# qif_neuron_array

Figure 1. Signal wires on met3 (qif_neuron_array).
Scale: 4 px per um. Cells faint in the background.
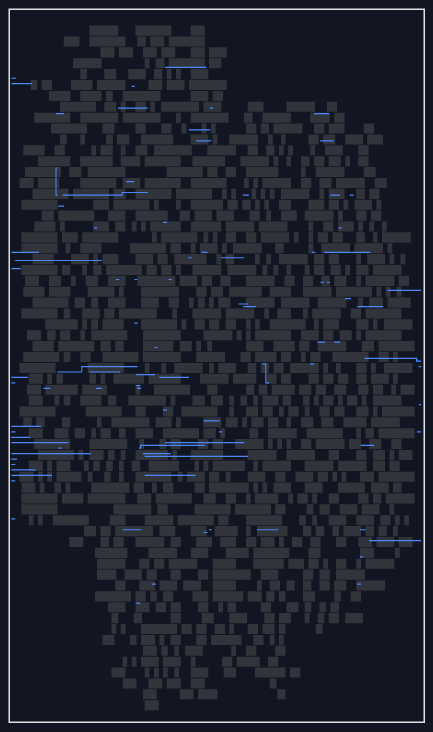

===== src/rtl/qif_neuron_array.sv =====
// qif_neuron_array: time-multiplexed quadratic integrate-and-fire neurons.
// One update request per transfer; each transfer updates a single channel's
// membrane voltage / refractory counter and returns a registered result
// through a valid/ready output stage with a one-cycle latency.
module qif_neuron_array #(
    parameter int N_CH     = 4,
    parameter int W        = 8,
    parameter int SHIFT_B  = 2,
    parameter int SHIFT_SQ = 4,
    parameter int REFRAC   = 2,
    parameter int V_INIT   = -20,
    localparam int CH_W    = (N_CH > 1) ? $clog2(N_CH) : 1
) (
    input  logic                clk,
    input  logic                rst_n,
    input  logic                in_valid,
    output logic                in_ready,
    input  logic [CH_W-1:0]     in_ch,
    input  logic signed [W-1:0] in_b,
    input  logic signed [W-1:0] cfg_vpeak,
    input  logic signed [W-1:0] cfg_vreset,
    output logic                out_valid,
    input  logic                out_ready,
    output logic [CH_W-1:0]     out_ch,
    output logic signed [W-1:0] out_v,
    output logic                out_spike
);

    // Wide enough that V + B/4 + V*V/16 can never overflow before saturation.
    localparam int WX = 2 * W + 2;
    localparam logic signed [WX-1:0] SAT_MAX = {{(W + 3){1'b0}}, {(W - 1){1'b1}}};
    localparam logic signed [WX-1:0] SAT_MIN = {{(W + 3){1'b1}}, {(W - 1){1'b0}}};
    localparam logic signed [W-1:0]  V_RST   = W'(V_INIT);
    localparam logic [3:0]           R_LOAD  = 4'(REFRAC);

    // Per-channel neuron state.
    logic signed [W-1:0] v_q [N_CH];
    logic signed [W-1:0] v_d [N_CH];
    logic [3:0]          r_q [N_CH];
    logic [3:0]          r_d [N_CH];

    // Registered result stage.
    logic                out_valid_q, out_valid_d;
    logic [CH_W-1:0]     out_ch_q, out_ch_d;
    logic signed [W-1:0] out_v_q, out_v_d;
    logic                out_spike_q, out_spike_d;

    // Datapath intermediates.
    logic                ch_ok;
    logic [CH_W-1:0]     ch_idx;
    logic signed [W-1:0] v_cur;
    logic [3:0]          r_cur;
    logic signed [WX-1:0] v_ext;
    logic signed [WX-1:0] b_ext;
    logic signed [WX-1:0] b_sh;
    logic signed [WX-1:0] sq;
    logic signed [WX-1:0] sq_sh;
    logic signed [WX-1:0] sum;
    logic signed [W-1:0]  v_sat;
    logic                 spike_hit;
    logic                 fire;

    assign in_ready  = !out_valid_q || out_ready;
    assign fire      = in_valid && in_ready;
    assign out_valid = out_valid_q;
    assign out_ch    = out_ch_q;
    assign out_v     = out_v_q;
    assign out_spike = out_spike_q;

    // Integration arithmetic for the addressed channel, saturated to W bits.
    always_comb begin
        ch_ok  = (32'(in_ch) < N_CH);
        ch_idx = ch_ok ? in_ch : '0;
        v_cur  = v_q[ch_idx];
        r_cur  = r_q[ch_idx];
        v_ext  = {{(WX - W){v_cur[W-1]}}, v_cur};
        b_ext  = {{(WX - W){in_b[W-1]}}, in_b};
        b_sh   = b_ext >>> SHIFT_B;
        sq     = v_ext * v_ext;
        sq_sh  = sq >>> SHIFT_SQ;
        sum    = v_ext + b_sh + sq_sh;
        if (sum > SAT_MAX) begin
            v_sat = SAT_MAX[W-1:0];
        end else if (sum < SAT_MIN) begin
            v_sat = SAT_MIN[W-1:0];
        end else begin
            v_sat = sum[W-1:0];
        end
        spike_hit = (v_sat >= cfg_vpeak);
    end

    // Next-state selection: refractory hold, spike/reset, or plain integrate.
    always_comb begin
        for (int i = 0; i < N_CH; i++) begin
            v_d[i] = v_q[i];
            r_d[i] = r_q[i];
        end
        out_valid_d = out_valid_q;
        out_ch_d    = out_ch_q;
        out_v_d     = out_v_q;
        out_spike_d = out_spike_q;

        if (out_ready) begin
            out_valid_d = 1'b0;
        end

        if (fire && ch_ok) begin
            out_valid_d = 1'b1;
            out_ch_d    = in_ch;
            if (r_cur != 4'd0) begin
                v_d[ch_idx] = cfg_vreset;
                r_d[ch_idx] = r_cur - 4'd1;
                out_v_d     = cfg_vreset;
                out_spike_d = 1'b0;
            end else if (spike_hit) begin
                v_d[ch_idx] = cfg_vreset;
                r_d[ch_idx] = R_LOAD;
                out_v_d     = cfg_vreset;
                out_spike_d = 1'b1;
            end else begin
                v_d[ch_idx] = v_sat;
                out_v_d     = v_sat;
                out_spike_d = 1'b0;
            end
        end
    end

    // State and result registers with asynchronous active-low reset.
    always_ff @(posedge clk or negedge rst_n) begin
        if (!rst_n) begin
            for (int i = 0; i < N_CH; i++) begin
                v_q[i] <= V_RST;
                r_q[i] <= 4'd0;
            end
            out_valid_q <= 1'b0;
            out_ch_q    <= '0;
            out_v_q     <= '0;
            out_spike_q <= 1'b0;
        end else begin
            for (int i = 0; i < N_CH; i++) begin
                v_q[i] <= v_d[i];
                r_q[i] <= r_d[i];
            end
            out_valid_q <= out_valid_d;
            out_ch_q    <= out_ch_d;
            out_v_q     <= out_v_d;
            out_spike_q <= out_spike_d;
        end
    end

endmodule


===== config.mk =====
export PLATFORM = sky130hd
export DESIGN_NAME = qif_neuron_array
export DESIGN_NICKNAME = d
export VERILOG_FILES = /design/src/rtl/qif_neuron_array.sv
export SDC_FILE = /design/constraint.sdc
export NUM_CORES = 1
export LEC_CHECK = 0
export ABC_CLOCK_PERIOD_IN_PS = 10000
export CAP_MARGIN = 20
export CELL_PAD_IN_SITES_DETAIL_PLACEMENT = 1
export CELL_PAD_IN_SITES_GLOBAL_PLACEMENT = 1
export CORE_ASPECT_RATIO = 1.75
export CORE_MARGIN = 2
export CORE_UTILIZATION = 35
export DETAILED_ROUTE_END_ITERATION = 7
export HOLD_SLACK_MARGIN = 0.03
export PLACE_DENSITY = 0.7
export SETUP_SLACK_MARGIN = 0.4
export SYNTH_ARGS = -nofsm -noshare
export SYNTH_HDL_FRONTEND = slang
export SYNTH_SLANG_ARGS = --single-unit

===== constraint.sdc =====
create_clock -name clk -period 10 [get_ports clk]
set_clock_uncertainty 0.05 [all_clocks]
set_input_delay 3 -clock clk [delete_from_list [all_inputs] [get_ports clk]]
set_output_delay 3 -clock clk [all_outputs]
set_load 0.01 [all_outputs]

# c512to8

$ cat src/rtl/c512to8.sv
// c512to8 -- egress width converter.
//
// Takes 480-bit words (plus 32-bit control) from one crossbar output port and
// replays them as a byte stream with packet delimiters. This undoes the
// ingress byte-to-word packing. The crossbar cannot be back-pressured, so
// words land in a small show-ahead FIFO. A word stays at the FIFO head until
// its last valid byte has been emitted.
//
// Ports:
//   clk           rising-edge clock
//   rst           synchronous reset, active-low (0 = reset, 1 = run)
//   datavalid     write strobe for in_ctl/in_data
//   in_ctl        [31]=SOP, [30]=EOP, [5:0]=valid byte count (0 or >BYTES -> BYTES)
//   in_data       byte 0 in the top 8 bits, following bytes descending
//   pause         downstream stall; no byte is emitted on a paused edge
//   in_rdy        registered "FIFO not full", advisory to upstream
//   overflow      sticky flag: a write arrived while the FIFO was full
//   data_out      output byte (holds its value when not valid)
//   dataout_valid data_out valid this cycle
//   newpkt        first byte of an SOP word
//   lastbyte      final valid byte of an EOP word
//   busy          FSM not idle or FIFO non-empty
module c512to8 #(
  parameter int DATA_WIDTH = 480,
  parameter int CTRL_WIDTH = 32,
  parameter int FIFO_DEPTH = 4,
  parameter int IPG_CYCLES = 0
) (
  input  logic                  clk,
  input  logic                  rst,
  input  logic                  datavalid,
  input  logic [CTRL_WIDTH-1:0] in_ctl,
  input  logic [DATA_WIDTH-1:0] in_data,
  input  logic                  pause,
  output logic                  in_rdy,
  output logic                  overflow,
  output logic [7:0]            data_out,
  output logic                  dataout_valid,
  output logic                  newpkt,
  output logic                  lastbyte,
  output logic                  busy
);

  localparam int BYTES = DATA_WIDTH / 8;
  localparam int PTR_W = $clog2(FIFO_DEPTH);
  localparam int IDX_W = $clog2(BYTES + 1);
  // Only the fields used downstream are stored: SOP, EOP, len[5:0], data.
  localparam int ENT_W = DATA_WIDTH + 8;

  typedef enum logic [1:0] {
    IDLE = 2'd0,
    SEND = 2'd1,
    GAP  = 2'd2
  } state_t;

  state_t state, state_nxt;

  logic [ENT_W-1:0]      mem [FIFO_DEPTH];
  logic [PTR_W-1:0]      wr_ptr, rd_ptr;
  logic [PTR_W:0]        count, count_nxt;
  logic [IDX_W-1:0]      idx, idx_nxt;
  logic [7:0]            gap_cnt, gap_nxt;

  logic [ENT_W-1:0]      head;
  logic                  head_sop, head_eop;
  logic [IDX_W-1:0]      head_len;
  logic [DATA_WIDTH-1:0] head_data;
  logic [7:0]            cur_byte;
  logic                  emit, last, pop, wr_acc;

  // Zero or out-of-range lengths mean a full word.
  function automatic logic [IDX_W-1:0] eff_len(input logic [5:0] l);
    if (l == 6'd0 || int'(l) > BYTES) return IDX_W'(BYTES);
    return IDX_W'(l);
  endfunction

  // Byte i sits at [DATA_WIDTH-1-8*i -: 8]; shift it up to the top.
  function automatic logic [7:0] pick_byte(input logic [DATA_WIDTH-1:0] d,
                                           input logic [IDX_W-1:0] i);
    logic [DATA_WIDTH-1:0] s;
    s = d << {i, 3'b000};
    return s[DATA_WIDTH-1 -: 8];
  endfunction

  // ---- head of FIFO (show-ahead) / emit decision ----
  assign head      = mem[rd_ptr];
  assign head_sop  = head[ENT_W-1];
  assign head_eop  = head[ENT_W-2];
  assign head_len  = eff_len(head[ENT_W-3 -: 6]);
  assign head_data = head[DATA_WIDTH-1:0];
  assign cur_byte  = pick_byte(head_data, idx);

  // SEND always has its word at the head, so one condition covers IDLE and SEND.
  assign emit   = !pause && (state != GAP) && (count != '0);
  assign last   = (idx == head_len - 1'b1);
  assign pop    = emit && last;
  // A pop on the same edge frees a slot, so a write into a full FIFO is taken.
  assign wr_acc = datavalid && ((count != (PTR_W+1)'(FIFO_DEPTH)) || pop);
  assign count_nxt = count + (PTR_W+1)'(wr_acc) - (PTR_W+1)'(pop);

  assign busy = (state != IDLE) || (count != '0);

  always_comb begin
    state_nxt = state;
    idx_nxt   = idx;
    gap_nxt   = gap_cnt;
    case (state)
      IDLE, SEND: begin
        if (emit) begin
          if (last) begin
            idx_nxt = '0;
            if (head_eop && IPG_CYCLES > 0) begin
              state_nxt = GAP;
              gap_nxt   = 8'(IPG_CYCLES - 1);
            end else begin
              state_nxt = (count_nxt != '0) ? SEND : IDLE;
            end
          end else begin
            idx_nxt   = idx + 1'b1;
            state_nxt = SEND;
          end
        end
      end
      GAP: begin
        // The gap runs on every edge, paused or not.
        if (gap_cnt == 8'd0) state_nxt = IDLE;
        else                 gap_nxt   = gap_cnt - 8'd1;
      end
      default: state_nxt = IDLE;
    endcase
  end

  // ---- FIFO storage (data only, not reset) ----
  always_ff @(posedge clk) begin
    if (rst && wr_acc)
      mem[wr_ptr] <= {in_ctl[31], in_ctl[30], in_ctl[5:0], in_data};
  end

  // ---- control and output registers ----
  always_ff @(posedge clk) begin
    if (!rst) begin
      state         <= IDLE;
      idx           <= '0;
      gap_cnt       <= 8'd0;
      wr_ptr        <= '0;
      rd_ptr        <= '0;
      count         <= '0;
      in_rdy        <= 1'b1;
      overflow      <= 1'b0;
      data_out      <= 8'd0;
      dataout_valid <= 1'b0;
      newpkt        <= 1'b0;
      lastbyte      <= 1'b0;
    end else begin
      state   <= state_nxt;
      idx     <= idx_nxt;
      gap_cnt <= gap_nxt;
      count   <= count_nxt;
      in_rdy  <= (count_nxt != (PTR_W+1)'(FIFO_DEPTH));
      if (wr_acc) wr_ptr <= wr_ptr + 1'b1;
      if (pop)    rd_ptr <= rd_ptr + 1'b1;
      if (datavalid && !wr_acc) overflow <= 1'b1;
      dataout_valid <= emit;
      newpkt        <= emit && (idx == '0) && head_sop;
      lastbyte      <= emit && last && head_eop;
      if (emit) data_out <= cur_byte;
    end
  end

endmodule

$ cat config.mk
export PLATFORM = sky130hd
export DESIGN_NAME = c512to8
export DESIGN_NICKNAME = d
export VERILOG_FILES = /design/src/rtl/c512to8.sv
export SDC_FILE = /design/constraint.sdc
export NUM_CORES = 2
export LEC_CHECK = 0
export CAP_MARGIN = 25
export CELL_PAD_IN_SITES_DETAIL_PLACEMENT = 0
export CELL_PAD_IN_SITES_GLOBAL_PLACEMENT = 1
export CORE_ASPECT_RATIO = 1.25
export CORE_MARGIN = 10
export CORE_UTILIZATION = 45
export CTS_CLUSTER_DIAMETER = 120
export DETAILED_ROUTE_END_ITERATION = 10
export PLACE_DENSITY = 0.7
export SETUP_SLACK_MARGIN = 0.5
export SYNTH_ARGS = -nofsm -noshare
export SYNTH_HDL_FRONTEND = slang
export SYNTH_SLANG_ARGS = --single-unit
$ cat constraint.sdc
create_clock -name clk -period 41.3 [get_ports clk]
set_input_delay 8.26 -clock clk [delete_from_list [all_inputs] [get_ports clk]]
set_output_delay 8.26 -clock clk [all_outputs]
set_load 0.005 [all_outputs]
# paddle_debouncer

--- src/rtl/paddle_debouncer.sv ---
// ============================================================================
//  Module      : paddle_debouncer
//  Description : Two-channel pushbutton synchronizer/debouncer producing a
//                one-cycle trigger pulse and a debounced held level per button.
//                Optional macro DBNC_LOCKOUT_EN adds a per-channel retrigger lockout.
//  Revision    : 1.0  initial release
// ============================================================================
`default_nettype none

module paddle_debouncer #(
    parameter int DEBOUNCE_CYCLES = 1000000,
    parameter int SYNC_STAGES     = 2,
    parameter int LOCKOUT_CYCLES  = 5000000
) (
    input  logic clk,
    input  logic reset,
    input  logic btn_left_raw,
    input  logic btn_right_raw,
    output logic left_trigger,
    output logic right_trigger,
    output logic left_held,
    output logic right_held
);

    localparam int CW = $clog2(DEBOUNCE_CYCLES + 1);
    localparam logic [CW-1:0] C_DBNC = CW'(DEBOUNCE_CYCLES);

    localparam logic [1:0] S_IDLE         = 2'd0;
    localparam logic [1:0] S_PRESS_WAIT   = 2'd1;
    localparam logic [1:0] S_HELD         = 2'd2;
    localparam logic [1:0] S_RELEASE_WAIT = 2'd3;

    if (DEBOUNCE_CYCLES < 1 || SYNC_STAGES < 2 || LOCKOUT_CYCLES < 0) begin : g_param_check
        $error("paddle_debouncer: illegal parameter value");
    end

    logic [1:0] w_raw;
    logic [1:0] w_trig;
    logic [1:0] w_held;

    assign w_raw = {btn_right_raw, btn_left_raw};

    for (genvar g = 0; g < 2; g++) begin : g_chan
        logic [SYNC_STAGES-1:0] r_sync;
        logic [1:0]             r_state;
        logic [1:0]             w_state_nxt;
        logic [CW-1:0]          r_cnt;
        logic [CW-1:0]          w_cnt_nxt;
        logic                   r_trig;
        logic                   w_s;
        logic                   w_accept;
        logic                   w_fire;
        logic                   w_lock_busy;

        assign w_s = r_sync[SYNC_STAGES-1];

        // State register; the trigger is registered so it can never glitch.
        always_ff @(posedge clk or posedge reset) begin
            if (reset) begin
                r_sync  <= '0;
                r_state <= S_IDLE;
                r_cnt   <= '0;
                r_trig  <= 1'b0;
            end else begin
                r_sync  <= {r_sync[SYNC_STAGES-2:0], w_raw[g]};
                r_state <= w_state_nxt;
                r_cnt   <= w_cnt_nxt;
                r_trig  <= w_fire;
            end
        end

        always_comb begin
            w_state_nxt = r_state;
            w_cnt_nxt   = r_cnt;
            w_accept    = 1'b0;
            case (r_state)
                S_IDLE: begin
                    if (w_s) begin
                        w_state_nxt = S_PRESS_WAIT;
                        w_cnt_nxt   = CW'(1);
                    end else begin
                        w_cnt_nxt   = '0;
                    end
                end
                S_PRESS_WAIT: begin
                    if (!w_s) begin
                        w_state_nxt = S_IDLE;
                        w_cnt_nxt   = '0;
                    end else if (r_cnt == C_DBNC) begin
                        w_state_nxt = S_HELD;
                        w_cnt_nxt   = '0;
                        w_accept    = 1'b1;
                    end else if (r_cnt < C_DBNC) begin
                        w_cnt_nxt   = r_cnt + CW'(1);
                    end
                end
                S_HELD: begin
                    if (!w_s) begin
                        w_state_nxt = S_RELEASE_WAIT;
                        w_cnt_nxt   = CW'(1);
                    end
                end
                default: begin
                    if (w_s) begin
                        w_state_nxt = S_HELD;
                        w_cnt_nxt   = '0;
                    end else if (r_cnt == C_DBNC) begin
                        w_state_nxt = S_IDLE;
                        w_cnt_nxt   = '0;
                    end else if (r_cnt < C_DBNC) begin
                        w_cnt_nxt   = r_cnt + CW'(1);
                    end
                end
            endcase
        end

        always_comb begin
            w_fire    = w_accept & ~w_lock_busy;
            w_held[g] = (r_state == S_HELD) || (r_state == S_RELEASE_WAIT);
            w_trig[g] = r_trig;
        end

`ifdef DBNC_LOCKOUT_EN
        localparam int LW = $clog2(LOCKOUT_CYCLES + 2);
        logic [LW-1:0] r_lock;

        // Suppressed presses do not reload the lockout window.
        always_ff @(posedge clk or posedge reset) begin
            if (reset) begin
                r_lock <= '0;
            end else if (w_fire) begin
                r_lock <= LW'(LOCKOUT_CYCLES);
            end else if (r_lock != '0) begin
                r_lock <= r_lock - LW'(1);
            end
        end

        assign w_lock_busy = (r_lock != '0);
`else
        assign w_lock_busy = 1'b0;
`endif
    end

    assign left_trigger  = w_trig[0];
    assign right_trigger = w_trig[1];
    assign left_held     = w_held[0];
    assign right_held    = w_held[1];

endmodule

`default_nettype wire

--- config.mk ---
export PLATFORM = sky130hd
export DESIGN_NAME = paddle_debouncer
export DESIGN_NICKNAME = d
export VERILOG_FILES = /design/src/rtl/paddle_debouncer.sv
export SDC_FILE = /design/constraint.sdc
export NUM_CORES = 1
export LEC_CHECK = 0
export CELL_PAD_IN_SITES_DETAIL_PLACEMENT = 0
export CELL_PAD_IN_SITES_GLOBAL_PLACEMENT = 1
export CORE_MARGIN = 1.5
export CORE_UTILIZATION = 41
export CTS_CLUSTER_DIAMETER = 120
export DETAILED_ROUTE_END_ITERATION = 8
export HOLD_SLACK_MARGIN = 0.12
export PLACE_DENSITY = 0.8
export SETUP_SLACK_MARGIN = 0.15
export SLEW_MARGIN = 10
export SYNTH_ARGS = -nofsm -noshare
export SYNTH_HDL_FRONTEND = slang
export SYNTH_SLANG_ARGS = --single-unit
--- constraint.sdc ---
create_clock -name clk -period 2.5 [get_ports clk]
set_clock_uncertainty 0.2 [all_clocks]
set_input_delay 0.5 -clock clk [delete_from_list [all_inputs] [get_ports clk]]
set_output_delay 0.5 -clock clk [all_outputs]
set_load 0.03 [all_outputs]

==> gallery <==
The metal 1 layer.
Plate I
Scale: 3 px per um. Supply wires on this layer in gray. Cells faint in the background.
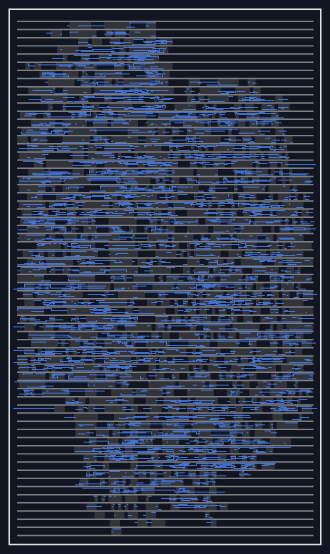
Plate II
Scale: 1 px per um. Supply wires on this layer in gray. Cells faint in the background.
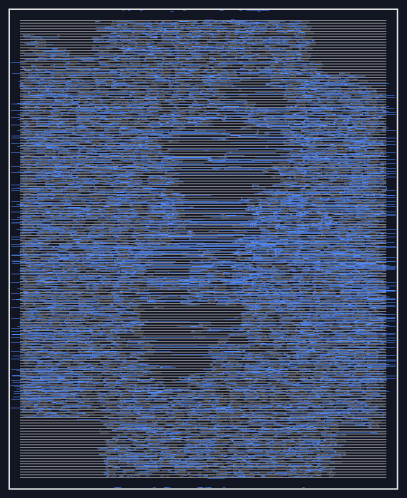
Plate III
Scale: 6 px per um. Supply wires on this layer in gray. Cells faint in the background.
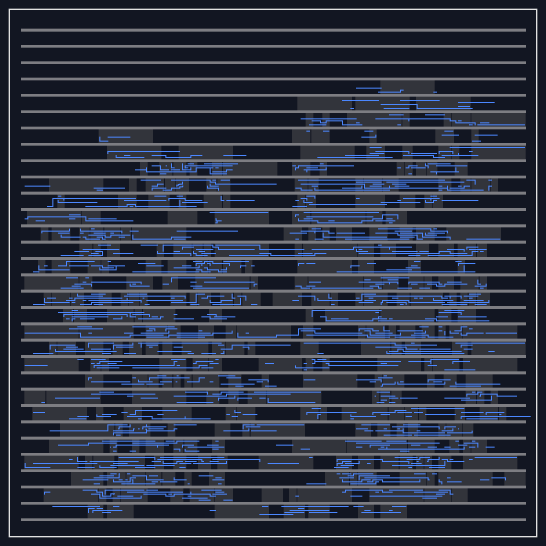
The one with the largest die is Plate II.
The one with the smallest die is Plate III.
For c512to8, see Plate II.
For paddle_debouncer, see Plate III.
For qif_neuron_array, see Plate I.

Key to Plate II:
main direction	horizontal
nets with wire on the layer	4011
wire length on this layer	74.5 mm

Figure 2. Track usage over the die (c512to8).
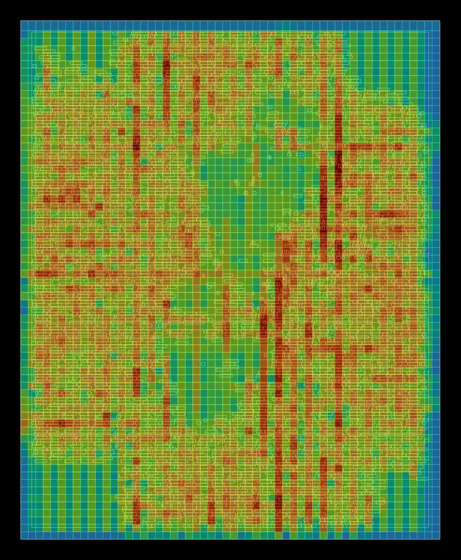
busiest grt layer: met2
met1 Track Usage GR: 0.2604

==> run summary, c512to8 <==
impl run done, here's what came out: CLK BUF=240, routed wl met3=18.95 mm, Adder Area Share=0.001754, outcome=completed, Final Net Count=about 4200, #FFs+latches synth=just under 2000, fin area=about 0.089 mm^2, Total Wirelength=183.6 mm, crit path DAT=about 13 ns, largest registers=mem (1952), data_out (8), idx (6), combinational share of cell area=0.1744, Comb gates=946, Signal buffers=567, Post-synth mux share=0.1796
[c512to8: worst register-to-register path, delay by kind of cell, from the launching register on]
family,cells,cell delay (ns)
XOR/XNOR,1,0.16
AND/OR/NAND/NOR,4,1.16
multiplexers,1,0.73
buffers and inverters,3,2.56
adder cells (fa/ha/maj),1,0.24
flip-flops,1,0.87
AND-OR/OR-AND,2,0.81
[c512to8: routing by layer]
layer | vias to the layer above | GRT usage
met5 | - | 0
met4 | 150 | 0.05274
met3 | 370 | 0.08555
met2 | 1111 | 0.2960
met1 | 18500 | 0.2604
li1 | 14730 | -
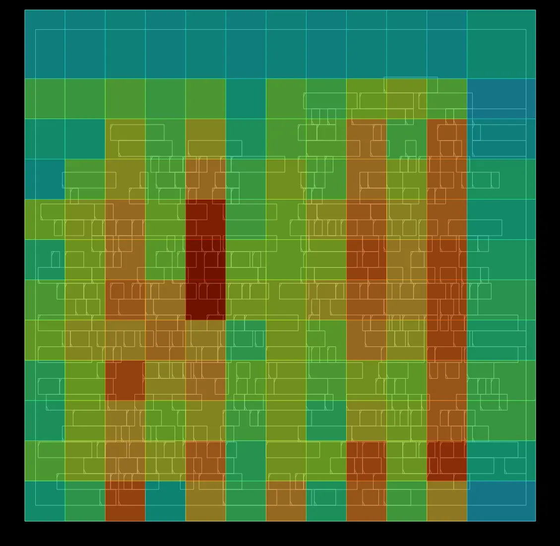
Figure 3: paddle_debouncer, track usage over the die.
Wirelength per Cell: 14.12 um
busiest grt layer: met2
grt met3 use: 0.03110
met1 Track Usage GR: 0.2287

==> run summary, paddle_debouncer <==
impl run done, here's what came out: number of synthesized flops with an enable pin=0, CP cell instances=or4_1 -> or4_4 -> o41ai_4 -> o31ai_1 -> a22o_1, instance count of the mapped netlist=about 320, FP Core Util=0.4279, Hold Crit Depth=0, FP Rows=30, Setup Crit Path Kind=flop to flop, # DRC=0, syn_nets=332, Unique cell types=52, xor+xnor area frac=0.1043, DIE HEIGHT=87.67 um, crit path DAT=~2.4 ns, Non-clk invs=16, grt ovf=0, Metal-1 WL=2.923 mm, count leader, synth=dfrtp_1, outcome=completed, PortBufs=7, fin area=0.003331 mm^2, Final Net Count=352, CTS Buf Count=5, reg2reg start=g_chan[1].r_cnt[10], Detailed Routing Iterations Pass 1=4, top cells by count, synth=50 x dfrtp_1, 49 x nor2_1, 31 x xnor2_1, Critical Path Stages=5, required time of the critical path=2.51 ns, yosys warning tally=0, DIE WIDTH=87.67 um, Slowest cell on crit path=or4_4, delay-heaviest family, CP=simple AND/OR/NAND/NOR gates, sequential cell area share=0.3757, Max-area cell share=0.4257, Main area contributors=dfrtp_1 43%, xnor2_1 9.2%, nor2_1 6.3%, Top class by area=logic gates, Non-Filler Instances=432, largest fanout on the critical path=5, Signal buffers=26, Comb gates=237, Mapped Avg Cell Area=9.301 um^2, setup TNS=0 ns, share of cells above drive strength 1=0.1280, combinational share of cell area=0.4752, Placed Cells=422, Min Hold Slack=0.1460 ns
[paddle_debouncer: flip-flops by register name (all words and copies together) (netlist names), named ones only]
name / cells
g_chan.r_cnt: 40
g_chan.r_state: 2
g_chan.r_sync: 4
left_trigger: 1
right_trigger: 1
[paddle_debouncer: timing repair]
item                                    4_1_cts  5_1_grt
gates cloned                                  0        0
buffers inserted                              2        1
endpoints found under the setup margin       22       42
resized                                       8        6
endpoints found under the hold margin         0        0
pin swaps                                     1        1
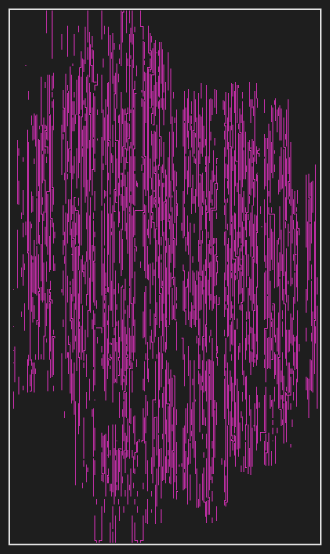
Figure 4: qif_neuron_array, met2 routing.
Scale: 3 px per um.
longest straight run	59.0 um
main direction	vertical
total number of vias: 5366
grt met2 use: 0.4597

## Picture notes: Figure 1
main direction	horizontal
wire length on this layer	402 um
grt met3 use: 0.02363
Total Wirelength: 21.25 mm

==> run summary, qif_neuron_array <==
impl run done, here's what came out: outcome=finished, violations left, failing checks=negative setup slack, FP Rows=roughly 63, number of synthesized flops with an enable pin=0, clock buffer depth=2, Wirelength per Cell=20.77 um, chip area=0.01839 mm^2, final worst slack=-1.292 ns, Worst Max-Slew Pin Slew=0.9811 ns, Main area contributors=fa_1 19%, dfrtp_1 17%, ha_1 9.9%, Final setup viols=57, number of hold buffers added after CTS=0, CP endpoint=v_q[17], share of cells above drive strength 1=0.4234
==> qif_neuron_array: metal layers <==
metal	GRT usage	wire [um]	vias up
met2	0.4597	12810	100
li1	-	-	2419
met5	0	0	-
met1	0.2135	6903	2785
met3	0.02363	401	62
met4	0.1255	1135	0

# register_bank_mp

Figure 5. The metal 1 layer (register_bank_mp).
Scale: 1 px per um. Supply wires on this layer in gray. Cells faint in the background.
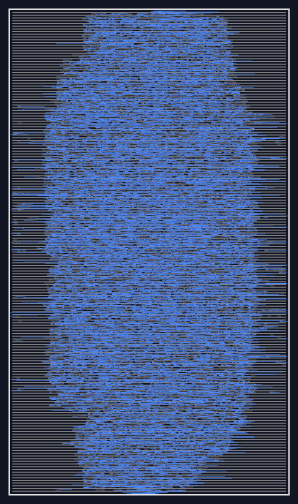

$ cat src/rtl/regfile_pkg.sv
`default_nettype none
// ============================================================================
//  Module      : regfile_pkg
//  Description : Shared defaults and types for the multi-port register bank.
//  Revision    : 1.0 - initial release
// ============================================================================
package regfile_pkg;

    localparam int c_DATA_W_DEF = 32;
    localparam int c_ADDR_W_DEF = 5;

    typedef logic [c_ADDR_W_DEF-1:0] regAddr_t;

    // Address of the hard-wired zero register when that feature is enabled
    localparam regAddr_t c_ZERO_ADDR = '0;

endpackage
`default_nettype wire

$ cat src/rtl/regfile_scoreboard.sv
`default_nettype none
// ============================================================================
//  Module      : regfile_scoreboard
//  Description : Per-register busy bits with set/clear/flush priority and
//                combinational hazard lookup for the two read addresses.
//  Revision    : 1.0 - initial release
// ============================================================================
module regfile_scoreboard
    import regfile_pkg::*;
#(
    parameter int ADDR_W   = c_ADDR_W_DEF,
    parameter bit ZERO_REG = 1'b1
) (
    input  logic              clk,
    input  logic              rst_n,
    input  logic              i_issEn,
    input  logic [ADDR_W-1:0] i_issAddr,
    input  logic              i_flush,
    input  logic              i_wrEn0,
    input  logic [ADDR_W-1:0] i_wrAddr0,
    input  logic              i_wrEn1,
    input  logic [ADDR_W-1:0] i_wrAddr1,
    input  logic [ADDR_W-1:0] i_rdAddrA,
    input  logic [ADDR_W-1:0] i_rdAddrB,
    output logic              o_busyA,
    output logic              o_busyB
);

    localparam int c_DEPTH = 2 ** ADDR_W;

    logic [c_DEPTH-1:0] r_busy;
    logic [c_DEPTH-1:0] w_busyNext;
    logic               w_fwdA;
    logic               w_fwdB;

    // Next busy vector: writes clear, issue sets (new producer wins), flush clears all
    always_comb begin
        w_busyNext = r_busy;
        if (i_wrEn0) w_busyNext[i_wrAddr0] = 1'b0;
        if (i_wrEn1) w_busyNext[i_wrAddr1] = 1'b0;
        if (i_issEn) w_busyNext[i_issAddr] = 1'b1;
        if (ZERO_REG) w_busyNext[c_ZERO_ADDR[0 +: 1] == 1'b0 ? 0 : 0] = 1'b0;
        if (i_flush) w_busyNext = '0;
    end

    // Busy vector register
    always_ff @(posedge clk or negedge rst_n) begin
        if (!rst_n) r_busy <= '0;
        else        r_busy <= w_busyNext;
    end

    // A write landing this cycle is forwarded by the read path, so it is no hazard.
    // With the zero register enabled busy[0] is never set, so address 0 reads not busy.
    always_comb begin
        w_fwdA  = (i_wrEn0 && (i_wrAddr0 == i_rdAddrA)) || (i_wrEn1 && (i_wrAddr1 == i_rdAddrA));
        w_fwdB  = (i_wrEn0 && (i_wrAddr0 == i_rdAddrB)) || (i_wrEn1 && (i_wrAddr1 == i_rdAddrB));
        o_busyA = r_busy[i_rdAddrA] & ~w_fwdA;
        o_busyB = r_busy[i_rdAddrB] & ~w_fwdB;
    end

endmodule
`default_nettype wire

$ cat src/rtl/register_bank_mp.sv
`default_nettype none
// ============================================================================
//  Module      : register_bank_mp
//  Description : Multi-port CPU register file: two registered read ports with
//                write bypass, two prioritised write ports (port 1 wins) and a
//                busy scoreboard for the stall logic.
//  Revision    : 1.0 - initial release
// ============================================================================
module register_bank_mp
    import regfile_pkg::*;
#(
    parameter int DATA_W   = c_DATA_W_DEF,
    parameter int ADDR_W   = c_ADDR_W_DEF,
    parameter bit ZERO_REG = 1'b1
) (
    input  logic              clk,
    input  logic              rst_n,
    input  logic              rd_en,
    input  logic [ADDR_W-1:0] rd_addr_a,
    input  logic [ADDR_W-1:0] rd_addr_b,
    output logic [DATA_W-1:0] rd_data_a,
    output logic [DATA_W-1:0] rd_data_b,
    output logic              rd_valid,
    output logic              busy_a,
    output logic              busy_b,
    input  logic              wr_en_0,
    input  logic [ADDR_W-1:0] wr_addr_0,
    input  logic [DATA_W-1:0] wr_data_0,
    input  logic              wr_en_1,
    input  logic [ADDR_W-1:0] wr_addr_1,
    input  logic [DATA_W-1:0] wr_data_1,
    input  logic              iss_en,
    input  logic [ADDR_W-1:0] iss_addr,
    input  logic              flush
);

    localparam int c_DEPTH = 2 ** ADDR_W;
    localparam logic [ADDR_W-1:0] c_ZERO = ADDR_W'(c_ZERO_ADDR);

    logic [DATA_W-1:0] r_mem [c_DEPTH];
    logic [DATA_W-1:0] r_rdDataA;
    logic [DATA_W-1:0] r_rdDataB;
    logic              r_rdValid;
    logic [DATA_W-1:0] w_rdNextA;
    logic [DATA_W-1:0] w_rdNextB;
    logic              w_zeroA;
    logic              w_zeroB;

    // Storage array; port 1 overrides port 0 on an address clash, register 0 may be pinned to zero
    always_ff @(posedge clk or negedge rst_n) begin
        if (!rst_n) begin
            for (int i = 0; i < c_DEPTH; i++) r_mem[i] <= '0;
        end else begin
            for (int i = 0; i < c_DEPTH; i++) begin
                if (!(ZERO_REG && (i == 0))) begin
                    if (wr_en_1 && (wr_addr_1 == ADDR_W'(i)))      r_mem[i] <= wr_data_1;
                    else if (wr_en_0 && (wr_addr_0 == ADDR_W'(i))) r_mem[i] <= wr_data_0;
                end
            end
        end
    end

    // Read muxes with same-cycle write bypass, same priority as the array write
    always_comb begin
        w_zeroA   = ZERO_REG && (rd_addr_a == c_ZERO);
        w_zeroB   = ZERO_REG && (rd_addr_b == c_ZERO);
        w_rdNextA = r_mem[rd_addr_a];
        w_rdNextB = r_mem[rd_addr_b];
        if (wr_en_0 && (wr_addr_0 == rd_addr_a)) w_rdNextA = wr_data_0;
        if (wr_en_1 && (wr_addr_1 == rd_addr_a)) w_rdNextA = wr_data_1;
        if (wr_en_0 && (wr_addr_0 == rd_addr_b)) w_rdNextB = wr_data_0;
        if (wr_en_1 && (wr_addr_1 == rd_addr_b)) w_rdNextB = wr_data_1;
        if (w_zeroA) w_rdNextA = '0;
        if (w_zeroB) w_rdNextB = '0;
    end

    // Read output registers; data holds when no read is requested
    always_ff @(posedge clk or negedge rst_n) begin
        if (!rst_n) begin
            r_rdDataA <= '0;
            r_rdDataB <= '0;
            r_rdValid <= 1'b0;
        end else begin
            r_rdValid <= rd_en;
            if (rd_en) begin
                r_rdDataA <= w_rdNextA;
                r_rdDataB <= w_rdNextB;
            end
        end
    end

    assign rd_data_a = r_rdDataA;
    assign rd_data_b = r_rdDataB;
    assign rd_valid  = r_rdValid;

    regfile_scoreboard #(
        .ADDR_W   (ADDR_W),
        .ZERO_REG (ZERO_REG)
    ) u_scoreboard (
        .clk       (clk),
        .rst_n     (rst_n),
        .i_issEn   (iss_en),
        .i_issAddr (iss_addr),
        .i_flush   (flush),
        .i_wrEn0   (wr_en_0),
        .i_wrAddr0 (wr_addr_0),
        .i_wrEn1   (wr_en_1),
        .i_wrAddr1 (wr_addr_1),
        .i_rdAddrA (rd_addr_a),
        .i_rdAddrB (rd_addr_b),
        .o_busyA   (busy_a),
        .o_busyB   (busy_b)
    );

endmodule
`default_nettype wire

$ cat config.mk
export PLATFORM = sky130hd
export DESIGN_NAME = register_bank_mp
export DESIGN_NICKNAME = d
export VERILOG_FILES = /design/src/rtl/regfile_pkg.sv /design/src/rtl/regfile_scoreboard.sv /design/src/rtl/register_bank_mp.sv
export SDC_FILE = /design/constraint.sdc
export NUM_CORES = 2
export LEC_CHECK = 0
export CORE_ASPECT_RATIO = 1.75
export CORE_MARGIN = 2
export CORE_UTILIZATION = 52
export DETAILED_ROUTE_END_ITERATION = 6
export PLACE_DENSITY = 0.8
export SYNTH_ARGS = -nofsm -noshare
export SYNTH_HDL_FRONTEND = slang
export SYNTH_SLANG_ARGS = --single-unit
$ cat constraint.sdc
create_clock -name clk -period 10 [get_ports clk]
set_input_delay 2.5 -clock clk [delete_from_list [all_inputs] [get_ports clk]]
set_output_delay 2.5 -clock clk [all_outputs]
set_load 0.1 [all_outputs]
# elevator_ctrl_nfloor

**src/rtl/elevator_ctrl_nfloor.sv**
```systemverilog
// N-floor collective-scheduling elevator controller with latched hall/car requests and travel/door timers.
// Optional feature macro: DOOR_REOPEN_EN (a request at the open floor restarts the door timer).
module elevator_ctrl_nfloor #(
  parameter int FLOORS        = 4,
  parameter int FLOOR_W       = 2,
  parameter int TRAVEL_CYCLES = 200000000,
  parameter int DOOR_CYCLES   = 100000000
) (
  input  logic               clk_50mhz,
  input  logic               rst,
  input  logic               start_stop,
  input  logic [FLOORS-1:0]  hall_up,
  input  logic [FLOORS-1:0]  hall_down,
  input  logic [FLOORS-1:0]  car_call,
  output logic [FLOOR_W-1:0] floor,
  output logic [1:0]         state,
  output logic               dir_up,
  output logic [FLOORS-1:0]  pending
);

  typedef enum logic [1:0] {
    S_IDLE = 2'd0,
    S_UP   = 2'd1,
    S_DOWN = 2'd2,
    S_DOOR = 2'd3
  } state_t;

  localparam logic [31:0]       TRAVEL_LAST    = 32'(TRAVEL_CYCLES - 1);
  localparam logic [31:0]       DOOR_LAST      = 32'(DOOR_CYCLES - 1);
  localparam logic [FLOORS-1:0] HALL_UP_MASK   = {1'b0, {(FLOORS-1){1'b1}}};
  localparam logic [FLOORS-1:0] HALL_DOWN_MASK = {{(FLOORS-1){1'b1}}, 1'b0};

  state_t              state_q, state_d;
  logic [FLOOR_W-1:0]  floor_q, floor_d, step_floor;
  logic                dir_q, dir_d;
  logic [FLOORS-1:0]   pending_q, pending_d;
  logic [FLOORS-1:0]   new_raw, new_req, here, clr;
  logic [31:0]         timer_q, timer_d;

  function automatic logic [FLOORS-1:0] onehot(input logic [FLOOR_W-1:0] f);
    onehot    = '0;
    onehot[f] = 1'b1;
  endfunction

  // True when any bit of p lies strictly above (up=1) or below (up=0) floor f.
  function automatic logic any_beyond(input logic [FLOORS-1:0] p,
                                      input logic [FLOOR_W-1:0] f,
                                      input logic up);
    any_beyond = 1'b0;
    for (int i = 0; i < FLOORS; i++) begin
      if (p[i] && (up ? (i > int'(f)) : (i < int'(f)))) any_beyond = 1'b1;
    end
  endfunction

  // NOTE: every signal written here gets a default first so no path leaves it unassigned (no latches).
  always_comb begin
    state_d    = state_q;
    floor_d    = floor_q;
    dir_d      = dir_q;
    timer_d    = timer_q;
    clr        = '0;
    here       = onehot(floor_q);
    step_floor = (state_q == S_UP) ? floor_q + FLOOR_W'(1) : floor_q - FLOOR_W'(1);
    new_raw    = car_call | (hall_up & HALL_UP_MASK) | (hall_down & HALL_DOWN_MASK);
    new_req    = (state_q == S_DOOR) ? (new_raw & ~here) : new_raw;

    if (start_stop) begin
      unique case (state_q)
        S_IDLE: begin
          timer_d = '0;
          if (pending_q[floor_q]) begin
            state_d = S_DOOR;
            clr     = here;
          end else if (any_beyond(pending_q, floor_q, dir_q)) begin
            state_d = dir_q ? S_UP : S_DOWN;
          end else if (any_beyond(pending_q, floor_q, !dir_q)) begin
            state_d = dir_q ? S_DOWN : S_UP;
            dir_d   = !dir_q;
          end
        end
        S_UP, S_DOWN: begin
          if (timer_q == TRAVEL_LAST) begin
            timer_d = '0;
            floor_d = step_floor;
            if (pending_q[step_floor]) begin
              state_d = S_DOOR;
              clr     = onehot(step_floor);
            end else if (!any_beyond(pending_q, step_floor, state_q == S_UP)) begin
              state_d = S_IDLE;
            end
          end else begin
            timer_d = timer_q + 32'd1;
          end
        end
        S_DOOR: begin
`ifdef DOOR_REOPEN_EN
          if (|(new_raw & here)) begin
            timer_d = '0;
          end else
`endif
          if (timer_q == DOOR_LAST) begin
            timer_d = '0;
            state_d = S_IDLE;
          end else begin
            timer_d = timer_q + 32'd1;
          end
        end
        default: state_d = S_IDLE;
      endcase
    end

    // A new request overrides a same-cycle clear; the DOOR-floor case is already masked out of new_req.
    pending_d = (pending_q & ~clr) | new_req;
  end

  // NOTE: sequential state uses non-blocking assignments so all registers update together at the edge.
  always_ff @(posedge clk_50mhz or negedge rst) begin
    if (!rst) begin
      state_q   <= S_IDLE;
      floor_q   <= '0;
      dir_q     <= 1'b1;
      pending_q <= '0;
      timer_q   <= '0;
    end else begin
      state_q   <= state_d;
      floor_q   <= floor_d;
      dir_q     <= dir_d;
      pending_q <= pending_d;
      timer_q   <= timer_d;
    end
  end

  assign floor   = floor_q;
  assign state   = state_q;
  assign dir_up  = dir_q;
  assign pending = pending_q;

endmodule
```
**config.mk**
```make
export PLATFORM = sky130hd
export DESIGN_NAME = elevator_ctrl_nfloor
export DESIGN_NICKNAME = d
export VERILOG_FILES = /design/src/rtl/elevator_ctrl_nfloor.sv
export SDC_FILE = /design/constraint.sdc
export NUM_CORES = 1
export LEC_CHECK = 0
export CORE_ASPECT_RATIO = 1.4
export CORE_MARGIN = 2
export CORE_UTILIZATION = 37
export CTS_CLUSTER_SIZE = 40
export DETAILED_ROUTE_END_ITERATION = 8
export PLACE_DENSITY_LB_ADDON = 0.3
export RECOVER_POWER = 25
export SLEW_MARGIN = 20
export SYNTH_ARGS = -nofsm -noshare
export SYNTH_HDL_FRONTEND = slang
export SYNTH_SLANG_ARGS = --single-unit
```
**constraint.sdc**
```tcl
create_clock -name clk_50mhz -period 3.45 [get_ports clk_50mhz]
set_input_delay 0.69 -clock clk_50mhz [delete_from_list [all_inputs] [get_ports clk_50mhz]]
set_output_delay 0.69 -clock clk_50mhz [all_outputs]
set_load 0.01 [all_outputs]
```
# pic_ctrl

## src/rtl/pic_ctrl.sv

```systemverilog
// pic_ctrl - 8-line programmable interrupt controller for the K86 SoC.
//
// Latches one-cycle request pulses into IRR, masks them with IMR, picks the
// highest-priority (lowest-index) unmasked request and delivers its vector
// to the core by toggling irq. Lines being serviced are tracked in ISR so a
// lower-priority request cannot interrupt a higher one (nesting), and a
// holdoff counter spaces consecutive irq toggles.
//
// Ports:
//   clock     - system clock (clock_25 domain)
//   reset_n   - asynchronous active-low reset
//   irq_req   - request pulses, bit n = line n
//   port_a    - I/O port address from core
//   port_w    - I/O write strobe (one cycle)
//   port_r    - I/O read strobe (one cycle)
//   port_o    - I/O write data
//   port_i    - registered I/O read data
//   port_hit  - one-cycle pulse after a read addressed to BASE or BASE+1
//   irq       - toggle to core, each edge is one interrupt
//   irq_in    - vector, valid from the toggle until the next toggle
module pic_ctrl #(
  parameter logic [15:0] BASE      = 16'h0020,
  parameter logic [7:0]  VECT_BASE = 8'h08,
  parameter int          HOLDOFF   = 64
) (
  input  logic        clock,
  input  logic        reset_n,
  input  logic [7:0]  irq_req,
  input  logic [15:0] port_a,
  input  logic        port_w,
  input  logic        port_r,
  input  logic [7:0]  port_o,
  output logic [7:0]  port_i,
  output logic        port_hit,
  output logic        irq,
  output logic [7:0]  irq_in
);

  localparam int HO_W = (HOLDOFF < 2) ? 1 : $clog2(HOLDOFF);
  localparam logic [HO_W-1:0] HO_LOAD = HO_W'(HOLDOFF - 1);

  logic [7:0]      irr;
  logic [7:0]      isr;
  logic [7:0]      imr;
  logic            rsel;
  logic [HO_W-1:0] holdoff_cnt;

  logic [7:0] pend;
  logic       cand_vld;
  logic [2:0] cand_idx;
  logic       top_vld;
  logic [2:0] top_idx;
  logic       raise;
  logic [7:0] raise_set;
  logic [7:0] eoi_clr;
  logic       sel_cmd;
  logic       sel_mask;
  logic       wr_cmd;
  logic       wr_mask;
  logic       rd_hit;

  assign pend     = irr & ~imr;
  assign sel_cmd  = (port_a == BASE);
  assign sel_mask = (port_a == BASE + 16'd1);
  assign wr_cmd   = port_w && sel_cmd;
  assign wr_mask  = port_w && sel_mask;
  assign rd_hit   = port_r && (sel_cmd || sel_mask);

  // Priority encoders: scanning downward leaves the lowest set index, which
  // is the highest priority, for both the pending candidate and the
  // in-service top line.
  always_comb begin
    cand_vld = 1'b0;
    cand_idx = 3'd0;
    top_vld  = 1'b0;
    top_idx  = 3'd0;
    for (int i = 7; i >= 0; i--) begin
      if (pend[i]) begin
        cand_vld = 1'b1;
        cand_idx = 3'(i);
      end
      if (isr[i]) begin
        top_vld = 1'b1;
        top_idx = 3'(i);
      end
    end
  end

  // Raise decision uses only registered state, so a same-cycle mask or EOI
  // write takes effect from the following cycle.
  always_comb begin
    raise     = cand_vld && (holdoff_cnt == '0) && (!top_vld || (cand_idx < top_idx));
    raise_set = raise ? (8'b1 << cand_idx) : 8'h00;
  end

  // EOI decode: non-specific clears the top in-service line, specific
  // (0x60..0x67) clears the named line.
  always_comb begin
    eoi_clr = 8'h00;
    if (wr_cmd) begin
      if (port_o == 8'h20) begin
        if (top_vld) eoi_clr = 8'b1 << top_idx;
      end else if (port_o[7:3] == 5'b01100) begin
        eoi_clr = 8'b1 << port_o[2:0];
      end
    end
  end

  // Controller state. The raise set is OR-ed after the EOI clear so it wins
  // on a shared ISR bit; a request arriving with the raise of the same line
  // is OR-ed after the IRR clear so it stays pending.
  always_ff @(posedge clock or negedge reset_n) begin
    if (!reset_n) begin
      irr         <= 8'h00;
      isr         <= 8'h00;
      imr         <= 8'h00;
      rsel        <= 1'b0;
      holdoff_cnt <= '0;
      irq         <= 1'b0;
      irq_in      <= 8'h00;
    end else begin
      irr <= (irr & ~raise_set) | irq_req;
      isr <= (isr & ~eoi_clr) | raise_set;
      if (wr_mask) imr <= port_o;
      if (wr_cmd && port_o == 8'h0A) rsel <= 1'b0;
      if (wr_cmd && port_o == 8'h0B) rsel <= 1'b1;
      if (raise) begin
        irq         <= ~irq;
        irq_in      <= VECT_BASE + {5'b0, cand_idx};
        holdoff_cnt <= HO_LOAD;
      end else if (holdoff_cnt != '0) begin
        holdoff_cnt <= holdoff_cnt - 1'b1;
      end
    end
  end

  // Read port: data holds between reads, hit flag pulses for one cycle.
  always_ff @(posedge clock or negedge reset_n) begin
    if (!reset_n) begin
      port_i   <= 8'h00;
      port_hit <= 1'b0;
    end else begin
      port_hit <= rd_hit;
      if (port_r && sel_cmd)  port_i <= rsel ? isr : irr;
      if (port_r && sel_mask) port_i <= imr;
    end
  end

endmodule
```

## config.mk

```make
export PLATFORM = sky130hd
export DESIGN_NAME = pic_ctrl
export DESIGN_NICKNAME = d
export VERILOG_FILES = /design/src/rtl/pic_ctrl.sv
export SDC_FILE = /design/constraint.sdc
export NUM_CORES = 1
export LEC_CHECK = 0
export CAP_MARGIN = 0
export CORE_UTILIZATION = 30
export DETAILED_ROUTE_END_ITERATION = 8
export PLACE_DENSITY = 0.48
export SETUP_SLACK_MARGIN = 0.15
export SLEW_MARGIN = 20
export SYNTH_ARGS = -nofsm -noshare
export SYNTH_HDL_FRONTEND = slang
export SYNTH_SLANG_ARGS = --single-unit
```

## constraint.sdc

```tcl
create_clock -name clock -period 3.1 [get_ports clock]
set_input_delay 0.465 -clock clock [delete_from_list [all_inputs] [get_ports clock]]
set_output_delay 0.465 -clock clock [all_outputs]
set_load 0.05 [all_outputs]
```

Figure 6. The metal 1 layer (elevator_ctrl_nfloor).
Scale: 4 px per um. Supply wires on this layer in gray. Cells faint in the background.
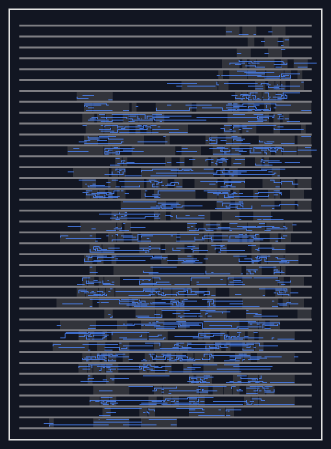
wire length on this layer	2860 um
longest straight run	31.3 um
nets with wire on the layer	327
total number of vias: 2473
met1 Track Usage GR: 0.2069

==> run summary, elevator_ctrl_nfloor <==
impl run done, here's what came out: Slew Viols, Final=42, Final Util=0.4384, FP Rows=37, Hold Crit Depth=1, Adder Area Share=0.05770, ys async rst share=1.000, setup bufs post-CTS=0, crit path DAT=~3.0 ns, failing checks=max-capacitance violations, max-slew violations, combinational share of power=0.417, H-tree depth=2, Synth area leader=dfrtp_1, net switching power=about 0.64 mW, DIE WIDTH=~78 um, OpenROAD warning count=38, outcome=finished, violations left, clock network power share=0.245, number of synthesized flops with an enable pin=0, DP Area=0.003112 mm^2, Final setup viols=0, Wirelength per Cell=15.28 um, FP Core Util=0.3830, Slowest cell on crit path=dfrtp_1, Max-cap violations=1, Unique cell types=53, number of hold buffers added after CTS=0, largest net degree at the start of global routing=42, top cells by count, synth=40 x dfrtp_1, 31 x a21oi_1, 25 x a31oi_1, power per cell area=516.1 mW/mm^2, leakage=1.351 nW, clock latency (worst-skew pair)=around 0.3 ns, CTS Buf Count=5, simple share=0.2583, # clock sinks=41, post-DR vias/cell=5.725, top comb family, area=simple AND/OR/NAND/NOR gates, Total Wirelength=roughly 6.6 mm
[elevator_ctrl_nfloor: power groups by stage]
stage	Clock, mW	Combinational, mW	Sequential [mW]
detailed placement	0	0.694	0.572
global placement	0	0.678	0.570
floorplan	0	0.539	0.569
global route	0.434	0.787	0.570
CTS	0.417	0.697	0.562
finish	0.408	0.695	0.562
[elevator_ctrl_nfloor: layout make-up]
type | count | share of cell area
Multi-Input combinational cell | 248 | 0.5204
Sequential cell | 41 | 0.3183
Timing Repair Buffer | 25 | 0.07251
Tap cell | 97 | 0.03761
Clock buffer | 7 | 0.02675
Inverter | 13 | 0.01512
Clock inverter | 1 | 0.009306
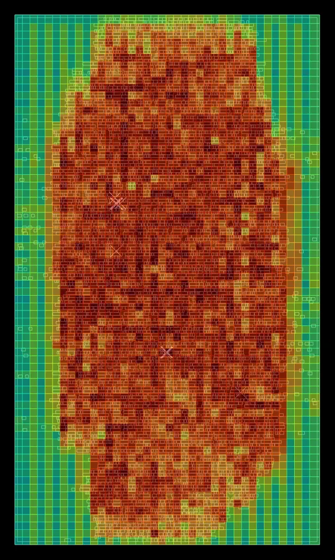
Figure 7: register_bank_mp, track usage over the die.
Final Util: 0.5588
Global Route Usage Sum: 0.4086
met1 Track Usage GR: 0.4634
busiest grt layer: met2

About Figure 5:
longest straight run	97.1 um
nets with wire on the layer	6217
total number of vias: 61810
Total Wirelength: 279.8 mm

==> run summary, register_bank_mp <==
impl run done, here's what came out: outcome=finished, violations left, failing checks=design-rule violations, max-capacitance violations, max-slew violations, startpoint types=primary input, dpl hpwl=154.4 mm, Top class by area=logic gates, Slew Viols, Final=7, CP cell instances=clkdlybuf4s50_1 -> xor2_1 -> nor4_2 -> nand3_2 -> nand2_1 -> nor2_1 -> buf_4, register area=approximately 0.027 mm^2, Hold Crit Depth=1, sequential cell area share=0.3718, Logic cell area=0.03784 mm^2, Signal buffers=318, H-tree depth=3, most used logic cell in the final layout=mux2i_1, number of synthesized flops with an enable pin=0, largest net degree at the start of global routing=158, ClkCell Share=0.04176, Unique cell types=around 69, r2r setup slk=7.86 ns, CLK BUF=approximately 140, delay-heaviest family, CP=buffers and inverters, # DRC=a little under 70, setup bufs post-CTS=0, PortBufs=~160, buffering overhead=0.03956, CTS Buf Count=between 90 and 100, Final Net Count=6590, Worst Max-Slew Pin Slew=between 1.5 and 2 ns, Max-cap violations=2, Final Cycle Share=0.7843
register_bank_mp: registers in the layout, summed over array words and instances (netlist names):
name / cells
r_mem: 992
rd_data_a: 32
rd_data_b: 32
rd_valid: 1
u_scoreboard.r_busy: 31
register_bank_mp: cells by family (layout without fill, tap and decap cells):
family                 Yosys count  after routing  share of synthesized area
AND-OR/OR-AND                 1586           1586                     0.1350
other                            0             26                          0
multiplexers                  1803           1803                     0.3084
buffers and inverters          851            497                    0.05744
XOR/XNOR                        20             20                   0.002559
flip-flops                    1088           1088                     0.3977
AND/OR/NAND/NOR               1575           1575                    0.09886
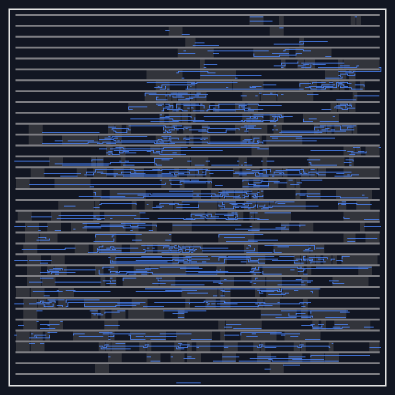
Figure 8: pic_ctrl, the metal 1 layer.
Scale: 4 px per um. Supply wires on this layer in gray. Cells faint in the background.
longest straight run	38.6 um
wire length on this layer	3230 um
main direction	horizontal
share of all routed wire	47%
nets with wire on the layer	318

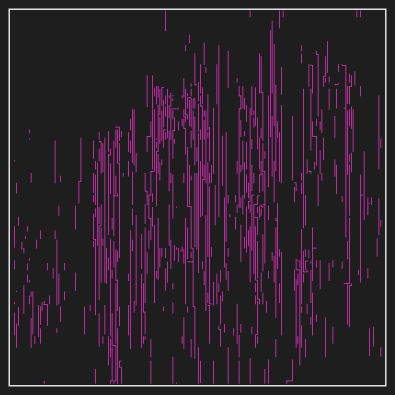
Figure 9: pic_ctrl, met2 routing.
Scale: 4 px per um.
nets with wire on the layer	308
share of all routed wire	49%
main direction	vertical
Total Wirelength: 6.821 mm
total number of vias: 2164
grt met2 use: 0.2774

==> run summary, pic_ctrl <==
impl run done, here's what came out: outcome=completed, Final setup viols=0, top cells by count, synth=45 x dfrtp_1, 34 x nand2_1, 23 x nor2_1, Filler cells=842, Setup Crit Path Kind=flop to flop, Global Route Usage Sum=0.1689, CTS Buf Count=5, initial antenna violation count=0, # Taps=105, #FFs+latches synth=45, ClkCell Share=0.02800, DIE HEIGHT=93.72 um, Slowest cell on crit path=dfrtp_1, Setup crit end kind=flop, AO/OA Area Share=0.1691, Post-synth mux share=0.08032, setup TNS=0 ns, simple share=0.2439, combinational share of cell area=0.4107
## pic_ctrl: power by group through the flow
stage	Sequential, mW	Clock (mW)	Combinational (mW)
after floorplan	0.827	0	0.256
after global placement	0.743	0	0.527
after detailed placement	0.747	0	0.531
after CTS	0.735	0.397	0.533
after global routing	0.749	0.423	0.580
final	0.736	0.382	0.527
## pic_ctrl: flip-flops by register name, indices dropped and copies added (netlist names)
register and cells:
imr 8, isr 8, port_hit 1, holdoff_cnt 6, irq 1, port_i 8, irr 8, rsel 1
irq_in 4

# enc8to3_registered

Figure 10. Signal wires on met3 (enc8to3_registered).
Scale: 12 px per um. Cells faint in the background.
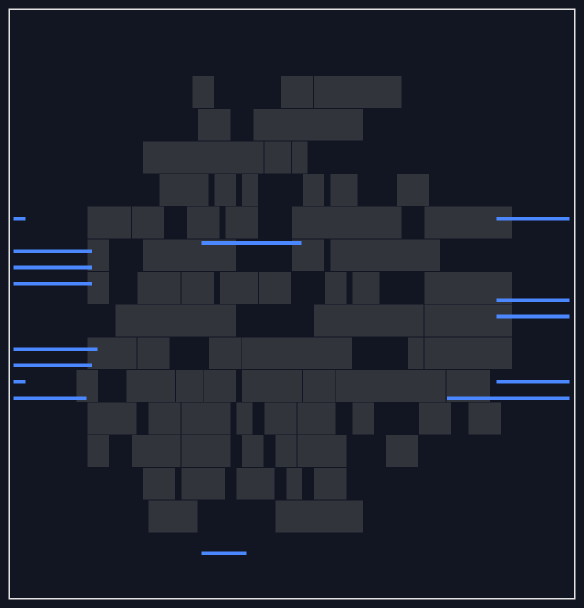

$ cat config.mk
export PLATFORM = sky130hd
export DESIGN_NAME = enc8to3_registered
export DESIGN_NICKNAME = d
export VERILOG_FILES = /design/src/rtl/enc8to3_registered_pkg.sv /design/src/rtl/enc8to3_registered_onehot_check.sv /design/src/rtl/enc8to3_registered.sv
export SDC_FILE = /design/constraint.sdc
export NUM_CORES = 1
export LEC_CHECK = 0
export CAP_MARGIN = 30
export CORE_AREA = 5 5 42 44
export DETAILED_ROUTE_END_ITERATION = 8
export DIE_AREA = 0 0 47 49
export PLACE_DENSITY = 0.53
export REMOVE_ABC_BUFFERS = 1
export SYNTH_ARGS = -nofsm -noshare
export SYNTH_HDL_FRONTEND = slang
export SYNTH_SLANG_ARGS = --single-unit
$ cat constraint.sdc
create_clock -name clk -period 0.83 [get_ports clk]
set_input_delay 0.2075 -clock clk [delete_from_list [all_inputs] [get_ports clk]]
set_output_delay 0.2075 -clock clk [all_outputs]
set_load 0.1 [all_outputs]
$ cat src/rtl/enc8to3_registered_pkg.sv
// Shared definitions for the registered 8-to-3 encoder.
//   ENC_IN_W    : width of the one-hot input vector
//   ENC_OUT_W   : width of the binary index
//   prio_index(): index of the winning set bit. msb=1 picks the highest
//                 set bit, msb=0 picks the lowest. Returns 0 for all-zero.
package enc_pkg;

  localparam int ENC_IN_W  = 8;
  localparam int ENC_OUT_W = $clog2(ENC_IN_W);

  // Later assignments override earlier ones, so the scan direction decides
  // which set bit wins.
  function automatic logic [ENC_OUT_W-1:0] prio_index(
    input logic [ENC_IN_W-1:0] v,
    input logic                msb
  );
    logic [ENC_OUT_W-1:0] idx;
    idx = '0;
    if (msb) begin
      for (int i = 0; i < ENC_IN_W; i++)
        if (v[i]) idx = ENC_OUT_W'(i);
    end else begin
      for (int i = ENC_IN_W - 1; i >= 0; i--)
        if (v[i]) idx = ENC_OUT_W'(i);
    end
    return idx;
  endfunction

endpackage

$ cat src/rtl/enc8to3_registered_onehot_check.sv
// Combinational one-hot classifier.
//   v        : input vector
//   is_zero  : no bit of v is set
//   is_multi : two or more bits of v are set
module onehot_check
  import enc_pkg::*;
(
  input  logic [ENC_IN_W-1:0] v,
  output logic                is_zero,
  output logic                is_multi
);

  // Subtracting one clears the lowest set bit, so any bit that survives
  // the AND means a second bit was set.
  assign is_zero  = (v == '0);
  assign is_multi = ((v & (v - ENC_IN_W'(1))) != '0);

endmodule

$ cat src/rtl/enc8to3_registered.sv
// Registered 8-to-3 binary encoder with one-hot error flags.
//   clk       : rising-edge clock
//   rst_n     : asynchronous active-low reset
//   in_vld    : qualifies inpt on the rising clock edge
//   inpt      : one-hot input vector
//   outpt     : registered binary index of the winning bit
//   out_vld   : registered copy of in_vld
//   zero_err  : registered, sampled input was all-zero
//   multi_err : registered, sampled input had more than one bit set
// Parameter PRIORITY_MSB selects highest (1) or lowest (0) set bit on
// multi-hot inputs.
module enc8to3_registered
  import enc_pkg::*;
#(
  parameter bit PRIORITY_MSB = 1'b1
) (
  input  logic                 clk,
  input  logic                 rst_n,
  input  logic                 in_vld,
  input  logic [ENC_IN_W-1:0]  inpt,
  output logic [ENC_OUT_W-1:0] outpt,
  output logic                 out_vld,
  output logic                 zero_err,
  output logic                 multi_err
);

  logic                 is_zero;
  logic                 is_multi;
  logic [ENC_OUT_W-1:0] idx;

  onehot_check u_check (
    .v        (inpt),
    .is_zero  (is_zero),
    .is_multi (is_multi)
  );

  assign idx = prio_index(inpt, PRIORITY_MSB);

  // Result and flags only update on a qualified input so that idle cycles
  // leave the last captured result visible; out_vld follows in_vld.
  always_ff @(posedge clk or negedge rst_n) begin
    if (!rst_n) begin
      outpt     <= '0;
      out_vld   <= 1'b0;
      zero_err  <= 1'b0;
      multi_err <= 1'b0;
    end else if (in_vld) begin
      outpt     <= idx;
      out_vld   <= 1'b1;
      zero_err  <= is_zero;
      multi_err <= is_multi;
    end else begin
      out_vld   <= 1'b0;
    end
  end

endmodule

# key_event_capture

File: config.mk
export PLATFORM = sky130hd
export DESIGN_NAME = key_event_capture
export DESIGN_NICKNAME = d
export VERILOG_FILES = /design/src/rtl/key_event_pkg.sv /design/src/rtl/key_fifo.sv /design/src/rtl/key_event_capture.sv
export SDC_FILE = /design/constraint.sdc
export NUM_CORES = 1
export LEC_CHECK = 0
export CORE_MARGIN = 2
export CORE_UTILIZATION = 34
export DETAILED_ROUTE_END_ITERATION = 10
export PLACE_DENSITY_LB_ADDON = 0.3
export RECOVER_POWER = 100
export REMOVE_ABC_BUFFERS = 1
export SLEW_MARGIN = 20
export SYNTH_ARGS = -nofsm -noshare
export SYNTH_HDL_FRONTEND = slang
export SYNTH_SLANG_ARGS = --single-unit
export TNS_END_PERCENT = 10
File: constraint.sdc
create_clock -name clk -period 3.6 [get_ports clk]
set_clock_uncertainty 0.15 [all_clocks]
set_input_delay 0.72 -clock clk [delete_from_list [all_inputs] [get_ports clk]]
set_output_delay 0.72 -clock clk [all_outputs]
set_load 0.03 [all_outputs]
File: src/rtl/key_event_pkg.sv
// key_event_pkg: shared types and constants for the key event capture block
package key_event_pkg;
  typedef enum logic [1:0] {IDLE, PRESS_DB, HELD, RELEASE_DB} state_e;
  localparam int CODE_W = 3;
  localparam logic [CODE_W:0] IDLE_SYNC_VALUE = 4'b1111;
endpackage

File: src/rtl/key_fifo.sv
// key_fifo: synchronous FIFO with registered storage, no fall-through
module key_fifo #(
  parameter int WIDTH = 3,
  parameter int DEPTH = 4,
  parameter int LVL_W = $clog2(DEPTH) + 1
) (
  input  logic             clk,
  input  logic             rst,
  input  logic             push,
  input  logic [WIDTH-1:0] wdata,
  input  logic             pop,
  output logic [WIDTH-1:0] rdata,
  output logic             full,
  output logic             empty,
  output logic [LVL_W-1:0] level
);
  localparam int PTR_W = $clog2(DEPTH);
  logic [WIDTH-1:0] mem_q [DEPTH];
  logic [WIDTH-1:0] mem_d [DEPTH];
  logic [PTR_W-1:0] wr_ptr_q, wr_ptr_d, rd_ptr_q, rd_ptr_d;
  logic [LVL_W-1:0] level_q, level_d;
  logic do_push, do_pop;
  assign full  = level_q == LVL_W'(DEPTH);
  assign empty = level_q == '0;
  assign level = level_q;
  assign rdata = empty ? '0 : mem_q[rd_ptr_q];
  always_comb begin
    do_pop   = pop && !empty;
    do_push  = push && (!full || do_pop);
    mem_d    = mem_q;
    if (do_push) mem_d[wr_ptr_q] = wdata;
    wr_ptr_d = wr_ptr_q + PTR_W'(do_push);
    rd_ptr_d = rd_ptr_q + PTR_W'(do_pop);
    level_d  = level_q + LVL_W'(do_push) - LVL_W'(do_pop);
  end
  always_ff @(posedge clk) begin
    if (rst) begin
      mem_q    <= '{default: '0};
      wr_ptr_q <= '0;
      rd_ptr_q <= '0;
      level_q  <= '0;
    end else begin
      mem_q    <= mem_d;
      wr_ptr_q <= wr_ptr_d;
      rd_ptr_q <= rd_ptr_d;
      level_q  <= level_d;
    end
  end
endmodule

File: src/rtl/key_event_capture.sv
// key_event_capture: debounces a 74HC148-style encoder and queues one key code per confirmed press
module key_event_capture
  import key_event_pkg::*;
#(
  parameter int DEBOUNCE_CYCLES = 16,
  parameter int FIFO_DEPTH      = 4,
  parameter int LVL_W           = $clog2(FIFO_DEPTH) + 1
) (
  input  logic              clk,
  input  logic              rst,
  input  logic              en,
  input  logic [CODE_W-1:0] enc_code_n,
  input  logic              enc_gs_n,
  output logic              enc_ei_n,
  output logic [CODE_W-1:0] key_code,
  output logic              key_valid,
  input  logic              key_ready,
  output logic [LVL_W-1:0]  fifo_level,
  output logic              overflow,
  input  logic              ovf_clr
);
  localparam int CNT_W = $clog2(DEBOUNCE_CYCLES);
  localparam logic [CNT_W-1:0] CNT_MAX = CNT_W'(DEBOUNCE_CYCLES - 1);
  logic [CODE_W:0] sync1_q, sync1_d, sync2_q, sync2_d;
  logic [CODE_W-1:0] cand_q, cand_d, code_s;
  logic [CNT_W-1:0] cnt_q, cnt_d;
  state_e state_q, state_d;
  logic gs_s, push, pop, full, empty, ovf_q, ovf_d, ei_n_q, ei_n_d;
  assign gs_s      = sync2_q[CODE_W];
  assign code_s    = sync2_q[CODE_W-1:0];
  assign key_valid = !empty;
  assign pop       = key_valid && key_ready;
  assign overflow  = ovf_q;
  assign enc_ei_n  = ei_n_q;
  always_comb begin
    sync1_d = {enc_gs_n, enc_code_n};
    sync2_d = sync1_q;
    ei_n_d  = !en;
    state_d = state_q;
    cnt_d   = cnt_q;
    cand_d  = cand_q;
    push    = 1'b0;
    case (state_q)
      IDLE: if (!gs_s) begin
        state_d = PRESS_DB;
        cnt_d   = '0;
        cand_d  = code_s;
      end
      PRESS_DB:
        if (gs_s || code_s != cand_q) state_d = IDLE;
        else if (cnt_q == CNT_MAX) begin
          push    = 1'b1;
          state_d = HELD;
        end else cnt_d = cnt_q + CNT_W'(1);
      HELD: if (gs_s) begin
        state_d = RELEASE_DB;
        cnt_d   = '0;
      end
      RELEASE_DB:
        if (!gs_s) state_d = HELD;
        else if (cnt_q == CNT_MAX) state_d = IDLE;
        else cnt_d = cnt_q + CNT_W'(1);
      default: state_d = IDLE;
    endcase
    if (!en) begin
      state_d = IDLE;
      push    = 1'b0;
    end
    // a dropped press wins over a same-cycle clear so it is never lost silently
    ovf_d = (push && full && !pop) || (ovf_q && !ovf_clr);
  end
  always_ff @(posedge clk) begin
    if (rst) begin
      sync1_q <= IDLE_SYNC_VALUE;
      sync2_q <= IDLE_SYNC_VALUE;
      state_q <= IDLE;
      cnt_q   <= '0;
      cand_q  <= '0;
      ovf_q   <= 1'b0;
      ei_n_q  <= 1'b1;
    end else begin
      sync1_q <= sync1_d;
      sync2_q <= sync2_d;
      state_q <= state_d;
      cnt_q   <= cnt_d;
      cand_q  <= cand_d;
      ovf_q   <= ovf_d;
      ei_n_q  <= ei_n_d;
    end
  end
  key_fifo #(.WIDTH(CODE_W), .DEPTH(FIFO_DEPTH), .LVL_W(LVL_W)) u_fifo (
    .clk  (clk),
    .rst  (rst),
    .push (push),
    .wdata(~cand_q),
    .pop  (pop),
    .rdata(key_code),
    .full (full),
    .empty(empty),
    .level(fifo_level)
  );
endmodule

# mac_requant

### config.mk
export PLATFORM = sky130hd
export DESIGN_NAME = mac_requant
export DESIGN_NICKNAME = d
export VERILOG_FILES = /design/src/rtl/mac_requant.sv
export SDC_FILE = /design/constraint.sdc
export NUM_CORES = 1
export LEC_CHECK = 0
export CORE_MARGIN = 8
export CORE_UTILIZATION = 45
export CTS_BUF_LIST = sky130_fd_sc_hd__clkbuf_16
export CTS_CLUSTER_DIAMETER = 80
export DETAILED_ROUTE_END_ITERATION = 7
export PLACE_DENSITY = 0.88
export SETUP_SLACK_MARGIN = 0.5
export SYNTH_ARGS = -nofsm -noshare
export SYNTH_HDL_FRONTEND = slang
export SYNTH_SLANG_ARGS = --single-unit
### constraint.sdc
create_clock -name clk_i -period 1.8 [get_ports clk_i]
set_input_delay 0.36 -clock clk_i [delete_from_list [all_inputs] [get_ports clk_i]]
set_output_delay 0.36 -clock clk_i [all_outputs]
set_load 0.05 [all_outputs]
### src/rtl/mac_requant.sv
// Requantizer for the MAC accumulator stream: round-half-up, then saturate,
// in a two-stage elastic pipeline with a per-sample clamp flag and a running clamp count.
module mac_requant #(
   parameter int unsigned int_in_p        = 10,
   parameter int unsigned frac_in_p       = 22,
   parameter int unsigned int_out_p       = 1,
   parameter int unsigned frac_out_p      = 11,
   parameter int unsigned sat_cnt_width_p = 16
) (
   input  logic                                clk_i,
   input  logic                                reset_i,
   input  logic                                valid_i,
   output logic                                ready_o,
   input  logic [int_in_p+frac_in_p-1:0]       data_i,
   output logic                                valid_o,
   input  logic                                ready_i,
   output logic [int_out_p+frac_out_p-1:0]     data_o,
   output logic                                sat_o,
   output logic [sat_cnt_width_p-1:0]          sat_count_o,
   input  logic                                clear_count_i
);

   localparam int unsigned in_w  = int_in_p + frac_in_p;
   localparam int unsigned out_w = int_out_p + frac_out_p;
   localparam int unsigned sh_w  = frac_in_p - frac_out_p;
   localparam int unsigned r_w   = int_in_p + frac_out_p + 1;

   logic             s1_valid;
   logic [r_w-1:0]   s1_r;
   logic             s1_adv;
   logic             s2_adv;

   logic [in_w:0]    round_sum;
   logic [r_w-1:0]   round_r;
   logic [r_w-out_w:0] s1_top;
   logic             fits;
   logic             sat_c;
   logic [out_w-1:0] sat_data;

   // Each stage moves when it is empty or its successor takes its contents.
   assign s2_adv  = !valid_o || ready_i;
   assign s1_adv  = !s1_valid || s2_adv;
   assign ready_o = s1_adv;

   // Round half up: add half an output LSB to the sign-extended word, keep the upper bits.
   always_comb begin
      round_sum = {data_i[in_w-1], data_i} + ((in_w+1)'(1) << (sh_w - 1));
      round_r   = round_sum[in_w:sh_w];
   end

   // Value fits when every bit above the output sign bit matches it.
   always_comb begin
      s1_top   = s1_r[r_w-1:out_w-1];
      fits     = (&s1_top) || !(|s1_top);
      sat_c    = !fits;
      sat_data = s1_r[out_w-1:0];
      if (!fits) begin
         sat_data = s1_r[r_w-1] ? {1'b1, {(out_w-1){1'b0}}} : {1'b0, {(out_w-1){1'b1}}};
      end
   end

   always_ff @(posedge clk_i or negedge reset_i) begin
      if (!reset_i) begin
         s1_valid <= 1'b0;
         s1_r     <= '0;
      end else if (s1_adv) begin
         s1_valid <= valid_i;
         if (valid_i) begin
            s1_r <= round_r;
         end
      end
   end

   always_ff @(posedge clk_i or negedge reset_i) begin
      if (!reset_i) begin
         valid_o <= 1'b0;
         data_o  <= '0;
         sat_o   <= 1'b0;
      end else if (s2_adv) begin
         valid_o <= s1_valid;
         if (s1_valid) begin
            data_o <= sat_data;
            sat_o  <= sat_c;
         end
      end
   end

   // Clamp counter sticks at all-ones; clear takes priority over an increment.
   always_ff @(posedge clk_i or negedge reset_i) begin
      if (!reset_i) begin
         sat_count_o <= '0;
      end else if (clear_count_i) begin
         sat_count_o <= '0;
      end else if (valid_o && ready_i && sat_o && !(&sat_count_o)) begin
         sat_count_o <= sat_count_o + sat_cnt_width_p'(1);
      end
   end

endmodule

# fp_norm_round

==> config.mk <==
export PLATFORM = sky130hd
export DESIGN_NAME = fp_norm_round
export DESIGN_NICKNAME = d
export VERILOG_FILES = /design/src/rtl/fp_pkg.sv /design/src/rtl/fp_norm_round_lzc27.sv /design/src/rtl/fp_norm_round.sv
export SDC_FILE = /design/constraint.sdc
export NUM_CORES = 1
export LEC_CHECK = 0
export CAP_MARGIN = 20
export CORE_MARGIN = 5
export CORE_UTILIZATION = 46
export CTS_CLUSTER_DIAMETER = 60
export DETAILED_ROUTE_END_ITERATION = 8
export PLACE_DENSITY = 0.71
export SYNTH_ARGS = -nofsm -noshare
export SYNTH_HDL_FRONTEND = slang
export SYNTH_SLANG_ARGS = --single-unit
==> constraint.sdc <==
create_clock -name clk -period 4.5 [get_ports clk]
set_input_delay 0.675 -clock clk [delete_from_list [all_inputs] [get_ports clk]]
set_output_delay 0.675 -clock clk [all_outputs]
set_load 0.01 [all_outputs]
==> src/rtl/fp_pkg.sv <==
// Shared binary32 constants, flag indices and the packed result type for the
// normalize/round back end.
package fp_pkg;

    localparam int unsigned EXP_W   = 8;
    localparam int unsigned FRAC_W  = 23;
    localparam int unsigned BIAS    = 127;
    localparam int unsigned EXP_MAX = 255;

    localparam int unsigned FLG_OVF = 2;
    localparam int unsigned FLG_UNF = 1;
    localparam int unsigned FLG_INX = 0;

    typedef struct packed {
        logic              sign;
        logic [EXP_W-1:0]  exp;
        logic [FRAC_W-1:0] frac;
    } fp32_t;

    // Result class carried down the pipeline alongside the datapath.
    typedef enum logic [1:0] {
        K_NORM,
        K_ZERO,
        K_SPECIAL,
        K_FLUSH
    } kind_t;

endpackage

==> src/rtl/fp_norm_round_lzc27.sv <==
// Combinational leading-zero counter over 27 bits; count is 27 when the
// input is all zero.
module fpnorm_lzc27 (
    input  logic [26:0] d,
    output logic [4:0]  count,
    output logic        zero
);

    always_comb begin
        count = 5'd27;
        for (int unsigned i = 0; i < 27; i++) begin
            if (d[i]) count = 5'(26 - i);
        end
    end

    assign zero = (d == '0);

endmodule

==> src/rtl/fp_norm_round.sv <==
// Three-stage normalize / round-to-nearest-even / pack back end for binary32.
// Define FPNORM_DENORMAL_EN to produce subnormals instead of flushing to zero.
module fp_norm_round
    import fp_pkg::*;
(
    input  logic        clk,
    input  logic        rst_n,
    input  logic        in_valid,
    output logic        in_ready,
    input  logic        in_sign,
    input  logic [7:0]  in_exp,
    input  logic [24:0] in_mant,
    input  logic [2:0]  in_grs,
    output logic        out_valid,
    input  logic        out_ready,
    output logic [31:0] out_result,
    output logic [2:0]  out_flags
);

    logic adv;
    assign adv      = !out_valid || out_ready;
    assign in_ready = adv;

    // ---------------- stage 1: classify ----------------
    logic [27:0]       w_in;
    logic [4:0]        lz;
    logic              lz_zero;
    kind_t             s1_kind_d;
    logic signed [9:0] s1_exp_d;

    assign w_in = {in_mant, in_grs};

    fpnorm_lzc27 u_lzc (
        .d     (w_in[26:0]),
        .count (lz),
        .zero  (lz_zero)
    );

    always_comb begin
        s1_kind_d = K_NORM;
        s1_exp_d  = '0;
        if (in_exp == 8'(EXP_MAX))
            s1_kind_d = K_SPECIAL;
        else if (lz_zero && !in_mant[24])
            s1_kind_d = K_ZERO;
        else if (in_mant[24])
            s1_exp_d = $signed({2'b00, in_exp}) + 10'sd1;
        else
            s1_exp_d = $signed({2'b00, in_exp}) - $signed({5'b00000, lz});
    end

    logic              s1_valid;
    kind_t             s1_kind;
    logic              s1_sign;
    logic [27:0]       s1_w;
    logic signed [9:0] s1_exp;
    logic [4:0]        s1_lz;
    logic              s1_carry;
`ifdef FPNORM_DENORMAL_EN
    logic [7:0]        s1_in_exp;
`endif

    always_ff @(posedge clk or negedge rst_n) begin
        if (!rst_n) begin
            s1_valid  <= 1'b0;
            s1_kind   <= K_NORM;
            s1_sign   <= 1'b0;
            s1_w      <= '0;
            s1_exp    <= '0;
            s1_lz     <= '0;
            s1_carry  <= 1'b0;
`ifdef FPNORM_DENORMAL_EN
            s1_in_exp <= '0;
`endif
        end else if (adv) begin
            s1_valid  <= in_valid;
            s1_kind   <= s1_kind_d;
            s1_sign   <= in_sign;
            s1_w      <= w_in;
            s1_exp    <= s1_exp_d;
            s1_lz     <= lz;
            s1_carry  <= in_mant[24];
`ifdef FPNORM_DENORMAL_EN
            s1_in_exp <= in_exp;
`endif
        end
    end

    // ---------------- stage 2: shift ----------------
    logic [26:0]       w_sh;
    kind_t             s2_kind_d;
    logic signed [9:0] s2_exp_d;
    logic              tiny;

    always_comb begin
        tiny      = (s1_kind == K_NORM) && !s1_carry && (s1_exp < 10'sd1);
        s2_kind_d = s1_kind;
        s2_exp_d  = s1_exp;
        if (s1_kind != K_NORM) begin
            w_sh = s1_w[26:0];
        end else if (s1_carry) begin
            w_sh = {s1_w[27:2], s1_w[1] | s1_w[0]};
        end else if (tiny) begin
`ifdef FPNORM_DENORMAL_EN
            // Hidden-bit slot now weighs 2^-126, so exponent 1 with a 0 hidden bit.
            s2_exp_d = 10'sd1;
            if (s1_in_exp == '0)
                w_sh = {s1_w[27:2], s1_w[1] | s1_w[0]};
            else
                w_sh = 27'(s1_w << (s1_in_exp - 8'd1));
`else
            s2_kind_d = K_FLUSH;
            w_sh      = s1_w[26:0];
`endif
        end else begin
            w_sh = 27'(s1_w << s1_lz);
        end
    end

    logic              s2_valid;
    kind_t             s2_kind;
    logic              s2_sign;
    logic [23:0]       s2_sig;
    logic              s2_g, s2_r, s2_s;
    logic signed [9:0] s2_exp;
    logic              s2_tiny;

    always_ff @(posedge clk or negedge rst_n) begin
        if (!rst_n) begin
            s2_valid <= 1'b0;
            s2_kind  <= K_NORM;
            s2_sign  <= 1'b0;
            s2_sig   <= '0;
            s2_g     <= 1'b0;
            s2_r     <= 1'b0;
            s2_s     <= 1'b0;
            s2_exp   <= '0;
            s2_tiny  <= 1'b0;
        end else if (adv) begin
            s2_valid <= s1_valid;
            s2_kind  <= s2_kind_d;
            s2_sign  <= s1_sign;
            s2_sig   <= w_sh[26:3];
            s2_g     <= w_sh[2];
            s2_r     <= w_sh[1];
            s2_s     <= w_sh[0];
            s2_exp   <= s2_exp_d;
            s2_tiny  <= tiny;
        end
    end

    // ---------------- stage 3: round and pack ----------------
    logic              inexact;
    logic              rnd_inc;
    logic [24:0]       rnd_sum;
    logic [23:0]       sig_r;
    logic signed [9:0] exp_r;
    fp32_t             res;
    logic [2:0]        flags;

    always_comb begin
        inexact = s2_g | s2_r | s2_s;
        rnd_inc = s2_g & (s2_r | s2_s | s2_sig[0]);
        rnd_sum = {1'b0, s2_sig} + {24'b0, rnd_inc};
        sig_r   = rnd_sum[24] ? rnd_sum[24:1] : rnd_sum[23:0];
        exp_r   = rnd_sum[24] ? s2_exp + 10'sd1 : s2_exp;
        res.sign = s2_sign;
        res.exp  = '0;
        res.frac = '0;
        flags    = '0;
        unique case (s2_kind)
            K_SPECIAL: begin
                res.exp  = '1;
                res.frac = s2_sig[22:0];
            end
            K_ZERO: ;
            K_FLUSH: begin
                flags[FLG_UNF] = 1'b1;
                flags[FLG_INX] = 1'b1;
            end
            default: begin
                if (exp_r >= $signed(10'(EXP_MAX))) begin
                    res.exp        = '1;
                    flags[FLG_OVF] = 1'b1;
                    flags[FLG_INX] = 1'b1;
                end else begin
                    // A subnormal that rounds up into the hidden bit becomes the smallest normal.
                    res.exp        = sig_r[23] ? exp_r[7:0] : '0;
                    res.frac       = sig_r[22:0];
                    flags[FLG_INX] = inexact;
                    flags[FLG_UNF] = s2_tiny & inexact;
                end
            end
        endcase
    end

    always_ff @(posedge clk or negedge rst_n) begin
        if (!rst_n) begin
            out_valid  <= 1'b0;
            out_result <= '0;
            out_flags  <= '0;
        end else if (adv) begin
            out_valid <= s2_valid;
            if (s2_valid) begin
                out_result <= res;
                out_flags  <= flags;
            end
        end
    end

endmodule

==> screenshots <==
Signal wires on met3.
(a)
Scale: 4 px per um. Cells faint in the background.
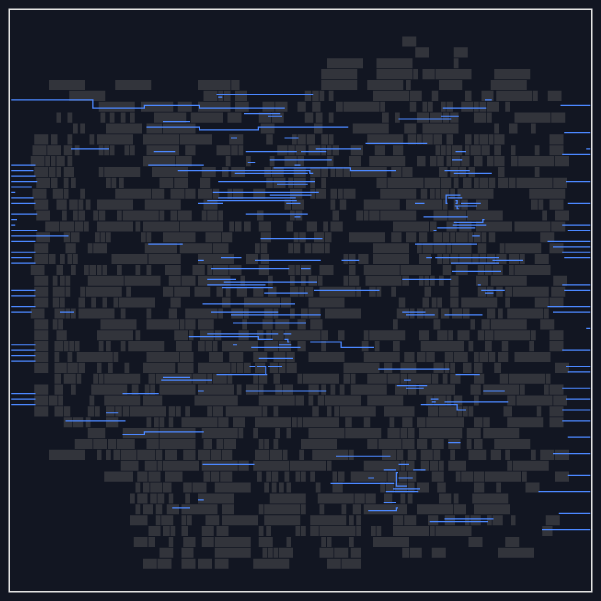
(b)
Scale: 6 px per um. Cells faint in the background.
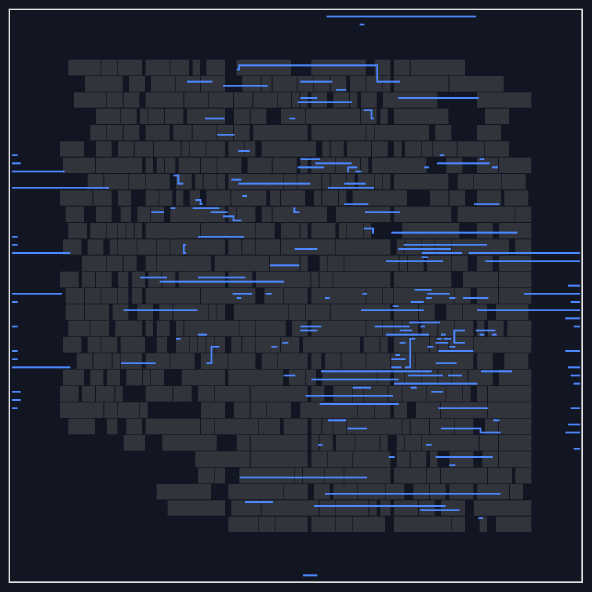
(c)
Scale: 8 px per um. Cells faint in the background.
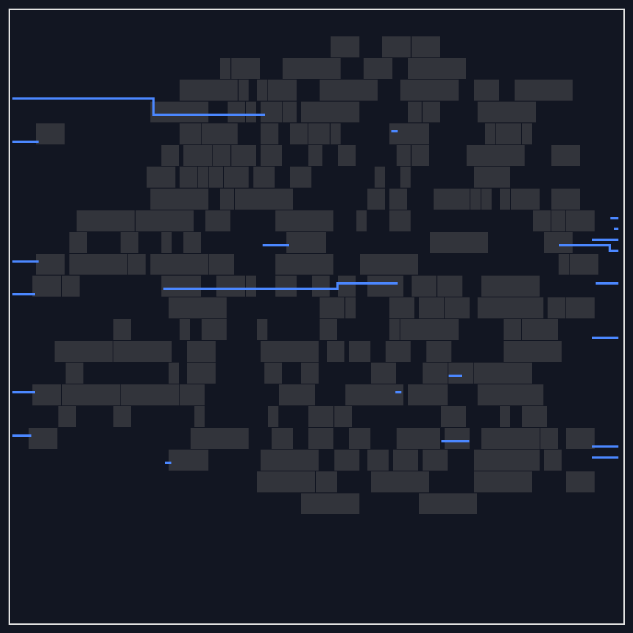
Of these, smallest die: (c)
Of these, largest die: (a)
fp_norm_round: (a)
mac_requant: (b)
key_event_capture: (c)

Key to (b):
wire length on this layer	760 um
nets with wire on the layer	112

Figure 11. Track usage over the die (enc8to3_registered).
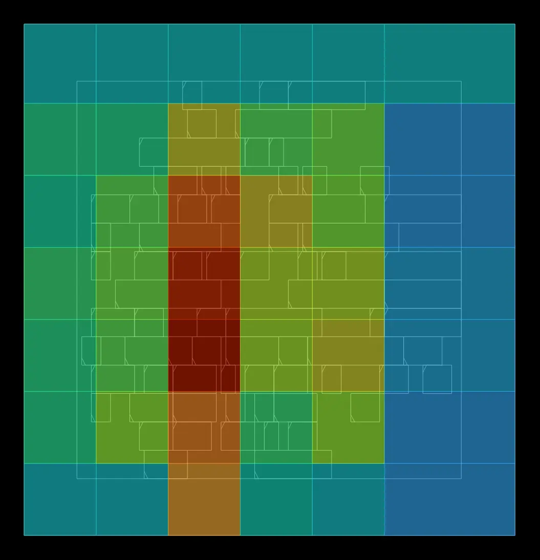
Wirelength per Cell: 11.05 um
Final Util: 0.5688

Notes on Figure 10 above:
wire length on this layer	83.0 um
nets with wire on the layer	14

==> run summary, enc8to3_registered <==
impl run done, here's what came out: Setup Slack @ Placement=-1.099 ns, PortBufs=16, clock buffer depth=2, power per cell area=1239 mW/mm^2, failing checks=negative setup slack, placer congestion estimate=0.7723, initial antenna violation count=0, Unique cell types=19, CTS Buf Count=3, Mapped Avg Cell Area=9.175 um^2, R2R depth=4, ClkCell Share=0.02826, DIE WIDTH=approximately 47 um, Max-cap violations=0, Final setup viols=8, total number of vias=between 400 and 500, first-pass GRT wire length=around 1.6 mm, setup bufs post-CTS=3, outcome=finished, violations left, clock latency (worst-skew pair)=0.23 ns, startpoint types=primary input, final worst slack=-0.4684 ns, clk_skew=0 ns, top cells by count, synth=6 x dfrtp_1, 5 x nor2_1, 4 x a21oi_1, critical path startpoint=inpt[2], Final min period=between 1 and 1.5 ns, DIE HEIGHT=around 49 um, Non-Filler Instances=88, Slew Viols, Final=0, reg2reg start=multi_err, yosys stat area=330.3 um^2, busiest grt layer=met2, Final Net Count=85, OpenROAD warning count=27, worst hold path class=primary input to asynchronous set/reset pin, register area=150.1 um^2, worst rel slew slack=0.7722, largest net degree at the start of global routing=9, Max Used Layer=met4
## enc8to3_registered: cells by family after synthesis
group | Yosys count | share of synthesized area
flops | 6 | 0.4545
compound gates | 11 | 0.2311
fa+ha+maj | 1 | 0.03030
simple gates | 14 | 0.2386
buf+inv | 4 | 0.04544
## enc8to3_registered: where the power goes
group          leakage, nW  switching, mW  internal (mW)
Sequential          0.0647         0.0165          0.310
Combinational        0.259          0.221          0.183
Clock               0.0138         0.0947          0.163
## enc8to3_registered: critical path: stages
cell and delay [ns]:
buf_6 0.09, or4_4 0.57, a2111oi_4 0.32, nor3_2 0.08, a21o_1 0.16
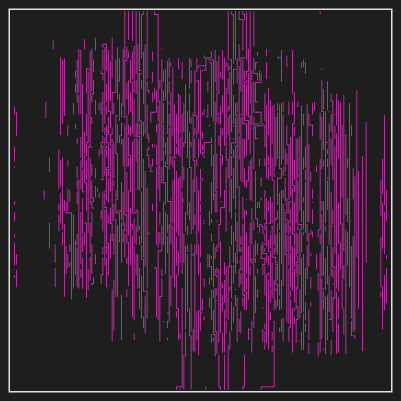
Figure 12: mac_requant, met2 routing.
Scale: 4 px per um.
longest straight run	48.6 um
wire length on this layer	6550 um
Total Wirelength: 12.62 mm
grt met2 use: 0.4223
total number of vias: 3429

==> run summary, mac_requant <==
impl run done, here's what came out: largest fanout on the critical path=6, xor+xnor area frac=0.03409, vias in the first global route=between 3000 and 4000, largest net degree at the start of global routing=54, #FFs+latches synth=roughly 53, outcome=completed, top comb family, area=simple AND/OR/NAND/NOR gates, share of cells above drive strength 1=0.5466, CP cell instances=ha_4 -> nand3_4 -> buf_6 -> nor3_4 -> buf_12 -> or4_1 -> a21oi_1, Iteration-0 DRC Markers=279, internal power=2.281 mW, largest registers=s1_r (22), sat_count_o (16), data_o (12), R2R depth=7, switching share of power=0.3524, CLK BUF=5, Final setup viols=0, DIE HEIGHT=95.25 um, final antenna-violating net count=0, instance count of the mapped netlist=313, Setup crit end kind=flop, Worst IR Drop VDD=1.230 mV, Slowest cell on crit path=or4_1, post_cts resized=160, Largest Register=s1_r, Wirelength per Cell=about 23 um, Synth area leader=dfrtp_1, leakage=roughly 2.2 nW
==> mac_requant: stage by stage <==
stage	utilization	setup WS [ns]	setup TNS, ns	instance area, um^2	power (mW)
6_report	0.8387	0.03298	0	5204	3.522
5_1_grt	0.8387	-0.02871	-0.02871	5204	3.638
4_1_cts	0.7423	0.1473	0	4606	3.264
3_5_place_dp	0.6290	-0.5413	-9.891	3902	2.268
3_3_place_gp	0.6290	-0.4768	-7.944	3902	2.238
2_1_floorplan	-	-0.1204	-2.007	2917	1.902
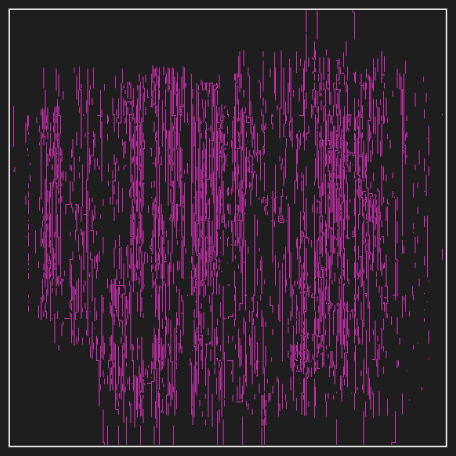
Figure 13: fp_norm_round, met2 routing.
Scale: 3 px per um.
wire length on this layer	10500 um
longest straight run	54.1 um
nets with wire on the layer	839

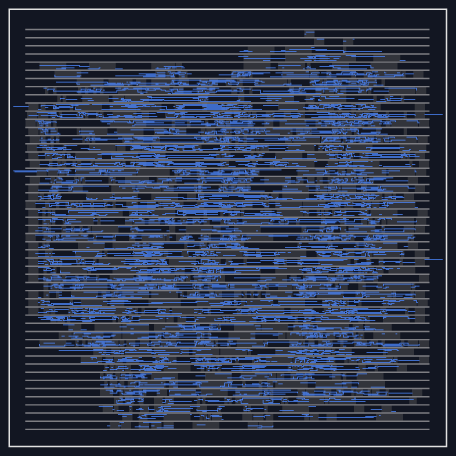
Figure 14: fp_norm_round, the metal 1 layer.
Scale: 3 px per um. Supply wires on this layer in gray. Cells faint in the background.
share of all routed wire	45%
nets with wire on the layer	969
main direction	horizontal
wire length on this layer	10600 um
met1 Track Usage GR: 0.3148
total number of vias: 7753
Total Wirelength: 23.24 mm

==> run summary, fp_norm_round <==
impl run done, here's what came out: yosys cell count=995, Post-synth mux share=0.1003, outcome=completed, OpenROAD warning count=27, r2r setup slk=around 1.3 ns, # clock sinks=125, flip-flops=about 130, Signal buffers=roughly 97, syn_nets=1046, DIE HEIGHT=145.2 um, vias in the first global route=7306, busiest grt layer=met2, Max-cap violations=0, Max Used Layer=met4, mapped cell area=0.008412 mm^2, most used logic cell in the final layout=nand2_1, reg2reg start=s2_g, H-tree depth=4, yosys warning tally=0, I/O pin count=78, Peak Freq=roughly 250 MHz, unrepaired setup endpoints after global routing=false, Final Hold Vio Count=0, Top class by area=logic gates, combinational share of cell area=0.4948, Adder Area Share=0.01577, Min Hold Slack=0.3839 ns, Critical Path Stages=18, required time of the critical path=between 4 and 5 ns, Wirelength per Cell=~18 um, simple share=0.2484, Placed Cells=1253, Setup Crit Path Kind=primary input to flop, CTS tree=yes, ant diodes=0, Final Util=0.5580, Main area contributors=dfrtp_1 37%, nand2_1 9.9%, mux4_2 5.1%, xor+xnor area frac=0.03109, DP Area=0.009349 mm^2, Synth area leader=dfrtp_1, Global Route Usage Sum=0.2189, # DRC=0, Non-clk invs=15, Tot Pwr=slightly below 6 mW, final antenna-violating net count=0, Final Net Count=1094, Max-area cell share=0.3719, Area Growth Syn to Fin=19.16%, grt met3 use=0.04178, worst rel slew slack=0.3459, top cells by count, synth=222 x nand2_1, 125 x dfrtp_1, 82 x nor2_1, instance count of the mapped netlist=995, buffering overhead=0.09162, Comb gates=around 800, worst stage delay on the critical path=~0.52 ns, post_cts resized=0, R2R Path End=out_result[11], chip area=between 0.02 and 0.025 mm^2, worst hold path class=primary input to asynchronous set/reset pin, Root Driver=clkbuf_16, R2R depth=9, fin area=0.01002 mm^2, Final setup viols=0, number of synthesized flops with an enable pin=0, Iteration-0 DRC Markers=771, core area=0.01796 mm^2, startpoint types=primary input, top comb family, area=simple AND/OR/NAND/NOR gates, grt met2 use=0.3330, Detailed Routing Iterations Pass 1=7
## fp_norm_round: registers in the layout, indices dropped and copies added, names as in the netlist
register,cells
out_result,32
s2_exp,10
out_flags,3
s1_lz,5
s2_s,1
s1_valid,1
s1_sign,1
s2_kind,2
s1_w,28
s2_r,1
s2_sig,24
s2_g,1
s2_tiny,1
s1_kind,2
s2_sign,1
s1_exp,10
out_valid,1
s2_valid,1
## fp_norm_round: report_power, final
group | internal, mW | switching (mW)
Sequential | 1.52 | 0.567
Clock | 1.03 | 0.542
Combinational | 1.10 | 1.18
Total | 3.65 | 2.29
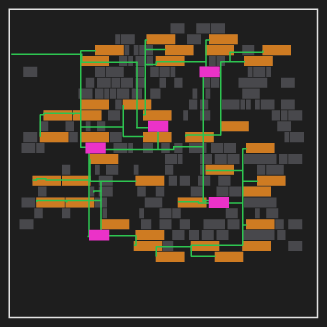
Figure 15: key_event_capture, clock network drawn from the DEF.
Scale: 4 px per um.
[orange] flip-flops | count: 38
[green] clock wires | length: 483 um
[magenta] cells driving clock nets | count: 5
routed clock nets	6
flops lie	spread over the die
clock network power share: 0.267
clock latency (worst-skew pair): 0.29 ns

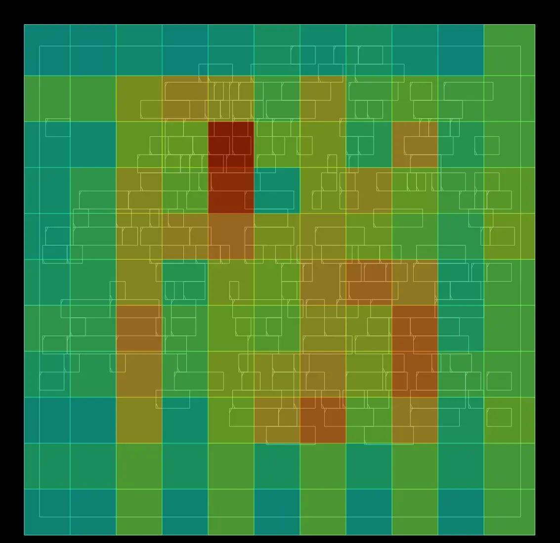
Figure 16: key_event_capture, track usage over the die.
met1 Track Usage GR: 0.1484
grt met3 use: 0.04000
grt met2 use: 0.1781

==> run summary, key_event_capture <==
impl run done, here's what came out: Final Cycle Share=0.8497, Root Driver=clkbuf_8, Detailed Routing Iterations Pass 1=4, ys async rst share=0, Peak Freq=~330 MHz, initial antenna violation count=0, placer congestion estimate=roughly 0.78, yosys warning tally=0, post-DR vias/cell=4.988, post_cts resized=0, H-tree depth=2, net switching power=0.3113 mW, OpenROAD warning count=25, largest fanout on the critical path=8, number of hold buffers added after CTS=0, simple share=0.1889, CP endpoint=u_fifo.level[1], PortBufs=17, Metal-1 WL=1.601 mm, number of synthesized flops with an enable pin=0, xor+xnor area frac=0.03902, # DRC=0, ant diodes=0, Power Sequential=0.489 mW, Max Used Layer=met4, Unique cell types=44, vias in the first global route=1223, Post-synth mux share=0.07666, R2R Path End=u_fifo.level[2], yosys cell count=between 150 and 200, Filler cells=546, Setup Slack @ Placement=0.4924 ns, FP Rows=26, comb pwr=0.254 mW, delay-heaviest family, CP=simple AND/OR/NAND/NOR gates, worst rel slew slack=0.4371, instance count of the mapped netlist=167, outcome=completed, Tot Pwr=approximately 1.0 mW, DIE HEIGHT=76.67 um, Worst IR Drop VDD=about 0.22 mV, count leader, synth=dfxtp_1, critical path startpoint=key_ready, Synth area leader=dfxtp_1, total number of vias=1262, Final min period=between 3 and 4 ns, internal power=0.7019 mW, Total Wirelength=around 3.1 mm
key_event_capture: final cells by class:
type	instances	area, um^2	area share
Multi-Input combinational cell	110	868.3	0.4324
Sequential cell	38	760.7	0.3788
Timing Repair Buffer	20	185.2	0.09221
Tap cell	70	87.58	0.04361
Clock buffer	7	76.32	0.03801
Inverter	8	30.03	0.01495
key_event_capture: per-layer routing:
metal	global-route usage	up-vias
met2	0.1781	23
met4	0.06000	0
met1	0.1484	599
li1	-	633
met5	0	-
met3	0.04000	7

# image_writer

Figure 17. Signal wires on met3 (image_writer).
Scale: 6 px per um. Cells faint in the background.
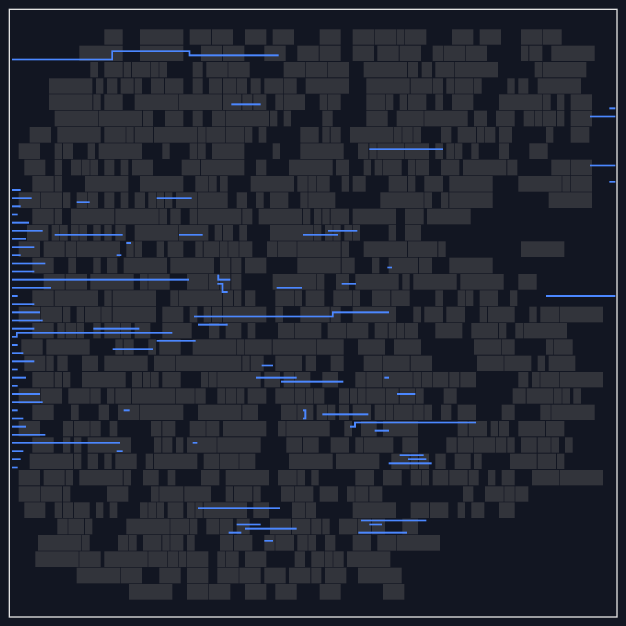

<file path="src/rtl/image_pkg.sv">
// Shared types and constants for the image writer and its pixel counter.
// Build option: define GRAY_ONLY_EN for one byte per pixel (R channel only).
package image_pkg;

    localparam int DEFAULT_HEIGHT = 120;
    localparam int DEFAULT_WIDTH  = 160;

`ifdef GRAY_ONLY_EN
    localparam int BYTES_PER_PIXEL = 1;

    // Grayscale build: a single write state per pixel.
    typedef enum logic [2:0] {
        ST_IDLE   = 3'd0,
        ST_ACCEPT = 3'd1,
        ST_WR_R   = 3'd2,
        ST_DONE   = 3'd5
    } wr_state_e;
`else
    localparam int BYTES_PER_PIXEL = 3;

    // RGB build: three write states serialise one pixel.
    typedef enum logic [2:0] {
        ST_IDLE   = 3'd0,
        ST_ACCEPT = 3'd1,
        ST_WR_R   = 3'd2,
        ST_WR_G   = 3'd3,
        ST_WR_B   = 3'd4,
        ST_DONE   = 3'd5
    } wr_state_e;
`endif

    // Byte address of the first byte of pixel idx in the frame memory.
    function automatic logic [31:0] pixel_byte_addr(input logic [31:0] idx);
        return idx * 32'(BYTES_PER_PIXEL);
    endfunction

endpackage

</file>
<file path="src/rtl/pixel_counter.sv">
// Raster position tracker: row/col of the next pixel plus a linear index.
// Columns wrap at width-1 and carry into the row; after the final pixel the
// position rests at row=height, col=0. Shared with the reader side.
module pixel_counter import image_pkg::*; #(
    parameter int height = DEFAULT_HEIGHT,
    parameter int width  = DEFAULT_WIDTH,
    parameter int IDX_W  = 16
) (
    input  logic             clk,
    input  logic             rst,
    input  logic             clear,
    input  logic             advance,
    output logic [15:0]      row,
    output logic [15:0]      col,
    output logic [IDX_W-1:0] index,
    output logic             last
);

    localparam logic [IDX_W-1:0] LAST_IDX  = IDX_W'(height * width - 1);
    localparam logic [IDX_W-1:0] IDX_ONE   = IDX_W'(32'd1);
    localparam logic [IDX_W-1:0] IDX_ZERO  = {IDX_W{1'b0}};
    localparam logic [15:0]      LAST_COL  = 16'(width - 1);

    // Step the raster position once per accepted pixel; clear re-arms a frame.
    always_ff @(posedge clk) begin
        if (rst) begin
            row   <= 16'd0;
            col   <= 16'd0;
            index <= IDX_ZERO;
        end else if (clear) begin
            row   <= 16'd0;
            col   <= 16'd0;
            index <= IDX_ZERO;
        end else if (advance) begin
            index <= index + IDX_ONE;
            if (col == LAST_COL) begin
                col <= 16'd0;
                row <= row + 16'd1;
            end else begin
                col <= col + 16'd1;
            end
        end else begin
            row   <= row;
            col   <= col;
            index <= index;
        end
    end

    // The pixel about to be accepted is the final one of the frame.
    assign last = (index == LAST_IDX);

endmodule

</file>
<file path="src/rtl/image_writer.sv">
// Pixel-stream sink: takes one pixel per valid/ready handshake and writes it
// to byte-wide frame memory as interleaved R,G,B (the reader's layout).
// Build option: GRAY_ONLY_EN writes only data_r, one byte per pixel, and can
// accept a pixel every cycle.
module image_writer import image_pkg::*; #(
    parameter int height = DEFAULT_HEIGHT,
    parameter int width  = DEFAULT_WIDTH,
    parameter int ADDR_W = 16
) (
    input  logic              clk,
    input  logic              rst,
    input  logic              start,
    input  logic [7:0]        data_r,
    input  logic [7:0]        data_g,
    input  logic [7:0]        data_b,
    input  logic              pix_valid,
    output logic              pix_ready,
    output logic              mem_we,
    output logic [ADDR_W-1:0] mem_addr,
    output logic [7:0]        mem_wdata,
    output logic [15:0]       row,
    output logic [15:0]       col,
    output logic              busy,
    output logic              frame_done
);

    localparam logic [ADDR_W-1:0] ADDR_ZERO = {ADDR_W{1'b0}};
`ifndef GRAY_ONLY_EN
    localparam logic [ADDR_W-1:0] ADDR_ONE  = ADDR_W'(32'd1);
`endif

    wr_state_e         state_r;
    logic [ADDR_W-1:0] idx_s;
    logic [ADDR_W-1:0] base_addr_s;
    logic              last_s;
    logic              handshake_s;
    logic              clear_s;
    logic              last_pix_r;
`ifndef GRAY_ONLY_EN
    logic [7:0]        g_r;
    logic [7:0]        b_r;
`endif

    // pix_ready is only ever high in states that may take a pixel.
    assign handshake_s = pix_valid & pix_ready;
    assign clear_s     = (state_r == ST_IDLE) & start;
    assign base_addr_s = ADDR_W'(pixel_byte_addr(32'(idx_s)));

    pixel_counter #(
        .height (height),
        .width  (width),
        .IDX_W  (ADDR_W)
    ) u_counter (
        .clk     (clk),
        .rst     (rst),
        .clear   (clear_s),
        .advance (handshake_s),
        .row     (row),
        .col     (col),
        .index   (idx_s),
        .last    (last_s)
    );

    // Writer FSM: sequences byte writes and drives all registered outputs.
    always_ff @(posedge clk) begin
        if (rst) begin
            state_r    <= ST_IDLE;
            pix_ready  <= 1'b0;
            mem_we     <= 1'b0;
            mem_addr   <= ADDR_ZERO;
            mem_wdata  <= 8'h00;
            busy       <= 1'b0;
            frame_done <= 1'b0;
            last_pix_r <= 1'b0;
`ifndef GRAY_ONLY_EN
            g_r        <= 8'h00;
            b_r        <= 8'h00;
`endif
        end else begin
            mem_we     <= 1'b0;
            frame_done <= 1'b0;
            case (state_r)
                ST_IDLE: begin
                    if (start) begin
                        state_r   <= ST_ACCEPT;
                        pix_ready <= 1'b1;
                        busy      <= 1'b1;
                    end else begin
                        state_r   <= ST_IDLE;
                    end
                end
                ST_ACCEPT: begin
                    // Left only through the handshake path below.
                    state_r <= ST_ACCEPT;
                end
`ifdef GRAY_ONLY_EN
                ST_WR_R: begin
                    if (last_pix_r) begin
                        state_r    <= ST_DONE;
                        pix_ready  <= 1'b0;
                        busy       <= 1'b0;
                        frame_done <= 1'b1;
                    end else begin
                        state_r    <= ST_ACCEPT;
                    end
                end
`else
                ST_WR_R: begin
                    state_r   <= ST_WR_G;
                    mem_we    <= 1'b1;
                    mem_addr  <= mem_addr + ADDR_ONE;
                    mem_wdata <= g_r;
                end
                ST_WR_G: begin
                    state_r   <= ST_WR_B;
                    mem_we    <= 1'b1;
                    mem_addr  <= mem_addr + ADDR_ONE;
                    mem_wdata <= b_r;
                    // Overlap the next handshake with the B write unless done.
                    pix_ready <= ~last_pix_r;
                end
                ST_WR_B: begin
                    if (last_pix_r) begin
                        state_r    <= ST_DONE;
                        pix_ready  <= 1'b0;
                        busy       <= 1'b0;
                        frame_done <= 1'b1;
                    end else begin
                        state_r    <= ST_ACCEPT;
                    end
                end
`endif
                ST_DONE: begin
                    state_r <= ST_IDLE;
                end
                default: begin
                    state_r   <= ST_IDLE;
                    pix_ready <= 1'b0;
                    busy      <= 1'b0;
                end
            endcase

            // A handshake always starts the R write of the accepted pixel,
            // whichever accepting state it happened in.
            if (handshake_s) begin
                state_r    <= ST_WR_R;
                mem_we     <= 1'b1;
                mem_addr   <= base_addr_s;
                mem_wdata  <= data_r;
                last_pix_r <= last_s;
`ifdef GRAY_ONLY_EN
                pix_ready  <= ~last_s;
`else
                pix_ready  <= 1'b0;
                g_r        <= data_g;
                b_r        <= data_b;
`endif
            end
        end
    end

endmodule

</file>
<file path="config.mk">
export PLATFORM = sky130hd
export DESIGN_NAME = image_writer
export DESIGN_NICKNAME = d
export VERILOG_FILES = /design/src/rtl/image_pkg.sv /design/src/rtl/pixel_counter.sv /design/src/rtl/image_writer.sv
export SDC_FILE = /design/constraint.sdc
export NUM_CORES = 1
export LEC_CHECK = 0
export ABC_CLOCK_PERIOD_IN_PS = 4100
export CORE_UTILIZATION = 50
export CTS_CLUSTER_SIZE = 12
export DETAILED_ROUTE_END_ITERATION = 12
export GPL_TIMING_DRIVEN = 0
export PLACE_DENSITY = 0.8
export SYNTH_ARGS = -nofsm -noshare
export SYNTH_HDL_FRONTEND = slang
export SYNTH_SLANG_ARGS = --single-unit
</file>
<file path="constraint.sdc">
create_clock -name clk -period 4.1 [get_ports clk]
set_clock_uncertainty 0.2 [all_clocks]
set_input_delay 0.82 -clock clk [delete_from_list [all_inputs] [get_ports clk]]
set_output_delay 0.82 -clock clk [all_outputs]
set_load 0.02 [all_outputs]
</file>
# sd_block_read_scheduler

--- src/rtl/sd_block_read_scheduler.sv ---
// sd_block_read_scheduler: round-robin owner of a shared CMD17 single-block read path for two requesters.
// Optional macro SD_READ_RETRY_EN: up to two silent reissues of CMD17 before ERR is reported.
module sd_block_read_scheduler #(
    parameter logic [23:0] TIMEOUT_CYCLES = 24'd1000000,
    parameter bit          BYTE_ADDR      = 1'b1
) (
    input  logic        i_clk,
    input  logic        i_rst,
    input  logic        i_req0,
    input  logic [31:0] i_addr0,
    input  logic        i_req1,
    input  logic [31:0] i_addr1,
    output logic [1:0]  o_grant,
    output logic        o_done0,
    output logic        o_done1,
    output logic        o_err0,
    output logic        o_err1,
    output logic        o_cmd_send,
    output logic [5:0]  o_cmd_index,
    output logic [31:0] o_cmd_arg,
    input  logic        i_cmd_done,
    input  logic [7:0]  i_cmd_r1,
    output logic        o_rx_start,
    input  logic        i_rx_finish
);
    typedef enum logic [2:0] {S_IDLE, S_ISSUE, S_WAIT_R1, S_RECEIVE, S_FIN, S_FAIL} state_t;
    state_t      r_state, w_next;
    logic [1:0]  r_grant;
    logic [31:0] r_arg;
    logic        r_ptr;
    logic [23:0] r_cnt;
    logic        w_any, w_sel, w_tmo, w_retry;
    logic [31:0] w_addr;
    assign w_any  = i_req0 | i_req1;
    assign w_sel  = (i_req0 & i_req1) ? ~r_ptr : i_req1;
    assign w_addr = w_sel ? i_addr1 : i_addr0;
    assign w_tmo  = r_cnt >= TIMEOUT_CYCLES - 24'd1;
`ifdef SD_READ_RETRY_EN
    logic [1:0] r_retry;
    assign w_retry = r_retry != 2'd2;
    always_ff @(posedge i_clk) begin
        if (i_rst)
            r_retry <= 2'd0;
        else if (r_state == S_IDLE && w_any)
            r_retry <= 2'd0;
        else if (r_state == S_FAIL && w_retry)
            r_retry <= r_retry + 2'd1;
    end
`else
    assign w_retry = 1'b0;
`endif
    always_ff @(posedge i_clk) begin
        if (i_rst)
            r_state <= S_IDLE;
        else
            r_state <= w_next;
    end
    always_comb begin
        w_next = r_state;
        case (r_state)
            S_IDLE:    w_next = w_any ? S_ISSUE : S_IDLE;
            S_ISSUE:   w_next = S_WAIT_R1;
            S_WAIT_R1: w_next = i_cmd_done ? ((i_cmd_r1 == 8'h00) ? S_RECEIVE : S_FAIL) : (w_tmo ? S_FAIL : S_WAIT_R1);
            S_RECEIVE: w_next = i_rx_finish ? S_FIN : (w_tmo ? S_FAIL : S_RECEIVE);
            S_FIN:     w_next = S_IDLE;
            S_FAIL:    w_next = w_retry ? S_ISSUE : S_IDLE;
            default:   w_next = S_IDLE;
        endcase
    end
    always_ff @(posedge i_clk) begin
        if (i_rst) begin
            r_grant <= 2'b00;
            r_arg   <= 32'd0;
            r_ptr   <= 1'b1;
            r_cnt   <= 24'd0;
        end else begin
            if (r_state == S_IDLE && w_any) begin
                r_grant <= w_sel ? 2'b10 : 2'b01;
                r_arg   <= BYTE_ADDR ? {w_addr[22:0], 9'd0} : w_addr;
                r_ptr   <= w_sel;
            end
            if (r_state == S_FIN || (r_state == S_FAIL && !w_retry))
                r_grant <= 2'b00;
            // counter restarts for each phase and saturates rather than wrapping
            if (r_state == S_ISSUE || (r_state == S_WAIT_R1 && i_cmd_done))
                r_cnt <= 24'd0;
            else if ((r_state == S_WAIT_R1 || r_state == S_RECEIVE) && r_cnt != 24'hFFFFFF)
                r_cnt <= r_cnt + 24'd1;
        end
    end
    always_comb begin
        o_grant     = r_grant;
        o_cmd_send  = r_state == S_ISSUE;
        o_rx_start  = r_state == S_RECEIVE;
        o_done0     = r_state == S_FIN && r_grant[0];
        o_done1     = r_state == S_FIN && r_grant[1];
        o_err0      = r_state == S_FAIL && !w_retry && r_grant[0];
        o_err1      = r_state == S_FAIL && !w_retry && r_grant[1];
        o_cmd_index = (r_grant != 2'b00) ? 6'd17 : 6'd0;
        o_cmd_arg   = r_arg;
    end
endmodule

--- config.mk ---
export PLATFORM = sky130hd
export DESIGN_NAME = sd_block_read_scheduler
export DESIGN_NICKNAME = d
export VERILOG_FILES = /design/src/rtl/sd_block_read_scheduler.sv
export SDC_FILE = /design/constraint.sdc
export NUM_CORES = 1
export LEC_CHECK = 0
export CAP_MARGIN = 20
export CORE_ASPECT_RATIO = 1.1
export CORE_MARGIN = 2
export CORE_UTILIZATION = 29
export CTS_CLUSTER_DIAMETER = 150
export DETAILED_ROUTE_END_ITERATION = 10
export PLACE_DENSITY = 0.65
export SETUP_SLACK_MARGIN = 0.4
export SLEW_MARGIN = 30
export SYNTH_ARGS = -nofsm -noshare
export SYNTH_HDL_FRONTEND = slang
export SYNTH_SLANG_ARGS = --single-unit
export TNS_END_PERCENT = 50
--- constraint.sdc ---
create_clock -name i_clk -period 3.4 [get_ports i_clk]
set_input_delay 0.68 -clock i_clk [delete_from_list [all_inputs] [get_ports i_clk]]
set_output_delay 0.68 -clock i_clk [all_outputs]
set_load 0.03 [all_outputs]
Figure 18. Met4 routing (image_writer).
Scale: 4 px per um. Supply wires on this layer in gray. Cells faint in the background.
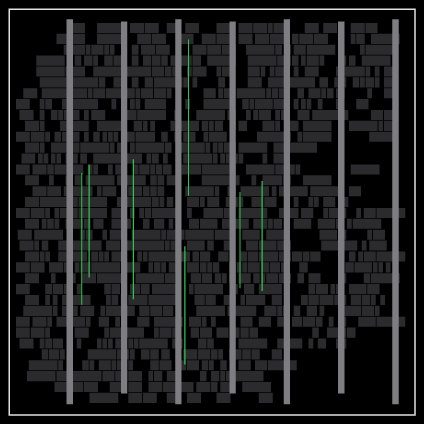
share of all routed wire	1.8%
nets with wire on the layer	6
wire length on this layer	214 um
main direction	vertical

## Picture notes: Figure 17
share of all routed wire	3.8%
nets with wire on the layer	73
main direction	horizontal
wire length on this layer	459 um
total number of vias: 4565
Total Wirelength: 12.26 mm
grt met3 use: 0.03606

==> run summary, image_writer <==
impl run done, here's what came out: outcome=completed, clock buffer depth=2, Max-cap violations=0, CLK BUF=10, met1 Track Usage GR=0.3329, CTS tree=yes, yosys cell count=602, setup bufs post-CTS=0, # clock sinks=around 96, CP endpoint=mem_addr[13], top comb family, area=simple AND/OR/NAND/NOR gates, sequential cell area share=0.3133, instance count of the mapped netlist=approximately 600, count leader, synth=dfxtp_1, net switching power=0.5171 mW, hold path startpoint=g_r[6], Top Layout Cells=96 x dfxtp_1, 86 x clkdlybuf4s50_1, 84 x nand2_1, Final Hold Vio Count=0, R2R depth=8, switching share of power=0.2754, Final min period=3.187 ns, #FFs+latches synth=96, Iteration-0 DRC Markers=244, Max-area cell share=0.3917, FP Rows=35, H-tree depth=3
image_writer: stage by stage:
stage	worst slack [ns]	utilization	hold WS [ns]	power [mW]
3_5_place_dp	0.8034	0.6326	0.2480	1.248
3_3_place_gp	0.8479	0.6326	0.2427	1.244
5_1_grt	0.7606	0.6546	0.2856	1.950
2_1_floorplan	1.362	-	0.2357	1.143
4_1_cts	0.9460	0.6546	0.2636	1.881
6_report	0.9128	0.6546	0.2636	1.877
image_writer: worst min-delay path: cells and delay by family, from the launching register on:
kind            cells  cell delay (ns)
compound gates      1             0.05
flops               1             0.32
simple gates        1             0.05
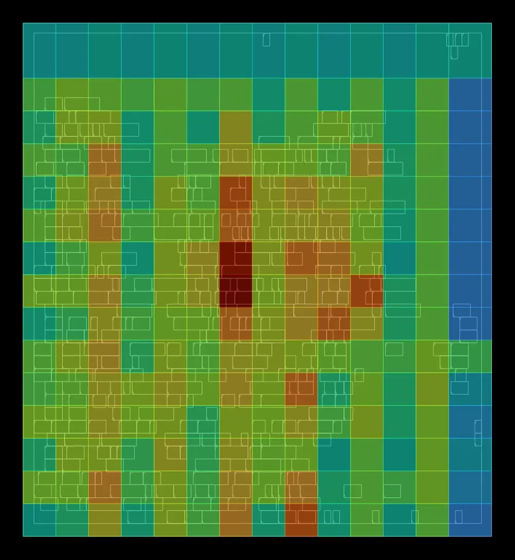
Figure 19: sd_block_read_scheduler, track usage over the die.
busiest grt layer: met2
grt met2 use: 0.2157
Final Util: 0.4042
Global Route Usage Sum: 0.1282

==> run summary, sd_block_read_scheduler <==
impl run done, here's what came out: total number of vias=2549, most used logic cell in the final layout=clkdlybuf4s50_1, net switching power=0.5551 mW, Non-Filler Instances=approximately 530, Worst Max-Slew Pin Slew=between 0.8 and 0.9 ns, Top pwr grp=sequential cells, sequential cell area share=0.2693, first-pass GRT wire length=11.30 mm, Wirelength per Cell=around 13 um, register area=0.001061 mm^2, Signal buffers=96, CTS tree=yes, OpenROAD warning count=44, largest net degree at the start of global routing=about 49, Unique cell types=53, Final Cycle Share=0.8100, Final Net Count=483, ClkCell Share=0.02413, yosys cell count=323, ys async rst share=0, outcome=completed, Setup crit end kind=primary output, instance count of the mapped netlist=323, Filler cells=985, final antenna-violating net count=0, comb pwr=between 0.5 and 0.6 mW, top cells by count, synth=55 x nor2_1, 53 x dfxtp_1, 26 x a211oi_1, r2r setup slk=1.31 ns, #FFs+latches synth=53, crit path DAT=2.07 ns, share of cells above drive strength 1=0.06914, mapped cell area=0.002863 mm^2, Seq/Total Area, Yosys=0.3706, internal power=1.070 mW, DIE HEIGHT=108.2 um, fin area=0.003940 mm^2, Placed Cells=between 500 and 600
## sd_block_read_scheduler: registers in the layout (all words and copies together) (netlist names)
signal / count
o_grant: 2
o_cmd_arg: 23
r_cnt: 24
r_state: 3
r_ptr: 1
## sd_block_read_scheduler: critical path, stage by stage, from the launching register on
cell and delay [ns]:
dfxtp_1 0.52, nor2b_1 0.37, and3_1 0.21, clkdlybuf4s50_1 0.67

# booth_mul_seq

Figure 20. Clock network drawn from the DEF (booth_mul_seq).
Scale: 4 px per um.
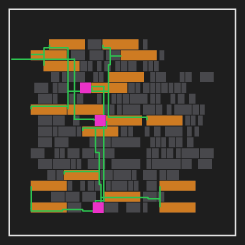

==> src/rtl/booth_pkg.sv <==
// ----------------------------------------------------------------------------
// booth_pkg
//   Shared types for the sequential radix-2 Booth multiplier:
//     state_t : control FSM states (IDLE, RUN, DONE)
//     op_t    : per-step Booth operation (NOP, ADD, SUB)
//     booth_decode() : maps the {Q[0], Q-1} bit pair onto an op_t
// ----------------------------------------------------------------------------
package booth_pkg;

    typedef enum logic [1:0] {
        IDLE = 2'd0,
        RUN  = 2'd1,
        DONE = 2'd2
    } state_t;

    typedef enum logic [1:0] {
        NOP = 2'd0,
        ADD = 2'd1,
        SUB = 2'd2
    } op_t;

    // Radix-2 Booth recoding: 10 starts a run of ones (subtract),
    // 01 ends one (add), 00/11 are inside a run (nothing to do).
    function automatic op_t booth_decode(input logic q0, input logic qm1);
        case ({q0, qm1})
            2'b10:   return SUB;
            2'b01:   return ADD;
            default: return NOP;
        endcase
    endfunction

endpackage

==> src/rtl/booth_addsub.sv <==
// ----------------------------------------------------------------------------
// booth_addsub
//   Combinational add/subtract stage of the Booth multiplier.
//   Ports:
//     op     in  op_t   NOP / ADD / SUB
//     a      in  W      current partial product (accumulator A)
//     m      in  W      sign-extended multiplicand
//     result out W      a, a+m or a-m according to op
// ----------------------------------------------------------------------------
module booth_addsub
    import booth_pkg::*;
#(
    parameter int W = 5
) (
    input  op_t          op,
    input  logic [W-1:0] a,
    input  logic [W-1:0] m,
    output logic [W-1:0] result
);

    always_comb begin
        case (op)
            ADD:     result = a + m;
            SUB:     result = a - m;
            default: result = a;
        endcase
    end

endmodule

==> src/rtl/booth_mul_seq.sv <==
// ----------------------------------------------------------------------------
// booth_mul_seq
//   Sequential radix-2 Booth signed multiplier with its own control FSM.
//   One Booth step per RUN cycle; the 2N-bit product is {A[N-1:0], Q}.
//
//   Optional feature macro: BOOTH_EARLY_TERM_EN
//     When defined, RUN finishes as soon as the multiplier bits still to be
//     scanned (Q[count-1:0] and Q-1) are uniform: the remaining shifts are
//     applied in one arithmetic shift by count. When undefined, latency is
//     a fixed N steps and no barrel shifter exists.
//
//   Ports:
//     clk    in   1      rising-edge clock
//     rst    in   1      asynchronous active-low reset
//     start  in   1      start request, accepted in IDLE or DONE
//     Min    in   N      signed multiplicand, latched on accept
//     Q      in   N      signed multiplier, latched on accept
//     busy   out  1      high while in RUN
//     done   out  1      one-cycle pulse, Dout valid
//     count  out  CNT_W  remaining Booth steps
//     Dout   out  2N     product {A[N-1:0], Q}, held until next accept
// ----------------------------------------------------------------------------
module booth_mul_seq
    import booth_pkg::*;
#(
    parameter int N     = 4,
    parameter int CNT_W = $clog2(N + 1)
) (
    input  logic             clk,
    input  logic             rst,
    input  logic             start,
    input  logic [N-1:0]     Min,
    input  logic [N-1:0]     Q,
    output logic             busy,
    output logic             done,
    output logic [CNT_W-1:0] count,
    output logic [2*N-1:0]   Dout
);

    state_t           state, state_next;
    logic [N:0]       a_r;      // one guard bit so M = -2^(N-1) cannot overflow
    logic [N-1:0]     q_r;
    logic             qm1_r;
    logic [N-1:0]     m_r;
    logic [CNT_W-1:0] count_r;

    logic [N:0]       a_sum;
    logic [N:0]       a_nxt;
    logic [N-1:0]     q_nxt;
    logic             qm1_nxt;
    logic [CNT_W-1:0] count_nxt;
    logic             early_term;
    logic             accept;
    logic             last_step;

    assign accept    = start && (state == IDLE || state == DONE);
    assign last_step = (count_r == CNT_W'(1)) || early_term;

    booth_addsub #(.W(N + 1)) u_addsub (
        .op     (booth_decode(q_r[0], qm1_r)),
        .a      (a_r),
        .m      ({m_r[N-1], m_r}),
        .result (a_sum)
    );

    // ------------------------------------------------------------------
    // Step datapath: one add/sub plus a 1-bit arithmetic shift of
    // {A,Q,Q-1}, or (early termination) a shift of {A,Q} by count.
    // ------------------------------------------------------------------
`ifdef BOOTH_EARLY_TERM_EN
    logic             all_zero;
    logic             all_one;
    logic [2*N:0]     aq_shifted;

    always_comb begin
        // NOTE: every always_comb output gets a default first so no path
        // leaves it unassigned and no latch is inferred.
        all_zero = ~qm1_r;
        all_one  = qm1_r;
        for (int i = 0; i < N; i++) begin
            if (CNT_W'(i) < count_r) begin
                all_zero = all_zero & ~q_r[i];
                all_one  = all_one  &  q_r[i];
            end
        end
        early_term = all_zero | all_one;
        aq_shifted = $signed({a_r, q_r}) >>> count_r;
    end
`else
    assign early_term = 1'b0;
`endif

    always_comb begin
        a_nxt     = {a_sum[N], a_sum[N:1]};
        q_nxt     = {a_sum[0], q_r[N-1:1]};
        qm1_nxt   = q_r[0];
        count_nxt = count_r - CNT_W'(1);
`ifdef BOOTH_EARLY_TERM_EN
        if (early_term) begin
            // Remaining steps are all NOPs; Q-1 already holds the
            // uniform bit value, so it stays as it is.
            {a_nxt, q_nxt} = aq_shifted;
            qm1_nxt        = qm1_r;
            count_nxt      = '0;
        end
`endif
    end

    // ------------------------------------------------------------------
    // Control FSM
    // ------------------------------------------------------------------
    always_ff @(posedge clk or negedge rst) begin
        if (!rst) state <= IDLE;
        else      state <= state_next;
    end

    always_comb begin
        state_next = state;
        case (state)
            IDLE:    if (start) state_next = RUN;
            RUN:     if (last_step) state_next = DONE;
            DONE:    state_next = start ? RUN : IDLE;
            default: state_next = IDLE;
        endcase
    end

    // ------------------------------------------------------------------
    // Operand / shift registers and step counter
    // ------------------------------------------------------------------
    always_ff @(posedge clk or negedge rst) begin
        // NOTE: sequential state uses non-blocking assignments so every
        // register samples pre-edge values regardless of statement order.
        if (!rst) begin
            a_r     <= '0;
            q_r     <= '0;
            qm1_r   <= 1'b0;
            m_r     <= '0;
            count_r <= '0;
        end else if (accept) begin
            a_r     <= '0;
            q_r     <= Q;
            qm1_r   <= 1'b0;
            m_r     <= Min;
            count_r <= CNT_W'(N);
        end else if (state == RUN) begin
            a_r     <= a_nxt;
            q_r     <= q_nxt;
            qm1_r   <= qm1_nxt;
            count_r <= count_nxt;
        end
    end

    assign busy  = (state == RUN);
    assign done  = (state == DONE);
    assign count = count_r;
    assign Dout  = {a_r[N-1:0], q_r};

endmodule

==> config.mk <==
export PLATFORM = sky130hd
export DESIGN_NAME = booth_mul_seq
export DESIGN_NICKNAME = d
export VERILOG_FILES = /design/src/rtl/booth_pkg.sv /design/src/rtl/booth_addsub.sv /design/src/rtl/booth_mul_seq.sv
export SDC_FILE = /design/constraint.sdc
export NUM_CORES = 1
export LEC_CHECK = 0
export ABC_AREA = 1
export CAP_MARGIN = 20
export CORE_MARGIN = 5
export CORE_UTILIZATION = 53
export CTS_CLUSTER_DIAMETER = 30
export DETAILED_ROUTE_END_ITERATION = 12
export PLACE_DENSITY = 0.83
export SLEW_MARGIN = 20
export SYNTH_ARGS = -nofsm -noshare
export SYNTH_HDL_FRONTEND = slang
export SYNTH_SLANG_ARGS = --single-unit
export TNS_END_PERCENT = 5
==> constraint.sdc <==
create_clock -name clk -period 4.9 [get_ports clk]
set_clock_uncertainty 0.2 [all_clocks]
set_input_delay 0.98 -clock clk [delete_from_list [all_inputs] [get_ports clk]]
set_output_delay 0.98 -clock clk [all_outputs]
set_load 0.005 [all_outputs]
# fifo_frame_reader

===== config.mk =====
export PLATFORM = sky130hd
export DESIGN_NAME = fifo_frame_reader
export DESIGN_NICKNAME = d
export VERILOG_FILES = /design/src/rtl/fifo_frame_pkg.sv /design/src/rtl/frame_out_reg.sv /design/src/rtl/fifo_frame_reader.sv
export SDC_FILE = /design/constraint.sdc
export NUM_CORES = 1
export LEC_CHECK = 0
export ABC_AREA = 0
export CAP_MARGIN = 10
export CORE_MARGIN = 2
export CORE_UTILIZATION = 41
export CTS_CLUSTER_SIZE = 28
export DETAILED_ROUTE_END_ITERATION = 10
export PLACE_DENSITY = 0.71
export SLEW_MARGIN = 5
export SYNTH_ARGS = -nofsm -noshare
export SYNTH_HDL_FRONTEND = slang
export SYNTH_SLANG_ARGS = --single-unit
export TNS_END_PERCENT = 10

===== constraint.sdc =====
create_clock -name rclk -period 2.1 [get_ports rclk]
set_input_delay 0.42 -clock rclk [delete_from_list [all_inputs] [get_ports rclk]]
set_output_delay 0.42 -clock rclk [all_outputs]
set_load 0.01 [all_outputs]

===== src/rtl/fifo_frame_pkg.sv =====
`default_nettype none
// ============================================================================
// Module   : fifo_frame_pkg
// Purpose  : Shared types and helpers for the FIFO frame reader.
// Revision : 1.0 - initial release
// ============================================================================
package fifo_frame_pkg;

    localparam int DEFAULT_DATA_WIDTH = 8;

    typedef enum logic [1:0] {
        HDR  = 2'd0,
        PAY  = 2'd1,
        CSUM = 2'd2
    } frame_state_t;

    function automatic int len_w(input int max_len);
        return $clog2(max_len + 1);
    endfunction

endpackage
`default_nettype wire


===== src/rtl/frame_out_reg.sv =====
`default_nettype none
// ============================================================================
// Module   : frame_out_reg
// Purpose  : Single-entry valid/ready output register carrying data and last.
// Revision : 1.0 - initial release
// ============================================================================
module frame_out_reg
    import fifo_frame_pkg::*;
#(
    parameter int DATA_WIDTH = DEFAULT_DATA_WIDTH
) (
    input  logic                  clk,
    input  logic                  rst_n,
    input  logic                  load,
    input  logic [DATA_WIDTH-1:0] load_data,
    input  logic                  load_last,
    input  logic                  m_ready,
    output logic [DATA_WIDTH-1:0] m_data,
    output logic                  m_valid,
    output logic                  m_last,
    output logic                  load_ok
);

    assign load_ok = !m_valid || m_ready;

    // Callers only raise load when load_ok is set, so a held word is never overwritten.
    always_ff @(posedge clk or negedge rst_n) begin
        if (!rst_n) begin
            m_data  <= '0;
            m_valid <= 1'b0;
            m_last  <= 1'b0;
        end else if (load) begin
            m_data  <= load_data;
            m_valid <= 1'b1;
            m_last  <= load_last;
        end else if (m_ready) begin
            m_valid <= 1'b0;
            m_last  <= 1'b0;
        end
    end

endmodule
`default_nettype wire


===== src/rtl/fifo_frame_reader.sv =====
`default_nettype none
// ============================================================================
// Module   : fifo_frame_reader
// Purpose  : Pops length-prefixed frames from a FWFT FIFO into a valid/ready
//            stream with m_last. Optional trailing XOR checksum: FRAME_CHECKSUM_EN.
// Revision : 1.0 - initial release
// ============================================================================
module fifo_frame_reader
    import fifo_frame_pkg::*;
#(
    parameter int DATA_WIDTH  = DEFAULT_DATA_WIDTH,
    parameter int MAX_LEN     = 64,
    parameter int COUNT_WIDTH = 16
) (
    input  logic                   rclk,
    input  logic                   reset,
    input  logic                   fifo_empty,
    input  logic [DATA_WIDTH-1:0]  fifo_rdata,
    output logic                   fifo_rd_en,
    output logic [DATA_WIDTH-1:0]  m_data,
    output logic                   m_valid,
    input  logic                   m_ready,
    output logic                   m_last,
    output logic                   frame_done,
    output logic [COUNT_WIDTH-1:0] frame_count,
`ifdef FRAME_CHECKSUM_EN
    output logic                   csum_err,
`endif
    output logic                   len_err
);

    localparam int LEN_W = len_w(MAX_LEN);
    // Header compare width covers both the data word and MAX_LEN.
    localparam int HW    = (DATA_WIDTH > LEN_W) ? DATA_WIDTH : LEN_W;

    frame_state_t     state;
    frame_state_t     state_nxt;
    logic [LEN_W-1:0] remaining;
    logic [LEN_W-1:0] remaining_nxt;
    logic [HW-1:0]    hdr_len;
    logic             hdr_bad;
    logic             load_ok;
    logic             load;
    logic             load_last;
    logic             len_err_nxt;
    logic             handoff;

    assign hdr_len = HW'(fifo_rdata);
    assign hdr_bad = (hdr_len == '0) || (hdr_len > HW'(MAX_LEN));
    assign handoff = m_valid && m_ready && m_last;

`ifdef FRAME_CHECKSUM_EN
    logic [DATA_WIDTH-1:0] csum_acc;
    logic [DATA_WIDTH-1:0] csum_acc_nxt;
    logic                  csum_err_nxt;
`endif

    always_comb begin
        state_nxt     = state;
        remaining_nxt = remaining;
        fifo_rd_en    = 1'b0;
        load          = 1'b0;
        load_last     = 1'b0;
        len_err_nxt   = 1'b0;
`ifdef FRAME_CHECKSUM_EN
        csum_acc_nxt  = csum_acc;
        csum_err_nxt  = 1'b0;
`endif
        case (state)
            HDR: begin
                // Header pops never touch the output register, so a waiting last word does not block them.
                fifo_rd_en = !fifo_empty;
                if (!fifo_empty) begin
                    if (hdr_bad) begin
                        len_err_nxt = 1'b1;
                    end else begin
                        remaining_nxt = hdr_len[LEN_W-1:0];
                        state_nxt     = PAY;
`ifdef FRAME_CHECKSUM_EN
                        csum_acc_nxt  = '0;
`endif
                    end
                end
            end
            PAY: begin
                fifo_rd_en = !fifo_empty && load_ok;
                if (!fifo_empty && load_ok) begin
                    load          = 1'b1;
                    load_last     = (remaining == LEN_W'(1));
                    remaining_nxt = remaining - LEN_W'(1);
`ifdef FRAME_CHECKSUM_EN
                    csum_acc_nxt  = csum_acc ^ fifo_rdata;
                    if (remaining == LEN_W'(1)) state_nxt = CSUM;
`else
                    if (remaining == LEN_W'(1)) state_nxt = HDR;
`endif
                end
            end
`ifdef FRAME_CHECKSUM_EN
            CSUM: begin
                fifo_rd_en = !fifo_empty;
                if (!fifo_empty) begin
                    csum_err_nxt = (fifo_rdata != csum_acc);
                    state_nxt    = HDR;
                end
            end
`endif
            default: state_nxt = HDR;
        endcase
    end

    always_ff @(posedge rclk or negedge reset) begin
        if (!reset) begin
            state       <= HDR;
            remaining   <= '0;
            len_err     <= 1'b0;
            frame_done  <= 1'b0;
            frame_count <= '0;
        end else begin
            state      <= state_nxt;
            remaining  <= remaining_nxt;
            len_err    <= len_err_nxt;
            frame_done <= handoff;
            if (handoff) frame_count <= frame_count + COUNT_WIDTH'(1);
        end
    end

`ifdef FRAME_CHECKSUM_EN
    always_ff @(posedge rclk or negedge reset) begin
        if (!reset) begin
            csum_acc <= '0;
            csum_err <= 1'b0;
        end else begin
            csum_acc <= csum_acc_nxt;
            csum_err <= csum_err_nxt;
        end
    end
`endif

    frame_out_reg #(
        .DATA_WIDTH (DATA_WIDTH)
    ) u_out (
        .clk       (rclk),
        .rst_n     (reset),
        .load      (load),
        .load_data (fifo_rdata),
        .load_last (load_last),
        .m_ready   (m_ready),
        .m_data    (m_data),
        .m_valid   (m_valid),
        .m_last    (m_last),
        .load_ok   (load_ok)
    );

endmodule
`default_nettype wire


# lux_sample_averager

===== src/rtl/lux_sample_averager.sv =====
// Fetches 2**LOG2_N sensor readings on each request edge and returns their rounded mean.
// Latency: 1 + N*(D+1) + (N-1)*GAP_CYCLES cycles from start edge to avg_ready (D = sensor delay).
// Backpressure: sens_valid is held until sens_ready; a request edge while busy is dropped, not queued.
module lux_sample_averager #(
   parameter int LOG2_N         = 2,
   parameter int TIMEOUT_CYCLES = 4096,
   parameter int GAP_CYCLES     = 1
) (
   input  logic       clk,
   input  logic       rst,
   input  logic       req_valid,
   output logic       avg_ready,
   output logic [7:0] avg_data,
   output logic       avg_err,
   output logic       busy,
   output logic       sens_valid,
   input  logic       sens_ready,
   input  logic [7:0] sens_data
);

   // Accumulator holds 255 * 2**LOG2_N plus the rounding bias without overflow.
   localparam int AW = 8 + LOG2_N;
   localparam int CW = LOG2_N + 1;
   localparam int TW = $clog2(TIMEOUT_CYCLES + 1);
   localparam int GW = $clog2(GAP_CYCLES + 1);

   localparam logic [CW-1:0] N_SAMPLES  = CW'(2 ** LOG2_N);
   // Half an LSB of the final shift; zero in single-reading passthrough.
   localparam logic [AW-1:0] ROUND_BIAS = AW'((2 ** LOG2_N) / 2);
   localparam logic [TW-1:0] TIMER_LAST = TW'(TIMEOUT_CYCLES - 1);
   localparam logic [GW-1:0] GAP_LAST   = GW'(GAP_CYCLES - 1);

   typedef enum logic [2:0] {
      ST_IDLE,
      ST_WAIT,
      ST_GAP,
      ST_DONE,
      ST_ERR
   } state_t;

   state_t        state_q, state_d;
   logic          req_q, req_d;
   logic [AW-1:0] acc_q, acc_d;
   logic [CW-1:0] cnt_q, cnt_d;
   logic [TW-1:0] timer_q, timer_d;
   logic [GW-1:0] gap_q, gap_d;
   logic          avg_ready_q, avg_ready_d;
   logic [7:0]    avg_data_q, avg_data_d;
   logic          avg_err_q, avg_err_d;

   logic          start;
   logic [CW-1:0] cnt_inc;
   logic [AW-1:0] rounded_sum;
   logic [7:0]    mean;

   // Next-state and datapath: edge detect, accumulate, timeout, and result capture.
   always_comb begin
      state_d     = state_q;
      req_d       = req_valid;
      acc_d       = acc_q;
      cnt_d       = cnt_q;
      timer_d     = timer_q;
      gap_d       = gap_q;
      avg_ready_d = 1'b0;
      avg_data_d  = avg_data_q;
      avg_err_d   = avg_err_q;

      start       = req_valid & ~req_q;
      cnt_inc     = cnt_q + 1'b1;
      rounded_sum = acc_q + ROUND_BIAS;
      mean        = 8'(rounded_sum >> LOG2_N);

      case (state_q)
         ST_IDLE: begin
            if (start) begin
               acc_d   = '0;
               cnt_d   = '0;
               timer_d = '0;
               state_d = ST_WAIT;
            end
         end
         ST_WAIT: begin
            // A reading on the last allowed cycle still wins over the timeout.
            if (sens_ready) begin
               acc_d   = acc_q + AW'(sens_data);
               cnt_d   = cnt_inc;
               timer_d = '0;
               gap_d   = '0;
               state_d = (cnt_inc == N_SAMPLES) ? ST_DONE : ST_GAP;
            end else if (timer_q == TIMER_LAST) begin
               state_d = ST_ERR;
            end else begin
               timer_d = timer_q + 1'b1;
            end
         end
         ST_GAP: begin
            // sens_valid is low here; any stray sens_ready is ignored.
            if (gap_q == GAP_LAST) begin
               state_d = ST_WAIT;
            end else begin
               gap_d = gap_q + 1'b1;
            end
         end
         ST_DONE: begin
            avg_ready_d = 1'b1;
            avg_err_d   = 1'b0;
            avg_data_d  = mean;
            state_d     = ST_IDLE;
         end
         ST_ERR: begin
            avg_ready_d = 1'b1;
            avg_err_d   = 1'b1;
            avg_data_d  = 8'h00;
            state_d     = ST_IDLE;
         end
         default: begin
            state_d = ST_IDLE;
         end
      endcase
   end

   // State and output registers; reset aborts any transaction without a result pulse.
   always_ff @(posedge clk) begin
      if (rst) begin
         state_q     <= ST_IDLE;
         req_q       <= 1'b0;
         acc_q       <= '0;
         cnt_q       <= '0;
         timer_q     <= '0;
         gap_q       <= '0;
         avg_ready_q <= 1'b0;
         avg_data_q  <= 8'h00;
         avg_err_q   <= 1'b0;
      end else begin
         state_q     <= state_d;
         req_q       <= req_d;
         acc_q       <= acc_d;
         cnt_q       <= cnt_d;
         timer_q     <= timer_d;
         gap_q       <= gap_d;
         avg_ready_q <= avg_ready_d;
         avg_data_q  <= avg_data_d;
         avg_err_q   <= avg_err_d;
      end
   end

   assign avg_ready  = avg_ready_q;
   assign avg_data   = avg_data_q;
   assign avg_err    = avg_err_q;
   assign busy       = (state_q != ST_IDLE);
   assign sens_valid = (state_q == ST_WAIT);

endmodule


===== config.mk =====
export PLATFORM = sky130hd
export DESIGN_NAME = lux_sample_averager
export DESIGN_NICKNAME = d
export VERILOG_FILES = /design/src/rtl/lux_sample_averager.sv
export SDC_FILE = /design/constraint.sdc
export NUM_CORES = 1
export LEC_CHECK = 0
export CAP_MARGIN = 10
export CORE_ASPECT_RATIO = 1.2
export CORE_MARGIN = 2
export CORE_UTILIZATION = 30
export CTS_BUF_LIST = sky130_fd_sc_hd__clkbuf_8
export CTS_CLUSTER_DIAMETER = 100
export DETAILED_ROUTE_END_ITERATION = 7
export PLACE_DENSITY = 0.47
export SYNTH_ARGS = -nofsm -noshare
export SYNTH_HDL_FRONTEND = slang
export SYNTH_SLANG_ARGS = --single-unit

===== constraint.sdc =====
create_clock -name clk -period 5.6 [get_ports clk]
set_clock_uncertainty 0.2 [all_clocks]
set_input_delay 1.12 -clock clk [delete_from_list [all_inputs] [get_ports clk]]
set_output_delay 1.12 -clock clk [all_outputs]
set_load 0.05 [all_outputs]

# controle_lampada

==> src/rtl/controle_lampada.sv <==
// Lamp controller: four-state on/off FSM with soft-start/soft-stop duty ramps
// and a free-running 255-cycle PWM generator driving the lamp.
module controle_lampada #(
  parameter int unsigned RAMP_STEP_T = 100
) (
  input  logic       clk,
  input  logic       rst,
  input  logic       A,
  input  logic       C,
  output logic       enable,
  output logic       lampada,
  output logic [7:0] duty,
  output logic       pwm_out
);

  typedef enum logic [1:0] {
    DESLIGADA = 2'd0,
    SUBINDO   = 2'd1,
    LIGADA    = 2'd2,
    DESCENDO  = 2'd3
  } estado_t;

  localparam logic [15:0] STEP_LAST = 16'(RAMP_STEP_T - 1);

  estado_t     estado, estado_next;
  logic [7:0]  duty_next;
  logic [15:0] step_cnt, step_next;
  logic [7:0]  pwm_cnt;
  logic        step_due;

  assign step_due = (step_cnt == STEP_LAST);

  // NOTE: every always_comb output gets a default first so no path infers a latch.
  always_comb begin
    estado_next = estado;
    duty_next   = duty;
    step_next   = step_cnt;
    unique case (estado)
      DESLIGADA: begin
        if (A) estado_next = SUBINDO;
      end
      SUBINDO: begin
        // Saturation check precedes the step so duty can never wrap past 255.
        if (duty == 8'hFF) begin
          estado_next = LIGADA;
        end else if (A) begin
          estado_next = DESCENDO;
        end else if (step_due) begin
          duty_next = duty + 8'd1;
          step_next = '0;
        end else begin
          step_next = step_cnt + 16'd1;
        end
      end
      LIGADA: begin
        if (A || C) estado_next = DESCENDO;
      end
      DESCENDO: begin
        if (duty == 8'h00) begin
          estado_next = DESLIGADA;
        end else if (A) begin
          estado_next = SUBINDO;
        end else if (step_due) begin
          duty_next = duty - 8'd1;
          step_next = '0;
        end else begin
          step_next = step_cnt + 16'd1;
        end
      end
      default: begin
        estado_next = DESLIGADA;
        duty_next   = '0;
      end
    endcase
    // A fresh state always starts a full step interval.
    if (estado_next != estado) step_next = '0;
  end

  // NOTE: sequential state uses non-blocking assignments so all registers
  // update together from pre-edge values.
  always_ff @(posedge clk or posedge rst) begin
    if (rst) begin
      estado   <= DESLIGADA;
      duty     <= '0;
      step_cnt <= '0;
    end else begin
      estado   <= estado_next;
      duty     <= duty_next;
      step_cnt <= step_next;
    end
  end

  // PWM period is 255 so duty=255 yields a constant high output.
  always_ff @(posedge clk or posedge rst) begin
    if (rst) begin
      pwm_cnt <= '0;
      pwm_out <= 1'b0;
    end else begin
      pwm_cnt <= (pwm_cnt == 8'd254) ? 8'd0 : pwm_cnt + 8'd1;
      pwm_out <= (pwm_cnt < duty);
    end
  end

  assign enable  = (estado == LIGADA);
  assign lampada = (estado == SUBINDO) || (estado == LIGADA);

endmodule

==> config.mk <==
export PLATFORM = sky130hd
export DESIGN_NAME = controle_lampada
export DESIGN_NICKNAME = d
export VERILOG_FILES = /design/src/rtl/controle_lampada.sv
export SDC_FILE = /design/constraint.sdc
export NUM_CORES = 1
export LEC_CHECK = 0
export CAP_MARGIN = 20
export CORE_MARGIN = 4
export CORE_UTILIZATION = 59
export CTS_CLUSTER_SIZE = 30
export DETAILED_ROUTE_END_ITERATION = 10
export PLACE_DENSITY = 0.78
export SETUP_SLACK_MARGIN = 0.2
export SYNTH_ARGS = -nofsm -noshare
export SYNTH_HDL_FRONTEND = slang
export SYNTH_SLANG_ARGS = --single-unit
==> constraint.sdc <==
create_clock -name clk -period 2.7 [get_ports clk]
set_clock_uncertainty 0.1 [all_clocks]
set_input_delay 0.81 -clock clk [delete_from_list [all_inputs] [get_ports clk]]
set_output_delay 0.81 -clock clk [all_outputs]
set_load 0.1 [all_outputs]
Figure 21. Met2 routing (controle_lampada).
Scale: 6 px per um.
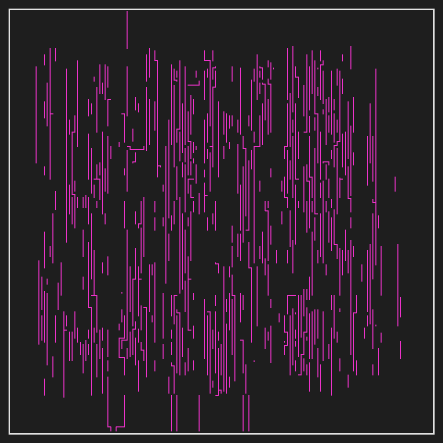
wire length on this layer	2380 um
nets with wire on the layer	260
main direction	vertical
share of all routed wire	48%
Total Wirelength: 4.941 mm
total number of vias: 2033
grt met2 use: 0.3493

==> run summary, controle_lampada <==
impl run done, here's what came out: number of synthesized flops with an enable pin=0, xor+xnor area frac=0.04178, Placed Cells=337, Final setup viols=0, I/O pin count=15, power per cell area=762.6 mW/mm^2, Slew Viols, Final=0, CTS tree=yes, Comb gates=211, register area=888.4 um^2, Main synth FF type=dfrtp_1, Non-clk invs=18, grt ovf=0, clock network power share=0.245, delay-heaviest family, CP=simple AND/OR/NAND/NOR gates, Logic cell area=between 0.001 and 0.0015 mm^2, syn_nets=between 200 and 300, simple share=0.2447, ClkCell Share=0.04356, crit path DAT=2.53 ns, Hold EP=pwm_cnt[7], Synth area leader=dfrtp_1, worst stage delay on the critical path=roughly 0.45 ns, Worst Max-Slew Pin Slew=0.4800 ns, AO/OA Area Share=0.1622, WP buf/inv=2, Signal buffers=25, yosys warning tally=0, outcome=completed, Setup Crit Path Kind=flop to flop, dpl hpwl=3.504 mm, net switching power=0.8412 mW, # Taps=48, largest fanout on the critical path=6, core area=about 0.0037 mm^2, hold path startpoint=pwm_cnt[7], top comb family, area=simple AND/OR/NAND/NOR gates, Global Route Usage Sum=0.2129, clock latency (worst-skew pair)=0.30 ns, Adder Area Share=0.1172, DIE HEIGHT=~71 um, Slowest cell on crit path=dfrtp_2, Root Driver=clkbuf_8
## controle_lampada: metal layers
metal  wire, um  GRT usage  share of wire
met1       2316     0.2736           0.47
met4         66    0.07660          0.013
met5          0          0              0
met3        183    0.05036          0.037
met2       2375     0.3493           0.48
## controle_lampada: power by group through the flow
stage / clock (mW) / combinational, mW / sequential [mW]
final: 0.505 / 0.967 / 0.587
after global routing: 0.532 / 1.04 / 0.590
after CTS: 0.510 / 0.942 / 0.581
after detailed placement: 0 / 0.942 / 0.592
after global placement: 0 / 0.926 / 0.591
after floorplan: 0 / 0.674 / 0.583
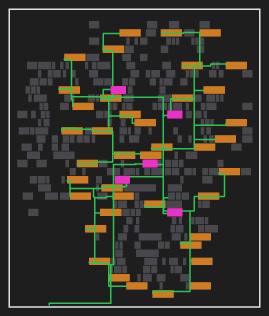
Figure 22: lux_sample_averager, clock network drawn from the DEF.
Scale: 3 px per um.
[green] clock wires | length: 609 um
[orange] flip-flops | count: 40
[magenta] cells driving clock nets | count: 5
routed clock nets	6
clock latency (worst-skew pair): 0.30 ns
clk pwr: 0.242 mW
clock network power share: 0.385

==> run summary, lux_sample_averager <==
impl run done, here's what came out: outcome=completed, worst rel slew slack=0.4952, Setup Crit Path Kind=flop to primary output, Min Hold Slack=roughly 0.23 ns, Global Route Usage Sum=0.1352, chip area=between 0.008 and 0.009 mm^2, Seq/Total Area, Yosys=0.3567, ys async rst share=0, leakage=0.9812 nW, power per cell area=around 240 mW/mm^2, R2R depth=5, core area=0.007274 mm^2, post-DR vias/cell=5.069, Total Wirelength=5.134 mm, OpenROAD warning count=26, required time of the critical path=4.28 ns, Peak Freq=280.7 MHz, Clk pin slew, worst setup/hold paths=0.08 ns, # DRC=0, CTS Buf Count=5, final worst slack=2.038 ns, Unique cell types=52, WP buf/inv=1, top comb family, area=simple AND/OR/NAND/NOR gates, #FFs+latches synth=40, setup bufs post-CTS=0
[lux_sample_averager: cell type report]
type                    count  area, um^2
repair buffers             24       237.7
clock inverters             3       42.54
flip-flops and latches     40       800.8
inverters                   9       33.78
multi-input cells         206        1361
well taps                  90       112.6
fillers                   746        4617
clock buffers               5       68.82
[lux_sample_averager: worst min-delay path, cell delays in order, from the launching register on]
cell and delay (ns):
dfxtp_1 0.31, nand2_1 0.05, a41oi_1 0.03
[lux_sample_averager: metal layers]
metal	global-route usage	share of wire
met5	0	0
met4	0.04540	0.017
met3	0.02513	0.037
met2	0.2016	0.42
met1	0.1963	0.53
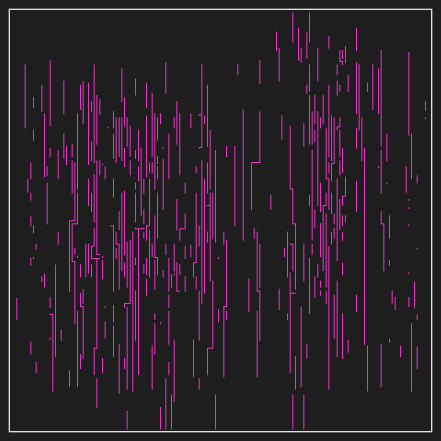
Figure 23: fifo_frame_reader, met2 routing.
Scale: 6 px per um.
share of all routed wire	48%
nets with wire on the layer	213
wire length on this layer	1820 um
main direction	vertical

==> run summary, fifo_frame_reader <==
impl run done, here's what came out: outcome=completed, CP endpoint=fifo_rd_en, share of cells above drive strength 1=0.1875, top cells by count, synth=36 x dfrtp_1, 14 x nand2_1, 10 x inv_1, 10 x mux2_2, 10 x xnor2_1, largest registers=frame_count (16), u_out.m_data (8), remaining (7), worst rel slew slack=0.7015, I/O pin count=41, number of hold buffers added after CTS=0, met1 Track Usage GR=0.2216, Filler cells=approximately 400, WP buf/inv=2, Iteration-0 DRC Markers=48, ys async rst share=1.000, Peak Freq=549.8 MHz, Placed Cells=around 270, Main synth FF type=dfrtp_1, Total Wirelength=3.805 mm, setup bufs post-CTS=0, Wirelength per Cell=between 10 and 15 um, first-pass GRT wire length=between 6 and 7 mm, chip area=approximately 0.0049 mm^2, switching share of power=0.2711, Root Driver=clkbuf_8, net switching power=0.4318 mW, Final Net Count=239, Hold EP=frame_count[15], syn_nets=178, # DRC=0, clock network power share=0.286, R2R depth=4, mapped cell area=roughly 0.0018 mm^2, clk_skew=0.004063 ns, post-DR vias/cell=5.297, clock buffer depth=2, dpl hpwl=2.835 mm, AO/OA Area Share=0.1053, Global Route Usage Sum=0.1682, leakage=1.127 nW, CLK BUF=6, Top pwr grp=sequential cells, combinational share of power=0.211, yosys cell count=163, unrepaired setup endpoints after global routing=false, DIE HEIGHT=about 70 um, Worst Max-Slew Pin Slew=about 0.45 ns, worst stage delay on the critical path=around 0.41 ns, instance count of the mapped netlist=163, yosys stat area=between 0.0015 and 0.002 mm^2, Signal buffers=58, Final setup viols=0, required time of the critical path=about 1.7 ns, final antenna-violating net count=0, Setup crit end kind=primary output, yosys warning tally=0, clock latency (worst-skew pair)=0.28 ns, Final Util=0.5746, r2r setup slk=0.46 ns, comb pwr=0.336 mW, Max-area cell share=0.5021, CTS Buf Count=5, critical path startpoint=u_out.m_valid, DP Area=0.002390 mm^2, Tot Pwr=1.593 mW, Area Growth Syn to Fin=37.52%, FP Core Util=0.4178, total number of vias=1462
[fifo_frame_reader: placed cells by master, fill, tap and decap left out, types with 3 or more instances in the layout]
cell type,n
clkdlybuf4s50_1,38
dfrtp_1,36
buf_4,17
nand2_1,14
inv_1,10
mux2_2,10
xnor2_1,10
nor2_1,7
nand3_1,6
a21oi_1,5
nand4_1,5
xor2_1,5
clkbuf_8,5
a211o_1,3
nor2b_1,3
o21ai_0,3
mux2i_1,3
ha_1,3
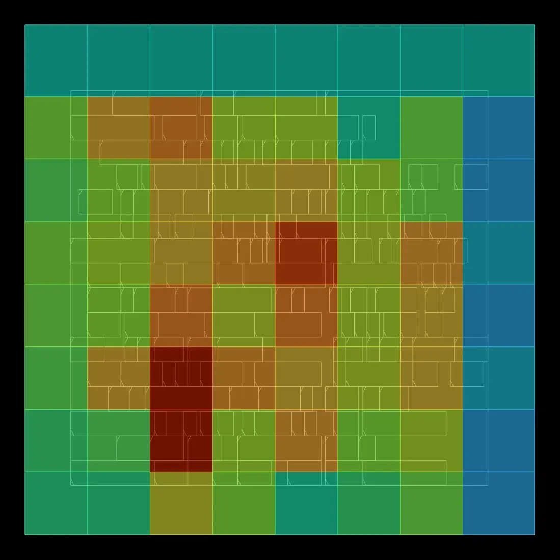
Figure 24: booth_mul_seq, track usage over the die.
Global Route Usage Sum: 0.1782
Final Util: 0.7094
grt met2 use: 0.2654
grt met3 use: 0.03712
busiest grt layer: met2

About Figure 20:
[magenta] cells driving clock nets | count: 3
[green] clock wires | length: 240 um
[orange] flip-flops | count: 18
routed clock nets	4

==> run summary, booth_mul_seq <==
impl run done, here's what came out: Setup Crit Path Kind=flop to primary output, number of synthesized flops with an enable pin=0, Unique cell types=28, Top Layout Cells=26 x nand2_1, 23 x inv_1, 23 x clkdlybuf4s50_1, Synth area leader=dfrtp_1, Final setup viols=0, Seq/Total Area, Yosys=0.3982, clock buffer depth=2, R2R depth=11, CP endpoint=busy, Setup crit end kind=primary output, CTS Buf Count=3, total number of vias=~980, H-tree depth=1, sequential share of power=0.241, worst rel slew slack=0.4663, # clock sinks=18, xor+xnor area frac=0.007743, dpl hpwl=1.921 mm, internal power=between 0.6 and 0.7 mW, top comb family, area=simple AND/OR/NAND/NOR gates, Iteration-0 DRC Markers=21, Area Growth Syn to Fin=25.55%, setup TNS=0 ns, DIE WIDTH=around 56 um, Metal-1 WL=1.080 mm, Total Wirelength=between 2 and 2.5 mm, Setup Slack @ Placement=2.552 ns, startpoint types=flop, count leader, synth=nand2_1, outcome=completed, largest fanout on the critical path=8, largest net degree at the start of global routing=19, met1 Track Usage GR=0.2345, Hold Crit Depth=1, Root Driver=clkbuf_4, Min Hold Slack=0.3497 ns, switching share of power=0.4735, grt ovf=0, unrepaired setup endpoints after global routing=false, FP Core Util=0.5650, Slew Viols, Final=0, Worst Max-Slew Pin Slew=around 0.80 ns, net switching power=0.5677 mW, Final Net Count=180, critical path startpoint=state[1], yosys stat area=0.001131 mm^2, crit path DAT=1.50 ns, CTS tree=yes, instance count of the mapped netlist=roughly 130, fin area=~0.0014 mm^2, Mapped Avg Cell Area=8.504 um^2, yosys cell count=133, Filler cells=153, final worst slack=2.225 ns, power per cell area=roughly 840 mW/mm^2, first-pass GRT wire length=4.457 mm, Main synth FF type=dfrtp_1, setup bufs post-CTS=0, Top pwr grp=combinational cells, ant diodes=0, CP cell instances=nor2_8 -> clkdlybuf4s50_1
[booth_mul_seq: final cells by class]
class / count / area (um^2) / share of cell area
Timing Repair Buffer: 23 / 230.2 / 0.1621
Clock buffer: 4 / 36.28 / 0.02555
Tap cell: 27 / 33.78 / 0.02379
Multi-Input combinational cell: 88 / 566.8 / 0.3991
Sequential cell: 18 / 450.4 / 0.3172
Inverter: 26 / 102.6 / 0.07225
[booth_mul_seq: flip-flops by register name, indices dropped and copies added, names as in the netlist]
name,cells
a_r,4
q_r,4
count,3
state,2
qm1_r,1
m_r,4


==> screenshots <==
The metal 1 layer.
image #1
Scale: 4 px per um. Supply wires on this layer in gray. Cells faint in the background.
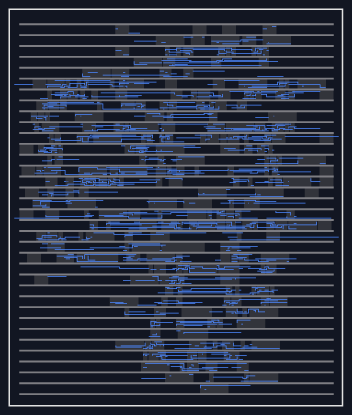
image #2
Scale: 10 px per um. Supply wires on this layer in gray. Cells faint in the background.
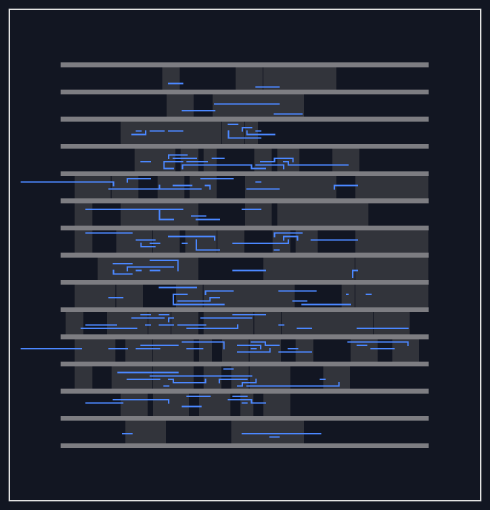
image #3
Scale: 6 px per um. Supply wires on this layer in gray. Cells faint in the background.
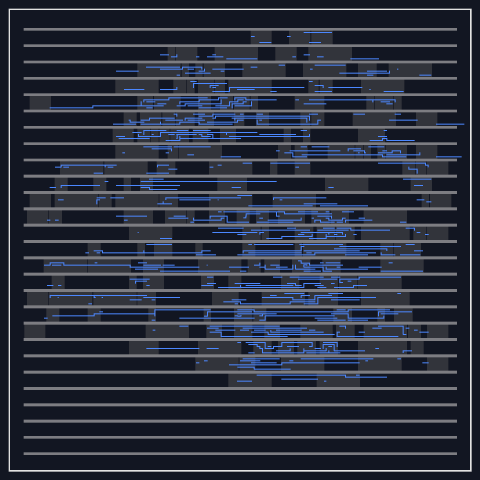
image #4
Scale: 4 px per um. Supply wires on this layer in gray. Cells faint in the background.
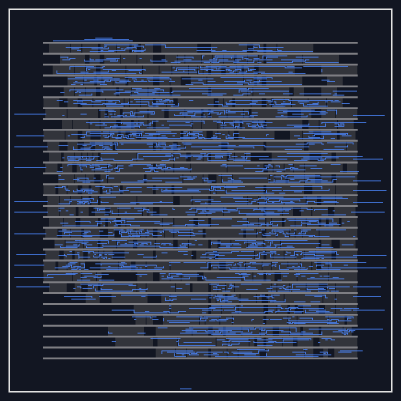
image #5
Scale: 4 px per um. Supply wires on this layer in gray. Cells faint in the background.
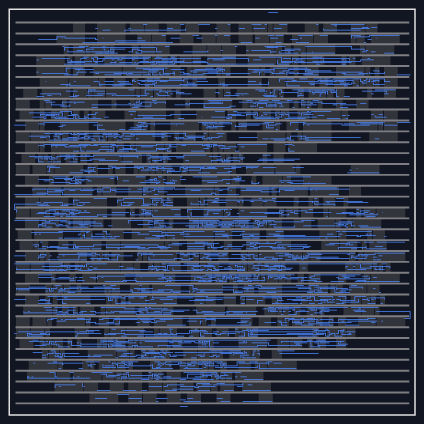
image #6
Scale: 6 px per um. Supply wires on this layer in gray. Cells faint in the background.
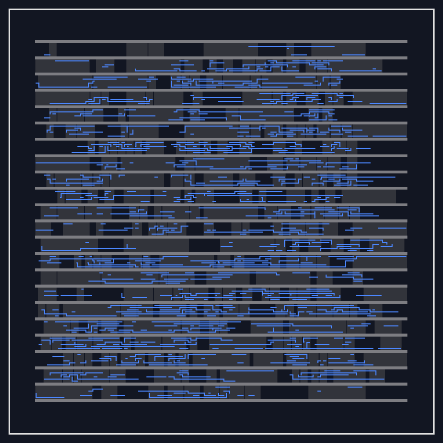
Of these, smallest die: image #2
| picture | from |
|---|---|
| image #6 | controle_lampada |
| image #1 | lux_sample_averager |
| image #5 | image_writer |
| image #2 | enc8to3_registered |
| image #3 | key_event_capture |
| image #4 | mac_requant |


==> notes/layouts.md <==
Pictures saved along the way, in no particular order.

Clock network drawn from the DEF.
picture 1
Scale: 3 px per um.
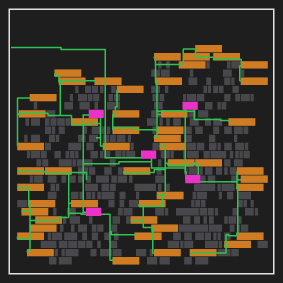
picture 2
Scale: 2 px per um.
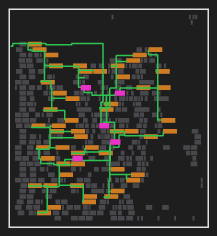
picture 3
Scale: 2 px per um.
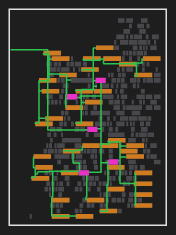
picture 4
Scale: 4 px per um.
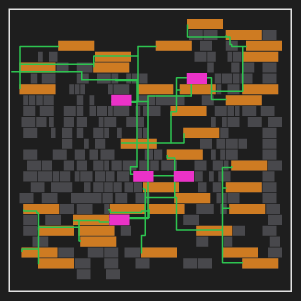
picture 5
Scale: 6 px per um.
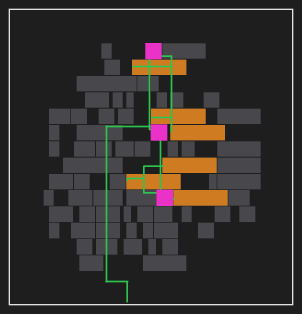
picture 6
Scale: 3 px per um.
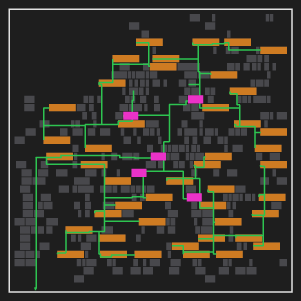
- smallest die: picture 5
- fewest sequential cells: picture 5
picture 3 -> elevator_ctrl_nfloor
picture 6 -> pic_ctrl
picture 5 -> enc8to3_registered
picture 4 -> fifo_frame_reader
picture 2 -> sd_block_read_scheduler
picture 1 -> paddle_debouncer

Key to picture 2:
[green] clock wires | length: 677 um
[orange] flip-flops | count: 53
[magenta] cells driving clock nets | count: 5
routed clock nets	6

Power and IR drop assume default switching activity.
